# ---- adda_stream ----
**src/rtl/adda_pkg.sv**
```systemverilog
// Shared types and defaults for the ADC -> DAC streaming block.
package adda_pkg;

  localparam int ADDA_DATA_W = 8;

  typedef enum logic [1:0] {
    MODE_PASS  = 2'd0,
    MODE_DELAY = 2'd1,
    MODE_RAMP  = 2'd2,
    MODE_HOLD  = 2'd3
  } mode_e;

endpackage

```
**src/rtl/adda_delay_ram.sv**
```systemverilog
// Single-clock simple dual-port delay memory with registered read; contents are not reset.
module adda_delay_ram #(
  parameter int DATA_W = 8,
  parameter int DEPTH  = 256,
  localparam int AW    = $clog2(DEPTH)
) (
  input  logic              clk,
  input  logic              we,
  input  logic [AW-1:0]     waddr,
  input  logic [DATA_W-1:0] wdata,
  input  logic              re,
  input  logic [AW-1:0]     raddr,
  output logic [DATA_W-1:0] rdata
);

  logic [DATA_W-1:0] mem [DEPTH];
  logic [DATA_W-1:0] rdata_q;

  // Write port and registered read port.
  always_ff @(posedge clk) begin
    if (we) begin
      mem[waddr] <= wdata;
    end
    if (re) begin
      rdata_q <= mem[raddr];
    end
  end

  assign rdata = rdata_q;

endmodule

```
**src/rtl/adda_stream.sv**
```systemverilog
// AD9280 -> AD9708 streaming path: pass / delay / ramp / hold, plus peak tracker.
// Optional feature macro: ADDA_PEAK_EN (peak detector with clear; otherwise o_peak = last sample).
module adda_stream
  import adda_pkg::*;
#(
  parameter int DATA_W = ADDA_DATA_W,
  parameter int DIV    = 2,
  parameter int DEPTH  = 256,
  localparam int AW    = $clog2(DEPTH),
  localparam int CW    = (DIV > 2) ? $clog2(DIV) : 1
) (
  input  logic              i_clk,
  input  logic              i_rst_n,
  input  logic [DATA_W-1:0] i_ad_data,
  output logic              o_ad_clk,
  output logic              o_da_clk,
  output logic [DATA_W-1:0] o_da_data,
  input  logic [1:0]        i_mode,
  input  logic [AW-1:0]     i_delay,
  input  logic              i_peak_clr,
  output logic [DATA_W-1:0] o_peak,
  output logic              o_valid
);

  logic [CW-1:0]     cnt_q, cnt_d;
  logic              ad_clk_q, ad_clk_d, da_clk_q, da_clk_d;
  logic              stb_s, sample_q, sample_d, valid_q, valid_d;
  logic [DATA_W-1:0] ad_q, ad_d, da_data_q, da_data_d, ramp_q, ramp_d;
  mode_e             mode_q, mode_d;
  logic              dly_zero_q, dly_zero_d, dly_ok_q, dly_ok_d;
  logic [AW-1:0]     wp_q, wp_d;
  logic [AW:0]       fill_q, fill_d;
  logic [DATA_W-1:0] rd_data_s;

  assign stb_s = (cnt_q == CW'(DIV - 1));

  adda_delay_ram #(.DATA_W(DATA_W), .DEPTH(DEPTH)) u_ram (
    .clk   (i_clk),
    .we    (stb_s),
    .waddr (wp_q),
    .wdata (i_ad_data),
    .re    (stb_s),
    .raddr (wp_q - i_delay),
    .rdata (rd_data_s)
  );

  // Converter clocks, capture and per-sample bookkeeping.
  always_comb begin
    cnt_d      = stb_s ? {CW{1'b0}} : cnt_q + CW'(1);
    ad_clk_d   = (cnt_d < CW'(DIV / 2));
    da_clk_d   = ~ad_clk_q;
    sample_d   = stb_s;
    ad_d       = ad_q;
    mode_d     = mode_q;
    dly_zero_d = dly_zero_q;
    dly_ok_d   = dly_ok_q;
    wp_d       = wp_q;
    fill_d     = fill_q;
    ramp_d     = ramp_q;
    if (stb_s) begin
      ad_d       = i_ad_data;
      mode_d     = mode_e'(i_mode);
      dly_zero_d = (i_delay == {AW{1'b0}});
      // fill_q counts samples written before this one, so the delayed sample exists iff fill >= delay.
      dly_ok_d   = (fill_q >= {1'b0, i_delay});
      wp_d       = wp_q + AW'(1);
      fill_d     = (fill_q == (AW+1)'(DEPTH)) ? fill_q : fill_q + (AW+1)'(1);
      ramp_d     = ramp_q + DATA_W'(1);
    end else begin
      ad_d = ad_q;
    end
  end

  // Output stage, one cycle after the strobe; ramp_q has already advanced, so step back by one.
  always_comb begin
    valid_d   = sample_q;
    da_data_d = da_data_q;
    if (sample_q) begin
      case (mode_q)
        MODE_PASS:  da_data_d = ad_q;
        MODE_DELAY: da_data_d = dly_zero_q ? ad_q : (dly_ok_q ? rd_data_s : {DATA_W{1'b0}});
        MODE_RAMP:  da_data_d = ramp_q - DATA_W'(1);
        MODE_HOLD:  da_data_d = da_data_q;
        default:    da_data_d = da_data_q;
      endcase
    end else begin
      da_data_d = da_data_q;
    end
  end

  // State registers.
  always_ff @(posedge i_clk or negedge i_rst_n) begin
    if (!i_rst_n) begin
      cnt_q      <= {CW{1'b0}};
      ad_clk_q   <= 1'b1;
      da_clk_q   <= 1'b0;
      sample_q   <= 1'b0;
      valid_q    <= 1'b0;
      ad_q       <= {DATA_W{1'b0}};
      da_data_q  <= {DATA_W{1'b0}};
      ramp_q     <= {DATA_W{1'b0}};
      mode_q     <= MODE_PASS;
      dly_zero_q <= 1'b0;
      dly_ok_q   <= 1'b0;
      wp_q       <= {AW{1'b0}};
      fill_q     <= {(AW+1){1'b0}};
    end else begin
      cnt_q      <= cnt_d;
      ad_clk_q   <= ad_clk_d;
      da_clk_q   <= da_clk_d;
      sample_q   <= sample_d;
      valid_q    <= valid_d;
      ad_q       <= ad_d;
      da_data_q  <= da_data_d;
      ramp_q     <= ramp_d;
      mode_q     <= mode_d;
      dly_zero_q <= dly_zero_d;
      dly_ok_q   <= dly_ok_d;
      wp_q       <= wp_d;
      fill_q     <= fill_d;
    end
  end

  assign o_ad_clk  = ad_clk_q;
  assign o_da_clk  = da_clk_q;
  assign o_da_data = da_data_q;
  assign o_valid   = valid_q;

`ifdef ADDA_PEAK_EN
  logic [DATA_W-1:0] peak_q, peak_d;

  // Peak tracker; a clear coinciding with a strobe restarts from the captured sample.
  always_comb begin
    peak_d = peak_q;
    if (stb_s) begin
      if (i_peak_clr || (i_ad_data > peak_q)) begin
        peak_d = i_ad_data;
      end else begin
        peak_d = peak_q;
      end
    end else if (i_peak_clr) begin
      peak_d = {DATA_W{1'b0}};
    end else begin
      peak_d = peak_q;
    end
  end

  // Peak register.
  always_ff @(posedge i_clk or negedge i_rst_n) begin
    if (!i_rst_n) begin
      peak_q <= {DATA_W{1'b0}};
    end else begin
      peak_q <= peak_d;
    end
  end

  assign o_peak = peak_q;
`else
  logic unused_peak_clr_s;
  assign unused_peak_clr_s = i_peak_clr;
  assign o_peak            = ad_q;
`endif

endmodule

```
**config.mk**
```make
export PLATFORM = sky130hd
export DESIGN_NAME = adda_stream
export DESIGN_NICKNAME = d
export VERILOG_FILES = /design/src/rtl/adda_pkg.sv /design/src/rtl/adda_delay_ram.sv /design/src/rtl/adda_stream.sv
export SDC_FILE = /design/constraint.sdc
export NUM_CORES = 2
export LEC_CHECK = 0
export CORE_ASPECT_RATIO = 1.2
export CORE_UTILIZATION = 60
export CTS_CLUSTER_DIAMETER = 200
export DETAILED_ROUTE_END_ITERATION = 6
export MAX_ROUTING_LAYER = met4
export PLACE_DENSITY = 0.81
export SETUP_SLACK_MARGIN = 0.15
export SYNTH_ARGS = -nofsm -noshare
export SYNTH_HDL_FRONTEND = slang
export SYNTH_SLANG_ARGS = --single-unit
```
**constraint.sdc**
```tcl
create_clock -name i_clk -period 3.7 [get_ports i_clk]
set_input_delay 0.555 -clock i_clk [delete_from_list [all_inputs] [get_ports i_clk]]
set_output_delay 0.555 -clock i_clk [all_outputs]
set_load 0.005 [all_outputs]
```
# ---- imem_arbiter ----
`src/rtl/imem_arbiter.sv`:
```
// rtl/imem_arbiter.sv - two-port instruction memory arbiter, fetch priority with L starvation guard
// Optional IMEM_ARB_STATS_EN adds conflict_cnt / forced_cnt statistics outputs.
module imem_arbiter #(
    parameter int ADDR_BIT_WIDTH = 11,
    parameter int DATA_BIT_WIDTH = 32,
    parameter int STARVE_LIMIT   = 4
) (
    input  logic                      clk,
    input  logic                      reset_n,
    input  logic                      f_req,
    input  logic [ADDR_BIT_WIDTH-1:0] f_addr,
    output logic                      f_gnt,
    output logic                      f_rvalid,
    output logic [DATA_BIT_WIDTH-1:0] f_rdata,
    input  logic                      f_rready,
    input  logic                      l_req,
    input  logic [ADDR_BIT_WIDTH-1:0] l_addr,
    output logic                      l_gnt,
    output logic                      l_rvalid,
    output logic [DATA_BIT_WIDTH-1:0] l_rdata,
    input  logic                      l_rready,
    output logic [ADDR_BIT_WIDTH-1:0] mem_addr,
    input  logic [DATA_BIT_WIDTH-1:0] mem_data
`ifdef IMEM_ARB_STATS_EN
    ,
    output logic [15:0]               conflict_cnt,
    output logic [15:0]               forced_cnt
`endif
);

    localparam logic [3:0] LP_LIMIT = 4'(STARVE_LIMIT);

    logic                      r_f_rvalid;
    logic [DATA_BIT_WIDTH-1:0] r_f_rdata;
    logic                      r_l_rvalid;
    logic [DATA_BIT_WIDTH-1:0] r_l_rdata;
    logic [3:0]                r_starve;

    logic w_f_elig;
    logic w_l_elig;
    logic w_force_l;
    logic w_f_gnt;
    logic w_l_gnt;

    // A full buffer that drains this cycle can accept a new word on the same edge.
    assign w_f_elig  = f_req & (~r_f_rvalid | f_rready);
    assign w_l_elig  = l_req & (~r_l_rvalid | l_rready);
    assign w_force_l = (r_starve >= LP_LIMIT) & w_l_elig;
    assign w_f_gnt   = ~w_force_l & w_f_elig;
    assign w_l_gnt   = w_force_l | (~w_f_elig & w_l_elig);

    assign f_gnt    = w_f_gnt;
    assign l_gnt    = w_l_gnt;
    assign mem_addr = w_l_gnt ? l_addr : f_addr;
    assign f_rvalid = r_f_rvalid;
    assign f_rdata  = r_f_rdata;
    assign l_rvalid = r_l_rvalid;
    assign l_rdata  = r_l_rdata;

    always_ff @(posedge clk or negedge reset_n) begin
        if (!reset_n) begin
            r_f_rvalid <= 1'b0;
            r_f_rdata  <= '0;
        end else if (w_f_gnt) begin
            r_f_rvalid <= 1'b1;
            r_f_rdata  <= mem_data;
        end else if (r_f_rvalid && f_rready) begin
            r_f_rvalid <= 1'b0;
        end
    end

    always_ff @(posedge clk or negedge reset_n) begin
        if (!reset_n) begin
            r_l_rvalid <= 1'b0;
            r_l_rdata  <= '0;
        end else if (w_l_gnt) begin
            r_l_rvalid <= 1'b1;
            r_l_rdata  <= mem_data;
        end else if (r_l_rvalid && l_rready) begin
            r_l_rvalid <= 1'b0;
        end
    end

    // Back-pressure on L's own buffer holds the count rather than advancing it.
    always_ff @(posedge clk or negedge reset_n) begin
        if (!reset_n) begin
            r_starve <= 4'd0;
        end else if (w_l_gnt || !l_req) begin
            r_starve <= 4'd0;
        end else if (w_l_elig && r_starve != 4'd15) begin
            r_starve <= r_starve + 4'd1;
        end
    end

`ifdef IMEM_ARB_STATS_EN
    logic [15:0] r_conflict_cnt;
    logic [15:0] r_forced_cnt;

    always_ff @(posedge clk or negedge reset_n) begin
        if (!reset_n) begin
            r_conflict_cnt <= 16'd0;
            r_forced_cnt   <= 16'd0;
        end else begin
            if (w_f_elig && w_l_elig && r_conflict_cnt != 16'hFFFF)
                r_conflict_cnt <= r_conflict_cnt + 16'd1;
            if (w_force_l && r_forced_cnt != 16'hFFFF)
                r_forced_cnt <= r_forced_cnt + 16'd1;
        end
    end

    assign conflict_cnt = r_conflict_cnt;
    assign forced_cnt   = r_forced_cnt;
`endif

endmodule

```
`config.mk`:
```
export PLATFORM = sky130hd
export DESIGN_NAME = imem_arbiter
export DESIGN_NICKNAME = d
export VERILOG_FILES = /design/src/rtl/imem_arbiter.sv
export SDC_FILE = /design/constraint.sdc
export NUM_CORES = 1
export LEC_CHECK = 0
export CAP_MARGIN = 20
export CELL_PAD_IN_SITES_DETAIL_PLACEMENT = 0
export CELL_PAD_IN_SITES_GLOBAL_PLACEMENT = 1
export CORE_MARGIN = 2
export CORE_UTILIZATION = 32
export DETAILED_ROUTE_END_ITERATION = 16
export GPL_TIMING_DRIVEN = 0
export PLACE_DENSITY = 0.93
export SLEW_MARGIN = 10
export SYNTH_ARGS = -nofsm -noshare
export SYNTH_HDL_FRONTEND = slang
export SYNTH_SLANG_ARGS = --single-unit
```
`constraint.sdc`:
```
create_clock -name clk -period 2.26 [get_ports clk]
set_input_delay 0.452 -clock clk [delete_from_list [all_inputs] [get_ports clk]]
set_output_delay 0.452 -clock clk [all_outputs]
set_load 0.02 [all_outputs]
```
==> imem_arbiter/congestion_map.png <==
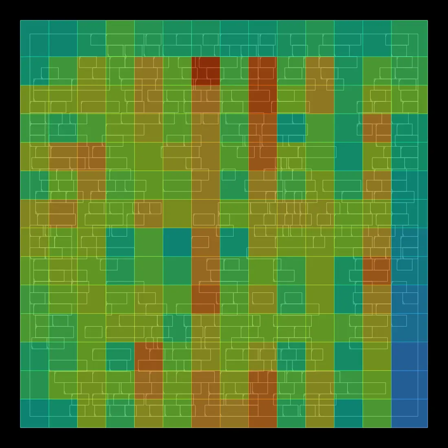
routed len/inst: 15.56 um
met2 Use GR: 26.01%
GRT Overall Usage: 14.74%
met1 usage: 16.64%
GRT Max-Usage Layer: met2

==> imem_arbiter/pinout.png <==
Drawn at 3 px/um. Pins as bars across the die edge, other pins in gray.
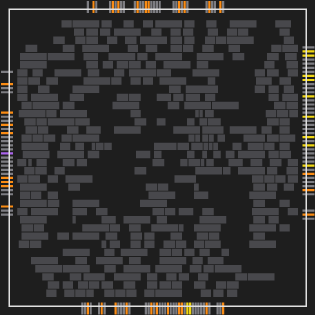
l_rdata: drawn in orange, pins 32, direction output, edge 11 bottom, 10 top, 8 left, 3 right. mem_addr: drawn in yellow, pins 11, direction output, edge 9 right, 2 bottom. f_rready: drawn in purple, pins 1, direction input, edge left.
All pins by edge: 40 bottom, 40 right, 31 top, 28 left.

==> impl_metrics.yaml, imem_arbiter <==
# yosys + openroad results
run_status:
  status: "complete, no violations"
worst_hold_path:
  hold_class: "in -> async"
floorplanning:
  n_tap_cell: 108
  core_um2: 8678
  fp_util_pct: 32.92
  die_h_um: 98.48
critical_path:
  critPathMaxFanout: 5
  critPathArrivalTime_ns: 1.76
finish:
  largest_cell_class: "registers"
  seq_share_pct: 36.76
  buffer_area_share_pct: 33.68
  register_area_um2: 1752
  clockNetworkAreaShare_pct: 4.201
  nets: 400
power_and_ir_drop:
  p_int_w: 0.002752
logic_synthesis:
  yosys_area_um2: 2856
  ff_type: "dfrtp_1"
  fp_nets: 236
sta:
  worst_slack_ns: 0.04870
  worstMarginPinSlew_ns: 0.3879
  hold_ws_ns: 0.04172
  slew_violations: 0
clock_tree:
  hold_buffers: 0
  cts-root-buf: "clkbuf_8"
  cts_tree: "yes"
placed_design:
  preCtsSetupSlack_ns: -0.7732
==> adda_stream/ff_map.png <==
Drawn at 1 px/um. Other sequential cells in the stronger gray, the rest of the logic in the fainter gray.
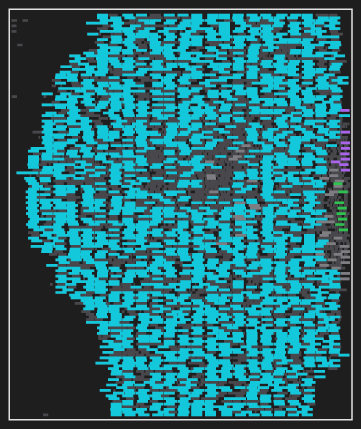
o_da_data: drawn in green, sequential cells 8, where middle right. fill_q: drawn in purple, sequential cells 9. u_ram.mem: drawn in cyan, sequential cells 2048, where all over the die.
register area: 62990 um2
fin util: 70.19%
Seq/total area: 65.85%

==> impl_metrics.yaml, adda_stream <==
# yosys + openroad results
run_status:
  status: "finished, violations left"
  failed_checks: "DRC, setup timing"
global_routing:
  grt_pass1_vias: 45950
  grt_busiest_layer: "met2"
detailed_routing:
  dr_total_vias: 45820
  drcViolationCount: 1
  highest_layer: "met4"
sta:
  finalSetupViolCount: 8
  worst_slack_ns: -0.1752
finish:
  reg_top3: "u_ram.mem: 2048 flops, fill_q: 9 flops"
  final_cells: 6250
logic_synthesis:
  fp_nets: 3925
  simple_gate_area_share_pct: 3.544
  ys_warn_count: 0
worst_hold_path:
  hold_depth: 1
floorplanning:
  die_area_um2: 139500
run:
  log.warning_count: 59

# ---- ef ----
==> ef/pinout.png <==
Drawn at 1.5 px/um. Pins as bars across the die edge, other pins in gray.
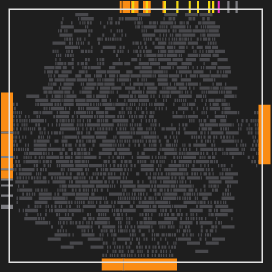

$ cat config.mk
export PLATFORM = sky130hd
export DESIGN_NAME = ef
export DESIGN_NICKNAME = d
export VERILOG_FILES = /design/src/rtl/ef.sv
export SDC_FILE = /design/constraint.sdc
export NUM_CORES = 1
export LEC_CHECK = 0
export ABC_AREA = 1
export CAP_MARGIN = 20
export CORE_UTILIZATION = 50
export CTS_CLUSTER_SIZE = 40
export DETAILED_ROUTE_END_ITERATION = 12
export DONT_BUFFER_PORTS = 1
export PLACE_DENSITY = 0.77
export SLEW_MARGIN = 20
export SYNTH_ARGS = -nofsm -noshare
export SYNTH_HDL_FRONTEND = slang
export SYNTH_SLANG_ARGS = --single-unit
$ cat constraint.sdc
create_clock -name clk -period 7.9 [get_ports clk]
set_input_delay 1.185 -clock clk [delete_from_list [all_inputs] [get_ports clk]]
set_output_delay 1.185 -clock clk [all_outputs]
set_load 0.1 [all_outputs]
$ cat src/rtl/ef.sv
// Folded FIR equalizer: one signed MAC reused over TAP_N cycles per sample,
// saturating rescale to the output format once the sum is complete.
module ef #(
    parameter int unsigned TAP_N   = 17,
    parameter int unsigned DI_IL_W = 2,
    parameter int unsigned DI_FL_W = 5,
    parameter int unsigned DI_W    = DI_IL_W + DI_FL_W + 1,
    parameter int unsigned C_IL_W  = 2,
    parameter int unsigned C_FL_W  = 5,
    parameter int unsigned C_W     = C_IL_W + C_FL_W + 1,
    parameter int unsigned DO_IL_W = 2,
    parameter int unsigned DO_FL_W = 5,
    parameter int unsigned DO_W    = DO_IL_W + DO_FL_W + 1
) (
    input  logic                   clk,
    input  logic                   rst_n,
    input  logic                   valid_i,
    input  logic [DI_W-1:0]        data_i,
    input  logic [TAP_N*C_W-1:0]   coeff_i,
    output logic                   valid_o,
    output logic [DO_W-1:0]        data_o
);

    localparam int unsigned P_W   = DI_W + C_W;
    localparam int unsigned ACC_W = P_W + $clog2(TAP_N);
    localparam int unsigned S     = DI_FL_W + C_FL_W - DO_FL_W;
    localparam int unsigned IDX_W = $clog2(TAP_N + 1);
    localparam int unsigned TAP_W = (TAP_N > 1) ? $clog2(TAP_N) : 1;

    typedef enum logic [0:0] {IDLE, BUSY} state_e;

    state_e                   state_q;
    logic                     valid_q;
    logic [DO_W-1:0]          data_q;
    logic [IDX_W-1:0]         idx_q;
    logic signed [ACC_W-1:0]  acc_q;
    logic signed [DI_W-1:0]   x_q [TAP_N];

    logic signed [C_W-1:0]    c_arr [TAP_N];
    logic [TAP_W-1:0]         tap_sel;
    logic signed [P_W-1:0]    prod;
    logic signed [ACC_W-1:0]  acc_d;
    logic signed [ACC_W-1:0]  acc_shr;
    logic [ACC_W-DO_W:0]      acc_top;
    logic [DO_W-1:0]          sat_d;

    for (genvar k = 0; k < int'(TAP_N); k++) begin : g_coeff
        assign c_arr[k] = coeff_i[C_W*k +: C_W];
    end

    // MAC datapath; tap select is clamped so the final (output) cycle never indexes past the line
    always_comb begin
        tap_sel = '0;
        if (idx_q < IDX_W'(TAP_N)) begin
            tap_sel = TAP_W'(idx_q);
        end
        prod    = c_arr[tap_sel] * x_q[tap_sel];
        acc_d   = acc_q + ACC_W'(prod);
        acc_shr = acc_q >>> S;
        acc_top = acc_shr[ACC_W-1:DO_W-1];
    end

    // In range when every bit above the output sign matches it; otherwise clip by sign
    always_comb begin
        sat_d = acc_shr[DO_W-1:0];
        if (!((&acc_top) || (~|acc_top))) begin
            sat_d = acc_shr[ACC_W-1] ? {1'b1, {(DO_W-1){1'b0}}} : {1'b0, {(DO_W-1){1'b1}}};
        end
    end

    always_ff @(posedge clk or negedge rst_n) begin
        if (!rst_n) begin
            state_q <= IDLE;
            valid_q <= 1'b0;
            data_q  <= '0;
            idx_q   <= '0;
            acc_q   <= '0;
            for (int k = 0; k < int'(TAP_N); k++) begin
                x_q[k] <= '0;
            end
        end else begin
            valid_q <= 1'b0;
            case (state_q)
                IDLE: begin
                    if (valid_i) begin
                        x_q[0] <= data_i;
                        for (int k = 1; k < int'(TAP_N); k++) begin
                            x_q[k] <= x_q[k-1];
                        end
                        acc_q   <= '0;
                        idx_q   <= '0;
                        state_q <= BUSY;
                    end
                end
                BUSY: begin
                    if (idx_q == IDX_W'(TAP_N)) begin
                        data_q  <= sat_d;
                        valid_q <= 1'b1;
                        state_q <= IDLE;
                    end else begin
                        acc_q <= acc_d;
                        idx_q <= idx_q + IDX_W'(1);
                    end
                end
                default: state_q <= IDLE;
            endcase
        end
    end

    assign valid_o = valid_q;
    assign data_o  = data_q;

endmodule

# ---- rom_arbiter_flat ----
<file path="src/rtl/rom_arbiter_if.sv">
// rom_arbiter_if: requester handshakes and ROM macro pins around the ROM arbiter
interface rom_arbiter_if #(
  parameter int AW = 7,
  parameter int DW = 16,
  parameter int CW = 8
) ();
  logic          i_req_cu;
  logic [AW-1:0] i_addr_cu;
  logic [CW-1:0] i_wcnt_cu;
  logic          i_full_cu;
  logic          i_req_aes;
  logic [AW-1:0] i_addr_aes;
  logic [CW-1:0] i_wcnt_aes;
  logic          i_full_aes;
  logic          i_clear;
  logic [DW-1:0] i_Q;
  logic          o_CEN;
  logic [AW-1:0] o_A;
  logic [DW-1:0] o_data;
  logic          o_gnt_cu;
  logic          o_gnt_aes;
  logic          o_valid_cu;
  logic          o_valid_aes;
  logic          o_done_cu;
  logic          o_done_aes;
  modport slave (
    input  i_req_cu, i_addr_cu, i_wcnt_cu, i_full_cu,
    input  i_req_aes, i_addr_aes, i_wcnt_aes, i_full_aes,
    input  i_clear, i_Q,
    output o_CEN, o_A, o_data, o_gnt_cu, o_gnt_aes,
    output o_valid_cu, o_valid_aes, o_done_cu, o_done_aes
  );
  modport master (
    output i_req_cu, i_addr_cu, i_wcnt_cu, i_full_cu,
    output i_req_aes, i_addr_aes, i_wcnt_aes, i_full_aes,
    output i_clear, i_Q,
    input  o_CEN, o_A, o_data, o_gnt_cu, o_gnt_aes,
    input  o_valid_cu, o_valid_aes, o_done_cu, o_done_aes
  );
endinterface

</file>
<file path="src/rtl/rom_arbiter.sv">
// rom_arbiter: round-robin burst arbiter sharing one 128x16 ROM macro between CU and AES
module rom_arbiter #(
  parameter int AW = 7,
  parameter int DW = 16,
  parameter int CW = 8
) (
  input  logic           clk,
  input  logic           rst_n,
  rom_arbiter_if.slave   bus
);
  typedef enum logic [1:0] {IDLE, READ, DRAIN} state_t;
  state_t        state_q, state_d;
  logic          cen_q, cen_d;
  logic [AW-1:0] a_q, a_d;
  logic [DW-1:0] data_q, data_d;
  logic [CW-1:0] rem_q, rem_d;
  logic          gnt_cu_q, gnt_cu_d, gnt_aes_q, gnt_aes_d;
  logic          vld_cu_q, vld_cu_d, vld_aes_q, vld_aes_d;
  logic          done_cu_q, done_cu_d, done_aes_q, done_aes_d;
  logic          own_q, own_d;
  logic          last_q, last_d;
  logic          pend_q, pend_d;
  logic          pick_aes, full_own;
  logic [CW-1:0] wcnt_sel;
  assign pick_aes = bus.i_req_aes & (~bus.i_req_cu | ~last_q);
  assign wcnt_sel = pick_aes ? bus.i_wcnt_aes : bus.i_wcnt_cu;
  assign full_own = own_q ? bus.i_full_aes : bus.i_full_cu;
  // next state: arbitration, word issue with stall/wrap, drain and abort
  always_comb begin
    state_d    = state_q;
    cen_d      = cen_q;
    a_d        = a_q;
    rem_d      = rem_q;
    own_d      = own_q;
    last_d     = last_q;
    gnt_cu_d   = gnt_cu_q;
    gnt_aes_d  = gnt_aes_q;
    pend_d     = ~cen_q;
    data_d     = pend_q ? bus.i_Q : data_q;
    vld_cu_d   = pend_q & ~own_q;
    vld_aes_d  = pend_q & own_q;
    done_cu_d  = 1'b0;
    done_aes_d = 1'b0;
    case (state_q)
      IDLE: if (bus.i_req_cu | bus.i_req_aes) begin
        own_d     = pick_aes;
        gnt_cu_d  = ~pick_aes;
        gnt_aes_d = pick_aes;
        a_d       = pick_aes ? bus.i_addr_aes : bus.i_addr_cu;
        rem_d     = wcnt_sel - 1'b1;
        cen_d     = wcnt_sel == '0;
        state_d   = (wcnt_sel == '0) ? DRAIN : READ;
      end
      READ: if (~cen_q && rem_q == '0) begin
        state_d = DRAIN;
        cen_d   = 1'b1;
      end else begin
        a_d   = cen_q ? a_q : a_q + 1'b1;
        rem_d = cen_q ? rem_q : rem_q - 1'b1;
        cen_d = full_own;
      end
      DRAIN: begin
        done_cu_d  = ~own_q;
        done_aes_d = own_q;
        gnt_cu_d   = 1'b0;
        gnt_aes_d  = 1'b0;
        last_d     = own_q;
        state_d    = IDLE;
      end
      default: state_d = IDLE;
    endcase
    if (bus.i_clear) begin
      state_d    = IDLE;
      cen_d      = 1'b1;
      a_d        = a_q;
      rem_d      = rem_q;
      own_d      = own_q;
      last_d     = last_q;
      gnt_cu_d   = 1'b0;
      gnt_aes_d  = 1'b0;
      pend_d     = 1'b0;
      data_d     = data_q;
      vld_cu_d   = 1'b0;
      vld_aes_d  = 1'b0;
      done_cu_d  = 1'b0;
      done_aes_d = 1'b0;
    end
  end
  // state and output registers; AES is last owner out of reset so CU wins the first tie
  always_ff @(posedge clk or negedge rst_n) begin
    if (!rst_n) begin
      state_q    <= IDLE;
      cen_q      <= 1'b1;
      a_q        <= '0;
      data_q     <= '0;
      rem_q      <= '0;
      gnt_cu_q   <= 1'b0;
      gnt_aes_q  <= 1'b0;
      vld_cu_q   <= 1'b0;
      vld_aes_q  <= 1'b0;
      done_cu_q  <= 1'b0;
      done_aes_q <= 1'b0;
      own_q      <= 1'b0;
      last_q     <= 1'b1;
      pend_q     <= 1'b0;
    end else begin
      state_q    <= state_d;
      cen_q      <= cen_d;
      a_q        <= a_d;
      data_q     <= data_d;
      rem_q      <= rem_d;
      gnt_cu_q   <= gnt_cu_d;
      gnt_aes_q  <= gnt_aes_d;
      vld_cu_q   <= vld_cu_d;
      vld_aes_q  <= vld_aes_d;
      done_cu_q  <= done_cu_d;
      done_aes_q <= done_aes_d;
      own_q      <= own_d;
      last_q     <= last_d;
      pend_q     <= pend_d;
    end
  end
  assign bus.o_CEN       = cen_q;
  assign bus.o_A         = a_q;
  assign bus.o_data      = data_q;
  assign bus.o_gnt_cu    = gnt_cu_q;
  assign bus.o_gnt_aes   = gnt_aes_q;
  assign bus.o_valid_cu  = vld_cu_q;
  assign bus.o_valid_aes = vld_aes_q;
  assign bus.o_done_cu   = done_cu_q;
  assign bus.o_done_aes  = done_aes_q;
endmodule

</file>
<file path="src/flat_wrapper.sv">
// flat-port wrapper written by rule: the top's interface ports become plain ports
module rom_arbiter_flat 
#(
  parameter int AW = 7,
  parameter int DW = 16,
  parameter int CW = 8
)
  (clk, rst_n, bus_i_req_cu, bus_i_addr_cu, bus_i_wcnt_cu, bus_i_full_cu, bus_i_req_aes, bus_i_addr_aes, bus_i_wcnt_aes, bus_i_full_aes, bus_i_clear, bus_i_Q, bus_o_CEN, bus_o_A, bus_o_data, bus_o_gnt_cu, bus_o_gnt_aes, bus_o_valid_cu, bus_o_valid_aes, bus_o_done_cu, bus_o_done_aes);
  rom_arbiter_if #(.AW(AW), .DW(DW), .CW(CW)) bus_i ();
  input  logic clk;
  input  logic rst_n;
  input wire logic [$bits(bus_i.i_req_cu)-1:0] bus_i_req_cu;
  input wire logic [$bits(bus_i.i_addr_cu)-1:0] bus_i_addr_cu;
  input wire logic [$bits(bus_i.i_wcnt_cu)-1:0] bus_i_wcnt_cu;
  input wire logic [$bits(bus_i.i_full_cu)-1:0] bus_i_full_cu;
  input wire logic [$bits(bus_i.i_req_aes)-1:0] bus_i_req_aes;
  input wire logic [$bits(bus_i.i_addr_aes)-1:0] bus_i_addr_aes;
  input wire logic [$bits(bus_i.i_wcnt_aes)-1:0] bus_i_wcnt_aes;
  input wire logic [$bits(bus_i.i_full_aes)-1:0] bus_i_full_aes;
  input wire logic [$bits(bus_i.i_clear)-1:0] bus_i_clear;
  input wire logic [$bits(bus_i.i_Q)-1:0] bus_i_Q;
  output wire logic [$bits(bus_i.o_CEN)-1:0] bus_o_CEN;
  output wire logic [$bits(bus_i.o_A)-1:0] bus_o_A;
  output wire logic [$bits(bus_i.o_data)-1:0] bus_o_data;
  output wire logic [$bits(bus_i.o_gnt_cu)-1:0] bus_o_gnt_cu;
  output wire logic [$bits(bus_i.o_gnt_aes)-1:0] bus_o_gnt_aes;
  output wire logic [$bits(bus_i.o_valid_cu)-1:0] bus_o_valid_cu;
  output wire logic [$bits(bus_i.o_valid_aes)-1:0] bus_o_valid_aes;
  output wire logic [$bits(bus_i.o_done_cu)-1:0] bus_o_done_cu;
  output wire logic [$bits(bus_i.o_done_aes)-1:0] bus_o_done_aes;
  assign bus_i.i_req_cu = bus_i_req_cu;
  assign bus_i.i_addr_cu = bus_i_addr_cu;
  assign bus_i.i_wcnt_cu = bus_i_wcnt_cu;
  assign bus_i.i_full_cu = bus_i_full_cu;
  assign bus_i.i_req_aes = bus_i_req_aes;
  assign bus_i.i_addr_aes = bus_i_addr_aes;
  assign bus_i.i_wcnt_aes = bus_i_wcnt_aes;
  assign bus_i.i_full_aes = bus_i_full_aes;
  assign bus_i.i_clear = bus_i_clear;
  assign bus_i.i_Q = bus_i_Q;
  assign bus_o_CEN = bus_i.o_CEN;
  assign bus_o_A = bus_i.o_A;
  assign bus_o_data = bus_i.o_data;
  assign bus_o_gnt_cu = bus_i.o_gnt_cu;
  assign bus_o_gnt_aes = bus_i.o_gnt_aes;
  assign bus_o_valid_cu = bus_i.o_valid_cu;
  assign bus_o_valid_aes = bus_i.o_valid_aes;
  assign bus_o_done_cu = bus_i.o_done_cu;
  assign bus_o_done_aes = bus_i.o_done_aes;
  rom_arbiter #(.AW(AW), .DW(DW), .CW(CW)) u_core (.clk(clk), .rst_n(rst_n), .bus(bus_i));
endmodule
</file>
<file path="config.mk">
export PLATFORM = sky130hd
export DESIGN_NAME = rom_arbiter_flat
export DESIGN_NICKNAME = d
export VERILOG_FILES = /design/src/rtl/rom_arbiter_if.sv /design/src/rtl/rom_arbiter.sv /design/src/flat_wrapper.sv
export SDC_FILE = /design/constraint.sdc
export NUM_CORES = 1
export LEC_CHECK = 0
export CORE_MARGIN = 5
export CORE_UTILIZATION = 29
export DETAILED_ROUTE_END_ITERATION = 10
export GPL_ROUTABILITY_DRIVEN = 0
export HOLD_SLACK_MARGIN = 0.12
export RECOVER_POWER = 25
export SLEW_MARGIN = 20
export SYNTH_ARGS = -nofsm -noshare
export SYNTH_HDL_FRONTEND = slang
export SYNTH_SLANG_ARGS = --single-unit
</file>
<file path="constraint.sdc">
create_clock -name clk -period 3 [get_ports clk]
set_input_delay 0.6 -clock clk [delete_from_list [all_inputs] [get_ports clk]]
set_output_delay 0.6 -clock clk [all_outputs]
set_load 0.03 [all_outputs]
</file>
# ---- vctrl_addr_seq ----
File: config.mk
export PLATFORM = sky130hd
export DESIGN_NAME = vctrl_addr_seq
export DESIGN_NICKNAME = d
export VERILOG_FILES = /design/src/rtl/vctrl_addr_seq.sv
export SDC_FILE = /design/constraint.sdc
export NUM_CORES = 1
export LEC_CHECK = 0
export CORE_MARGIN = 2
export CORE_UTILIZATION = 38
export CTS_CLUSTER_DIAMETER = 200
export DETAILED_ROUTE_END_ITERATION = 8
export GPL_ROUTABILITY_DRIVEN = 1
export PLACE_DENSITY_LB_ADDON = 0.05
export SLEW_MARGIN = 20
export SYNTH_ARGS = -nofsm -noshare
export SYNTH_HDL_FRONTEND = slang
export SYNTH_SLANG_ARGS = --single-unit
File: constraint.sdc
create_clock -name clk -period 3.41 [get_ports clk]
set_clock_uncertainty 0.1 [all_clocks]
set_input_delay 0.682 -clock clk [delete_from_list [all_inputs] [get_ports clk]]
set_output_delay 0.682 -clock clk [all_outputs]
set_load 0.01 [all_outputs]
File: src/rtl/vctrl_addr_seq.sv
// vctrl_addr_seq: walks the (row, col) tile space of one VArray run and
// emits one registered address beat per accepted cycle for the OBuf banks
// and for the channel-wise / element-wise EBuf and VBuf ports.
module vctrl_addr_seq #(
  parameter int VROW_LOOP  = 16,
  parameter int VCOL_LOOP  = 16,
  parameter int OBUF_BANK  = 8,
  parameter int OBUF_GRP   = 2,
  parameter int OBUF_DEPTH = 64,
  parameter int EBUF_BANK  = 4,
  parameter int EBUF_DEPTH = 256,
  parameter int VBUF_BANK  = 4,
  parameter int VBUF_DEPTH = 256
) (
  input  logic                                          clk,
  input  logic                                          rst_n,
  input  logic                                          start,
  input  logic                                          abort,
  input  logic [$clog2(VROW_LOOP):0]                    cfg_rows,
  input  logic [$clog2(VCOL_LOOP):0]                    cfg_cols,
  input  logic [$clog2(EBUF_DEPTH)-1:0]                 cfg_ebase,
  input  logic [$clog2(VBUF_DEPTH)-1:0]                 cfg_vbase,
  output logic                                          busy,
  output logic                                          done,
  output logic                                          out_valid,
  input  logic                                          out_ready,
  output logic                                          out_last,
  output logic [OBUF_BANK*$clog2(OBUF_DEPTH)-1:0]       obuf_addr,
  output logic [OBUF_BANK-1:0]                          obuf_bank_sel,
  output logic [EBUF_BANK*$clog2(EBUF_DEPTH)-1:0]       cw_ebuf_addr,
  output logic [EBUF_BANK*$clog2(EBUF_DEPTH)-1:0]       ew_ebuf_addr,
  output logic [VBUF_BANK*$clog2(VBUF_DEPTH)-1:0]       cw_vbuf_addr,
  output logic [VBUF_BANK*$clog2(VBUF_DEPTH)-1:0]       ew_vbuf_addr
);

  localparam int RW  = $clog2(VROW_LOOP);
  localparam int CW  = $clog2(VCOL_LOOP);
  localparam int BPG = OBUF_BANK / OBUF_GRP;
  localparam int OAW = $clog2(OBUF_DEPTH);
  localparam int EAW = $clog2(EBUF_DEPTH);
  localparam int VAW = $clog2(VBUF_DEPTH);

  typedef enum logic [1:0] {IDLE, RUN, FIN} state_t;

  state_t            st, st_nxt;
  logic [RW-1:0]     row_p0, row_nxt;
  logic [CW-1:0]     col_p0, col_nxt;
  logic [RW:0]       rows_q, rows_nxt;
  logic [CW:0]       cols_q, cols_nxt;
  logic [EAW-1:0]    ebase_q, ebase_nxt;
  logic [VAW-1:0]    vbase_q, vbase_nxt;
  logic              vld_nxt, last_nxt, row_end;

  logic [OBUF_BANK*OAW-1:0] obuf_addr_nxt;
  logic [OBUF_BANK-1:0]     sel_nxt;
  logic [EBUF_BANK*EAW-1:0] cw_e_nxt, ew_e_nxt;
  logic [VBUF_BANK*VAW-1:0] cw_v_nxt, ew_v_nxt;

  // Base + offset modulo the buffer depth; overflow wraps silently.
  function automatic int wrap_add(input int base, input int idx, input int depth);
    return (base + idx) % depth;
  endfunction

  // OBuf word for bank i of a group: {col, (s+i) mod BPG}, truncated to the bank depth.
  function automatic logic [OAW-1:0] obuf_word(input logic [RW-1:0] row,
                                               input logic [CW-1:0] col,
                                               input int i);
    int s;
    int shuf;
    s    = int'(row) / OBUF_GRP;
    shuf = (s + i) % BPG;
    return OAW'((int'(col) * BPG + shuf) % OBUF_DEPTH);
  endfunction

  assign busy    = (st != IDLE);
  assign row_end = ({1'b0, row_p0} == rows_q - (RW+1)'(1));

  // State, loop pointers and the per-run configuration snapshot.
  always_ff @(posedge clk or negedge rst_n) begin
    if (!rst_n) begin
      st      <= IDLE;
      row_p0  <= '0;
      col_p0  <= '0;
      rows_q  <= '0;
      cols_q  <= '0;
      ebase_q <= '0;
      vbase_q <= '0;
    end else begin
      st      <= st_nxt;
      row_p0  <= row_nxt;
      col_p0  <= col_nxt;
      rows_q  <= rows_nxt;
      cols_q  <= cols_nxt;
      ebase_q <= ebase_nxt;
      vbase_q <= vbase_nxt;
    end
  end

  // Next state, next pointers and next beat validity.
  always_comb begin
    st_nxt    = st;
    row_nxt   = row_p0;
    col_nxt   = col_p0;
    rows_nxt  = rows_q;
    cols_nxt  = cols_q;
    ebase_nxt = ebase_q;
    vbase_nxt = vbase_q;
    vld_nxt   = out_valid;
    case (st)
      IDLE: begin
        vld_nxt = 1'b0;
        row_nxt = '0;
        col_nxt = '0;
        if (!abort && start) begin
          rows_nxt  = cfg_rows;
          cols_nxt  = cfg_cols;
          ebase_nxt = cfg_ebase;
          vbase_nxt = cfg_vbase;
          if (cfg_rows == '0 || cfg_cols == '0) begin
            st_nxt = FIN;
          end else begin
            st_nxt  = RUN;
            vld_nxt = 1'b1;
          end
        end
      end
      RUN: begin
        if (abort) begin
          st_nxt  = IDLE;
          vld_nxt = 1'b0;
          row_nxt = '0;
          col_nxt = '0;
        end else if (out_valid && out_ready) begin
          if (out_last) begin
            st_nxt  = FIN;
            vld_nxt = 1'b0;
            row_nxt = '0;
            col_nxt = '0;
          end else if (row_end) begin
            row_nxt = '0;
            col_nxt = col_p0 + CW'(1);
          end else begin
            row_nxt = row_p0 + RW'(1);
          end
        end
      end
      FIN: begin
        st_nxt  = IDLE;
        vld_nxt = 1'b0;
        row_nxt = '0;
        col_nxt = '0;
      end
      default: begin
        st_nxt  = IDLE;
        vld_nxt = 1'b0;
        row_nxt = '0;
        col_nxt = '0;
      end
    endcase
  end

  // Address decode for the beat that will be presented next cycle.
  always_comb begin
    obuf_addr_nxt = '0;
    sel_nxt       = '0;
    cw_e_nxt      = '0;
    ew_e_nxt      = '0;
    cw_v_nxt      = '0;
    ew_v_nxt      = '0;
    last_nxt      = vld_nxt &&
                    ({1'b0, row_nxt} == rows_nxt - (RW+1)'(1)) &&
                    ({1'b0, col_nxt} == cols_nxt - (CW+1)'(1));
    for (int b = 0; b < OBUF_BANK; b++) begin
      obuf_addr_nxt[b*OAW +: OAW] = obuf_word(row_nxt, col_nxt, b % BPG);
      sel_nxt[b] = vld_nxt && ((b / BPG) == (int'(row_nxt) % OBUF_GRP));
    end
    for (int e = 0; e < EBUF_BANK; e++) begin
      cw_e_nxt[e*EAW +: EAW] = EAW'(row_nxt);
      ew_e_nxt[e*EAW +: EAW] = EAW'(wrap_add(int'(ebase_nxt), int'({col_nxt, row_nxt}), EBUF_DEPTH));
    end
    for (int v = 0; v < VBUF_BANK; v++) begin
      cw_v_nxt[v*VAW +: VAW] = VAW'(row_nxt);
      ew_v_nxt[v*VAW +: VAW] = VAW'(wrap_add(int'(vbase_nxt), int'({col_nxt, row_nxt}), VBUF_DEPTH));
    end
  end

  // ---- output register stage: every beat field leaves from a flop ----
  // Output beat registers; reset clears every output immediately.
  always_ff @(posedge clk or negedge rst_n) begin
    if (!rst_n) begin
      out_valid     <= 1'b0;
      out_last      <= 1'b0;
      done          <= 1'b0;
      obuf_addr     <= '0;
      obuf_bank_sel <= '0;
      cw_ebuf_addr  <= '0;
      ew_ebuf_addr  <= '0;
      cw_vbuf_addr  <= '0;
      ew_vbuf_addr  <= '0;
    end else begin
      out_valid     <= vld_nxt;
      out_last      <= last_nxt;
      done          <= (st_nxt == FIN);
      obuf_addr     <= obuf_addr_nxt;
      obuf_bank_sel <= sel_nxt;
      cw_ebuf_addr  <= cw_e_nxt;
      ew_ebuf_addr  <= ew_e_nxt;
      cw_vbuf_addr  <= cw_v_nxt;
      ew_vbuf_addr  <= ew_v_nxt;
    end
  end

endmodule

==> vctrl_addr_seq/pinout.png <==
Drawn at 2 px/um. Pins as bars across the die edge, other pins in gray.
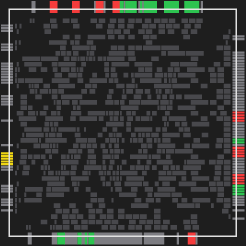
ew_ebuf_addr: drawn in red, pins 32, direction output, edge 16 top, 12 right, 4 bottom. obuf_addr: drawn in green, pins 48, direction output, edge 32 top, 10 bottom, 6 right. cfg_rows: drawn in yellow, pins 5, direction input, edge left.
All pins by edge: 68 bottom, 61 right, 56 top, 34 left.

==> impl_metrics.yaml, vctrl_addr_seq <==
# yosys + openroad results
logic_synthesis:
  top_area_cell: "dfrtp_1"
  synthMuxAreaShare_pct: 6.287
  top_cells_by_count: "buf_4, dfrtp_1, xnor2_1, inv_1, nor2_1"
  postSynthCellCount: 456
  numSynthFlops: 61
  top_area_share_pct: 33.94
floorplanning:
  fp_util_pct: 39.23
  rows: 39
finish:
  largest-register: "obuf_addr"
  register_area_um2: 1526
  seq_share_pct: 23.85
  nClkBuffers: 10
global_routing:
  met1_usage_pct: 20.90
  use_met3_pct: 3.964
worst_hold_path:
  hold_class: "in -> async"
clock_tree:
  cts-buffers-inserted: 9
  htreeDepth: 3
  insertion_delay_ns: 0.33
detailed_routing:
  first_iter_violations: 67
  wire_per_inst_um: 13.85
sta:
  finalSetupViolCount: 0
placed_design:
  preCtsSetupSlack_ns: -0.2970
critical_path:
  path_buffers: 2
  rr_startpoint: "rows_q[0]$_DFF_PN0_"
run_status:
  status: "complete, no violations"
==> ef/port_trees.png <==
Drawn at 2 px/um.
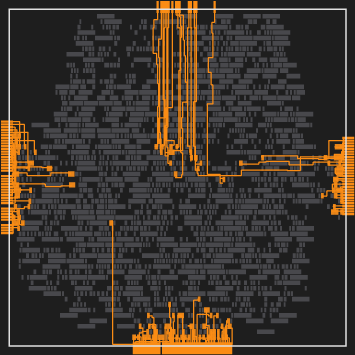
coeff_i: drawn in orange, direction input, end cells 136, buffers 0, wire 2520 um.

About ef/pinout.png:
valid_o: drawn in magenta, pins 1, direction output, edge top. data_o: drawn in yellow, pins 8, direction output, edge top. coeff_i: drawn in orange, pins 136, direction input, edge 53 bottom, 39 left, 29 right, 15 top.

==> impl_metrics.yaml, ef <==
# yosys + openroad results
run_status:
  status: "complete, no violations"
logic_synthesis:
  top_area_cell: "dfrtp_1"
  simple_gate_area_share_pct: 26.74
  numSynthFlops: 172
  ys_warn_count: 0
global_routing:
  grt_pass1_wl_mm: 62.25
  grt_max_degree: 173
  use_met2_pct: 45.09
  met1_usage_pct: 38.08
floorplanning:
  ios: 156
  core_um2: 26950
clock_tree:
  ctsResizeCount: 0
detailed_routing:
  wire_per_inst_um: 17.86
  wl_met1_mm: 16.27
critical_path:
  crit_path_start_kind: "flop"
  critPathMaxFanout: 34
  path_class: "reg -> reg"
  cp_slowest_stage_delay_ns: 0.56
sta:
  fin_crit_ns: 7.123
  fmax_mhz: 140.4
finish:
  drive_above_1_share_pct: 5.912
  nClkBuffers: 17
  largest_cell_class: "multi-input combinational cells"
  final_cells: 2158
  buffers: 21
==> rom_arbiter_flat/layers.png <==
Drawn at 4 px/um.
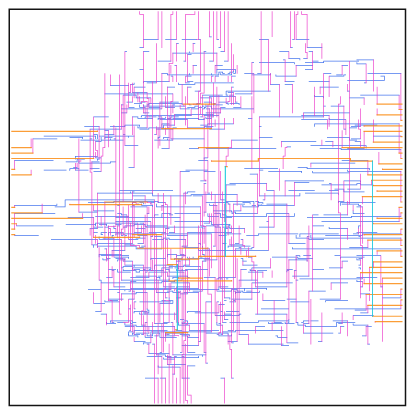
M4: drawn in cyan, wire length 77.5 um. M2: drawn in magenta, wire length 2910 um. M3: drawn in orange, wire length 489 um. M1: drawn in blue, wire length 2710 um.
drt total wl: 6.184 mm
detailed-route via count: 2105
routed len/inst: 14.38 um
GRT Overall Usage: 12.99%

==> impl_metrics.yaml, rom_arbiter_flat <==
# yosys + openroad results
run_status:
  status: "finished, violations left"
  failed_checks: "capacitance limit, slew limit"
logic_synthesis:
  ys_warn_count: 0
  ff_type: "dfrtp_1"
  synth_area_per_cell_um2: 9.381
  ys_sh_aoi_pct: 16.79
critical_path:
  cp_slowest_stage_delay_ns: 0.49
  reg2regPathDepth: 7
run:
  log.warning_count: 26
  drv_cap: 1
detailed_routing:
  wl_met3_um: 488
sta:
  slew_violations: 44
  finalSetupTns_ns: 0
  worst_slack_ns: 0.5251
placed_design:
  placed_cell_area_um2: 3238
clock_tree:
  insertion_delay_ns: 0.29
  htreeDepth: 2
  clk_transition_reported_paths_ns: 0.08

==> gallery <==
Register map, names as in the netlist.
(a)
Drawn at 2 px/um. Other sequential cells in the stronger gray, the rest of the logic in the fainter gray.
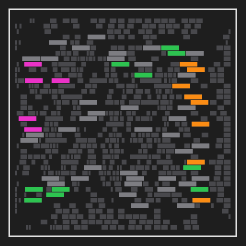
(b)
Drawn at 3 px/um. Other sequential cells in the stronger gray, the rest of the logic in the fainter gray.
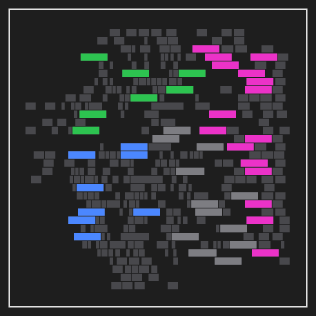
(c)
Drawn at 1.5 px/um. Other sequential cells in the stronger gray, the rest of the logic in the fainter gray.
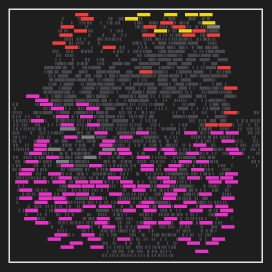
| picture | from |
|---|---|
| (c) | ef |
| (b) | rom_arbiter_flat |
| (a) | vctrl_addr_seq |


# ---- pedestrian_request_flat ----
==> pedestrian_request_flat/layers.png <==
Drawn at 8 px/um.
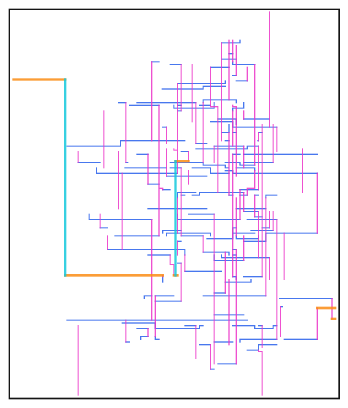

`config.mk`:
```
export PLATFORM = sky130hd
export DESIGN_NAME = pedestrian_request_flat
export DESIGN_NICKNAME = d
export VERILOG_FILES = /design/src/rtl/pedestrian_request_pkg.sv /design/src/rtl/pedestrian_request_if.sv /design/src/rtl/pedestrian_request_debounce.sv /design/src/rtl/pedestrian_request.sv /design/src/flat_wrapper.sv
export SDC_FILE = /design/constraint.sdc
export NUM_CORES = 1
export LEC_CHECK = 0
export CAP_MARGIN = 20
export CORE_ASPECT_RATIO = 1.2
export CORE_MARGIN = 2
export CORE_UTILIZATION = 35
export CTS_CLUSTER_DIAMETER = 120
export DETAILED_ROUTE_END_ITERATION = 7
export DONT_BUFFER_PORTS = 1
export HOLD_SLACK_MARGIN = 0.03
export SLEW_MARGIN = 20
export SYNTH_ARGS = -nofsm -noshare
export SYNTH_HDL_FRONTEND = slang
export SYNTH_SLANG_ARGS = --single-unit
```
`constraint.sdc`:
```
create_clock -name clk -period 4.9 [get_ports clk]
set_input_delay 0.98 -clock clk [delete_from_list [all_inputs] [get_ports clk]]
set_output_delay 0.98 -clock clk [all_outputs]
set_load 0.05 [all_outputs]
```
`src/rtl/pedestrian_request_pkg.sv`:
```
// Shared definitions for the pedestrian push-button conditioner: FSM state codes,
// counter width and the lamp codes shared with the traffic-light controller.
`timescale 1ns/1ps
package pedestrian_request_pkg;

    localparam int CNT_W = 8;

    typedef enum logic [1:0] {
        ST_IDLE = 2'd0,
        ST_PEND = 2'd1,
        ST_LOCK = 2'd2
    } state_e;

    typedef enum logic [1:0] {
        LAMP_OFF   = 2'd0,
        LAMP_RED   = 2'd1,
        LAMP_AMBER = 2'd2,
        LAMP_GREEN = 2'd3
    } lamp_e;

endpackage

```
`src/rtl/pedestrian_request_if.sv`:
```
// Button/controller-side signals of the pedestrian request conditioner.
// The slave modport is the conditioner; the master side drives button and ack.
`timescale 1ns/1ps
interface pedestrian_request_if;

    logic bt_raw;
    logic ack;
    logic req;
    logic press_pulse;

    modport master (
        output bt_raw, ack,
        input  req, press_pulse
    );

    modport slave (
        input  bt_raw, ack,
        output req, press_pulse
    );

endinterface

```
`src/rtl/pedestrian_request_debounce.sv`:
```
// Two-flop synchroniser, counter debouncer and rising-edge detector for the raw button.
// A level change is accepted only after DEB_CYCLES consecutive differing samples.
`timescale 1ns/1ps
module bt_debounce
    import pedestrian_request_pkg::*;
#(
    parameter int unsigned DEB_CYCLES = 2
) (
    input  logic clk,
    input  logic rst,
    input  logic in_i,
    output logic rise_pulse_o
);

    localparam logic [CNT_W-1:0] DEB_LAST = CNT_W'(DEB_CYCLES - 1);

    logic             s1_q, s2_q;
    logic             db_q, db_d;
    logic             db_dly_q;
    logic [CNT_W-1:0] cnt_q, cnt_d;

    // NOTE: every variable is given a default before the branches so no latch is inferred.
    always_comb begin
        db_d  = db_q;
        cnt_d = '0;
        if (s2_q != db_q) begin
            if (cnt_q == DEB_LAST) begin
                db_d = s2_q;
            end else begin
                cnt_d = cnt_q + CNT_W'(1);
            end
        end
    end

    // NOTE: state flops use non-blocking assignment so all of them sample pre-edge values.
    always_ff @(posedge clk or negedge rst) begin
        if (!rst) begin
            s1_q     <= 1'b0;
            s2_q     <= 1'b0;
            db_q     <= 1'b0;
            db_dly_q <= 1'b0;
            cnt_q    <= '0;
        end else begin
            s1_q     <= in_i;
            s2_q     <= s1_q;
            db_q     <= db_d;
            db_dly_q <= db_q;
            cnt_q    <= cnt_d;
        end
    end

    // Built from flops only, so the pulse is one full cycle wide.
    assign rise_pulse_o = db_q & ~db_dly_q;

endmodule

```
`src/rtl/pedestrian_request.sv`:
```
// Pedestrian request latch: holds one request per debounced press until the controller acks.
// Optional post-ack lockout window is enabled by defining BT_LOCKOUT_EN.
`timescale 1ns/1ps
module pedestrian_request
    import pedestrian_request_pkg::*;
#(
    parameter int unsigned DEB_CYCLES = 2
`ifdef BT_LOCKOUT_EN
    , parameter int unsigned LOCKOUT_CYCLES = 4
`endif
) (
    input logic                 clk,
    input logic                 rst,
    pedestrian_request_if.slave bus
);

    logic   press;
    state_e state_q, state_d;
    logic   req_q, req_d;

    bt_debounce #(
        .DEB_CYCLES (DEB_CYCLES)
    ) u_debounce (
        .clk          (clk),
        .rst          (rst),
        .in_i         (bus.bt_raw),
        .rise_pulse_o (press)
    );

`ifdef BT_LOCKOUT_EN
    localparam logic [CNT_W-1:0] LOCK_LAST = CNT_W'(LOCKOUT_CYCLES - 1);

    logic [CNT_W-1:0] lock_q, lock_d;

    always_ff @(posedge clk or negedge rst) begin
        if (!rst) lock_q <= '0;
        else      lock_q <= lock_d;
    end
`endif

    always_comb begin
        state_d = state_q;
        req_d   = req_q;
`ifdef BT_LOCKOUT_EN
        lock_d  = lock_q;
`endif
        unique case (state_q)
            ST_IDLE: begin
                if (press) begin
                    state_d = ST_PEND;
                    req_d   = 1'b1;
                end
            end
            // Ack has priority: a press landing with it was already served.
            ST_PEND: begin
                if (bus.ack) begin
                    req_d = 1'b0;
`ifdef BT_LOCKOUT_EN
                    state_d = ST_LOCK;
                    lock_d  = LOCK_LAST;
`else
                    state_d = ST_IDLE;
`endif
                end
            end
`ifdef BT_LOCKOUT_EN
            ST_LOCK: begin
                if (lock_q == '0) state_d = ST_IDLE;
                else              lock_d  = lock_q - CNT_W'(1);
            end
`endif
            default: begin
                state_d = ST_IDLE;
                req_d   = 1'b0;
            end
        endcase
    end

    always_ff @(posedge clk or negedge rst) begin
        if (!rst) begin
            state_q <= ST_IDLE;
            req_q   <= 1'b0;
        end else begin
            state_q <= state_d;
            req_q   <= req_d;
        end
    end

    assign bus.req         = req_q;
    assign bus.press_pulse = press;

endmodule

```
`src/flat_wrapper.sv`:
```
// flat-port wrapper written by rule: the top's interface ports become plain ports
module pedestrian_request_flat import pedestrian_request_pkg::*;
#(
    parameter int unsigned DEB_CYCLES = 2

)
  (clk, rst, bus_bt_raw, bus_ack, bus_req, bus_press_pulse);
  pedestrian_request_if bus_i ();
  input logic clk;
  input logic rst;
  input wire logic [$bits(bus_i.bt_raw)-1:0] bus_bt_raw;
  input wire logic [$bits(bus_i.ack)-1:0] bus_ack;
  output wire logic [$bits(bus_i.req)-1:0] bus_req;
  output wire logic [$bits(bus_i.press_pulse)-1:0] bus_press_pulse;
  assign bus_i.bt_raw = bus_bt_raw;
  assign bus_i.ack = bus_ack;
  assign bus_req = bus_i.req;
  assign bus_press_pulse = bus_i.press_pulse;
  pedestrian_request #(.DEB_CYCLES(DEB_CYCLES)) u_core (.clk(clk), .rst(rst), .bus(bus_i));
endmodule
```
# ---- ps2_key_rx_flat ----
$ cat src/rtl/ps2_key_rx_if.sv
//------------------------------------------------------------------------------
// Module   : ps2_key_rx_if
// Brief    : Key-event stream between the PS/2 receiver and its consumer.
// Revision : 1.0 - initial release
//------------------------------------------------------------------------------
`default_nettype none

interface ps2_key_rx_if;
  logic       ev_valid;
  logic       ev_ready;
  logic [7:0] ev_code;
  logic       ev_break;
  logic       ev_ext;

  modport master (output ev_valid, ev_code, ev_break, ev_ext, input  ev_ready);
  modport slave  (input  ev_valid, ev_code, ev_break, ev_ext, output ev_ready);
endinterface

`default_nettype wire

$ cat src/rtl/ps2_key_rx.sv
//------------------------------------------------------------------------------
// Module   : ps2_key_rx
// Brief    : PS/2 keyboard receiver with frame checking, event FIFO and
//            held-key bitmap. Define PS2_EXT_EN to decode E0-prefixed keys.
// Revision : 1.0 - initial release
//------------------------------------------------------------------------------
`default_nettype none

module ps2_key_rx #(
  parameter int FILT_LEN    = 4,
  parameter int TIMEOUT_CYC = 100000,
  parameter int FIFO_DEPTH  = 8
) (
  input  wire logic        clk,
  input  wire logic        rst_n,
  input  wire logic        ps2_clk,
  input  wire logic        ps2_data,
  ps2_key_rx_if.master     ev,
  output logic [3:0]       key_held,
  output logic [1:0]       dir,
  output logic             frame_err,
  output logic             ovf,
  input  wire logic        ovf_clr
);

  localparam int c_FCW = $clog2(FILT_LEN + 1);
  localparam int c_TCW = $clog2(TIMEOUT_CYC + 1);
  localparam int c_CW  = $clog2(FIFO_DEPTH + 1);
  localparam logic [c_FCW-1:0] c_FILT_LAST = c_FCW'(FILT_LEN - 1);
  localparam logic [c_TCW-1:0] c_TMO_LAST  = c_TCW'(TIMEOUT_CYC - 1);
  localparam logic [c_CW-1:0]  c_FULL      = c_CW'(FIFO_DEPTH);

  localparam logic [1:0] c_S_IDLE = 2'd0;
  localparam logic [1:0] c_S_DATA = 2'd1;
  localparam logic [1:0] c_S_PAR  = 2'd2;
  localparam logic [1:0] c_S_STOP = 2'd3;

  // ---------------- synchronisers and clock filter ----------------
  logic [1:0]       r_clk_sync, r_dat_sync;
  logic             r_filt;
  logic [c_FCW-1:0] r_filt_cnt;
  logic             w_clk_s, w_dat_s, w_differ, w_flip, w_strobe;

  assign w_clk_s  = r_clk_sync[1];
  assign w_dat_s  = r_dat_sync[1];
  assign w_differ = (w_clk_s != r_filt);
  assign w_flip   = w_differ && (r_filt_cnt == c_FILT_LAST);
  assign w_strobe = w_flip && r_filt;

  always_ff @(posedge clk or negedge rst_n) begin
    if (!rst_n) begin
      r_clk_sync <= 2'b11;
      r_dat_sync <= 2'b11;
      r_filt     <= 1'b1;
      r_filt_cnt <= '0;
    end else begin
      r_clk_sync <= {r_clk_sync[0], ps2_clk};
      r_dat_sync <= {r_dat_sync[0], ps2_data};
      if (!w_differ || w_flip) r_filt_cnt <= '0;
      else                     r_filt_cnt <= r_filt_cnt + 1'b1;
      if (w_flip) r_filt <= ~r_filt;
    end
  end

  // ---------------- frame FSM ----------------
  logic [1:0]       r_state, w_state_nxt;
  logic [7:0]       r_shift;
  logic [2:0]       r_bit_cnt;
  logic             r_par;
  logic [c_TCW-1:0] r_tmo_cnt;
  logic             w_timeout, w_byte_good, w_frame_bad;
  logic             r_byte_ok, r_frame_err;

  assign w_timeout = (r_state != c_S_IDLE) && !w_strobe && (r_tmo_cnt == c_TMO_LAST);

  always_ff @(posedge clk or negedge rst_n) begin
    if (!rst_n) r_state <= c_S_IDLE;
    else        r_state <= w_state_nxt;
  end

  always_comb begin
    w_state_nxt = r_state;
    if (w_timeout) begin
      w_state_nxt = c_S_IDLE;
    end else if (w_strobe) begin
      case (r_state)
        c_S_IDLE: if (!w_dat_s) w_state_nxt = c_S_DATA;
        c_S_DATA: if (r_bit_cnt == 3'd7) w_state_nxt = c_S_PAR;
        c_S_PAR:  w_state_nxt = c_S_STOP;
        default:  w_state_nxt = c_S_IDLE;
      endcase
    end
  end

  // Odd parity over data+parity means the XOR of all nine bits is 1.
  always_comb begin
    w_byte_good = 1'b0;
    w_frame_bad = w_timeout;
    if ((r_state == c_S_STOP) && w_strobe) begin
      if (w_dat_s && (^{r_shift, r_par})) w_byte_good = 1'b1;
      else                                w_frame_bad = 1'b1;
    end
  end

  always_ff @(posedge clk or negedge rst_n) begin
    if (!rst_n) begin
      r_shift     <= '0;
      r_bit_cnt   <= '0;
      r_par       <= 1'b0;
      r_tmo_cnt   <= '0;
      r_byte_ok   <= 1'b0;
      r_frame_err <= 1'b0;
    end else begin
      r_byte_ok   <= w_byte_good;
      r_frame_err <= w_frame_bad;
      if ((r_state == c_S_IDLE) || w_strobe || w_timeout) r_tmo_cnt <= '0;
      else                                                r_tmo_cnt <= r_tmo_cnt + 1'b1;
      if (w_strobe) begin
        case (r_state)
          c_S_IDLE: r_bit_cnt <= '0;
          c_S_DATA: begin
            r_shift   <= {w_dat_s, r_shift[7:1]};
            r_bit_cnt <= r_bit_cnt + 1'b1;
          end
          c_S_PAR:  r_par <= w_dat_s;
          default:  ;
        endcase
      end
    end
  end

  // ---------------- prefix decoder ----------------
  logic w_is_f0, w_is_e0, w_is_kerr, w_push_req, w_ext;
  logic r_brk;
  logic [9:0] w_event;

  assign w_is_f0    = (r_shift == 8'hF0);
  assign w_is_e0    = (r_shift == 8'hE0);
  assign w_is_kerr  = (r_shift == 8'h00) || (r_shift == 8'hFF);
  assign w_push_req = r_byte_ok && !w_is_f0 && !w_is_e0 && !w_is_kerr;
  assign w_event    = {w_ext, r_brk, r_shift};

  always_ff @(posedge clk or negedge rst_n) begin
    if (!rst_n)                       r_brk <= 1'b0;
    else if (r_byte_ok && !w_is_e0)   r_brk <= w_is_f0;
  end

`ifdef PS2_EXT_EN
  logic r_ext;
  always_ff @(posedge clk or negedge rst_n) begin
    if (!rst_n)                       r_ext <= 1'b0;
    else if (r_byte_ok && !w_is_f0)   r_ext <= w_is_e0;
  end
  assign w_ext = r_ext;
`else
  assign w_ext = 1'b0;
`endif

  // ---------------- held-key bitmap and direction ----------------
  logic [3:0] w_key_sel, r_key_held;
  logic [1:0] r_dir;

  always_comb begin
    w_key_sel = 4'b0000;
    if (!w_ext) begin
      case (r_shift)
        8'h1D, 8'h43: w_key_sel = 4'b0001;
        8'h1C, 8'h3B: w_key_sel = 4'b0010;
        8'h23, 8'h4B: w_key_sel = 4'b0100;
        8'h1B, 8'h42: w_key_sel = 4'b1000;
        default:      w_key_sel = 4'b0000;
      endcase
    end
`ifdef PS2_EXT_EN
    else begin
      case (r_shift)
        8'h75:   w_key_sel = 4'b0001;
        8'h6B:   w_key_sel = 4'b0010;
        8'h74:   w_key_sel = 4'b0100;
        8'h72:   w_key_sel = 4'b1000;
        default: w_key_sel = 4'b0000;
      endcase
    end
`endif
  end

  always_ff @(posedge clk or negedge rst_n) begin
    if (!rst_n) begin
      r_key_held <= '0;
      r_dir      <= 2'd0;
    end else begin
      if (w_push_req)
        r_key_held <= r_brk ? (r_key_held & ~w_key_sel) : (r_key_held | w_key_sel);
      if      (r_key_held[0]) r_dir <= 2'd1;
      else if (r_key_held[1]) r_dir <= 2'd2;
      else if (r_key_held[2]) r_dir <= 2'd3;
      else                    r_dir <= 2'd0;
    end
  end

  // ---------------- event FIFO ----------------
  // Shifting queue: slot 0 is always the head and unused slots hold zero.
  logic [c_CW-1:0] r_count;
  logic            w_pop, w_full, w_push, w_drop, r_ovf;

  assign w_pop  = (r_count != '0) && ev.ev_ready;
  assign w_full = (r_count == c_FULL);
  assign w_push = w_push_req && (!w_full || w_pop);
  assign w_drop = w_push_req && w_full && !w_pop;

  always_ff @(posedge clk or negedge rst_n) begin
    if (!rst_n) begin
      r_count <= '0;
      r_ovf   <= 1'b0;
    end else begin
      r_count <= r_count + c_CW'(w_push) - c_CW'(w_pop);
      if (w_drop)       r_ovf <= 1'b1;
      else if (ovf_clr) r_ovf <= 1'b0;
    end
  end

  for (genvar i = 0; i < FIFO_DEPTH; i++) begin : g_slot
    logic [9:0] r_q;
    logic [9:0] w_above;
    if (i == FIFO_DEPTH - 1) begin : g_top
      assign w_above = '0;
    end else begin : g_mid
      assign w_above = g_slot[i+1].r_q;
    end
    always_ff @(posedge clk or negedge rst_n) begin
      if (!rst_n) begin
        r_q <= '0;
      end else if (w_pop) begin
        if (w_push && (r_count == c_CW'(i + 1))) r_q <= w_event;
        else                                    r_q <= w_above;
      end else if (w_push && (r_count == c_CW'(i))) begin
        r_q <= w_event;
      end
    end
  end

  assign ev.ev_valid = (r_count != '0);
  assign ev.ev_ext   = g_slot[0].r_q[9];
  assign ev.ev_break = g_slot[0].r_q[8];
  assign ev.ev_code  = g_slot[0].r_q[7:0];
  assign key_held    = r_key_held;
  assign dir         = r_dir;
  assign frame_err   = r_frame_err;
  assign ovf         = r_ovf;

endmodule

`default_nettype wire

$ cat src/flat_wrapper.sv
// flat-port wrapper written by rule: the top's interface ports become plain ports
module ps2_key_rx_flat 
#(
  parameter int FILT_LEN    = 4,
  parameter int TIMEOUT_CYC = 100000,
  parameter int FIFO_DEPTH  = 8
)
  (clk, rst_n, ps2_clk, ps2_data, key_held, dir, frame_err, ovf, ovf_clr, ev_ev_valid, ev_ev_code, ev_ev_break, ev_ev_ext, ev_ev_ready);
  ps2_key_rx_if ev_i ();
  input  wire logic clk;
  input  wire logic rst_n;
  input  wire logic ps2_clk;
  input  wire logic ps2_data;
  output logic [3:0] key_held;
  output logic [1:0] dir;
  output logic frame_err;
  output logic ovf;
  input  wire logic ovf_clr;
  output wire logic [$bits(ev_i.ev_valid)-1:0] ev_ev_valid;
  output wire logic [$bits(ev_i.ev_code)-1:0] ev_ev_code;
  output wire logic [$bits(ev_i.ev_break)-1:0] ev_ev_break;
  output wire logic [$bits(ev_i.ev_ext)-1:0] ev_ev_ext;
  input wire logic [$bits(ev_i.ev_ready)-1:0] ev_ev_ready;
  assign ev_ev_valid = ev_i.ev_valid;
  assign ev_ev_code = ev_i.ev_code;
  assign ev_ev_break = ev_i.ev_break;
  assign ev_ev_ext = ev_i.ev_ext;
  assign ev_i.ev_ready = ev_ev_ready;
  ps2_key_rx #(.FILT_LEN(FILT_LEN), .TIMEOUT_CYC(TIMEOUT_CYC), .FIFO_DEPTH(FIFO_DEPTH)) u_core (.clk(clk), .rst_n(rst_n), .ps2_clk(ps2_clk), .ps2_data(ps2_data), .ev(ev_i), .key_held(key_held), .dir(dir), .frame_err(frame_err), .ovf(ovf), .ovf_clr(ovf_clr));
endmodule
$ cat config.mk
export PLATFORM = sky130hd
export DESIGN_NAME = ps2_key_rx_flat
export DESIGN_NICKNAME = d
export VERILOG_FILES = /design/src/rtl/ps2_key_rx_if.sv /design/src/rtl/ps2_key_rx.sv /design/src/flat_wrapper.sv
export SDC_FILE = /design/constraint.sdc
export NUM_CORES = 1
export LEC_CHECK = 0
export CAP_MARGIN = 25
export CORE_ASPECT_RATIO = 0.6
export CORE_UTILIZATION = 50
export CTS_CLUSTER_SIZE = 10
export DETAILED_ROUTE_END_ITERATION = 6
export GPL_ROUTABILITY_DRIVEN = 0
export PLACE_DENSITY = 0.66
export SLEW_MARGIN = 20
export SYNTH_ARGS = -nofsm -noshare
export SYNTH_HDL_FRONTEND = slang
export SYNTH_SLANG_ARGS = --single-unit
$ cat constraint.sdc
create_clock -name clk -period 3.87 [get_ports clk]
set_clock_uncertainty 0.2 [all_clocks]
set_input_delay 0.9675 -clock clk [delete_from_list [all_inputs] [get_ports clk]]
set_output_delay 0.9675 -clock clk [all_outputs]
set_load 0.05 [all_outputs]
# ---- input_conditioner_flat ----
[config.mk]
export PLATFORM = sky130hd
export DESIGN_NAME = input_conditioner_flat
export DESIGN_NICKNAME = d
export VERILOG_FILES = /design/src/rtl/input_conditioner_if.sv /design/src/rtl/input_conditioner.sv /design/src/flat_wrapper.sv
export SDC_FILE = /design/constraint.sdc
export NUM_CORES = 1
export LEC_CHECK = 0
export CAP_MARGIN = 20
export CORE_UTILIZATION = 60
export CTS_CLUSTER_DIAMETER = 100
export DETAILED_ROUTE_END_ITERATION = 16
export DONT_BUFFER_PORTS = 1
export HOLD_SLACK_MARGIN = 0.15
export PLACE_DENSITY = 0.85
export SYNTH_ARGS = -nofsm -noshare
export SYNTH_HDL_FRONTEND = slang
export SYNTH_SLANG_ARGS = --single-unit
[constraint.sdc]
create_clock -name i_clk -period 3.05 [get_ports i_clk]
set_input_delay 0.305 -clock i_clk [delete_from_list [all_inputs] [get_ports i_clk]]
set_output_delay 0.305 -clock i_clk [all_outputs]
set_load 0.005 [all_outputs]
[src/rtl/input_conditioner_if.sv]
// Raw-input / conditioned-strobe bundle for input_conditioner.
// master drives the raw pins and repeat enables; slave is the conditioner.
interface input_conditioner_if #(
    parameter int N_CH = 2
);
    logic [N_CH-1:0] i_raw;
    logic [N_CH-1:0] i_repeat_en;
    logic [N_CH-1:0] o_level;
    logic [N_CH-1:0] o_press;
    logic [N_CH-1:0] o_release;
    logic [N_CH-1:0] o_long;
    logic [N_CH-1:0] o_repeat;

    modport master (
        output i_raw, i_repeat_en,
        input  o_level, o_press, o_release, o_long, o_repeat
    );

    modport slave (
        input  i_raw, i_repeat_en,
        output o_level, o_press, o_release, o_long, o_repeat
    );
endinterface

[src/rtl/input_conditioner.sv]
// N-channel raw-input conditioner: polarity fix, synchroniser, debouncer,
// then press/release edge strobes and long-press / auto-repeat strobes.
module input_conditioner #(
    parameter int              N_CH            = 2,
    parameter int              SYNC_STAGES     = 2,
    parameter int              DEBOUNCE_CYCLES = 500000,
    parameter int              LONG_CYCLES     = 50000000,
    parameter int              REPEAT_CYCLES   = 10000000,
    parameter logic [N_CH-1:0] INVERT          = '1
) (
    input logic           i_clk,
    input logic           i_rst_p,
    input_conditioner_if.slave bus
);
    localparam int DB_W   = $clog2(DEBOUNCE_CYCLES);
    localparam int HOLD_W = $clog2(LONG_CYCLES + 1);
    localparam int RP_W   = (REPEAT_CYCLES > 1) ? $clog2(REPEAT_CYCLES) : 1;

    localparam logic [DB_W-1:0]   DB_LAST  = DB_W'(DEBOUNCE_CYCLES - 1);
    localparam logic [HOLD_W-1:0] LONG_K   = HOLD_W'(LONG_CYCLES);
    localparam logic [RP_W-1:0]   REP_LAST = RP_W'(REPEAT_CYCLES - 1);

    typedef enum logic [1:0] {
        IDLE,
        HELD,
        LONGHELD
    } state_e;

    logic [SYNC_STAGES-1:0] sync_q [N_CH];
    logic [SYNC_STAGES-1:0] sync_d [N_CH];
    logic [DB_W-1:0]        db_cnt_q [N_CH];
    logic [DB_W-1:0]        db_cnt_d [N_CH];
    logic [HOLD_W-1:0]      hold_q [N_CH];
    logic [HOLD_W-1:0]      hold_d [N_CH];
    logic [RP_W-1:0]        rep_q [N_CH];
    logic [RP_W-1:0]        rep_d [N_CH];
    state_e                 state_q [N_CH];
    state_e                 state_d [N_CH];

    logic [N_CH-1:0] level_q, level_d;
    logic [N_CH-1:0] level_dly_q, level_dly_d;
    logic [N_CH-1:0] norm, sync_out, press_s, long_s, rep_s;

    assign norm    = bus.i_raw ^ INVERT;
    assign press_s = level_q & ~level_dly_q;

    // Synchroniser and debounce counter
    always_comb begin
        level_dly_d = level_q;
        level_d     = level_q;
        for (int unsigned c = 0; c < N_CH; c++) begin
            sync_d[c]   = {sync_q[c][SYNC_STAGES-2:0], norm[c]};
            sync_out[c] = sync_q[c][SYNC_STAGES-1];
            db_cnt_d[c] = '0;
            if (sync_out[c] != level_q[c]) begin
                if (db_cnt_q[c] == DB_LAST) begin
                    level_d[c] = sync_out[c];
                end else begin
                    db_cnt_d[c] = db_cnt_q[c] + 1'b1;
                end
            end
        end
    end

    // Hold FSM: hold_q carries the cycle index k (press cycle is k=0) while HELD
    always_comb begin
        long_s = '0;
        rep_s  = '0;
        for (int unsigned c = 0; c < N_CH; c++) begin
            state_d[c] = state_q[c];
            hold_d[c]  = hold_q[c];
            rep_d[c]   = rep_q[c];
            if (!level_q[c]) begin
                state_d[c] = IDLE;
                hold_d[c]  = '0;
                rep_d[c]   = '0;
            end else begin
                case (state_q[c])
                    IDLE: begin
                        if (press_s[c]) begin
                            state_d[c] = HELD;
                            hold_d[c]  = HOLD_W'(1);
                        end
                    end
                    HELD: begin
                        if (hold_q[c] == LONG_K) begin
                            long_s[c]  = 1'b1;
                            state_d[c] = LONGHELD;
                            hold_d[c]  = '0;
                            rep_d[c]   = '0;
                        end else begin
                            hold_d[c] = hold_q[c] + 1'b1;
                        end
                    end
                    LONGHELD: begin
                        if (!bus.i_repeat_en[c]) begin
                            rep_d[c] = '0;
                        end else if (rep_q[c] == REP_LAST) begin
                            rep_s[c] = 1'b1;
                            rep_d[c] = '0;
                        end else begin
                            rep_d[c] = rep_q[c] + 1'b1;
                        end
                    end
                    default: state_d[c] = IDLE;
                endcase
            end
        end
    end

    always_ff @(posedge i_clk) begin
        if (i_rst_p) begin
            sync_q      <= '{default: '0};
            db_cnt_q    <= '{default: '0};
            hold_q      <= '{default: '0};
            rep_q       <= '{default: '0};
            state_q     <= '{default: IDLE};
            level_q     <= '0;
            level_dly_q <= '0;
        end else begin
            sync_q      <= sync_d;
            db_cnt_q    <= db_cnt_d;
            hold_q      <= hold_d;
            rep_q       <= rep_d;
            state_q     <= state_d;
            level_q     <= level_d;
            level_dly_q <= level_dly_d;
        end
    end

    assign bus.o_level   = level_q;
    assign bus.o_press   = press_s;
    assign bus.o_release = ~level_q & level_dly_q;
    assign bus.o_long    = long_s;
    assign bus.o_repeat  = rep_s;
endmodule

[src/flat_wrapper.sv]
// flat-port wrapper written by rule: the top's interface ports become plain ports
module input_conditioner_flat 
#(
    parameter int              N_CH            = 2,
    parameter int              SYNC_STAGES     = 2,
    parameter int              DEBOUNCE_CYCLES = 500000,
    parameter int              LONG_CYCLES     = 50000000,
    parameter int              REPEAT_CYCLES   = 10000000,
    parameter logic [N_CH-1:0] INVERT          = '1
)
  (i_clk, i_rst_p, bus_i_raw, bus_i_repeat_en, bus_o_level, bus_o_press, bus_o_release, bus_o_long, bus_o_repeat);
  input_conditioner_if #(.N_CH(N_CH)) bus_i ();
  input logic i_clk;
  input logic i_rst_p;
  input wire logic [$bits(bus_i.i_raw)-1:0] bus_i_raw;
  input wire logic [$bits(bus_i.i_repeat_en)-1:0] bus_i_repeat_en;
  output wire logic [$bits(bus_i.o_level)-1:0] bus_o_level;
  output wire logic [$bits(bus_i.o_press)-1:0] bus_o_press;
  output wire logic [$bits(bus_i.o_release)-1:0] bus_o_release;
  output wire logic [$bits(bus_i.o_long)-1:0] bus_o_long;
  output wire logic [$bits(bus_i.o_repeat)-1:0] bus_o_repeat;
  assign bus_i.i_raw = bus_i_raw;
  assign bus_i.i_repeat_en = bus_i_repeat_en;
  assign bus_o_level = bus_i.o_level;
  assign bus_o_press = bus_i.o_press;
  assign bus_o_release = bus_i.o_release;
  assign bus_o_long = bus_i.o_long;
  assign bus_o_repeat = bus_i.o_repeat;
  input_conditioner #(.N_CH(N_CH), .SYNC_STAGES(SYNC_STAGES), .DEBOUNCE_CYCLES(DEBOUNCE_CYCLES), .LONG_CYCLES(LONG_CYCLES), .REPEAT_CYCLES(REPEAT_CYCLES), .INVERT(INVERT)) u_core (.i_clk(i_clk), .i_rst_p(i_rst_p), .bus(bus_i));
endmodule
==> ps2_key_rx_flat/layers.png <==
Drawn at 3 px/um.
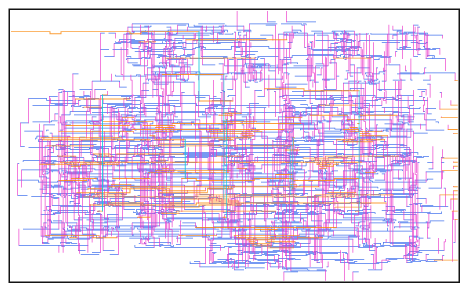
M1: drawn in blue, wire length 7860 um. M2: drawn in magenta, wire length 6890 um. M3: drawn in orange, wire length 1950 um. M4: drawn in cyan, wire length 222 um.

==> ps2_key_rx_flat/congestion_map.png <==
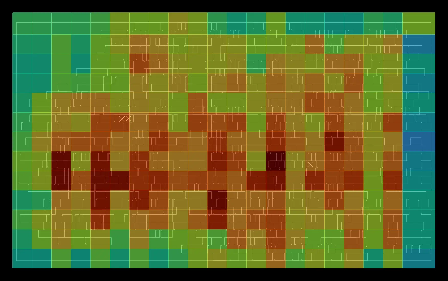
met1 usage: 41.00%
routed len/inst: 21.01 um
fin util: 61.12%
GR met3 Demand/Resource: 9.242%

==> impl_metrics.yaml, ps2_key_rx_flat <==
# yosys + openroad results
clock_tree:
  insertion_delay_ns: 0.42
power_and_ir_drop:
  leakage_nw: 3.419
global_routing:
  use_met2_pct: 35.84
  grt_pass1_wl_mm: 27.42
logic_synthesis:
  ys_warn_count: 0
  edf_count: 0
  ys_sh_aoi_pct: 20.07
critical_path:
  path_class: "reg -> out"
  timing.rr.end: "u_core.g_slot[2].w_above[5]$_DFF_PN0_"
  cp_num_cells: 3
  critPathLaunch: "u_core.r_count[1]$_DFF_PN0_"
  cp_slowest_stage_delay_ns: 0.81
floorplanning:
  ios: 25
detailed_routing:
  vias_per_cell: 6.225
  drcViolationCount: 10
run_status:
  status: "finished, violations left"
  failed_checks: "DRC"
worst_hold_path:
  worstHoldStart: "u_core.r_clk_sync[0]$_DFF_PN1_"
finish:
  nClkBuffers: 17
  largest_cell_class: "registers"
==> pedestrian_request_flat/sizing.png <==
Drawn at 6 px/um.
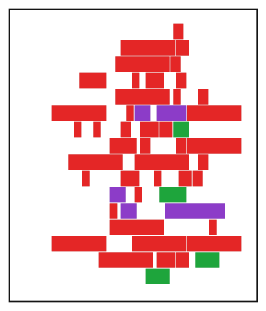
x1 and smaller: drawn in red, cells 42, most used dfrtp_1. x2: drawn in green, cells 4, most used mux2_2. x3 and x4: drawn in purple, cells 5, most used clkbuf_4.
Final Instance Area: 621.8 um2
Non-clk bufs: 0
area grow syn2layout: 7.809%
Worst Slack Setup Final: 2.469 ns

Notes on pedestrian_request_flat/layers.png above:
M4: drawn in cyan, wire length 38.8 um. M1: drawn in blue, wire length 410 um. M2: drawn in magenta, wire length 468 um. M3: drawn in orange, wire length 23.1 um.
detailed-route via count: 364
drt total wl: 939 um

==> impl_metrics.yaml, pedestrian_request_flat <==
# yosys + openroad results
global_routing:
  met1_usage_pct: 15.11
  grt_max_degree: 14
  use_met3_pct: 4.128
sta:
  finalSetupTns_ns: 0
  report.final.hold_viol_count: 0
run_status:
  status: "complete, no violations"
logic_synthesis:
  top_cells_by_count: "dfrtp_1, nor2_1"
  numSynthFlops: 13
power_and_ir_drop:
  top_power_group: "sequential cells"
  leakage_nw: 0.2623
  pwr-share-seq_pct: 50.8
worst_hold_path:
  hold_class: "reg -> reg"
clock_tree:
  insertion_delay_ns: 0.27
  hold_buffers: 0
run:
  log.warning_count: 27
critical_path:
  cp_num_cells: 1
  reg2regPathDepth: 5
finish:
  largest_reg_flops: 8
  most-common-layout-cells: "dfrtp_1, nor2_1"
  n_fill_cell: 160
  final-comb-area_um2: 240.2
placed_design:
  preCtsSetupSlack_ns: 2.744
==> input_conditioner_flat/pinout.png <==
Drawn at 2 px/um. Pins as bars across the die edge, other pins in gray.
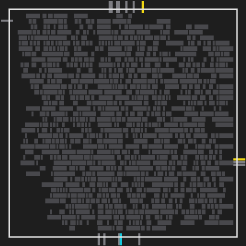
i_rst_p: drawn in cyan, pins 1, direction input, edge bottom. bus_o_level: drawn in yellow, pins 2, direction output, edge 1 right, 1 top.
Die Wd: 113.1 um
# port buffers: 0

==> input_conditioner_flat/congestion_map.png <==
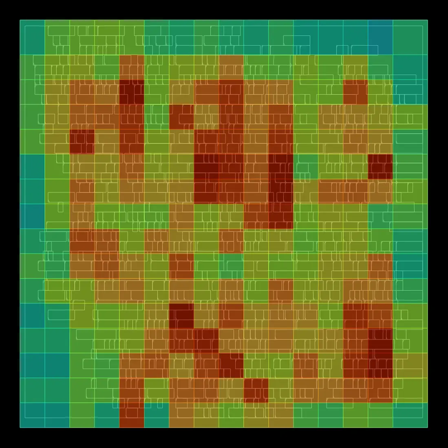
met1 usage: 32.76%
GR met3 Demand/Resource: 6.320%
GRT Max-Usage Layer: met2
GRT Overall Usage: 26.39%

==> impl_metrics.yaml, input_conditioner_flat <==
# yosys + openroad results
run:
  log.warning_count: 28
sta:
  slew_violations: 0
  fmax_mhz: 345.9
  rsz0062_at_grt: "false"
clock_tree:
  cts-buffers-inserted: 17
  cts-root-buf: "clkbuf_16"
  cts_setup_buffers: 0
floorplanning:
  fp_util_pct: 61.71
finish:
  inverters_excl_clock: 26
  ff_count: 150
power_and_ir_drop:
  p_sw_share_pct: 18.99
  pg_comb_w: 0.0000138
critical_path:
  critPathLaunch: "u_core.hold_q[4]$_SDFFE_PP0P_"
  rr_startpoint: "u_core.hold_q[4]$_SDFFE_PP0P_"
  timing.rr.end: "u_core.rep_q[13]$_SDFFE_PP0P_"
run_status:
  status: "complete, no violations"
global_routing:
  grt_pass1_wl_mm: 27.47
logic_synthesis:
  top_area_share_pct: 40.51

# ---- csr_rmw_unit ----
==> csr_rmw_unit/pinout.png <==
Drawn at 2 px/um. Pins as bars across the die edge, other pins in gray.
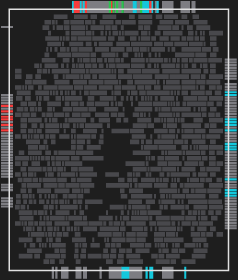

[src/rtl/csr_rmw_unit.sv]
// rtl/csr_rmw_unit.sv - Zicsr read-modify-write sequencer in front of a 64-entry CSR file
//
// Takes one CSRRW/S/C or CSRRWI/SI/CI request per handshake. It maps the CSR
// address onto a 6-bit file index, reads the old value and writes the new value
// back when the instruction needs a write. It then returns the old value for rd.
// Accesses outside the legal CSR page, and reserved funct3 encodings, are
// flagged illegal and never reach the file.
//
// Ports:
//   clk, reset            clock, synchronous active-high reset
//   req_valid/req_ready   request handshake; ready only while idle
//   req_funct3            instruction funct3 (bit 2 selects the immediate forms)
//   req_csr               12-bit CSR address
//   req_rs1_idx           rs1 field, doubles as zimm
//   req_rs1_data          rs1 register value
//   rsp_valid/rsp_ready   response handshake
//   rsp_rdata             old CSR value (0 when illegal)
//   rsp_illegal           illegal-instruction flag
//   csr_raddr/csr_rdata   combinational file read port
//   csr_we/waddr/wdata    file write port
//   wr_count              running count of file writes (wraps)

module csr_rmw_unit #(
   parameter logic [5:0] CSR_PAGE = 6'h0C
) (
   input  logic        clk,
   input  logic        reset,
   input  logic        req_valid,
   output logic        req_ready,
   input  logic [2:0]  req_funct3,
   input  logic [11:0] req_csr,
   input  logic [4:0]  req_rs1_idx,
   input  logic [31:0] req_rs1_data,
   output logic        rsp_valid,
   input  logic        rsp_ready,
   output logic [31:0] rsp_rdata,
   output logic        rsp_illegal,
   output logic [5:0]  csr_raddr,
   input  logic [31:0] csr_rdata,
   output logic        csr_we,
   output logic [5:0]  csr_waddr,
   output logic [31:0] csr_wdata,
   output logic [31:0] wr_count
);

   typedef enum logic [1:0] {IDLE, READ, WRITE, RESP} state_t;

   state_t      state_q, state_d;
   logic [2:0]  funct3_q, funct3_d;
   logic [5:0]  idx_q, idx_d;
   logic [4:0]  zimm_q, zimm_d;
   logic [31:0] rs1_q, rs1_d;
   logic [31:0] old_q, old_d;
   logic        illegal_q, illegal_d;
   logic [31:0] wr_count_q, wr_count_d;

   logic        accept;
   logic        req_illegal;
   logic        write_needed;
   logic [31:0] operand;
   logic [31:0] new_val;

   always_comb begin
      req_illegal = (req_csr[11:6] != CSR_PAGE) ||
                    (req_funct3 == 3'b000) || (req_funct3 == 3'b100);

      operand = funct3_q[2] ? {27'b0, zimm_q} : rs1_q;

      // Set/clear with rs1 = x0 (or zimm = 0) is a pure read.
      write_needed = (funct3_q[1:0] == 2'b01) || (zimm_q != '0);

      case (funct3_q[1:0])
         2'b01:   new_val = operand;
         2'b10:   new_val = old_q | operand;
         default: new_val = old_q & ~operand;
      endcase
   end

   always_comb begin
      state_d    = state_q;
      funct3_d   = funct3_q;
      idx_d      = idx_q;
      zimm_d     = zimm_q;
      rs1_d      = rs1_q;
      old_d      = old_q;
      illegal_d  = illegal_q;
      wr_count_d = wr_count_q;

      req_ready  = (state_q == IDLE);
      rsp_valid  = (state_q == RESP);
      accept     = req_valid && req_ready;
      csr_raddr  = '0;
      csr_we     = 1'b0;
      csr_waddr  = '0;
      csr_wdata  = '0;

      case (state_q)
         IDLE: begin
            if (accept) begin
               funct3_d  = req_funct3;
               idx_d     = req_csr[5:0];
               zimm_d    = req_rs1_idx;
               rs1_d     = req_rs1_data;
               illegal_d = req_illegal;
               // Cleared here so an illegal response reports 0.
               old_d     = '0;
               state_d   = req_illegal ? RESP : READ;
            end
         end
         READ: begin
            csr_raddr = idx_q;
            old_d     = csr_rdata;
            state_d   = write_needed ? WRITE : RESP;
         end
         WRITE: begin
            // Gate with reset so an aborted request never lands in the file.
            csr_we     = ~reset;
            csr_waddr  = idx_q;
            csr_wdata  = new_val;
            wr_count_d = wr_count_q + 32'd1;
            state_d    = RESP;
         end
         RESP: begin
            if (rsp_ready) state_d = IDLE;
         end
         default: state_d = IDLE;
      endcase

      rsp_rdata   = old_q;
      rsp_illegal = illegal_q;
      wr_count    = wr_count_q;
   end

   always_ff @(posedge clk) begin
      if (reset) begin
         state_q    <= IDLE;
         funct3_q   <= '0;
         idx_q      <= '0;
         zimm_q     <= '0;
         rs1_q      <= '0;
         old_q      <= '0;
         illegal_q  <= 1'b0;
         wr_count_q <= '0;
      end else begin
         state_q    <= state_d;
         funct3_q   <= funct3_d;
         idx_q      <= idx_d;
         zimm_q     <= zimm_d;
         rs1_q      <= rs1_d;
         old_q      <= old_d;
         illegal_q  <= illegal_d;
         wr_count_q <= wr_count_d;
      end
   end

endmodule

[config.mk]
export PLATFORM = sky130hd
export DESIGN_NAME = csr_rmw_unit
export DESIGN_NICKNAME = d
export VERILOG_FILES = /design/src/rtl/csr_rmw_unit.sv
export SDC_FILE = /design/constraint.sdc
export NUM_CORES = 1
export LEC_CHECK = 0
export CAP_MARGIN = 10
export CORE_ASPECT_RATIO = 1.2
export CORE_MARGIN = 2
export CORE_UTILIZATION = 40
export CTS_CLUSTER_DIAMETER = 150
export CTS_CLUSTER_SIZE = 30
export DETAILED_ROUTE_END_ITERATION = 8
export PLACE_DENSITY_LB_ADDON = 0.25
export SYNTH_ARGS = -nofsm -noshare
export SYNTH_HDL_FRONTEND = slang
export SYNTH_SLANG_ARGS = --single-unit
[constraint.sdc]
create_clock -name clk -period 2.11 [get_ports clk]
set_clock_uncertainty 0.2 [all_clocks]
set_input_delay 0.3165 -clock clk [delete_from_list [all_inputs] [get_ports clk]]
set_output_delay 0.3165 -clock clk [all_outputs]
set_load 0.05 [all_outputs]
# ---- bin_a_bcd_seq ----
--- src/rtl/bin_a_bcd_seq_pkg.sv ---
// Shared constants for the binary-to-BCD display path.
// State encoding, digit geometry and the four-digit ceiling.
package bin_a_bcd_seq_pkg;

  typedef enum logic [1:0] {
    IDLE  = 2'd0,
    SHIFT = 2'd1,
    FIN   = 2'd2
  } state_t;

  localparam int BCD_MAX = 9999;
  localparam int DIG_W   = 4;
  localparam int N_DIG   = 4;
  localparam int BCD_W   = DIG_W * N_DIG;

endpackage

--- src/rtl/bin_a_bcd_seq_add3.sv ---
// Per-nibble double-dabble corrector.
// Adds 3 to a BCD digit of 5 or more ahead of the shift.
module bcd_add3 (
  input  logic [3:0] din,
  output logic [3:0] dout
);

  assign dout = (din >= 4'd5) ? din + 4'd3 : din;

endmodule

--- src/rtl/bin_a_bcd_seq.sv ---
// Sequential binary-to-BCD converter, one bit per clock.
// Digits hold the last result until the next conversion ends.
module bin_a_bcd_seq
  import bin_a_bcd_seq_pkg::*;
#(
  parameter int WIDTH   = 14,
  parameter int MAX_VAL = BCD_MAX
) (
  input  logic             clk_g,
  input  logic             rst,
  input  logic             start,
  input  logic [WIDTH-1:0] bin,
  output logic             busy,
  output logic             done,
  output logic             ovf,
  output logic [3:0]       d0,
  output logic [3:0]       d1,
  output logic [3:0]       d2,
  output logic [3:0]       d3
);

  localparam int CW = $clog2(WIDTH + 1);
  localparam logic [CW-1:0] LAST = CW'(WIDTH - 1);
  localparam logic [WIDTH:0] MAXV = (WIDTH + 1)'(MAX_VAL);

  state_t state, state_nx;

  logic [WIDTH-1:0] sh;
  logic [BCD_W-1:0] acc;
  logic [BCD_W-1:0] acc_c;
  logic [CW-1:0]    cnt;
  logic             big;

  for (genvar i = 0; i < N_DIG; i++) begin : g_add3
    bcd_add3 u_add3 (
      .din  (acc[i*DIG_W +: DIG_W]),
      .dout (acc_c[i*DIG_W +: DIG_W])
    );
  end

  always_ff @(posedge clk_g) begin
    if (rst) state <= IDLE;
    else     state <= state_nx;
  end

  always_comb begin
    state_nx = state;
    unique case (state)
      IDLE:    if (start) state_nx = SHIFT;
      SHIFT:   if (cnt == LAST) state_nx = FIN;
      FIN:     state_nx = IDLE;
      default: state_nx = IDLE;
    endcase
  end

  assign busy = (state != IDLE);

  always_ff @(posedge clk_g) begin
    if (rst) begin
      sh   <= '0;
      acc  <= '0;
      cnt  <= '0;
      big  <= 1'b0;
      done <= 1'b0;
      ovf  <= 1'b0;
      d0   <= '0;
      d1   <= '0;
      d2   <= '0;
      d3   <= '0;
    end else begin
      done <= 1'b0;
      unique case (state)
        IDLE: begin
          if (start) begin
            sh  <= bin;
            acc <= '0;
            cnt <= '0;
            big <= {1'b0, bin} > MAXV;
          end
        end
        SHIFT: begin
          {acc, sh} <= {acc_c[BCD_W-2:0], sh, 1'b0};
          cnt       <= cnt + 1'b1;
        end
        FIN: begin
          done <= 1'b1;
          ovf  <= big;
          // Saturate so an out-of-range value never shows as a wrapped number
          if (big) {d3, d2, d1, d0} <= {N_DIG{4'd9}};
          else     {d3, d2, d1, d0} <= acc;
        end
        default: ;
      endcase
    end
  end

endmodule

--- config.mk ---
export PLATFORM = sky130hd
export DESIGN_NAME = bin_a_bcd_seq
export DESIGN_NICKNAME = d
export VERILOG_FILES = /design/src/rtl/bin_a_bcd_seq_pkg.sv /design/src/rtl/bin_a_bcd_seq_add3.sv /design/src/rtl/bin_a_bcd_seq.sv
export SDC_FILE = /design/constraint.sdc
export NUM_CORES = 1
export LEC_CHECK = 0
export CORE_AREA = 2 2 73 75
export CTS_BUF_LIST = sky130_fd_sc_hd__clkbuf_2 sky130_fd_sc_hd__clkbuf_4 sky130_fd_sc_hd__clkbuf_8
export CTS_CLUSTER_DIAMETER = 80
export CTS_CLUSTER_SIZE = 30
export DETAILED_ROUTE_END_ITERATION = 16
export DIE_AREA = 0 0 75 77
export GPL_TIMING_DRIVEN = 0
export PLACE_DENSITY = 0.8
export SYNTH_ARGS = -nofsm -noshare
export SYNTH_HDL_FRONTEND = slang
export SYNTH_SLANG_ARGS = --single-unit
--- constraint.sdc ---
create_clock -name clk_g -period 1.45 [get_ports clk_g]
set_input_delay 0.29 -clock clk_g [delete_from_list [all_inputs] [get_ports clk_g]]
set_output_delay 0.29 -clock clk_g [all_outputs]
set_load 0.1 [all_outputs]
# ---- pulse_delay_filter ----
### config.mk
export PLATFORM = sky130hd
export DESIGN_NAME = pulse_delay_filter
export DESIGN_NICKNAME = d
export VERILOG_FILES = /design/src/rtl/pulse_delay_pkg.sv /design/src/rtl/pulse_delay_chan.sv /design/src/rtl/pulse_delay_filter.sv
export SDC_FILE = /design/constraint.sdc
export NUM_CORES = 1
export LEC_CHECK = 0
export ABC_CLOCK_PERIOD_IN_PS = 2750
export CAP_MARGIN = 5
export CORE_MARGIN = 4
export CORE_UTILIZATION = 58
export CTS_CLUSTER_DIAMETER = 80
export DETAILED_ROUTE_END_ITERATION = 16
export PLACE_DENSITY = 0.78
export SYNTH_ARGS = -nofsm -noshare
export SYNTH_HDL_FRONTEND = slang
export SYNTH_HIERARCHICAL = 1
export SYNTH_SLANG_ARGS = --single-unit
### constraint.sdc
create_clock -name clk -period 2.75 [get_ports clk]
set_clock_uncertainty 0.05 [all_clocks]
set_input_delay 0.4125 -clock clk [delete_from_list [all_inputs] [get_ports clk]]
set_output_delay 0.4125 -clock clk [all_outputs]
set_load 0.05 [all_outputs]
### src/rtl/pulse_delay_pkg.sv
// pulse_delay_pkg: shared mode encoding and delay clamp for the pulse delay filter
package pulse_delay_pkg;
  typedef enum logic {
    MODE_TRANSPORT = 1'b0,
    MODE_INERTIAL  = 1'b1
  } mode_e;
  function automatic int clamp_delay(input int req, input int dmax);
    return req < 1 ? 1 : (req > dmax ? dmax : req);
  endfunction
endpackage

### src/rtl/pulse_delay_chan.sv
// pulse_delay_chan: one channel; ports clk/rst, din, shared mode/delay/clr, registered dout/lost
module pulse_delay_chan
  import pulse_delay_pkg::*;
#(
  parameter int DELAY_MAX = 32,
  parameter int DW        = $clog2(DELAY_MAX + 1)
) (
  input  logic          clk,
  input  logic          rst,
  input  logic          din,
  input  mode_e         mode,
  input  logic [DW-1:0] delay,
  input  logic          clr,
  output logic          dout,
  output logic          lost
);
  localparam int IW = $clog2(DELAY_MAX);
  logic [DELAY_MAX-1:0] sr_q, sr_d;
  logic [DW-1:0] cnt_q, cnt_d;
  logic [IW-1:0] idx;
  logic dout_q, dout_d, lost_q, lost_d, diff, ripe, fire, inert;
  always_comb begin
    sr_d   = {sr_q[DELAY_MAX-2:0], din};
    idx    = IW'(delay - DW'(1));
    inert  = mode == MODE_INERTIAL;
    diff   = sr_q[0] != dout_q;
    ripe   = cnt_q == delay - DW'(1);
    fire   = !clr && diff && ripe;
    dout_d = !inert ? sr_q[idx] : (fire ? sr_q[0] : dout_q);
    cnt_d  = (!inert || clr || !diff || ripe) ? '0 : cnt_q + DW'(1);
    lost_d = inert && !clr && !diff && cnt_q != '0;
  end
  always_ff @(posedge clk) begin
    if (rst) begin
      sr_q   <= '0;
      cnt_q  <= '0;
      dout_q <= 1'b0;
      lost_q <= 1'b0;
    end else begin
      sr_q   <= sr_d;
      cnt_q  <= cnt_d;
      dout_q <= dout_d;
      lost_q <= lost_d;
    end
  end
  assign dout = dout_q;
  assign lost = lost_q;
endmodule

### src/rtl/pulse_delay_filter.sv
// pulse_delay_filter: multi-channel transport/inertial delay; ports clk/rst, din, cfg_*, dout/lost_pulse, cur_*
module pulse_delay_filter
  import pulse_delay_pkg::*;
#(
  parameter int CHANNELS    = 2,
  parameter int DELAY_MAX   = 32,
  parameter int DELAY_RESET = 4,
  parameter int DW          = $clog2(DELAY_MAX + 1)
) (
  input  logic                clk,
  input  logic                rst,
  input  logic [CHANNELS-1:0] din,
  input  logic                cfg_load,
  input  logic                cfg_mode,
  input  logic [DW-1:0]       cfg_delay,
  output logic [CHANNELS-1:0] dout,
  output logic [CHANNELS-1:0] lost_pulse,
  output logic [DW-1:0]       cur_delay,
  output logic                cur_mode
);
  mode_e mode_q, mode_d;
  logic [DW-1:0] delay_q, delay_d;
  logic upd_q, upd_d;
  always_comb begin
    mode_d  = cfg_load ? mode_e'(cfg_mode) : mode_q;
    delay_d = cfg_load ? DW'(clamp_delay(int'(cfg_delay), DELAY_MAX)) : delay_q;
    upd_d   = cfg_load;
  end
  always_ff @(posedge clk) begin
    if (rst) begin
      mode_q  <= MODE_TRANSPORT;
      delay_q <= DW'(DELAY_RESET);
      upd_q   <= 1'b0;
    end else begin
      mode_q  <= mode_d;
      delay_q <= delay_d;
      upd_q   <= upd_d;
    end
  end
  // upd_q marks the first edge running under a freshly loaded config
  for (genvar i = 0; i < CHANNELS; i++) begin : g_chan
    pulse_delay_chan #(.DELAY_MAX(DELAY_MAX), .DW(DW)) u_chan (
      .clk  (clk),
      .rst  (rst),
      .din  (din[i]),
      .mode (mode_q),
      .delay(delay_q),
      .clr  (upd_q),
      .dout (dout[i]),
      .lost (lost_pulse[i])
    );
  end
  assign cur_delay = delay_q;
  assign cur_mode  = mode_q;
endmodule

# ---- config_chain_loader ----
--- src/rtl/config_chain_loader.sv ---
// Configuration scan-chain feeder: accepts host words over valid/ready, shifts them
// LSB-first onto prog_in/prog_en, then compares a trailing XOR check word.
//
// state      | meaning
// S_IDLE     | no load since reset; waiting for start
// S_WAIT_WORD| data_ready high, waiting for the next configuration word
// S_SHIFT    | driving one chain bit per cycle from the shift register
// S_WAIT_CHECK| data_ready high, waiting for the XOR check word
// S_DONE     | load finished; done/err held until start or reset
module config_chain_loader #(
  parameter int WORD_WIDTH = 8,
  parameter int CHAIN_LEN  = 24
) (
  input  logic                  prog_clk,
  input  logic                  prog_rst,
  input  logic                  start,
  input  logic [WORD_WIDTH-1:0] data_in,
  input  logic                  data_valid,
  output logic                  data_ready,
  output logic                  prog_in,
  output logic                  prog_en,
  output logic                  busy,
  output logic                  done,
  output logic                  err
);

  localparam int NUM_WORDS = (CHAIN_LEN + WORD_WIDTH - 1) / WORD_WIDTH;
  localparam int LAST_BITS = CHAIN_LEN - (NUM_WORDS - 1) * WORD_WIDTH;
  localparam int WCW       = $clog2(NUM_WORDS + 1);
  localparam int BCW       = $clog2(WORD_WIDTH + 1);

  localparam logic [WCW-1:0] LAST_WORD = WCW'(NUM_WORDS - 1);
  localparam logic [WCW-1:0] ALL_WORDS = WCW'(NUM_WORDS);
  localparam logic [BCW-1:0] FULL_CNT  = BCW'(WORD_WIDTH);
  localparam logic [BCW-1:0] LAST_CNT  = BCW'(LAST_BITS);
  localparam logic [BCW-1:0] ONE_CNT   = BCW'(1);

  typedef enum logic [2:0] {
    S_IDLE,
    S_WAIT_WORD,
    S_SHIFT,
    S_WAIT_CHECK,
    S_DONE
  } state_t;

  state_t                state_q, state_d;
  logic [WORD_WIDTH-1:0] shreg_q, shreg_d;
  logic [WORD_WIDTH-1:0] acc_q, acc_d;
  logic [WCW-1:0]        word_cnt_q, word_cnt_d;
  logic [BCW-1:0]        bit_cnt_q, bit_cnt_d;
  logic                  ready_q, ready_d;
  logic                  pin_q, pin_d;
  logic                  pen_q, pen_d;
  logic                  busy_q, busy_d;
  logic                  done_q, done_d;
  logic                  err_q, err_d;

  // bit_cnt_q holds the bits still to be presented, including the one on prog_in now
  always_comb begin
    state_d    = state_q;
    shreg_d    = shreg_q;
    acc_d      = acc_q;
    word_cnt_d = word_cnt_q;
    bit_cnt_d  = bit_cnt_q;
    ready_d    = ready_q;
    pin_d      = 1'b0;
    pen_d      = 1'b0;
    busy_d     = busy_q;
    done_d     = done_q;
    err_d      = err_q;
    case (state_q)
      S_IDLE, S_DONE: begin
        if (start) begin
          acc_d      = '0;
          word_cnt_d = '0;
          err_d      = 1'b0;
          done_d     = 1'b0;
          ready_d    = 1'b1;
          busy_d     = 1'b1;
          state_d    = S_WAIT_WORD;
        end
      end
      S_WAIT_WORD: begin
        if (data_valid && ready_q) begin
          shreg_d    = data_in >> 1;
          pin_d      = data_in[0];
          pen_d      = 1'b1;
          acc_d      = acc_q ^ data_in;
          bit_cnt_d  = (word_cnt_q == LAST_WORD) ? LAST_CNT : FULL_CNT;
          word_cnt_d = word_cnt_q + 1'b1;
          ready_d    = 1'b0;
          state_d    = S_SHIFT;
        end
      end
      S_SHIFT: begin
        if (bit_cnt_q == ONE_CNT) begin
          ready_d = 1'b1;
          state_d = (word_cnt_q == ALL_WORDS) ? S_WAIT_CHECK : S_WAIT_WORD;
        end else begin
          pin_d     = shreg_q[0];
          pen_d     = 1'b1;
          shreg_d   = shreg_q >> 1;
          bit_cnt_d = bit_cnt_q - 1'b1;
        end
      end
      S_WAIT_CHECK: begin
        if (data_valid && ready_q) begin
          err_d   = (data_in != acc_q);
          done_d  = 1'b1;
          ready_d = 1'b0;
          busy_d  = 1'b0;
          state_d = S_DONE;
        end
      end
      default: state_d = S_IDLE;
    endcase
  end

  always_ff @(posedge prog_clk) begin
    if (prog_rst) begin
      state_q    <= S_IDLE;
      shreg_q    <= '0;
      acc_q      <= '0;
      word_cnt_q <= '0;
      bit_cnt_q  <= '0;
      ready_q    <= 1'b0;
      pin_q      <= 1'b0;
      pen_q      <= 1'b0;
      busy_q     <= 1'b0;
      done_q     <= 1'b0;
      err_q      <= 1'b0;
    end else begin
      state_q    <= state_d;
      shreg_q    <= shreg_d;
      acc_q      <= acc_d;
      word_cnt_q <= word_cnt_d;
      bit_cnt_q  <= bit_cnt_d;
      ready_q    <= ready_d;
      pin_q      <= pin_d;
      pen_q      <= pen_d;
      busy_q     <= busy_d;
      done_q     <= done_d;
      err_q      <= err_d;
    end
  end

  assign data_ready = ready_q;
  assign prog_in    = pin_q;
  assign prog_en    = pen_q;
  assign busy       = busy_q;
  assign done       = done_q;
  assign err        = err_q;

endmodule

--- config.mk ---
export PLATFORM = sky130hd
export DESIGN_NAME = config_chain_loader
export DESIGN_NICKNAME = d
export VERILOG_FILES = /design/src/rtl/config_chain_loader.sv
export SDC_FILE = /design/constraint.sdc
export NUM_CORES = 1
export LEC_CHECK = 0
export CAP_MARGIN = 10
export CORE_ASPECT_RATIO = 1.4
export CORE_MARGIN = 2
export CORE_UTILIZATION = 40
export CTS_CLUSTER_DIAMETER = 100
export DETAILED_ROUTE_END_ITERATION = 8
export PLACE_DENSITY_LB_ADDON = 0.2
export SLEW_MARGIN = 20
export SYNTH_ARGS = -nofsm -noshare
export SYNTH_HDL_FRONTEND = slang
export SYNTH_SLANG_ARGS = --single-unit
--- constraint.sdc ---
create_clock -name prog_clk -period 3.75 [get_ports prog_clk]
set_input_delay 0.9375 -clock prog_clk [delete_from_list [all_inputs] [get_ports prog_clk]]
set_output_delay 0.9375 -clock prog_clk [all_outputs]
set_load 0.02 [all_outputs]
# ---- reg_acc_stack ----
==> src/rtl/reg_acc_pkg.sv <==
// Shared definitions for the reg_acc_stack accumulator: command encoding and
// default parameter values.
package reg_acc_pkg;

    localparam int              DEF_WIDTH = 16;
    localparam int              DEF_DEPTH = 4;
    localparam longint unsigned DEF_STEP  = 1;

    typedef enum logic [2:0] {
        CMD_HOLD,
        CMD_POP,
        CMD_MUX,
        CMD_ALU,
        CMD_INC,
        CMD_CLR,
        CMD_DEC
    } cmd_e;

endpackage

==> src/rtl/acc_lifo.sv <==
// DEPTH x WIDTH save/restore stack. The caller only presents legal,
// mutually exclusive push/pop requests; all error handling lives in the top.
module acc_lifo
    import reg_acc_pkg::*;
#(
    parameter int WIDTH = DEF_WIDTH,
    parameter int DEPTH = DEF_DEPTH
) (
    input  logic             clk,
    input  logic             rst_n,
    input  logic             i_push,
    input  logic             i_pop,
    input  logic [WIDTH-1:0] i_data,
    output logic [WIDTH-1:0] o_top,
    output logic             o_full,
    output logic             o_empty
);

    localparam int CW = $clog2(DEPTH + 1);
    localparam int PW = (DEPTH > 1) ? $clog2(DEPTH) : 1;

    logic [WIDTH-1:0] r_mem [DEPTH];
    logic [CW-1:0]    r_count;
    logic [PW-1:0]    w_wr_idx;
    logic [PW-1:0]    w_rd_idx;

    assign w_wr_idx = PW'(r_count);
    assign w_rd_idx = PW'(r_count - CW'(1));

    // NOTE: non-blocking assignments for every sequential register, so all
    // flops sample pre-edge values regardless of block ordering.
    always_ff @(posedge clk or negedge rst_n) begin
        if (!rst_n) begin
            r_count <= '0;
        end else if (i_push) begin
            r_count <= r_count + CW'(1);
        end else if (i_pop) begin
            r_count <= r_count - CW'(1);
        end
    end

    // NOTE: storage array has no reset; only the occupancy count qualifies it.
    always_ff @(posedge clk) begin
        if (i_push) begin
            r_mem[w_wr_idx] <= i_data;
        end
    end

    assign o_top   = r_mem[w_rd_idx];
    assign o_full  = (r_count == CW'(DEPTH));
    assign o_empty = (r_count == '0);

endmodule

==> src/rtl/reg_acc_stack.sv <==
// Accumulator register with prioritised load/inc/dec/clear and a save/restore
// stack. Define REG_ACC_SAT_EN to saturate inc/dec instead of wrapping.
module reg_acc_stack
    import reg_acc_pkg::*;
#(
    parameter int              WIDTH = DEF_WIDTH,
    parameter int              DEPTH = DEF_DEPTH,
    parameter longint unsigned STEP  = DEF_STEP
) (
    input  logic             clk,
    input  logic             rst_n,
    input  logic             mux_load,
    input  logic             alu_load,
    input  logic             inc,
    input  logic             clear,
    input  logic             dec,
    input  logic             push,
    input  logic             pop,
    input  logic             ovf_clr,
    input  logic [WIDTH-1:0] mux_in,
    input  logic [WIDTH-1:0] alu_in,
    output logic [WIDTH-1:0] data_out,
    output logic             zero,
    output logic             ovf,
    output logic             stk_full,
    output logic             stk_empty,
    output logic             stk_err
);

    logic [WIDTH-1:0] r_data;
    logic             r_ovf;
    logic             r_stk_err;

    logic             w_full;
    logic             w_empty;
    logic [WIDTH-1:0] w_top;
    logic             w_push_ok;
    logic             w_pop_ok;
    logic             w_stk_err_set;
    logic             w_ovf_set;
    cmd_e             w_cmd;
    logic [WIDTH:0]   w_step;
    logic [WIDTH:0]   w_inc_full;
    logic [WIDTH:0]   w_dec_full;
    logic [WIDTH-1:0] w_next;

    // An illegal request leaves the stack alone; data path then ignores pop.
    assign w_push_ok     = push & ~pop & ~w_full;
    assign w_pop_ok      = pop & ~push & ~w_empty;
    assign w_stk_err_set = (push & pop) | (push & w_full) | (pop & w_empty);

    acc_lifo #(
        .WIDTH (WIDTH),
        .DEPTH (DEPTH)
    ) u_lifo (
        .clk     (clk),
        .rst_n   (rst_n),
        .i_push  (w_push_ok),
        .i_pop   (w_pop_ok),
        .i_data  (r_data),
        .o_top   (w_top),
        .o_full  (w_full),
        .o_empty (w_empty)
    );

    // NOTE: default assigned first so no path through the block infers a latch.
    always_comb begin
        w_cmd = CMD_HOLD;
        if (w_pop_ok)      w_cmd = CMD_POP;
        else if (mux_load) w_cmd = CMD_MUX;
        else if (alu_load) w_cmd = CMD_ALU;
        else if (inc)      w_cmd = CMD_INC;
        else if (clear)    w_cmd = CMD_CLR;
        else if (dec)      w_cmd = CMD_DEC;
    end

    assign w_step     = (WIDTH + 1)'(STEP);
    assign w_inc_full = {1'b0, r_data} + w_step;
    assign w_dec_full = {1'b0, r_data} - w_step;

    always_comb begin
        w_next    = r_data;
        w_ovf_set = 1'b0;
        case (w_cmd)
            CMD_POP: w_next = w_top;
            CMD_MUX: w_next = mux_in;
            CMD_ALU: w_next = alu_in;
            CMD_CLR: w_next = '0;
            CMD_INC: begin
                w_ovf_set = w_inc_full[WIDTH];
`ifdef REG_ACC_SAT_EN
                w_next = w_inc_full[WIDTH] ? '1 : w_inc_full[WIDTH-1:0];
`else
                w_next = w_inc_full[WIDTH-1:0];
`endif
            end
            CMD_DEC: begin
                w_ovf_set = w_dec_full[WIDTH];
`ifdef REG_ACC_SAT_EN
                w_next = w_dec_full[WIDTH] ? '0 : w_dec_full[WIDTH-1:0];
`else
                w_next = w_dec_full[WIDTH-1:0];
`endif
            end
            default: w_next = r_data;
        endcase
    end

    // Set conditions outrank ovf_clr for each sticky flag.
    always_ff @(posedge clk or negedge rst_n) begin
        if (!rst_n) begin
            r_data    <= '0;
            r_ovf     <= 1'b0;
            r_stk_err <= 1'b0;
        end else begin
            r_data <= w_next;
            if (w_ovf_set)          r_ovf <= 1'b1;
            else if (ovf_clr)       r_ovf <= 1'b0;
            if (w_stk_err_set)      r_stk_err <= 1'b1;
            else if (ovf_clr)       r_stk_err <= 1'b0;
        end
    end

    assign data_out  = r_data;
    assign zero      = (r_data == '0);
    assign ovf       = r_ovf;
    assign stk_full  = w_full;
    assign stk_empty = w_empty;
    assign stk_err   = r_stk_err;

endmodule

==> config.mk <==
export PLATFORM = sky130hd
export DESIGN_NAME = reg_acc_stack
export DESIGN_NICKNAME = d
export VERILOG_FILES = /design/src/rtl/reg_acc_pkg.sv /design/src/rtl/acc_lifo.sv /design/src/rtl/reg_acc_stack.sv
export SDC_FILE = /design/constraint.sdc
export NUM_CORES = 1
export LEC_CHECK = 0
export ABC_AREA = 1
export CAP_MARGIN = 0
export CELL_PAD_IN_SITES_DETAIL_PLACEMENT = 0
export CELL_PAD_IN_SITES_GLOBAL_PLACEMENT = 2
export CORE_MARGIN = 1
export CORE_UTILIZATION = 36
export CTS_CLUSTER_DIAMETER = 60
export CTS_CLUSTER_SIZE = 8
export DETAILED_ROUTE_END_ITERATION = 16
export GPL_TIMING_DRIVEN = 1
export HOLD_SLACK_MARGIN = 0.1
export PLACE_DENSITY = 0.86
export SETUP_SLACK_MARGIN = 0.2
export SYNTH_ARGS = -nofsm -noshare
export SYNTH_HDL_FRONTEND = slang
export SYNTH_SLANG_ARGS = --single-unit
==> constraint.sdc <==
create_clock -name clk -period 7.7 [get_ports clk]
set_input_delay 0.77 -clock clk [delete_from_list [all_inputs] [get_ports clk]]
set_output_delay 0.77 -clock clk [all_outputs]
set_load 0.1 [all_outputs]
==> config_chain_loader/layers.png <==
Drawn at 4 px/um.
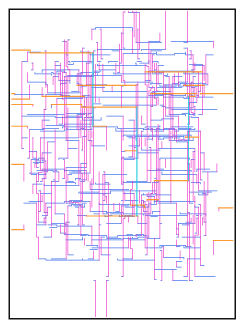
M4: drawn in cyan, wire length 66.6 um. M2: drawn in magenta, wire length 1660 um. M3: drawn in orange, wire length 175 um. M1: drawn in blue, wire length 1310 um.

==> config_chain_loader/pinout.png <==
Drawn at 4 px/um. Pins as bars across the die edge, other pins in gray.
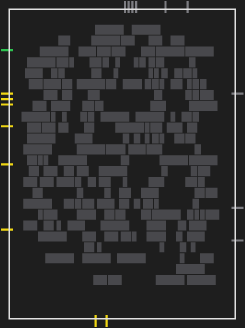
data_in: drawn in yellow, pins 8, direction input, edge 6 left, 2 bottom. prog_clk: drawn in green, pins 1, direction input, edge left.

==> impl_metrics.yaml, config_chain_loader <==
# yosys + openroad results
detailed_routing:
  wire_per_inst_um: 14.47
  antenna_left: 0
  wl_met3_um: 175
power_and_ir_drop:
  seq_power_w: 0.000346
  pwr-share-clk_pct: 37.3
  p_int_w: 0.0005256
logic_synthesis:
  simple_gate_area_share_pct: 22.27
  fp_nets: 179
sta:
  finClkSkew_ns: 0.007895
  worst_slack_ns: 1.200
  fmax_mhz: 392.1
finish:
  final-comb-area_um2: 825.8
  buffer_area_share_pct: 10.06
  seq_share_pct: 33.99
floorplanning:
  die_area_um2: 4323
  die_h_um: 77.01
global_routing:
  antenna_found_initial: 0
clock_tree:
  hold_buffers: 0
  cts_tree: "yes"
critical_path:
  path_buffers: 1
  timing.rr.end: "acc_q[3]$_SDFFE_PP0P_"
  worstPathCellList: "clkdlybuf4s50_1 > nand4b_1 > a21oi_1 > o211ai_1 > nor3b_2"
worst_hold_path:
  hold_depth: 2
run_status:
  status: "complete, no violations"
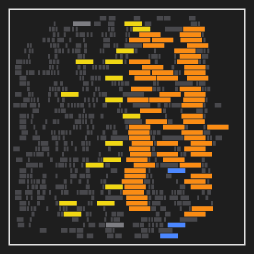
(reg_acc_stack/ff_map.png)
Drawn at 2 px/um. Other sequential cells in the stronger gray, the rest of the logic in the fainter gray.
u_lifo.r_count: drawn in blue, sequential cells 3. data_out: drawn in yellow, sequential cells 16. u_lifo.r_mem: drawn in orange, sequential cells 64.
Another 2 sequential cells are not colored.

==> impl_metrics.yaml, reg_acc_stack <==
# yosys + openroad results
detailed_routing:
  dr_total_vias: 3844
  drt-total-wl_mm: 12.38
logic_synthesis:
  ys_sh_aoi_pct: 11.82
  ys_sh_xor_pct: 2.023
placed_design:
  port_buffers: 62
critical_path:
  critPathMaxFanout: 36
  crit_end: "stk_full"
  regToRegSetupSlack_ns: 3.69
  cp_num_cells: 5
  path_class: "reg -> out"
clock_tree:
  cts_setup_buffers: 0
  hold_buffers: 0
finish:
  seq_share_pct: 42.16
  clockNetworkAreaShare_pct: 5.518
  comb-cell-share_pct: 33.89
  ff_count: 85
power_and_ir_drop:
  seq_power_w: 0.000762
run_status:
  status: "complete, no violations"
sta:
  slew_violations: 0
  rsz0062_at_grt: "false"
worst_hold_path:
  hold_depth: 2
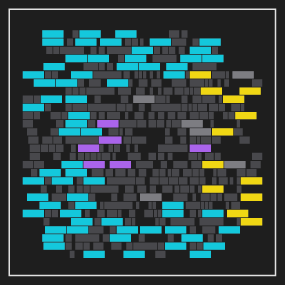
(pulse_delay_filter/ff_map.png)
Drawn at 3 px/um. Other sequential cells in the stronger gray, the rest of the logic in the fainter gray.
g_chan.u_chan/sr_q: drawn in cyan, sequential cells 64. g_chan.u_chan/cnt_q: drawn in yellow, sequential cells 12. cur_delay: drawn in purple, sequential cells 6.
Another 6 sequential cells are not colored.
register area: 1763 um2
fin util: 68.99%
Seq/total area: 41.92%

==> impl_metrics.yaml, pulse_delay_filter <==
# yosys + openroad results
run_status:
  status: "complete, no violations"
logic_synthesis:
  simple_gate_area_share_pct: 24.52
  ys_sh_aoi_pct: 3.350
  ys_sh_xor_pct: 8.442
  synth_area_per_cell_um2: 10.89
finish:
  largest_reg_flops: 64
clock_tree:
  cts_tree: "yes"
detailed_routing:
  firstDrtPassIters: 4
floorplanning:
  die_area_um2: 7787
  ios: 23
global_routing:
  grt_use_total_pct: 18.99
critical_path:
  critPathLaunch: "cur_delay[1]$_SDFFE_PP0P_"
  critPathArrivalTime_ns: 2.69
placed_design:
  dpl.hpwl_mm: 4.744
power_and_ir_drop:
  pwr-share-comb_pct: 9.8
  leakage_nw: 1.596
sta:
  finalClockPeriodUsage_pct: 91.19
  finalSetupViolCount: 0
  fmax_mhz: 398.8
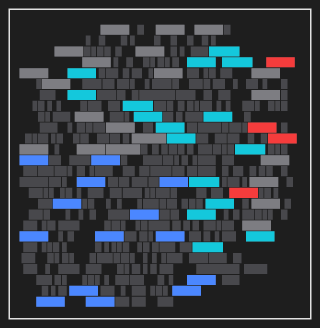
(bin_a_bcd_seq/ff_map.png)
Drawn at 4 px/um. Other sequential cells in the stronger gray, the rest of the logic in the fainter gray.
sh: drawn in blue, sequential cells 14. acc: drawn in cyan, sequential cells 16. d1: drawn in red, sequential cells 4.
Another 21 sequential cells are not colored.
register area: 1116 um2
fin util: 65.69%
Seq/total area: 34.14%

==> bin_a_bcd_seq/congestion_map.png <==
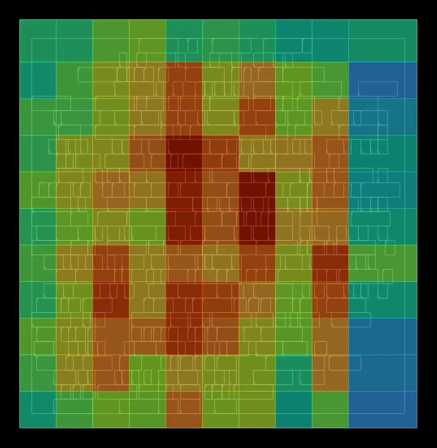
met2 Use GR: 39.39%
routed len/inst: 15.79 um
GRT Overall Usage: 24.52%
GR met3 Demand/Resource: 3.548%

==> impl_metrics.yaml, bin_a_bcd_seq <==
# yosys + openroad results
run_status:
  status: "finished, violations left"
  failed_checks: "setup timing"
finish:
  drive_above_1_share_pct: 23.35
  clockNetworkAreaShare_pct: 3.712
  final-comb-area_um2: 1418
  finalInstanceArea_um2: 3269
  reg_top3: "acc: 16 flops, sh: 14 flops"
  inverters_excl_clock: 18
clock_tree:
  cts-buffers-inserted: 5
  cts_setup_buffers: 3
  hold_buffers: 0
logic_synthesis:
  postSynthCellCount: 316
  ys_sh_xor_pct: 2.309
  synthMuxAreaShare_pct: 1.932
placed_design:
  preCtsSetupSlack_ns: -0.7152
  gp_congestion: 0.8573
detailed_routing:
  drt-total-wl_mm: 6.854
power_and_ir_drop:
  pg_comb_w: 0.000359
  top_power_group: "sequential cells"
  leakage_nw: 1.328
  pwr-share-comb_pct: 11.7
critical_path:
  end_kind: "output pin"
  cp_num_cells: 3
global_routing:
  antenna_found_initial: 0
sta:
  finalSetupViolCount: 1
  worst_slack_ns: -0.06923
  finalClockPeriodUsage_pct: 104.8
floorplanning:
  n_tap_cell: 70
==> csr_rmw_unit/ff_map.png <==
Drawn at 2 px/um. Other sequential cells in the stronger gray, the rest of the logic in the fainter gray.
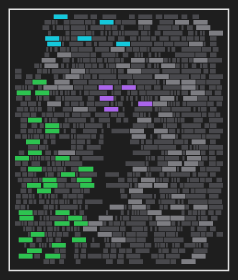
idx_q: drawn in cyan, sequential cells 6. zimm_q: drawn in purple, sequential cells 5. wr_count: drawn in green, sequential cells 32.
Another 70 sequential cells are not colored.
Seq/total area: 23.47%
register area: 2276 um2
Seq power: 0.00282 W

==> csr_rmw_unit/congestion_map.png <==
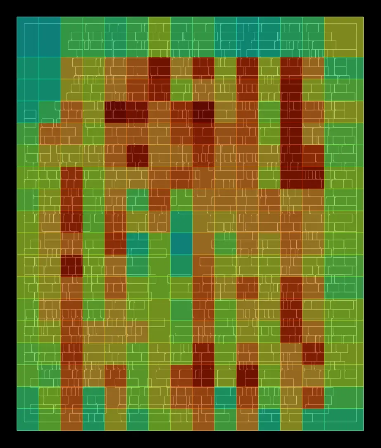
GRT Overall Usage: 28.16%
met1 usage: 31.84%
GRT Max-Usage Layer: met2
met2 Use GR: 49.51%

Notes on csr_rmw_unit/pinout.png above:
req_csr: drawn in red, pins 12, direction input, edge 6 top, 6 left. req_rs1_idx: drawn in green, pins 5, direction input, edge top. req_rs1_data: drawn in cyan, pins 32, direction input, edge 13 right, 11 top, 8 bottom.
All pins by edge: 62 right, 59 top, 40 bottom, 39 left.
Die Wd: 108.9 um
# port buffers: 199
die height: 129.9 um

==> impl_metrics.yaml, csr_rmw_unit <==
# yosys + openroad results
run_status:
  status: "finished, violations left"
  failed_checks: "setup timing"
sta:
  worst_slack_ns: -0.4646
  finalSetupViolCount: 32
detailed_routing:
  firstDrtPassIters: 5
  drt-total-wl_mm: 20.08
  met2_length_mm: 10.55
  drcViolationCount: 0
critical_path:
  critPathSlowestCell: "dfxtp_2"
  rr_startpoint: "funct3_q[1]$_SDFFE_PP0P_"
  cp_slowest_stage_delay_ns: 0.33
  crit_end: "csr_wdata[2]"
placed_design:
  dp.cells: 998
power_and_ir_drop:
  pwr-share-seq_pct: 27.1
finish:
  comb-cell-share_pct: 37.36
  buffers: 241
  diodes: 0
  drive_above_1_share_pct: 29.75
clock_tree:
  cts_setup_buffers: 4
  hold_buffers: 0
worst_hold_path:
  worstHoldStart: "reset"
logic_synthesis:
  numSynthFlops: 113
global_routing:
  grt-ovfl-total: 0
floorplanning:
  rows: 46

## Gallery

Nets reached from selected ports.
Plate I
Drawn at 3 px/um.
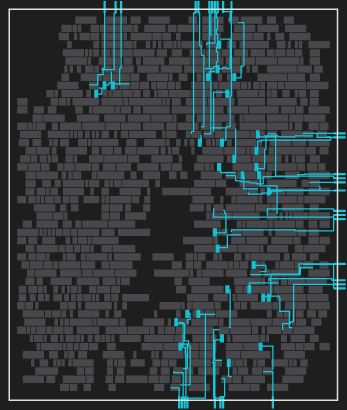
Plate II
Drawn at 3 px/um.
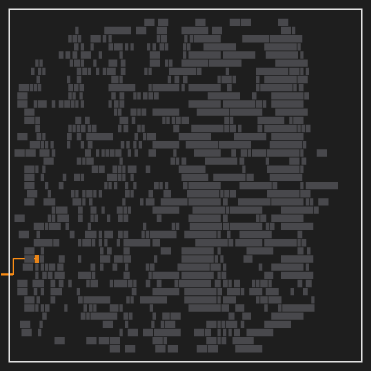
Plate III
Drawn at 4 px/um.
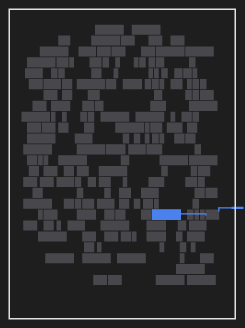
Plate IV
Drawn at 4 px/um.
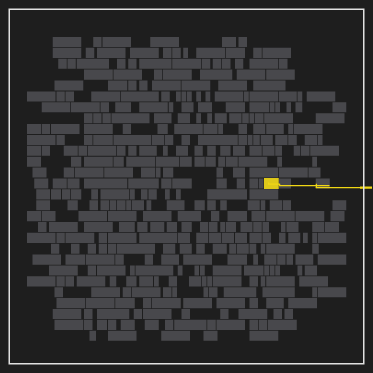
Plate V
Drawn at 4 px/um.
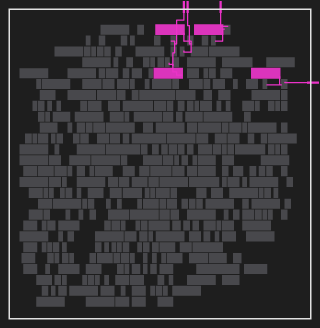
pulse_delay_filter is Plate IV.
csr_rmw_unit is Plate I.
config_chain_loader is Plate III.
reg_acc_stack is Plate II.
bin_a_bcd_seq is Plate V.
- fewest cells: Plate III
- most cells: Plate I

Key to Plate V:
d2: drawn in magenta, direction output, end cells 4, buffers 4, wire 65.0 um.


# ---- pc_seq ----
--- src/rtl/pc_seq.sv ---
// pc_seq: IF-stage program counter sequencer with start/run/hold FSM, redirect and fetch counter.
// Optional misaligned-redirect trap to 0x80 is compiled in only when PC_SEQ_ALIGN_TRAP_EN is defined.
module pc_seq (
  input  logic        clk_i,
  input  logic        rst_i,
  input  logic        start_i,
  input  logic        stall_i,
  input  logic        jump_i,
  input  logic [31:0] jump_addr_i,
  input  logic        branch_i,
  input  logic [31:0] branch_addr_i,
  output logic [31:0] pc_o,
  output logic [31:0] pc_plus4_o,
  output logic        valid_o,
  output logic        flush_o,
  output logic [31:0] fetch_cnt_o,
`ifdef PC_SEQ_ALIGN_TRAP_EN
  output logic        trap_o,
`endif
  output logic [1:0]  state_o
);
  typedef enum logic [1:0] {IDLE = 2'd0, RUN = 2'd1, HOLD = 2'd2} state_t;
  state_t      state_q, state_d;
  logic [31:0] pc_q, pc_d, cnt_q, cnt_d, tgt, tgt_fix;
  logic        redir, adv;
  assign redir = jump_i | branch_i;
  assign tgt = jump_i ? jump_addr_i : branch_addr_i;
  assign adv = (state_q == RUN) & ~stall_i;
`ifdef PC_SEQ_ALIGN_TRAP_EN
  logic mis;
  assign mis = tgt[1:0] != 2'b00;
  assign tgt_fix = mis ? 32'h0000_0080 : tgt;
  assign trap_o = adv & redir & mis;
`else
  assign tgt_fix = {tgt[31:2], 2'b00};
`endif
  always_comb begin
    state_d = (state_q == IDLE) ? (start_i ? RUN : IDLE) : (stall_i ? HOLD : RUN);
    pc_d = (state_q == IDLE) ? 32'h0 : adv ? (redir ? tgt_fix : pc_plus4_o) : pc_q;
    cnt_d = adv ? cnt_q + 32'd1 : cnt_q;
  end
  always_ff @(posedge clk_i or negedge rst_i) begin
    if (!rst_i) begin
      state_q <= IDLE;
      pc_q <= '0;
      cnt_q <= '0;
    end else begin
      state_q <= state_d;
      pc_q <= pc_d;
      cnt_q <= cnt_d;
    end
  end
  assign pc_o = pc_q;
  assign pc_plus4_o = pc_q + 32'd4;
  assign valid_o = state_q == RUN;
  assign flush_o = adv & redir;
  assign fetch_cnt_o = cnt_q;
  assign state_o = state_q;
endmodule

--- config.mk ---
export PLATFORM = sky130hd
export DESIGN_NAME = pc_seq
export DESIGN_NICKNAME = d
export VERILOG_FILES = /design/src/rtl/pc_seq.sv
export SDC_FILE = /design/constraint.sdc
export NUM_CORES = 1
export LEC_CHECK = 0
export CAP_MARGIN = 20
export CORE_ASPECT_RATIO = 2
export CORE_MARGIN = 3
export CORE_UTILIZATION = 43
export DETAILED_ROUTE_END_ITERATION = 16
export GPL_ROUTABILITY_DRIVEN = 0
export GPL_TIMING_DRIVEN = 0
export MAX_ROUTING_LAYER = met4
export PLACE_DENSITY = 0.85
export SLEW_MARGIN = 20
export SYNTH_ARGS = -nofsm -noshare
export SYNTH_HDL_FRONTEND = slang
export SYNTH_SLANG_ARGS = --single-unit
--- constraint.sdc ---
create_clock -name clk_i -period 3.5 [get_ports clk_i]
set_clock_uncertainty 0.1 [all_clocks]
set_input_delay 1.05 -clock clk_i [delete_from_list [all_inputs] [get_ports clk_i]]
set_output_delay 1.05 -clock clk_i [all_outputs]
set_load 0.01 [all_outputs]
# ---- pipe_skid_reg_flat ----
**config.mk**
```make
export PLATFORM = sky130hd
export DESIGN_NAME = pipe_skid_reg_flat
export DESIGN_NICKNAME = d
export VERILOG_FILES = /design/src/rtl/pipe_skid_reg_if.sv /design/src/rtl/pipe_skid_reg.sv /design/src/flat_wrapper.sv
export SDC_FILE = /design/constraint.sdc
export NUM_CORES = 1
export LEC_CHECK = 0
export ABC_AREA = 1
export CELL_PAD_IN_SITES_DETAIL_PLACEMENT = 0
export CELL_PAD_IN_SITES_GLOBAL_PLACEMENT = 2
export CORE_MARGIN = 2
export CORE_UTILIZATION = 28
export DETAILED_ROUTE_END_ITERATION = 8
export PLACE_DENSITY = 0.89
export SLEW_MARGIN = 0
export SYNTH_ARGS = -nofsm -noshare
export SYNTH_HDL_FRONTEND = slang
export SYNTH_SLANG_ARGS = --single-unit
```
**constraint.sdc**
```tcl
create_clock -name clk -period 1.7 [get_ports clk]
set_input_delay 0.34 -clock clk [delete_from_list [all_inputs] [get_ports clk]]
set_output_delay 0.34 -clock clk [all_outputs]
set_load 0.01 [all_outputs]
```
**src/rtl/pipe_skid_reg_if.sv**
```systemverilog
// Handshake bundle for pipe_skid_reg: upstream push, kill/flush controls and downstream pop.
// The master side is whoever drives the stage; the slave side is the stage itself.
interface pipe_skid_reg_if #(
  parameter int unsigned DATA_W = 32,
  parameter int unsigned CTRL_W = 8
);
  logic              in_valid;
  logic              in_ready;
  logic [CTRL_W-1:0] in_ctrl;
  logic [DATA_W-1:0] in_data;
  logic              kill;
  logic              flush;
  logic              out_valid;
  logic              out_ready;
  logic [CTRL_W-1:0] out_ctrl;
  logic [DATA_W-1:0] out_data;
  logic [1:0]        occupancy;

  modport master (
    output in_valid, in_ctrl, in_data, kill, flush, out_ready,
    input  in_ready, out_valid, out_ctrl, out_data, occupancy
  );

  modport slave (
    input  in_valid, in_ctrl, in_data, kill, flush, out_ready,
    output in_ready, out_valid, out_ctrl, out_data, occupancy
  );
endinterface

```
**src/rtl/pipe_skid_reg.sv**
```systemverilog
// Two-entry pipeline register with skid buffer: in_ready is decoded from registered state only,
// so no combinational path exists from out_ready back to in_ready.
module pipe_skid_reg #(
  parameter int unsigned       DATA_W   = 32,
  parameter int unsigned       CTRL_W   = 8,
  parameter logic [DATA_W-1:0] NOP_DATA = '0
) (
  input logic            clk,
  input logic            rst_n,
  pipe_skid_reg_if.slave bus
);

  typedef enum logic [1:0] {
    StEmpty = 2'd0,
    StBusy  = 2'd1,
    StFull  = 2'd2
  } state_e;

  state_e            state_q, state_d;
  logic              rdy_q;
  logic [DATA_W-1:0] main_data_q, main_data_d, skid_data_q, skid_data_d;
  logic [CTRL_W-1:0] main_ctrl_q, main_ctrl_d, skid_ctrl_q, skid_ctrl_d;
  logic [DATA_W-1:0] in_data_k;
  logic [CTRL_W-1:0] in_ctrl_k;
  logic              accept;
  logic              take;

  // rdy_q holds in_ready low during reset and until the first edge after release.
  assign bus.in_ready  = rdy_q & (state_q != StFull);
  assign bus.out_valid = (state_q != StEmpty);
  assign bus.out_data  = main_data_q;
  assign bus.out_ctrl  = main_ctrl_q;
  assign bus.occupancy = 2'(state_q);

  assign accept    = bus.in_valid & bus.in_ready;
  assign take      = bus.out_valid & bus.out_ready;
  assign in_data_k = bus.kill ? NOP_DATA : bus.in_data;
  assign in_ctrl_k = bus.kill ? '0 : bus.in_ctrl;

  always_comb begin
    state_d     = state_q;
    main_data_d = main_data_q;
    main_ctrl_d = main_ctrl_q;
    skid_data_d = skid_data_q;
    skid_ctrl_d = skid_ctrl_q;
    if (bus.flush) begin
      // Anything accepted this cycle is dropped; a coincident take has already completed.
      state_d = StEmpty;
    end else begin
      unique case (state_q)
        StEmpty: begin
          if (accept) begin
            state_d     = StBusy;
            main_data_d = in_data_k;
            main_ctrl_d = in_ctrl_k;
          end
        end
        StBusy: begin
          if (accept && take) begin
            main_data_d = in_data_k;
            main_ctrl_d = in_ctrl_k;
          end else if (accept) begin
            state_d     = StFull;
            skid_data_d = in_data_k;
            skid_ctrl_d = in_ctrl_k;
          end else if (take) begin
            state_d = StEmpty;
          end
        end
        StFull: begin
          if (take) begin
            state_d     = StBusy;
            main_data_d = skid_data_q;
            main_ctrl_d = skid_ctrl_q;
          end
        end
        default: state_d = StEmpty;
      endcase
    end
  end

  always_ff @(posedge clk or negedge rst_n) begin
    if (!rst_n) begin
      state_q     <= StEmpty;
      rdy_q       <= 1'b0;
      main_data_q <= '0;
      main_ctrl_q <= '0;
      skid_data_q <= '0;
      skid_ctrl_q <= '0;
    end else begin
      state_q     <= state_d;
      rdy_q       <= 1'b1;
      main_data_q <= main_data_d;
      main_ctrl_q <= main_ctrl_d;
      skid_data_q <= skid_data_d;
      skid_ctrl_q <= skid_ctrl_d;
    end
  end

endmodule

```
**src/flat_wrapper.sv**
```systemverilog
// flat-port wrapper written by rule: the top's interface ports become plain ports
module pipe_skid_reg_flat 
#(
  parameter int unsigned       DATA_W   = 32,
  parameter int unsigned       CTRL_W   = 8,
  parameter logic [DATA_W-1:0] NOP_DATA = '0
)
  (clk, rst_n, bus_in_valid, bus_in_ctrl, bus_in_data, bus_kill, bus_flush, bus_out_ready, bus_in_ready, bus_out_valid, bus_out_ctrl, bus_out_data, bus_occupancy);
  pipe_skid_reg_if #(.DATA_W(DATA_W), .CTRL_W(CTRL_W)) bus_i ();
  input logic clk;
  input logic rst_n;
  input wire logic [$bits(bus_i.in_valid)-1:0] bus_in_valid;
  input wire logic [$bits(bus_i.in_ctrl)-1:0] bus_in_ctrl;
  input wire logic [$bits(bus_i.in_data)-1:0] bus_in_data;
  input wire logic [$bits(bus_i.kill)-1:0] bus_kill;
  input wire logic [$bits(bus_i.flush)-1:0] bus_flush;
  input wire logic [$bits(bus_i.out_ready)-1:0] bus_out_ready;
  output wire logic [$bits(bus_i.in_ready)-1:0] bus_in_ready;
  output wire logic [$bits(bus_i.out_valid)-1:0] bus_out_valid;
  output wire logic [$bits(bus_i.out_ctrl)-1:0] bus_out_ctrl;
  output wire logic [$bits(bus_i.out_data)-1:0] bus_out_data;
  output wire logic [$bits(bus_i.occupancy)-1:0] bus_occupancy;
  assign bus_i.in_valid = bus_in_valid;
  assign bus_i.in_ctrl = bus_in_ctrl;
  assign bus_i.in_data = bus_in_data;
  assign bus_i.kill = bus_kill;
  assign bus_i.flush = bus_flush;
  assign bus_i.out_ready = bus_out_ready;
  assign bus_in_ready = bus_i.in_ready;
  assign bus_out_valid = bus_i.out_valid;
  assign bus_out_ctrl = bus_i.out_ctrl;
  assign bus_out_data = bus_i.out_data;
  assign bus_occupancy = bus_i.occupancy;
  pipe_skid_reg #(.DATA_W(DATA_W), .CTRL_W(CTRL_W), .NOP_DATA(NOP_DATA)) u_core (.clk(clk), .rst_n(rst_n), .bus(bus_i));
endmodule
```
==> pc_seq/pinout.png <==
Drawn at 2 px/um. Pins as bars across the die edge, other pins in gray.
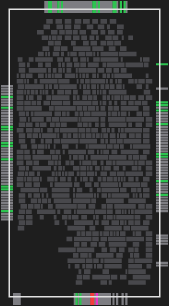
valid_o: drawn in magenta, pins 1, direction output, edge bottom. state_o: drawn in red, pins 2, direction output, edge bottom. pc_o: drawn in green, pins 32, direction output, edge 11 top, 10 left, 9 right, 2 bottom.
All pins by edge: 50 left, 49 right, 43 top, 28 bottom.
Die Wd: 74.53 um
die height: 143.1 um
# port buffers: 161

==> impl_metrics.yaml, pc_seq <==
# yosys + openroad results
run_status:
  status: "complete, no violations"
finish:
  synthToLayoutAreaGrowth_pct: 58.36
  lay_top_count: "clkdlybuf4s50_1"
  largest_cell_class: "multi-input combinational cells"
  buffers: 214
  diodes: 1
  utilization_pct: 70.49
  n_fill_cell: 676
  most-common-layout-cells: "clkdlybuf4s50_1, dfrtp_1, nand2_1, xnor2_1, buf_4"
  finalInstanceArea_um2: 6396
global_routing:
  use_met2_pct: 50.86
  use_met3_pct: 4.158
logic_synthesis:
  top_cells_by_area: "dfrtp_1, xnor2_1, nand2_1"
  edf_count: 0
  yosys_area_um2: 4039
  synth_area_per_cell_um2: 9.221
  ys_warn_count: 0
detailed_routing:
  wire_per_inst_um: 20.39
  firstDrtPassIters: 5
  drt-total-wl_mm: 15.15
critical_path:
  path_buffers: 3
  critPathSlowestCell: "or3_4"
  end_kind: "output pin"
clock_tree:
  cts-root-buf: "clkbuf_16"
  clockBufferDepth: 2
sta:
  slew_headroom_pct: 54.51
  fmax_mhz: 287.2
power_and_ir_drop:
  pg_comb_w: 0.000890
  pwr-share-seq_pct: 33.7
==> pipe_skid_reg_flat/congestion_map.png <==
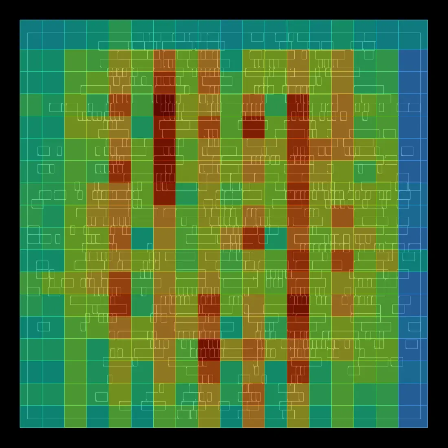
met1 usage: 19.22%
met2 Use GR: 24.32%
routed len/inst: 12.80 um
GRT Overall Usage: 14.80%
fin util: 38.99%

==> pipe_skid_reg_flat/ff_map.png <==
Drawn at 2 px/um. Other sequential cells in the stronger gray, the rest of the logic in the fainter gray.
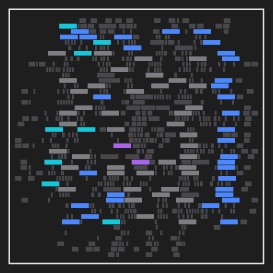
u_core.bus.occupancy: drawn in purple, sequential cells 2. u_core.bus.out_ctrl: drawn in cyan, sequential cells 8. u_core.bus.out_data: drawn in blue, sequential cells 32.

==> impl_metrics.yaml, pipe_skid_reg_flat <==
# yosys + openroad results
run_status:
  status: "complete, no violations"
power_and_ir_drop:
  pwr-share-seq_pct: 42.9
global_routing:
  grt_max_degree: 41
  grt_pass1_vias: 3875
  grt_busiest_layer: "met2"
  grt-ovfl-total: 0
logic_synthesis:
  top_cells_by_area: "dfrtp_1, nand2_1, nand3_1"
  ys_sh_adder_pct: 0
  yosys_area_um2: 4193
  ys_sh_aoi_pct: 0.5073
  yosysSeqAreaShare_pct: 49.54
finish:
  finalInstanceArea_um2: 5688
  diodes: 0
  lay_top_count: "nand2_1"
  final_cells: 871
  final-comb-area_um2: 1742
critical_path:
  critPathMaxFanout: 4
  crit_end: "bus_out_valid"
  critical-path-top-delay-family: "buffers and inverters"
clock_tree:
  clock_sinks: 83
  cts_setup_buffers: 2
sta:
  worst_slack_ns: 0.07354
  finalSetupViolCount: 0
  fmax_mhz: 614.8
placed_design:
  preCtsSetupSlack_ns: -0.1482
detailed_routing:
  vias_per_cell: 4.297
floorplanning:
  core_um2: 14590

## Gallery

Nets reached from selected ports.
Drawn at 3 px/um.
panel A
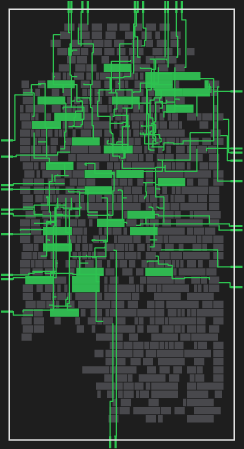
panel B
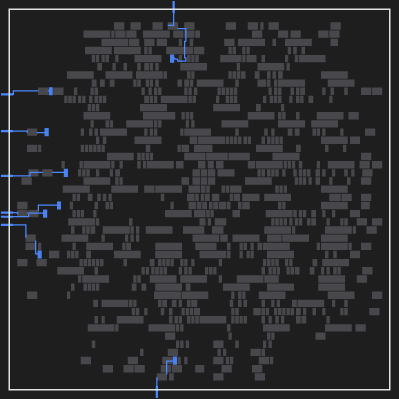
Panel A comes from pc_seq.
Panel B comes from pipe_skid_reg_flat.
Of these, most cells: panel B

Key to panel A:
pc_o: drawn in green, direction output, end cells 32, buffers 35, wire 1950 um.


# ---- adc_read_seq ----
==> adc_read_seq/layers.png <==
Drawn at 4 px/um.
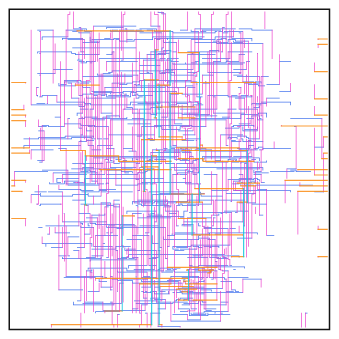

===== src/rtl/adc_seq_pkg.sv =====
// Shared types and constants for the ADC read sequencer.
package adc_seq_pkg;

  typedef enum logic [2:0] {
    IDLE,
    WAIT_DRDY,
    CMD,
    T6,
    READ,
    FINISH
  } state_t;

  localparam logic [7:0] CMD_RDATA_DEFAULT = 8'h01;
  localparam logic [7:0] DUMMY_BYTE        = 8'h00;

endpackage


===== src/rtl/drdy_sync.sv =====
// Brings the asynchronous active-low DRDY into the clock domain and
// emits a one-cycle pulse on each falling edge.
module drdy_sync (
  input  logic clock_i,
  input  logic reset_i,
  input  logic drdy_n_i,
  output logic fall_o
);

  logic r_meta;
  logic r_sync;
  logic r_sync_d;

  // Two-flop synchroniser plus one delayed copy; all reset high so a low
  // DRDY at reset release is not mistaken for an edge.
  always_ff @(posedge clock_i) begin
    if (reset_i) begin
      r_meta   <= 1'b1;
      r_sync   <= 1'b1;
      r_sync_d <= 1'b1;
    end else begin
      r_meta   <= drdy_n_i;
      r_sync   <= r_meta;
      r_sync_d <= r_sync;
    end
  end

  assign fall_o = r_sync_d & ~r_sync;

endmodule


===== src/rtl/adc_read_seq.sv =====
// Frames one ADC read: RDATA command, t6 wait, BYTES dummy reads assembled
// MSB-first, then hands the sample to a valid/ready stream.
module adc_read_seq
  import adc_seq_pkg::*;
#(
  parameter int         BYTES     = 3,
  parameter int         T6_CYCLES = 50,
  parameter logic [7:0] CMD_RDATA = CMD_RDATA_DEFAULT
) (
  input  logic                 clock_i,
  input  logic                 reset_i,
  input  logic                 enable_i,
  input  logic                 drdy_n_i,
  output logic                 spi_start_o,
  output logic [7:0]           spi_tx_o,
  input  logic                 spi_done_i,
  input  logic [7:0]           spi_rx_i,
  output logic                 cs_n_o,
  output logic [8*BYTES-1:0]   sample_o,
  output logic                 sample_valid_o,
  input  logic                 sample_ready_i,
  output logic                 overrun_o,
  input  logic                 clear_overrun_i
);

  localparam int              SW        = 8 * BYTES;
  localparam int              DW        = (T6_CYCLES > 1) ? $clog2(T6_CYCLES) : 1;
  localparam logic [DW-1:0]   DLY_LAST  = DW'(T6_CYCLES - 1);
  localparam logic [2:0]      BYTE_LAST = 3'(BYTES - 1);

  state_t          r_state;
  state_t          w_state_nxt;
  logic            w_fall;
  logic            r_pending;
  logic [DW-1:0]   r_dly;
  logic [2:0]      r_byte_cnt;
  logic [SW-1:0]   r_shreg;
  logic            r_cs_n;
  logic [SW-1:0]   r_sample;
  logic            r_valid;
  logic            r_overrun;

  logic            w_start;
  logic [7:0]      w_tx;
  logic            w_consume;
  logic            w_shift;
  logic            w_finish;
  logic            w_load;

  drdy_sync u_drdy_sync (
    .clock_i  (clock_i),
    .reset_i  (reset_i),
    .drdy_n_i (drdy_n_i),
    .fall_o   (w_fall)
  );

  // State register.
  always_ff @(posedge clock_i) begin
    if (reset_i) r_state <= IDLE;
    else         r_state <= w_state_nxt;
  end

  // Next state and the combinational SPI start/byte strobes.
  always_comb begin
    w_state_nxt = r_state;
    w_start     = 1'b0;
    w_tx        = 8'h00;
    w_consume   = 1'b0;
    w_shift     = 1'b0;
    w_finish    = 1'b0;
    case (r_state)
      IDLE: begin
        if (enable_i) w_state_nxt = WAIT_DRDY;
      end
      WAIT_DRDY: begin
        if (!enable_i) begin
          w_state_nxt = IDLE;
        end else if (r_pending) begin
          w_consume   = 1'b1;
          w_start     = 1'b1;
          w_tx        = CMD_RDATA;
          w_state_nxt = CMD;
        end
      end
      CMD: begin
        if (spi_done_i) w_state_nxt = T6;
      end
      T6: begin
        if (r_dly == DLY_LAST) begin
          w_start     = 1'b1;
          w_tx        = DUMMY_BYTE;
          w_state_nxt = READ;
        end
      end
      READ: begin
        if (spi_done_i) begin
          w_shift = 1'b1;
          // Chain the next byte in the done cycle so the frame has no gaps.
          if (r_byte_cnt != BYTE_LAST) begin
            w_start = 1'b1;
            w_tx    = DUMMY_BYTE;
          end else begin
            w_state_nxt = FINISH;
          end
        end
      end
      FINISH: begin
        w_finish    = 1'b1;
        w_state_nxt = enable_i ? WAIT_DRDY : IDLE;
      end
      default: w_state_nxt = IDLE;
    endcase
    // The SPI master shares our reset; never hand it a start while resetting.
    if (reset_i) begin
      w_start = 1'b0;
      w_tx    = 8'h00;
    end
  end

  assign w_load = w_finish && (!r_valid || sample_ready_i);

  // Control registers: DRDY pending, counters, chip select, output stream, overrun.
  always_ff @(posedge clock_i) begin
    if (reset_i) begin
      r_pending  <= 1'b0;
      r_dly      <= '0;
      r_byte_cnt <= '0;
      r_cs_n     <= 1'b1;
      r_sample   <= '0;
      r_valid    <= 1'b0;
      r_overrun  <= 1'b0;
    end else begin
      // A fresh edge wins over consumption so it is never lost.
      if (w_fall)         r_pending <= 1'b1;
      else if (w_consume) r_pending <= 1'b0;

      if (r_state == T6) r_dly <= r_dly + DW'(1);
      else               r_dly <= '0;

      if (w_consume)    r_byte_cnt <= '0;
      else if (w_shift) r_byte_cnt <= r_byte_cnt + 3'd1;

      if (w_consume)     r_cs_n <= 1'b0;
      else if (w_finish) r_cs_n <= 1'b1;

      if (w_load) begin
        r_sample <= r_shreg;
        r_valid  <= 1'b1;
      end else if (r_valid && sample_ready_i) begin
        r_valid  <= 1'b0;
      end

      if (w_finish && !w_load) r_overrun <= 1'b1;
      else if (clear_overrun_i) r_overrun <= 1'b0;
    end
  end

  // Sample shift register; each frame overwrites all bytes, so no reset needed.
  always_ff @(posedge clock_i) begin
    if (w_shift) r_shreg <= SW'({r_shreg, spi_rx_i});
  end

  assign spi_start_o    = w_start;
  assign spi_tx_o       = w_tx;
  assign cs_n_o         = r_cs_n;
  assign sample_o       = r_sample;
  assign sample_valid_o = r_valid;
  assign overrun_o      = r_overrun;

endmodule


===== config.mk =====
export PLATFORM = sky130hd
export DESIGN_NAME = adc_read_seq
export DESIGN_NICKNAME = d
export VERILOG_FILES = /design/src/rtl/adc_seq_pkg.sv /design/src/rtl/drdy_sync.sv /design/src/rtl/adc_read_seq.sv
export SDC_FILE = /design/constraint.sdc
export NUM_CORES = 1
export LEC_CHECK = 0
export CAP_MARGIN = 5
export CORE_MARGIN = 2
export CORE_UTILIZATION = 46
export CTS_CLUSTER_DIAMETER = 100
export DETAILED_ROUTE_END_ITERATION = 6
export PLACE_DENSITY = 0.83
export SYNTH_ARGS = -nofsm -noshare
export SYNTH_HDL_FRONTEND = slang
export SYNTH_SLANG_ARGS = --single-unit

===== constraint.sdc =====
create_clock -name clock_i -period 1.3 [get_ports clock_i]
set_input_delay 0.195 -clock clock_i [delete_from_list [all_inputs] [get_ports clock_i]]
set_output_delay 0.195 -clock clock_i [all_outputs]
set_load 0.05 [all_outputs]

# ---- div_16bit_recon_flat ----
$ cat src/rtl/div_16bit_recon_if.sv
// Operand/result bundle for the shift-add dividend reconstructor.
// The master side issues requests and the slave side (the reconstructor) returns results.
interface div_16bit_recon_if #(
  parameter int Q_WIDTH = 16,
  parameter int B_WIDTH = 8
);
  logic                         start;
  logic [Q_WIDTH-1:0]           quotient;
  logic [B_WIDTH-1:0]           divisor;
  logic [Q_WIDTH-1:0]           odd;
  logic                         busy;
  logic                         done;
  logic [Q_WIDTH-1:0]           result;
  logic [Q_WIDTH+B_WIDTH:0]     result_full;
  logic                         ovf;
  logic                         rem_err;

  modport master (
    output start, quotient, divisor, odd,
    input  busy, done, result, result_full, ovf, rem_err
  );

  modport slave (
    input  start, quotient, divisor, odd,
    output busy, done, result, result_full, ovf, rem_err
  );
endinterface

$ cat src/rtl/div_16bit_recon.sv
// Sequential shift-add reconstructor: computes D = Q*B + R over B_WIDTH iterations,
// flagging dividends wider than Q_WIDTH bits and remainders not below the divisor.
module div_16bit_recon #(
  parameter int Q_WIDTH = 16,
  parameter int B_WIDTH = 8
) (
  input  logic clk,
  input  logic rst,
  div_16bit_recon_if.slave bus
);
  localparam int ACC_W = Q_WIDTH + B_WIDTH + 1;
  localparam int CNT_W = (B_WIDTH > 1) ? $clog2(B_WIDTH) : 1;
  localparam logic [CNT_W-1:0] CNT_LAST = CNT_W'(B_WIDTH - 1);

  typedef enum logic [1:0] {S_IDLE, S_CALC, S_DONE} state_t;

  state_t             state_q, state_d;
  logic [ACC_W-1:0]   acc_q, acc_d;
  logic [ACC_W-1:0]   q_sh_q, q_sh_d;
  logic [B_WIDTH-1:0] b_sh_q, b_sh_d;
  logic [CNT_W-1:0]   cnt_q, cnt_d;
  logic               rem_nxt_q, rem_nxt_d;
  logic               busy_q, busy_d;
  logic               done_q, done_d;
  logic [Q_WIDTH-1:0] result_q, result_d;
  logic [ACC_W-1:0]   result_full_q, result_full_d;
  logic               ovf_q, ovf_d;
  logic               rem_err_q, rem_err_d;
  logic [ACC_W-1:0]   acc_sum;

  always_comb begin
    state_d       = state_q;
    acc_d         = acc_q;
    q_sh_d        = q_sh_q;
    b_sh_d        = b_sh_q;
    cnt_d         = cnt_q;
    rem_nxt_d     = rem_nxt_q;
    busy_d        = busy_q;
    done_d        = 1'b0;
    result_d      = result_q;
    result_full_d = result_full_q;
    ovf_d         = ovf_q;
    rem_err_d     = rem_err_q;
    acc_sum       = acc_q + (b_sh_q[0] ? q_sh_q : '0);

    case (state_q)
      // The edge that closes the DONE cycle accepts a new request, giving
      // one operation every B_WIDTH+1 cycles.
      S_IDLE, S_DONE: begin
        if (bus.start) begin
          acc_d     = ACC_W'(bus.odd);
          q_sh_d    = ACC_W'(bus.quotient);
          b_sh_d    = bus.divisor;
          cnt_d     = '0;
          rem_nxt_d = (ACC_W'(bus.odd) >= ACC_W'(bus.divisor));
          busy_d    = 1'b1;
          state_d   = S_CALC;
        end else begin
          busy_d    = 1'b0;
          state_d   = S_IDLE;
        end
      end
      S_CALC: begin
        acc_d  = acc_sum;
        q_sh_d = q_sh_q << 1;
        b_sh_d = b_sh_q >> 1;
        cnt_d  = cnt_q + CNT_W'(1);
        if (cnt_q == CNT_LAST) begin
          result_full_d = acc_sum;
          result_d      = acc_sum[Q_WIDTH-1:0];
          ovf_d         = |acc_sum[ACC_W-1:Q_WIDTH];
          rem_err_d     = rem_nxt_q;
          done_d        = 1'b1;
          state_d       = S_DONE;
        end
      end
      default: begin
        busy_d  = 1'b0;
        state_d = S_IDLE;
      end
    endcase
  end

  always_ff @(posedge clk or posedge rst) begin
    if (rst) begin
      state_q       <= S_IDLE;
      acc_q         <= '0;
      q_sh_q        <= '0;
      b_sh_q        <= '0;
      cnt_q         <= '0;
      rem_nxt_q     <= 1'b0;
      busy_q        <= 1'b0;
      done_q        <= 1'b0;
      result_q      <= '0;
      result_full_q <= '0;
      ovf_q         <= 1'b0;
      rem_err_q     <= 1'b0;
    end else begin
      state_q       <= state_d;
      acc_q         <= acc_d;
      q_sh_q        <= q_sh_d;
      b_sh_q        <= b_sh_d;
      cnt_q         <= cnt_d;
      rem_nxt_q     <= rem_nxt_d;
      busy_q        <= busy_d;
      done_q        <= done_d;
      result_q      <= result_d;
      result_full_q <= result_full_d;
      ovf_q         <= ovf_d;
      rem_err_q     <= rem_err_d;
    end
  end

  assign bus.busy        = busy_q;
  assign bus.done        = done_q;
  assign bus.result      = result_q;
  assign bus.result_full = result_full_q;
  assign bus.ovf         = ovf_q;
  assign bus.rem_err     = rem_err_q;
endmodule

$ cat src/flat_wrapper.sv
// flat-port wrapper written by rule: the top's interface ports become plain ports
module div_16bit_recon_flat 
#(
  parameter int Q_WIDTH = 16,
  parameter int B_WIDTH = 8
)
  (clk, rst, bus_start, bus_quotient, bus_divisor, bus_odd, bus_busy, bus_done, bus_result, bus_result_full, bus_ovf, bus_rem_err);
  div_16bit_recon_if #(.Q_WIDTH(Q_WIDTH), .B_WIDTH(B_WIDTH)) bus_i ();
  input  logic clk;
  input  logic rst;
  input wire logic [$bits(bus_i.start)-1:0] bus_start;
  input wire logic [$bits(bus_i.quotient)-1:0] bus_quotient;
  input wire logic [$bits(bus_i.divisor)-1:0] bus_divisor;
  input wire logic [$bits(bus_i.odd)-1:0] bus_odd;
  output wire logic [$bits(bus_i.busy)-1:0] bus_busy;
  output wire logic [$bits(bus_i.done)-1:0] bus_done;
  output wire logic [$bits(bus_i.result)-1:0] bus_result;
  output wire logic [$bits(bus_i.result_full)-1:0] bus_result_full;
  output wire logic [$bits(bus_i.ovf)-1:0] bus_ovf;
  output wire logic [$bits(bus_i.rem_err)-1:0] bus_rem_err;
  assign bus_i.start = bus_start;
  assign bus_i.quotient = bus_quotient;
  assign bus_i.divisor = bus_divisor;
  assign bus_i.odd = bus_odd;
  assign bus_busy = bus_i.busy;
  assign bus_done = bus_i.done;
  assign bus_result = bus_i.result;
  assign bus_result_full = bus_i.result_full;
  assign bus_ovf = bus_i.ovf;
  assign bus_rem_err = bus_i.rem_err;
  div_16bit_recon #(.Q_WIDTH(Q_WIDTH), .B_WIDTH(B_WIDTH)) u_core (.clk(clk), .rst(rst), .bus(bus_i));
endmodule
$ cat config.mk
export PLATFORM = sky130hd
export DESIGN_NAME = div_16bit_recon_flat
export DESIGN_NICKNAME = d
export VERILOG_FILES = /design/src/rtl/div_16bit_recon_if.sv /design/src/rtl/div_16bit_recon.sv /design/src/flat_wrapper.sv
export SDC_FILE = /design/constraint.sdc
export NUM_CORES = 1
export LEC_CHECK = 0
export CAP_MARGIN = 25
export CORE_MARGIN = 2
export CORE_UTILIZATION = 55
export CTS_CLUSTER_DIAMETER = 50
export CTS_CLUSTER_SIZE = 24
export DETAILED_ROUTE_END_ITERATION = 10
export DONT_BUFFER_PORTS = 1
export GPL_ROUTABILITY_DRIVEN = 0
export PLACE_DENSITY_LB_ADDON = 0.12
export SYNTH_ARGS = -nofsm -noshare
export SYNTH_HDL_FRONTEND = slang
export SYNTH_SLANG_ARGS = --single-unit
$ cat constraint.sdc
create_clock -name clk -period 4.4 [get_ports clk]
set_clock_uncertainty 0.1 [all_clocks]
set_input_delay 0.44 -clock clk [delete_from_list [all_inputs] [get_ports clk]]
set_output_delay 0.44 -clock clk [all_outputs]
set_load 0.005 [all_outputs]

==> notes/layouts.md <==
Pictures saved along the way, in no particular order.

Routing congestion.
image #1
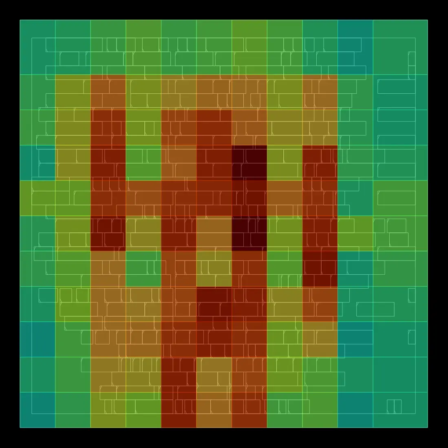
image #2
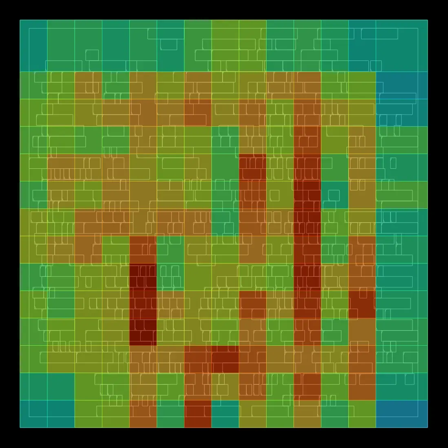
adc_read_seq -> image #1
div_16bit_recon_flat -> image #2
- highest utilization: image #1

==> adc_read_seq/port_trees.png <==
Drawn at 4 px/um.
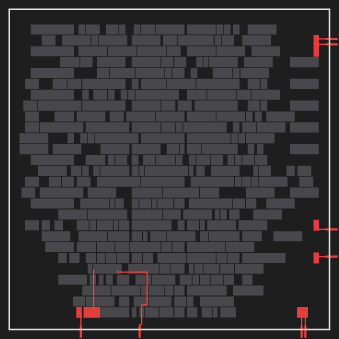
spi_tx_o: drawn in red, direction output, end cells 8, buffers 1, wire 55.9 um.

Notes on adc_read_seq/layers.png above:
M4: drawn in cyan, wire length 303 um. M1: drawn in blue, wire length 2800 um. M2: drawn in magenta, wire length 3620 um. M3: drawn in orange, wire length 474 um.
detailed-route via count: 2117
GRT Overall Usage: 21.16%
drt total wl: 7.198 mm
routed len/inst: 19.14 um

==> impl_metrics.yaml, adc_read_seq <==
# yosys + openroad results
sta:
  fin_crit_ns: 1.788
  finalSetupViolCount: 30
  worst_slack_ns: -0.4884
  finalClockPeriodUsage_pct: 137.6
power_and_ir_drop:
  finalPower_w: 0.004095
logic_synthesis:
  top_area_share_pct: 32.68
  synthDistinctLibCells: 41
  yosys_area_um2: 2634
run_status:
  status: "finished, violations left"
  failed_checks: "setup timing"
placed_design:
  dp.cells: 356
  port_buffers: 43
critical_path:
  timing.rr.end: "sample_o[8]$_SDFFE_PP0P_"
floorplanning:
  die_h_um: 79.67
run:
  log.warning_count: 31
detailed_routing:
  wl_met1_mm: 2.801
  met2_length_mm: 3.618
  antenna_left: 0
finish:
  buffer_area_share_pct: 25.63
  buffers: 69
  largest_cell_class: "registers"
  nets: 318
==> div_16bit_recon_flat/ff_map.png <==
Drawn at 3 px/um. Other sequential cells in the stronger gray, the rest of the logic in the fainter gray.
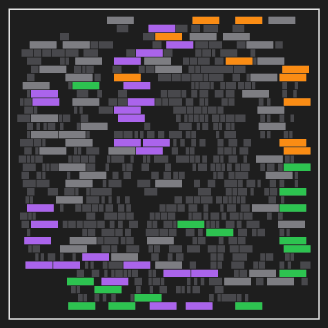
u_core.q_sh_q: drawn in purple, sequential cells 25. u_core.bus.result: drawn in green, sequential cells 15. u_core.bus.result_full: drawn in orange, sequential cells 10.
Another 43 sequential cells are not colored.
Seq/total area: 41.96%
Seq power: 0.00162 W
fin util: 57.81%
register area: 2327 um2

==> impl_metrics.yaml, div_16bit_recon_flat <==
# yosys + openroad results
floorplanning:
  fp_util_pct: 55.88
  fp.dieW_um: 102.7
finish:
  comb-cell-share_pct: 49.36
  diodes: 0
  synthToLayoutAreaGrowth_pct: 3.454
  nClkBuffers: 9
  final_cells: 675
power_and_ir_drop:
  top_power_group: "combinational cells"
  p_int_w: 0.002379
detailed_routing:
  wl_met3_um: 808
logic_synthesis:
  simple_gate_area_share_pct: 15.43
  postSynthCellCount: 567
  yosys_area_um2: 5361
global_routing:
  grt_use_total_pct: 24.64
  antenna_found_initial: 0
run_status:
  status: "complete, no violations"
placed_design:
  port_buffers: 0
worst_hold_path:
  hold_class: "in -> reg"
clock_tree:
  cts_setup_buffers: 0

# ---- calc1_port_arbiter ----
==> calc1_port_arbiter/port_trees.png <==
Drawn at 1.5 px/um.
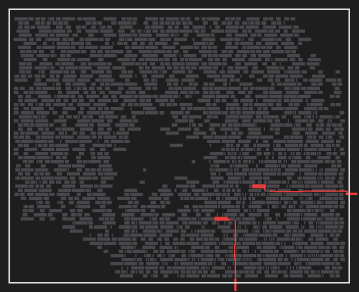

$ cat src/rtl/calc1_arb_pkg.sv
// Shared calc1 arbiter definitions: command/response codes, FSM state types, command check.
// Latency: n/a (declarations only).
// Backpressure: n/a.
package calc1_arb_pkg;

    localparam logic [3:0] CMD_ADD = 4'd1;
    localparam logic [3:0] CMD_SUB = 4'd2;
    localparam logic [3:0] CMD_SHL = 4'd5;
    localparam logic [3:0] CMD_SHR = 4'd6;

    localparam logic [1:0] RESP_NONE = 2'd0;
    localparam logic [1:0] RESP_OK   = 2'd1;
    localparam logic [1:0] RESP_ERR  = 2'd2;

    typedef enum logic [1:0] {
        P_IDLE,
        P_OPND,
        P_PEND,
        P_ISSUED
    } port_state_e;

    typedef enum logic {
        D_IDLE,
        D_BUSY
    } disp_state_e;

    // Caller zero-extends its command so any CMD_W works here.
    function automatic logic is_valid_cmd(input logic [31:0] cmd);
        return (cmd == 32'(CMD_ADD)) || (cmd == 32'(CMD_SUB)) ||
               (cmd == 32'(CMD_SHL)) || (cmd == 32'(CMD_SHR));
    endfunction

endpackage

$ cat src/rtl/calc1_port_capture.sv
// One calc1 requester port: captures cmd/op1 then op2, holds the request until granted and completed.
// Latency: request pending one edge after op2; invalid commands flag an error one edge after op2.
// Backpressure: none; a command arriving while the port is busy is dropped.
module calc1_port_capture
    import calc1_arb_pkg::*;
#(
    parameter int CMD_W  = 4,
    parameter int DATA_W = 32
) (
    input  logic              c_clk,
    input  logic              reset_n,
    input  logic [CMD_W-1:0]  cmd_in,
    input  logic [DATA_W-1:0] data_in,
    input  logic              grant,
    input  logic              cpl,
    output logic              pend,
    output logic              byp_err,
    output logic [CMD_W-1:0]  cmd,
    output logic [DATA_W-1:0] op1,
    output logic [DATA_W-1:0] op2
);

    port_state_e state_q, state_d;
    logic        cmd_ok;

    assign cmd_ok = is_valid_cmd(32'(cmd));
    assign pend   = (state_q == P_PEND);

    always_ff @(posedge c_clk or negedge reset_n) begin
        if (!reset_n) begin
            state_q <= P_IDLE;
        end else begin
            state_q <= state_d;
        end
    end

    always_ff @(posedge c_clk or negedge reset_n) begin
        if (!reset_n) begin
            cmd     <= '0;
            op1     <= '0;
            op2     <= '0;
            byp_err <= 1'b0;
        end else begin
            // Invalid commands never reach the dispatcher; this one-edge flag becomes the error response.
            byp_err <= (state_q == P_OPND) && !cmd_ok;
            if (state_q == P_IDLE && cmd_in != '0) begin
                cmd <= cmd_in;
                op1 <= data_in;
            end
            if (state_q == P_OPND) begin
                op2 <= data_in;
            end
        end
    end

    always_comb begin
        state_d = state_q;
        case (state_q)
            P_IDLE:   if (cmd_in != '0) state_d = P_OPND;
            P_OPND:   state_d = cmd_ok ? P_PEND : P_IDLE;
            P_PEND:   if (grant) state_d = P_ISSUED;
            P_ISSUED: if (cpl) state_d = P_IDLE;
            default:  state_d = P_IDLE;
        endcase
    end

endmodule

$ cat src/rtl/calc1_port_arbiter.sv
// Shares one calc1 ALU between four ports: round-robin grant, single op in flight, per-port responses.
// Latency: issue one edge after op2; response one edge after alu_done (or after ALU_TIMEOUT edges).
// Backpressure: ports wait in PEND until granted; busy ports drop new commands silently.
module calc1_port_arbiter
    import calc1_arb_pkg::*;
#(
    parameter int DATA_W      = 32,
    parameter int CMD_W       = 4,
    parameter int RESP_W      = 2,
    parameter int ALU_TIMEOUT = 16
) (
    input  logic              c_clk,
    input  logic              reset_n,
    input  logic [CMD_W-1:0]  req1_cmd_in,
    input  logic [DATA_W-1:0] req1_data_in,
    input  logic [CMD_W-1:0]  req2_cmd_in,
    input  logic [DATA_W-1:0] req2_data_in,
    input  logic [CMD_W-1:0]  req3_cmd_in,
    input  logic [DATA_W-1:0] req3_data_in,
    input  logic [CMD_W-1:0]  req4_cmd_in,
    input  logic [DATA_W-1:0] req4_data_in,
    output logic [RESP_W-1:0] out_resp1,
    output logic [DATA_W-1:0] out_data1,
    output logic [RESP_W-1:0] out_resp2,
    output logic [DATA_W-1:0] out_data2,
    output logic [RESP_W-1:0] out_resp3,
    output logic [DATA_W-1:0] out_data3,
    output logic [RESP_W-1:0] out_resp4,
    output logic [DATA_W-1:0] out_data4,
    output logic              alu_valid,
    output logic [CMD_W-1:0]  alu_cmd,
    output logic [DATA_W-1:0] alu_op1,
    output logic [DATA_W-1:0] alu_op2,
    input  logic              alu_done,
    input  logic [DATA_W-1:0] alu_result,
    input  logic [RESP_W-1:0] alu_resp
);

    localparam int TW = $clog2(ALU_TIMEOUT);

    logic [CMD_W-1:0]  cmd_in  [4];
    logic [DATA_W-1:0] data_in [4];
    logic [CMD_W-1:0]  p_cmd   [4];
    logic [DATA_W-1:0] p_op1   [4];
    logic [DATA_W-1:0] p_op2   [4];
    logic [RESP_W-1:0] resp_q  [4];
    logic [DATA_W-1:0] data_q  [4];
    logic [3:0]        pend, byp_err, grant, cpl;

    disp_state_e       dstate_q, dstate_d;
    logic [1:0]        rr_ptr, owner, win_idx, cand;
    logic              win_vld, alu_hit, alu_tmo, issue;
    logic [TW-1:0]     tcnt;

    assign cmd_in  = '{req1_cmd_in, req2_cmd_in, req3_cmd_in, req4_cmd_in};
    assign data_in = '{req1_data_in, req2_data_in, req3_data_in, req4_data_in};

    for (genvar g = 0; g < 4; g++) begin : g_port
        calc1_port_capture #(.CMD_W(CMD_W), .DATA_W(DATA_W)) u_cap (
            .c_clk   (c_clk),
            .reset_n (reset_n),
            .cmd_in  (cmd_in[g]),
            .data_in (data_in[g]),
            .grant   (grant[g]),
            .cpl     (cpl[g]),
            .pend    (pend[g]),
            .byp_err (byp_err[g]),
            .cmd     (p_cmd[g]),
            .op1     (p_op1[g]),
            .op2     (p_op2[g])
        );
    end

    // Scan starts just after the last winner; i == 4 wraps back to the last winner itself.
    always_comb begin
        win_vld = 1'b0;
        win_idx = rr_ptr;
        cand    = rr_ptr;
        for (int i = 1; i <= 4; i++) begin
            cand = rr_ptr + 2'(i);
            if (!win_vld && pend[cand]) begin
                win_vld = 1'b1;
                win_idx = cand;
            end
        end
    end

    assign alu_hit = (dstate_q == D_BUSY) && alu_done;
    assign alu_tmo = (dstate_q == D_BUSY) && !alu_done && (tcnt == TW'(ALU_TIMEOUT - 1));
    // A completing op frees the ALU on the same edge, so the next grant can go out back-to-back.
    assign issue   = win_vld && ((dstate_q == D_IDLE) || alu_hit);
    assign grant   = issue ? (4'b0001 << win_idx) : 4'b0000;
    assign cpl     = (alu_hit || alu_tmo) ? (4'b0001 << owner) : 4'b0000;

    always_ff @(posedge c_clk or negedge reset_n) begin
        if (!reset_n) begin
            dstate_q <= D_IDLE;
        end else begin
            dstate_q <= dstate_d;
        end
    end

    always_comb begin
        dstate_d = dstate_q;
        case (dstate_q)
            D_IDLE:  if (issue) dstate_d = D_BUSY;
            D_BUSY:  if (alu_hit || alu_tmo) dstate_d = issue ? D_BUSY : D_IDLE;
            default: dstate_d = D_IDLE;
        endcase
    end

    always_ff @(posedge c_clk or negedge reset_n) begin
        if (!reset_n) begin
            alu_valid <= 1'b0;
            alu_cmd   <= '0;
            alu_op1   <= '0;
            alu_op2   <= '0;
            rr_ptr    <= 2'd3;
            owner     <= 2'd0;
            tcnt      <= '0;
        end else begin
            alu_valid <= issue;
            if (issue) begin
                alu_cmd <= p_cmd[win_idx];
                alu_op1 <= p_op1[win_idx];
                alu_op2 <= p_op2[win_idx];
                rr_ptr  <= win_idx;
                owner   <= win_idx;
                tcnt    <= '0;
            end else if (dstate_q == D_BUSY) begin
                tcnt <= tcnt + TW'(1);
            end
        end
    end

    always_ff @(posedge c_clk or negedge reset_n) begin
        if (!reset_n) begin
            for (int p = 0; p < 4; p++) begin
                resp_q[p] <= '0;
                data_q[p] <= '0;
            end
        end else begin
            for (int p = 0; p < 4; p++) begin
                resp_q[p] <= RESP_W'(RESP_NONE);
                data_q[p] <= '0;
                if (byp_err[p]) begin
                    resp_q[p] <= RESP_W'(RESP_ERR);
                end else if (cpl[p]) begin
                    resp_q[p] <= alu_hit ? alu_resp : RESP_W'(RESP_ERR);
                    if (alu_hit && alu_resp == RESP_W'(RESP_OK)) begin
                        data_q[p] <= alu_result;
                    end
                end
            end
        end
    end

    assign out_resp1 = resp_q[0];
    assign out_resp2 = resp_q[1];
    assign out_resp3 = resp_q[2];
    assign out_resp4 = resp_q[3];
    assign out_data1 = data_q[0];
    assign out_data2 = data_q[1];
    assign out_data3 = data_q[2];
    assign out_data4 = data_q[3];

endmodule

$ cat config.mk
export PLATFORM = sky130hd
export DESIGN_NAME = calc1_port_arbiter
export DESIGN_NICKNAME = d
export VERILOG_FILES = /design/src/rtl/calc1_arb_pkg.sv /design/src/rtl/calc1_port_capture.sv /design/src/rtl/calc1_port_arbiter.sv
export SDC_FILE = /design/constraint.sdc
export NUM_CORES = 1
export LEC_CHECK = 0
export CORE_ASPECT_RATIO = 0.8
export CORE_MARGIN = 2
export CORE_UTILIZATION = 50
export DETAILED_ROUTE_END_ITERATION = 16
export HOLD_SLACK_MARGIN = 0.02
export PLACE_DENSITY = 0.78
export SETUP_SLACK_MARGIN = 0.2
export SYNTH_ARGS = -nofsm -noshare
export SYNTH_HDL_FRONTEND = slang
export SYNTH_SLANG_ARGS = --single-unit
export TNS_END_PERCENT = 100
$ cat constraint.sdc
create_clock -name c_clk -period 5.6 [get_ports c_clk]
set_clock_uncertainty 0.15 [all_clocks]
set_input_delay 1.12 -clock c_clk [delete_from_list [all_inputs] [get_ports c_clk]]
set_output_delay 1.12 -clock c_clk [all_outputs]
set_load 0.1 [all_outputs]
# ---- mod_codec_config_sequencer ----
==> src/rtl/mod_codec_config_sequencer.sv <==
// Walks a fixed WM8731-style codec register table through mod_i2c_master, one write per entry.
// Optional build macro CODEC_CFG_RETRY_EN adds per-entry retries on fault or timeout.
module mod_codec_config_sequencer #(
`ifdef CODEC_CFG_RETRY_EN
   parameter int unsigned MAX_RETRIES    = 2,
`endif
   parameter logic [6:0]  I2C_ADDR       = 7'h1A,
   parameter int unsigned RST_CYCLES     = 2,
   parameter int unsigned TIMEOUT_CYCLES = 128
) (
   input  logic       i_clk,
   input  logic       i_rst,
   input  logic       i_start,
   output logic       o_busy,
   output logic       o_done,
   output logic       o_error,
   output logic [3:0] o_err_index,
   output logic [3:0] o_err_code,
   output logic       o_i2c_nrst,
   output logic [6:0] o_i2c_addr,
   output logic [6:0] o_i2c_register,
   output logic [8:0] o_i2c_data,
   output logic       o_i2c_read_not_write,
   input  logic       i_i2c_done,
   input  logic [3:0] i_i2c_fault_code
);

   localparam int unsigned IDX_W    = 4;
   localparam int unsigned REG_W    = 7;
   localparam int unsigned DATA_W   = 9;
   localparam int unsigned CODE_W   = 4;
   localparam int unsigned LAST_IDX = 10;
   localparam int unsigned RST_W    = (RST_CYCLES > 1) ? $clog2(RST_CYCLES) : 1;
   localparam int unsigned TMO_W    = (TIMEOUT_CYCLES > 1) ? $clog2(TIMEOUT_CYCLES) : 1;

   localparam logic [CODE_W-1:0] CODE_IDLE    = 4'h0;
   localparam logic [CODE_W-1:0] CODE_OK      = 4'hF;
   localparam logic [CODE_W-1:0] CODE_TIMEOUT = 4'hE;

   typedef struct packed {
      logic [REG_W-1:0]  reg_addr;
      logic [DATA_W-1:0] data;
   } entry_t;

   typedef enum logic [2:0] {
      S_IDLE, S_LOAD, S_RUN, S_NEXT, S_FAIL, S_DONE, S_ERROR
   } state_t;

   // Codec bring-up table: register address and 9-bit payload per index
   function automatic entry_t table_entry(input logic [IDX_W-1:0] idx);
      entry_t e;
      case (idx)
         4'd0:    e = '{reg_addr: 7'h0F, data: 9'h000};
         4'd1:    e = '{reg_addr: 7'h00, data: 9'h017};
         4'd2:    e = '{reg_addr: 7'h01, data: 9'h017};
         4'd3:    e = '{reg_addr: 7'h02, data: 9'h079};
         4'd4:    e = '{reg_addr: 7'h03, data: 9'h079};
         4'd5:    e = '{reg_addr: 7'h04, data: 9'h012};
         4'd6:    e = '{reg_addr: 7'h05, data: 9'h000};
         4'd7:    e = '{reg_addr: 7'h06, data: 9'h000};
         4'd8:    e = '{reg_addr: 7'h07, data: 9'h042};
         4'd9:    e = '{reg_addr: 7'h08, data: 9'h000};
         4'd10:   e = '{reg_addr: 7'h09, data: 9'h001};
         default: e = '0;
      endcase
      return e;
   endfunction

   state_t              state_q, state_d;
   logic [IDX_W-1:0]    idx_q, idx_d;
   logic [RST_W-1:0]    rcnt_q, rcnt_d;
   logic [TMO_W-1:0]    tcnt_q, tcnt_d;
   logic [CODE_W-1:0]   code_q, code_d;
`ifdef CODEC_CFG_RETRY_EN
   logic [1:0]          retries_q, retries_d;
`endif

   logic                busy_q, busy_d;
   logic                done_q, done_d;
   logic                error_q, error_d;
   logic [IDX_W-1:0]    err_index_q, err_index_d;
   logic [CODE_W-1:0]   err_code_q, err_code_d;
   logic                nrst_q, nrst_d;
   logic [REG_W-1:0]    reg_q, reg_d;
   logic [DATA_W-1:0]   data_q, data_d;
   logic                start_acc;
   entry_t              entry;

   // State and per-entry bookkeeping registers
   always_ff @(posedge i_clk) begin
      if (i_rst) begin
         state_q   <= S_IDLE;
         idx_q     <= '0;
         rcnt_q    <= '0;
         tcnt_q    <= '0;
         code_q    <= '0;
`ifdef CODEC_CFG_RETRY_EN
         retries_q <= '0;
`endif
      end else begin
         state_q   <= state_d;
         idx_q     <= idx_d;
         rcnt_q    <= rcnt_d;
         tcnt_q    <= tcnt_d;
         code_q    <= code_d;
`ifdef CODEC_CFG_RETRY_EN
         retries_q <= retries_d;
`endif
      end
   end

   assign start_acc = i_start && (state_q inside {S_IDLE, S_DONE, S_ERROR});

   // Next-state logic
   always_comb begin
      state_d   = state_q;
      idx_d     = idx_q;
      rcnt_d    = rcnt_q;
      tcnt_d    = tcnt_q;
      code_d    = code_q;
`ifdef CODEC_CFG_RETRY_EN
      retries_d = retries_q;
`endif
      case (state_q)
         S_IDLE, S_DONE, S_ERROR: begin
            if (start_acc) begin
               state_d   = S_LOAD;
               idx_d     = '0;
               rcnt_d    = '0;
`ifdef CODEC_CFG_RETRY_EN
               retries_d = '0;
`endif
            end
         end
         S_LOAD: begin
            if (rcnt_q == RST_W'(RST_CYCLES - 1)) begin
               state_d = S_RUN;
               tcnt_d  = '0;
            end else begin
               rcnt_d = rcnt_q + RST_W'(1);
            end
         end
         S_RUN: begin
            tcnt_d = tcnt_q + TMO_W'(1);
            if (i_i2c_done && (i_i2c_fault_code == CODE_OK)) begin
               state_d = S_NEXT;
            end else if ((i_i2c_fault_code != CODE_IDLE) && (i_i2c_fault_code != CODE_OK)) begin
               state_d = S_FAIL;
               code_d  = i_i2c_fault_code;
            end else if (tcnt_q == TMO_W'(TIMEOUT_CYCLES - 1)) begin
               state_d = S_FAIL;
               code_d  = CODE_TIMEOUT;
            end
         end
         S_NEXT: begin
            if (idx_q == IDX_W'(LAST_IDX)) begin
               state_d = S_DONE;
            end else begin
               state_d   = S_LOAD;
               idx_d     = idx_q + IDX_W'(1);
               rcnt_d    = '0;
`ifdef CODEC_CFG_RETRY_EN
               retries_d = '0;
`endif
            end
         end
         S_FAIL: begin
`ifdef CODEC_CFG_RETRY_EN
            if (32'(retries_q) < MAX_RETRIES) begin
               state_d   = S_LOAD;
               retries_d = retries_q + 2'd1;
               rcnt_d    = '0;
            end else begin
               state_d = S_ERROR;
            end
`else
            state_d = S_ERROR;
`endif
         end
         default: state_d = S_IDLE;
      endcase
   end

   // Output next values, aligned with the state they belong to
   always_comb begin
      busy_d      = state_d inside {S_LOAD, S_RUN, S_NEXT, S_FAIL};
      nrst_d      = (state_d == S_RUN);
      done_d      = (state_d == S_DONE);
      error_d     = (state_d == S_ERROR);
      err_index_d = err_index_q;
      err_code_d  = err_code_q;
      reg_d       = reg_q;
      data_d      = data_q;
      entry       = table_entry(idx_d);
      if (start_acc) begin
         err_index_d = '0;
         err_code_d  = '0;
      end
      if ((state_q == S_FAIL) && (state_d == S_ERROR)) begin
         err_index_d = idx_q;
         err_code_d  = code_q;
      end
      if (state_d == S_LOAD) begin
         reg_d  = entry.reg_addr;
         data_d = entry.data;
      end
   end

   always_ff @(posedge i_clk) begin
      if (i_rst) begin
         busy_q      <= 1'b0;
         done_q      <= 1'b0;
         error_q     <= 1'b0;
         err_index_q <= '0;
         err_code_q  <= '0;
         nrst_q      <= 1'b0;
         reg_q       <= '0;
         data_q      <= '0;
      end else begin
         busy_q      <= busy_d;
         done_q      <= done_d;
         error_q     <= error_d;
         err_index_q <= err_index_d;
         err_code_q  <= err_code_d;
         nrst_q      <= nrst_d;
         reg_q       <= reg_d;
         data_q      <= data_d;
      end
   end

   assign o_busy               = busy_q;
   assign o_done               = done_q;
   assign o_error              = error_q;
   assign o_err_index          = err_index_q;
   assign o_err_code           = err_code_q;
   assign o_i2c_nrst           = nrst_q;
   assign o_i2c_addr           = I2C_ADDR;
   assign o_i2c_register       = reg_q;
   assign o_i2c_data           = data_q;
   assign o_i2c_read_not_write = 1'b0;

endmodule
==> config.mk <==
export PLATFORM = sky130hd
export DESIGN_NAME = mod_codec_config_sequencer
export DESIGN_NICKNAME = d
export VERILOG_FILES = /design/src/rtl/mod_codec_config_sequencer.sv
export SDC_FILE = /design/constraint.sdc
export NUM_CORES = 1
export LEC_CHECK = 0
export ABC_CLOCK_PERIOD_IN_PS = 2700
export CORE_MARGIN = 8
export CORE_UTILIZATION = 45
export CTS_CLUSTER_SIZE = 25
export DETAILED_ROUTE_END_ITERATION = 6
export GPL_ROUTABILITY_DRIVEN = 0
export PLACE_DENSITY = 0.68
export RECOVER_POWER = 25
export SKIP_LAST_GASP = 1
export SLEW_MARGIN = 10
export SYNTH_ARGS = -nofsm -noshare
export SYNTH_HDL_FRONTEND = slang
export SYNTH_SLANG_ARGS = --single-unit
==> constraint.sdc <==
create_clock -name i_clk -period 2.7 [get_ports i_clk]
set_clock_uncertainty 0.2 [all_clocks]
set_input_delay 0.405 -clock i_clk [delete_from_list [all_inputs] [get_ports i_clk]]
set_output_delay 0.405 -clock i_clk [all_outputs]
set_load 0.005 [all_outputs]
# ---- note_highway_vga ----
===== src/rtl/note_highway_vga.sv =====
// note_highway_vga: VGA timing generator with a scrolling LANES x SLOTS note highway fed from a note ROM.
// Define HIT_LINE_EN to draw an orange hit line at columns HIT_COL..HIT_COL+3.
`timescale 1ns/1ps
module note_highway_vga #(
  parameter int LANES    = 4,
  parameter int SLOTS    = 4,
  parameter int SLOT_GAP = 160,
  parameter int NOTE_LEN = 150,
  parameter int SPEED    = 5,
  parameter int ROM_AW   = 8,
  parameter int HPIXELS  = 640,
  parameter int HFP      = 16,
  parameter int HPULSE   = 96,
  parameter int HBP      = 48,
  parameter int VLINES   = 480,
  parameter int VFP      = 10,
  parameter int VPULSE   = 2,
  parameter int VBP      = 33,
  parameter int HIT_COL  = 560
) (
  input  logic              vgaclk,
  input  logic              rst_n,
  input  logic              pause,
  output logic              note_req,
  output logic [ROM_AW-1:0] note_addr,
  input  logic              note_valid,
  input  logic [LANES-1:0]  note_data,
  output logic              hsync,
  output logic              vsync,
  output logic [3:0]        red,
  output logic [3:0]        green,
  output logic [3:0]        blue,
  output logic [19:0]       frame_cnt,
  output logic              underrun
);
  localparam int CW = 11;
  localparam int PW = CW + 1;
  localparam logic [CW-1:0] H_LAST  = CW'(HPIXELS + HFP + HPULSE + HBP - 1);
  localparam logic [CW-1:0] V_LAST  = CW'(VLINES + VFP + VPULSE + VBP - 1);
  localparam logic [CW-1:0] H_ACT   = CW'(HPIXELS);
  localparam logic [CW-1:0] V_ACT   = CW'(VLINES);
  localparam logic [CW-1:0] HS_ON   = CW'(HPIXELS + HFP);
  localparam logic [CW-1:0] HS_OFF  = CW'(HPIXELS + HFP + HPULSE);
  localparam logic [CW-1:0] VS_ON   = CW'(VLINES + VFP);
  localparam logic [CW-1:0] VS_OFF  = CW'(VLINES + VFP + VPULSE);
  localparam logic [CW-1:0] LANE_H  = CW'(VLINES / LANES);
  localparam logic [PW-1:0] WRAP_AT = PW'(HPIXELS - 1 + NOTE_LEN);
  localparam logic [PW-1:0] P_LEN   = PW'(NOTE_LEN);
  localparam logic [PW-1:0] P_SPEED = PW'(SPEED);

  if (VLINES % LANES != 0 || HIT_COL < 0) begin : g_bad_cfg
    $error("VLINES must be divisible by LANES and HIT_COL must be non-negative");
  end

  typedef enum logic {S_EMPTY, S_FULL} state_t;

  state_t              r_state, w_state_nx;
  logic [CW-1:0]       r_hc, r_vc;
  logic [PW-1:0]       r_pos [SLOTS];
  logic [PW-1:0]       w_pos_nx [SLOTS];
  logic [LANES-1:0]    r_notes [SLOTS];
  logic [LANES-1:0]    w_notes_nx [SLOTS];
  logic [LANES-1:0]    r_buf;
  logic [ROM_AW-1:0]   r_addr;
  logic [19:0]         r_frame;
  logic                r_under, r_hs, r_vs;
  logic [11:0]         r_rgb, w_rgb;
  logic                w_upd, w_req, w_consume, w_under, w_note, w_head;
  logic [2:0]          w_lane;
  logic [PW-1:0]       w_hcp;

  function automatic logic [11:0] lane_rgb(input logic [2:0] k);
    case (k)
      3'd0, 3'd5: lane_rgb = 12'h0F0;
      3'd1, 3'd6: lane_rgb = 12'hF00;
      3'd2, 3'd7: lane_rgb = 12'hFF0;
      3'd3:       lane_rgb = 12'h00F;
      default:    lane_rgb = 12'hF80;
    endcase
  endfunction

  always_ff @(posedge vgaclk or negedge rst_n) begin
    if (!rst_n) begin
      r_hc <= '0;
      r_vc <= '0;
    end else if (r_hc == H_LAST) begin
      r_hc <= '0;
      r_vc <= (r_vc == V_LAST) ? '0 : r_vc + 1'b1;
    end else begin
      r_hc <= r_hc + 1'b1;
    end
  end

  // Frame update fires in vertical blanking, so changes land on the next frame
  assign w_upd = (r_hc == '0) && (r_vc == V_ACT) && !pause;

  always_comb begin
    logic taken;
    taken      = 1'b0;
    w_consume  = 1'b0;
    w_under    = 1'b0;
    w_pos_nx   = r_pos;
    w_notes_nx = r_notes;
    for (int i = 0; i < SLOTS; i++) begin
      if (r_pos[i] >= WRAP_AT) begin
        w_pos_nx[i] = '0;
        if (!taken && r_state == S_FULL) begin
          w_notes_nx[i] = r_buf;
          w_consume     = 1'b1;
        end else begin
          w_notes_nx[i] = '0;
          w_under       = 1'b1;
        end
        taken = 1'b1;
      end else begin
        w_pos_nx[i] = r_pos[i] + P_SPEED;
      end
    end
  end

  always_ff @(posedge vgaclk or negedge rst_n) begin
    if (!rst_n) r_state <= S_EMPTY;
    else        r_state <= w_state_nx;
  end

  always_comb begin
    w_state_nx = r_state;
    w_req      = 1'b0;
    case (r_state)
      S_EMPTY: begin
        w_req = 1'b1;
        if (note_valid) w_state_nx = S_FULL;
      end
      S_FULL: if (w_upd && w_consume) w_state_nx = S_EMPTY;
      default: w_state_nx = S_EMPTY;
    endcase
  end

  always_ff @(posedge vgaclk or negedge rst_n) begin
    if (!rst_n) begin
      r_buf   <= '0;
      r_addr  <= '0;
      r_frame <= '0;
      r_under <= 1'b0;
      for (int i = 0; i < SLOTS; i++) begin
        r_pos[i]   <= PW'(i * SLOT_GAP);
        r_notes[i] <= '1;
      end
    end else begin
      if (w_req && note_valid) begin
        r_buf  <= note_data;
        r_addr <= r_addr + 1'b1;
      end
      if (w_upd) begin
        r_pos   <= w_pos_nx;
        r_notes <= w_notes_nx;
        r_frame <= r_frame + 1'b1;
        if (w_under) r_under <= 1'b1;
      end
    end
  end

  assign w_lane = 3'(r_vc / LANE_H);
  assign w_hcp  = {1'b0, r_hc};

  always_comb begin
    logic [PW-1:0]    lo;
    logic [LANES-1:0] sh;
    w_note = 1'b0;
    w_head = 1'b0;
    for (int i = 0; i < SLOTS; i++) begin
      lo = (r_pos[i] < P_LEN) ? '0 : r_pos[i] - P_LEN;
      sh = r_notes[i] >> w_lane;
      if (lo < w_hcp && w_hcp < r_pos[i] && sh[0]) w_note = 1'b1;
      if (w_hcp == r_pos[i]) w_head = 1'b1;
    end
  end

  always_comb begin
    w_rgb = 12'hFFF;
    if (w_head) w_rgb = 12'h888;
    if (w_note) w_rgb = lane_rgb(w_lane);
`ifdef HIT_LINE_EN
    if (r_hc >= CW'(HIT_COL) && r_hc <= CW'(HIT_COL + 3)) w_rgb = 12'hF80;
`endif
    if (r_hc >= H_ACT || r_vc >= V_ACT) w_rgb = 12'h000;
  end

  // Colour and syncs share one register stage so they stay aligned
  always_ff @(posedge vgaclk or negedge rst_n) begin
    if (!rst_n) begin
      r_hs  <= 1'b1;
      r_vs  <= 1'b1;
      r_rgb <= '0;
    end else begin
      r_hs  <= !(r_hc >= HS_ON && r_hc < HS_OFF);
      r_vs  <= !(r_vc >= VS_ON && r_vc < VS_OFF);
      r_rgb <= w_rgb;
    end
  end

  assign note_req  = w_req;
  assign note_addr = r_addr;
  assign hsync     = r_hs;
  assign vsync     = r_vs;
  assign red       = r_rgb[11:8];
  assign green     = r_rgb[7:4];
  assign blue      = r_rgb[3:0];
  assign frame_cnt = r_frame;
  assign underrun  = r_under;
endmodule


===== config.mk =====
export PLATFORM = sky130hd
export DESIGN_NAME = note_highway_vga
export DESIGN_NICKNAME = d
export VERILOG_FILES = /design/src/rtl/note_highway_vga.sv
export SDC_FILE = /design/constraint.sdc
export NUM_CORES = 1
export LEC_CHECK = 0
export CAP_MARGIN = 5
export CORE_UTILIZATION = 23
export DETAILED_ROUTE_END_ITERATION = 8
export PLACE_DENSITY = 0.42
export SETUP_SLACK_MARGIN = 0.05
export SKIP_LAST_GASP = 1
export SYNTH_ARGS = -nofsm -noshare
export SYNTH_HDL_FRONTEND = slang
export SYNTH_SLANG_ARGS = --single-unit
export TNS_END_PERCENT = 10

===== constraint.sdc =====
create_clock -name vgaclk -period 7.3 [get_ports vgaclk]
set_input_delay 1.46 -clock vgaclk [delete_from_list [all_inputs] [get_ports vgaclk]]
set_output_delay 1.46 -clock vgaclk [all_outputs]
set_load 0.03 [all_outputs]

# ---- pc_redirect_unit_flat ----
## src/rtl/pc_redirect_unit_if.sv

```systemverilog
// Front-end redirect bus between the pipeline control logic and the PC redirect unit.
//   Inputs to the unit : MEM_Branch/MEM_BranchTarget (taken branch resolved in MEM),
//                        ID_Jump/ID_JumpTarget (jump decoded in ID), Stall, Halt.
//   Outputs of the unit: PC (fetch address), IF/ID/EX_Flush (pipeline squash),
//                        Halted, FlushCount (saturating redirect counter, CNT_W bits).
// master: drives the requests (pipeline side); slave: the redirect unit itself.
interface pc_redirect_unit_if #(
    parameter int unsigned CNT_W = 16
);
    logic             MEM_Branch;
    logic [31:0]      MEM_BranchTarget;
    logic             ID_Jump;
    logic [31:0]      ID_JumpTarget;
    logic             Stall;
    logic             Halt;
    logic [31:0]      PC;
    logic             IF_Flush;
    logic             ID_Flush;
    logic             EX_Flush;
    logic             Halted;
    logic [CNT_W-1:0] FlushCount;

    modport master (
        output MEM_Branch, MEM_BranchTarget, ID_Jump, ID_JumpTarget, Stall, Halt,
        input  PC, IF_Flush, ID_Flush, EX_Flush, Halted, FlushCount
    );

    modport slave (
        input  MEM_Branch, MEM_BranchTarget, ID_Jump, ID_JumpTarget, Stall, Halt,
        output PC, IF_Flush, ID_Flush, EX_Flush, Halted, FlushCount
    );
endinterface

```

## src/rtl/pc_redirect_unit.sv

```systemverilog
// PC redirect unit: owns the fetch PC and the RUN/HALT control state.
//   CLK   : single clock, all state on the rising edge.
//   Reset : asynchronous, active-low; forces PC=RESET_PC, RUN, FlushCount=0, flushes low.
//   bus   : pc_redirect_unit_if slave modport (redirect requests in, PC/flush/status out).
// Priority in RUN: branch > halt (unless stalled) > jump > stall > sequential PC+4.
// HALT is sticky until reset; FlushCount counts taken redirects and saturates.
module pc_redirect_unit #(
    parameter logic [31:0] RESET_PC = 32'h0000_0000,
    parameter int unsigned CNT_W    = 16
) (
    input logic              CLK,
    input logic              Reset,
    pc_redirect_unit_if.slave bus
);

    typedef enum logic {StRun = 1'b0, StHalt = 1'b1} state_e;

    state_e           state_q, state_d;
    logic [31:0]      pc_q, pc_d;
    logic [CNT_W-1:0] cnt_q, cnt_d;

    logic in_run;
    logic take_branch;
    logic take_halt;
    logic take_jump;

    // Request decode. A halt seen together with a MEM branch is on the wrong path, so it is
    // dropped; a stalled halt waits for the stall to clear. A halt beats a same-cycle jump.
    always_comb begin
        in_run      = (state_q == StRun);
        take_branch = in_run & bus.MEM_Branch;
        take_halt   = in_run & ~bus.MEM_Branch & bus.Halt & ~bus.Stall;
        take_jump   = in_run & ~bus.MEM_Branch & ~take_halt & bus.ID_Jump;
    end

    // State register.
    always_ff @(posedge CLK or negedge Reset) begin
        if (!Reset) begin
            state_q <= StRun;
        end else begin
            state_q <= state_d;
        end
    end

    // Next-state logic.
    always_comb begin
        state_d = state_q;
        unique case (state_q)
            StRun:   if (take_halt) state_d = StHalt;
            StHalt:  state_d = StHalt;
            default: state_d = StRun;
        endcase
    end

    // PC and redirect counter next values.
    always_comb begin
        pc_d  = pc_q;
        cnt_d = cnt_q;
        if (take_branch) begin
            pc_d = bus.MEM_BranchTarget & ~32'h3;
        end else if (take_jump) begin
            pc_d = bus.ID_JumpTarget & ~32'h3;
        end else if (in_run && !take_halt && !bus.Stall) begin
            pc_d = pc_q + 32'd4;
        end
        if ((take_branch || take_jump) && !(&cnt_q)) begin
            cnt_d = cnt_q + CNT_W'(1);
        end
    end

    always_ff @(posedge CLK or negedge Reset) begin
        if (!Reset) begin
            pc_q  <= RESET_PC;
            cnt_q <= '0;
        end else begin
            pc_q  <= pc_d;
            cnt_q <= cnt_d;
        end
    end

    // Outputs. Flushes are combinational from the request inputs and are held low while
    // Reset is asserted so nothing downstream is squashed by stale requests during reset.
    always_comb begin
        bus.PC         = pc_q;
        bus.FlushCount = cnt_q;
        bus.Halted     = (state_q == StHalt);
        bus.IF_Flush   = Reset & (take_branch | take_jump);
        bus.ID_Flush   = Reset & take_branch;
        bus.EX_Flush   = Reset & take_branch;
    end

endmodule

```

## src/flat_wrapper.sv

```systemverilog
// flat-port wrapper written by rule: the top's interface ports become plain ports
module pc_redirect_unit_flat 
#(
    parameter logic [31:0] RESET_PC = 32'h0000_0000,
    parameter int unsigned CNT_W    = 16
)
  (CLK, Reset, bus_MEM_Branch, bus_MEM_BranchTarget, bus_ID_Jump, bus_ID_JumpTarget, bus_Stall, bus_Halt, bus_PC, bus_IF_Flush, bus_ID_Flush, bus_EX_Flush, bus_Halted, bus_FlushCount);
  pc_redirect_unit_if #(.CNT_W(CNT_W)) bus_i ();
  input logic CLK;
  input logic Reset;
  input wire logic [$bits(bus_i.MEM_Branch)-1:0] bus_MEM_Branch;
  input wire logic [$bits(bus_i.MEM_BranchTarget)-1:0] bus_MEM_BranchTarget;
  input wire logic [$bits(bus_i.ID_Jump)-1:0] bus_ID_Jump;
  input wire logic [$bits(bus_i.ID_JumpTarget)-1:0] bus_ID_JumpTarget;
  input wire logic [$bits(bus_i.Stall)-1:0] bus_Stall;
  input wire logic [$bits(bus_i.Halt)-1:0] bus_Halt;
  output wire logic [$bits(bus_i.PC)-1:0] bus_PC;
  output wire logic [$bits(bus_i.IF_Flush)-1:0] bus_IF_Flush;
  output wire logic [$bits(bus_i.ID_Flush)-1:0] bus_ID_Flush;
  output wire logic [$bits(bus_i.EX_Flush)-1:0] bus_EX_Flush;
  output wire logic [$bits(bus_i.Halted)-1:0] bus_Halted;
  output wire logic [$bits(bus_i.FlushCount)-1:0] bus_FlushCount;
  assign bus_i.MEM_Branch = bus_MEM_Branch;
  assign bus_i.MEM_BranchTarget = bus_MEM_BranchTarget;
  assign bus_i.ID_Jump = bus_ID_Jump;
  assign bus_i.ID_JumpTarget = bus_ID_JumpTarget;
  assign bus_i.Stall = bus_Stall;
  assign bus_i.Halt = bus_Halt;
  assign bus_PC = bus_i.PC;
  assign bus_IF_Flush = bus_i.IF_Flush;
  assign bus_ID_Flush = bus_i.ID_Flush;
  assign bus_EX_Flush = bus_i.EX_Flush;
  assign bus_Halted = bus_i.Halted;
  assign bus_FlushCount = bus_i.FlushCount;
  pc_redirect_unit #(.RESET_PC(RESET_PC), .CNT_W(CNT_W)) u_core (.CLK(CLK), .Reset(Reset), .bus(bus_i));
endmodule
```

## config.mk

```make
export PLATFORM = sky130hd
export DESIGN_NAME = pc_redirect_unit_flat
export DESIGN_NICKNAME = d
export VERILOG_FILES = /design/src/rtl/pc_redirect_unit_if.sv /design/src/rtl/pc_redirect_unit.sv /design/src/flat_wrapper.sv
export SDC_FILE = /design/constraint.sdc
export NUM_CORES = 1
export LEC_CHECK = 0
export CAP_MARGIN = 20
export CORE_UTILIZATION = 45
export CTS_CLUSTER_DIAMETER = 30
export DETAILED_ROUTE_END_ITERATION = 8
export PLACE_DENSITY_LB_ADDON = 0.2
export SYNTH_ARGS = -nofsm -noshare
export SYNTH_HDL_FRONTEND = slang
export SYNTH_SLANG_ARGS = --single-unit
export TNS_END_PERCENT = 10
```

## constraint.sdc

```tcl
create_clock -name CLK -period 5.55 [get_ports CLK]
set_input_delay 0.555 -clock CLK [delete_from_list [all_inputs] [get_ports CLK]]
set_output_delay 0.555 -clock CLK [all_outputs]
set_load 0.01 [all_outputs]
```

==> mod_codec_config_sequencer/layers.png <==
Drawn at 4 px/um.
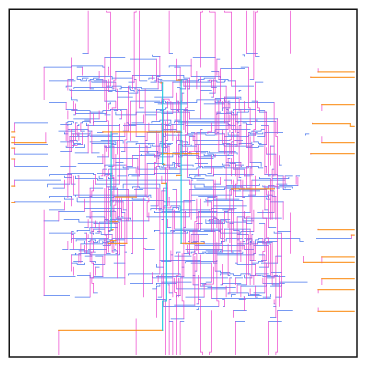
M1: drawn in blue, wire length 2380 um. M2: drawn in magenta, wire length 2550 um. M4: drawn in cyan, wire length 123 um. M3: drawn in orange, wire length 215 um.

==> mod_codec_config_sequencer/pinout.png <==
Drawn at 3 px/um. Pins as bars across the die edge, other pins in gray.
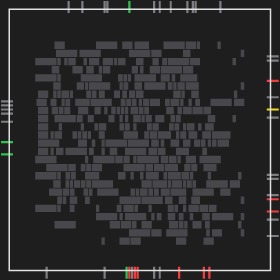
o_i2c_data: drawn in red, pins 9, direction output, edge 6 bottom, 3 right. o_busy: drawn in yellow, pins 1, direction output, edge right. o_err_index: drawn in green, pins 4, direction output, edge 2 left, 1 top, 1 bottom.
All pins by edge: 13 right, 12 bottom, 12 top, 7 left.

==> impl_metrics.yaml, mod_codec_config_sequencer <==
# yosys + openroad results
finish:
  synthToLayoutAreaGrowth_pct: 21.45
  inverters_excl_clock: 10
  seq_share_pct: 30.17
  most-common-layout-cells: "nor2_1, dfxtp_1, a21oi_1, buf_4, nand2_1"
  lay_top_count: "nor2_1"
  ff_count: 41
run_status:
  status: "complete, no violations"
floorplanning:
  rows: 25
  fp_util_pct: 47.11
logic_synthesis:
  synth_area_per_cell_um2: 8.144
  yosysSeqAreaShare_pct: 36.65
  edf_count: 0
  most_common_cell: "nor2_1"
  ys_sh_adder_pct: 3.911
critical_path:
  path_class: "in -> reg"
  critical-path-top-delay-family: "AND-OR/OR-AND gates"
  reg2regPathDepth: 8
sta:
  fin_crit_ns: 2.552
  finalSetupViolCount: 0
worst_hold_path:
  hold_class: "reg -> reg"
power_and_ir_drop:
  p_per_area_nw_per_um2: 488.9
==> pc_redirect_unit_flat/port_trees.png <==
Drawn at 4 px/um.
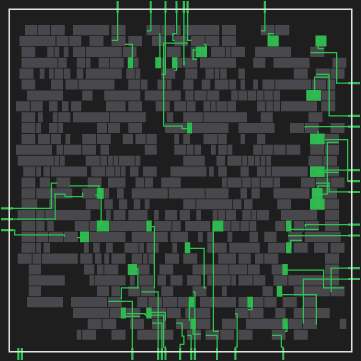
bus_ID_JumpTarget: drawn in green, direction input, end cells 30, buffers 30, wire 662 um.

==> impl_metrics.yaml, pc_redirect_unit_flat <==
# yosys + openroad results
run_status:
  status: "complete, no violations"
critical_path:
  reg2regPathDepth: 5
power_and_ir_drop:
  p_int_w: 0.0008951
  pwr-share-clk_pct: 18.7
  ir_drop_mv: 0.2203
finish:
  most-common-layout-cells: "clkdlybuf4s50_1, dfrtp_1, nand2_1, nor2_1, nand4_1"
  drive_above_1_share_pct: 6.623
clock_tree:
  cts-buffers-inserted: 5
  cts-root-buf: "clkbuf_8"
  ctsResizeCount: 0
global_routing:
  use_met3_pct: 6.226
placed_design:
  dpl.hpwl_mm: 6.677
detailed_routing:
  wl_met1_mm: 3.881
sta:
  fin_crit_ns: 3.075
logic_synthesis:
  edf_count: 0
==> calc1_port_arbiter/layers.png <==
Drawn at 1.5 px/um.
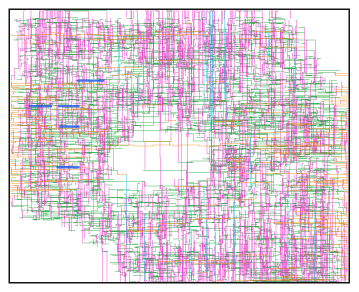
M5: drawn in blue, wire length 69.0 um. M3: drawn in orange, wire length 3750 um. M1: drawn in green, wire length 22.7 mm. M2: drawn in magenta, wire length 25.4 mm. M4: drawn in cyan, wire length 1200 um.

==> calc1_port_arbiter/congestion_map.png <==
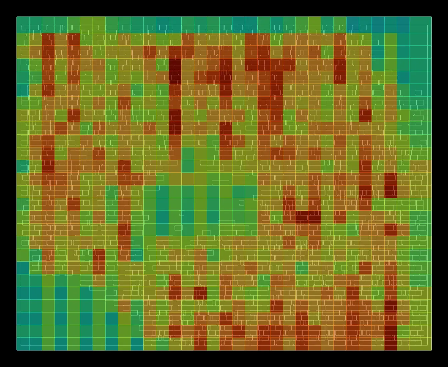
fin util: 66.32%
met1 usage: 35.93%
GRT Max-Usage Layer: met2
GR met3 Demand/Resource: 6.392%

About calc1_port_arbiter/port_trees.png:
out_resp4: drawn in red, direction output, end cells 2, buffers 2, wire 102 um.
num ports: 386
# port buffers: 385

==> impl_metrics.yaml, calc1_port_arbiter <==
# yosys + openroad results
floorplanning:
  core_um2: 38520
  rows: 64
detailed_routing:
  dr_total_vias: 13010
  wl_met3_mm: 3.748
power_and_ir_drop:
  leakage_nw: 11.35
  clk-power_w: 0.00330
finish:
  register_area_um2: 12460
  buffer_area_share_pct: 15.83
  nets: 1962
  final_cells: 2355
critical_path:
  regToRegSetupSlack_ns: 2.30
  crit_path_start_kind: "flop"
  cp_num_cells: 1
sta:
  report.final.hold_viol_count: 0
  finalSetupViolCount: 0
worst_hold_path:
  min_to: "out_resp2[1]$_DFF_PN0_"
global_routing:
  grt_use_total_pct: 25.95
run_status:
  status: "complete, no violations"
clock_tree:
  insertion_delay_ns: 0.58
  cts-root-buf: "clkbuf_16"
==> note_highway_vga/layers.png <==
Drawn at 2 px/um.
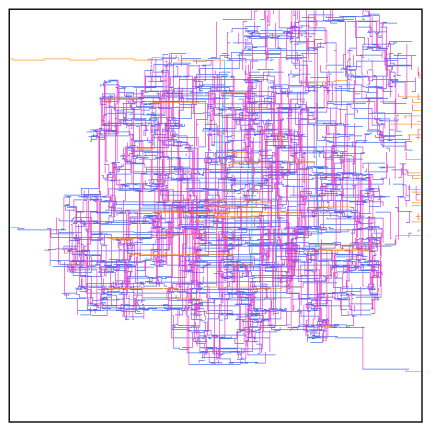
M1: drawn in blue, wire length 13900 um. M4: drawn in cyan, wire length 336 um. M3: drawn in orange, wire length 1120 um. M2: drawn in magenta, wire length 13700 um.
routed len/inst: 17.41 um
detailed-route via count: 8026
drt total wl: 29.09 mm
GRT Overall Usage: 14.42%

==> impl_metrics.yaml, note_highway_vga <==
# yosys + openroad results
logic_synthesis:
  simple_gate_area_share_pct: 21.30
  top_area_cell: "dfrtp_1"
  postSynth.asyncResetShare_pct: 100.0
  top_area_share_pct: 26.77
clock_tree:
  insertion_delay_ns: 0.45
  cts-root-buf: "clkbuf_16"
  clock_sinks: 128
finish:
  ff_count: 128
  drive_above_1_share_pct: 8.867
  final_cells: 1671
  synthToLayoutAreaGrowth_pct: 17.10
  final-comb-area_um2: 5824
  clockNetworkAreaShare_pct: 5.413
  logic_gate_count: 852
  finalInstanceArea_um2: 11160
floorplanning:
  rows: 74
  ios: 52
  fp.dieW_um: 205.6
placed_design:
  gp_congestion: 0.8104
power_and_ir_drop:
  clk-power_w: 0.000903
  pwr-share-seq_pct: 43.6
  pwr-share-comb_pct: 1.3
critical_path:
  crit_path_start_kind: "flop"
  critical-path-top-delay-family: "simple AND/OR/NAND/NOR gates"
  critPathRequiredTime_ns: 7.66
global_routing:
  use_met3_pct: 2.645
detailed_routing:
  met2_length_mm: 13.69
  wl_met1_mm: 13.94
sta:
  finalSetupTns_ns: 0
run_status:
  status: "complete, no violations"

==> screenshots <==
Register map, names as in the netlist.
shot_01.png
Drawn at 1 px/um. Other sequential cells in the stronger gray, the rest of the logic in the fainter gray.
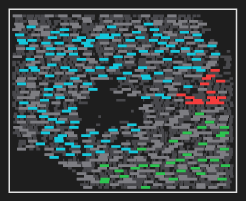
shot_02.png
Drawn at 1.5 px/um. Other sequential cells in the stronger gray, the rest of the logic in the fainter gray.
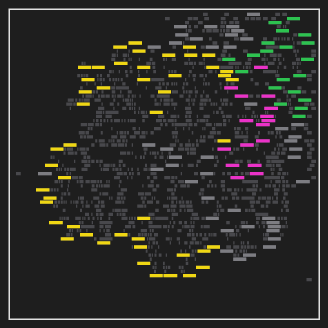
shot_03.png
Drawn at 3 px/um. Other sequential cells in the stronger gray, the rest of the logic in the fainter gray.
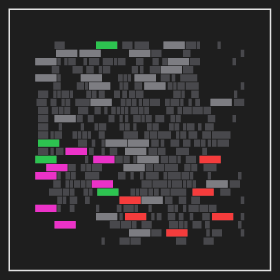
shot_04.png
Drawn at 3 px/um. Other sequential cells in the stronger gray, the rest of the logic in the fainter gray.
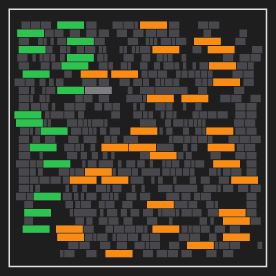
The one with the most cells is shot_01.png.
The one with the fewest cells is shot_03.png.
shot_02.png comes from note_highway_vga.
shot_01.png comes from calc1_port_arbiter.
shot_03.png comes from mod_codec_config_sequencer.
shot_04.png comes from pc_redirect_unit_flat.



==> layout pictures side by side <==
Pin placement.
picture 1
Drawn at 3 px/um. Pins as bars across the die edge, other pins in gray.
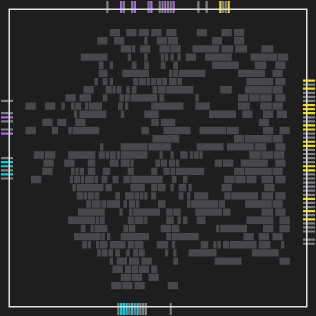
picture 2
Drawn at 1 px/um. Pins as bars across the die edge, other pins in gray.
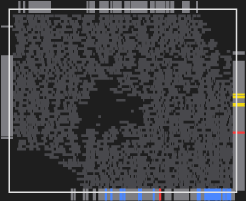
picture 3
Drawn at 3 px/um. Pins as bars across the die edge, other pins in gray.
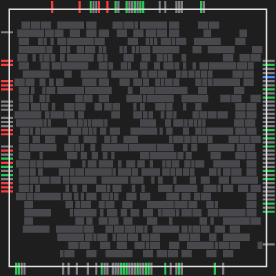
picture 4
Drawn at 2 px/um. Pins as bars across the die edge, other pins in gray.
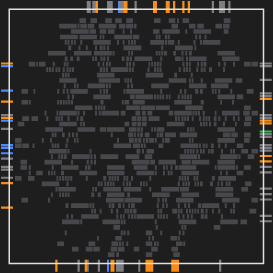
picture 5
Drawn at 2 px/um. Pins as bars across the die edge, other pins in gray.
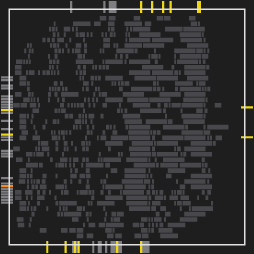
picture 6
Drawn at 3 px/um. Pins as bars across the die edge, other pins in gray.
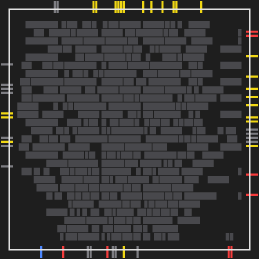
The one with the fewest pins is picture 6.
The one with the largest die is picture 2.
Picture 1 comes from rom_arbiter_flat.
Picture 5 comes from reg_acc_stack.
Picture 4 comes from pipe_skid_reg_flat.
Picture 6 comes from adc_read_seq.
Picture 2 comes from calc1_port_arbiter.
Picture 3 comes from pc_redirect_unit_flat.

Key to picture 4:
bus_in_data: drawn in orange, pins 32, direction input, edge 12 bottom, 10 top, 5 right, 5 left. bus_in_ctrl: drawn in blue, pins 8, direction input, edge 6 left, 1 bottom, 1 top. bus_out_ready: drawn in green, pins 1, direction input, edge right.


## Gallery

Routing congestion.
Plate I
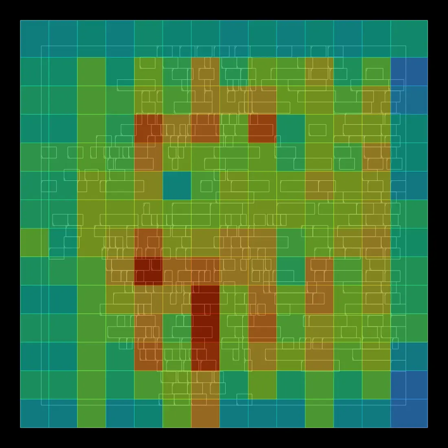
Plate II
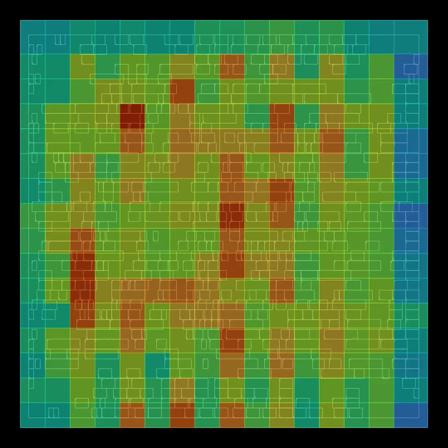
Plate III
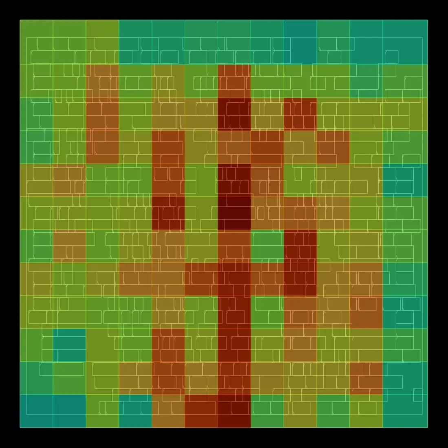
Plate IV
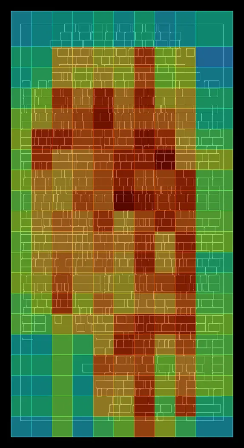
Plate V
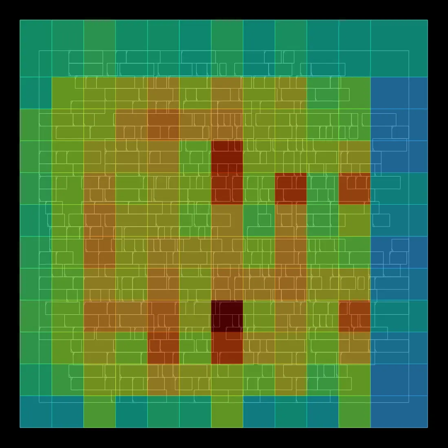
Plate VI
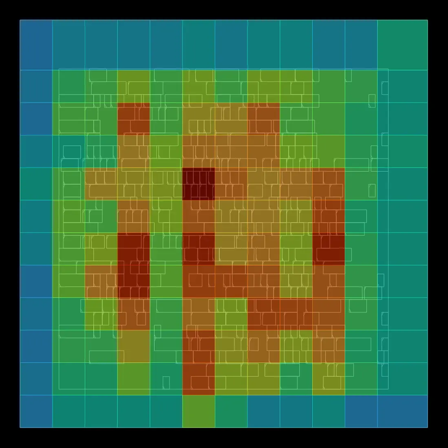
Plate V comes from pulse_delay_filter.
Plate I comes from rom_arbiter_flat.
Plate IV comes from pc_seq.
Plate II comes from vctrl_addr_seq.
Plate VI comes from mod_codec_config_sequencer.
Plate III comes from pc_redirect_unit_flat.
The one with the most wire per cell is Plate IV.
The one with the lowest utilization is Plate I.

Power and IR drop assume default switching activity.
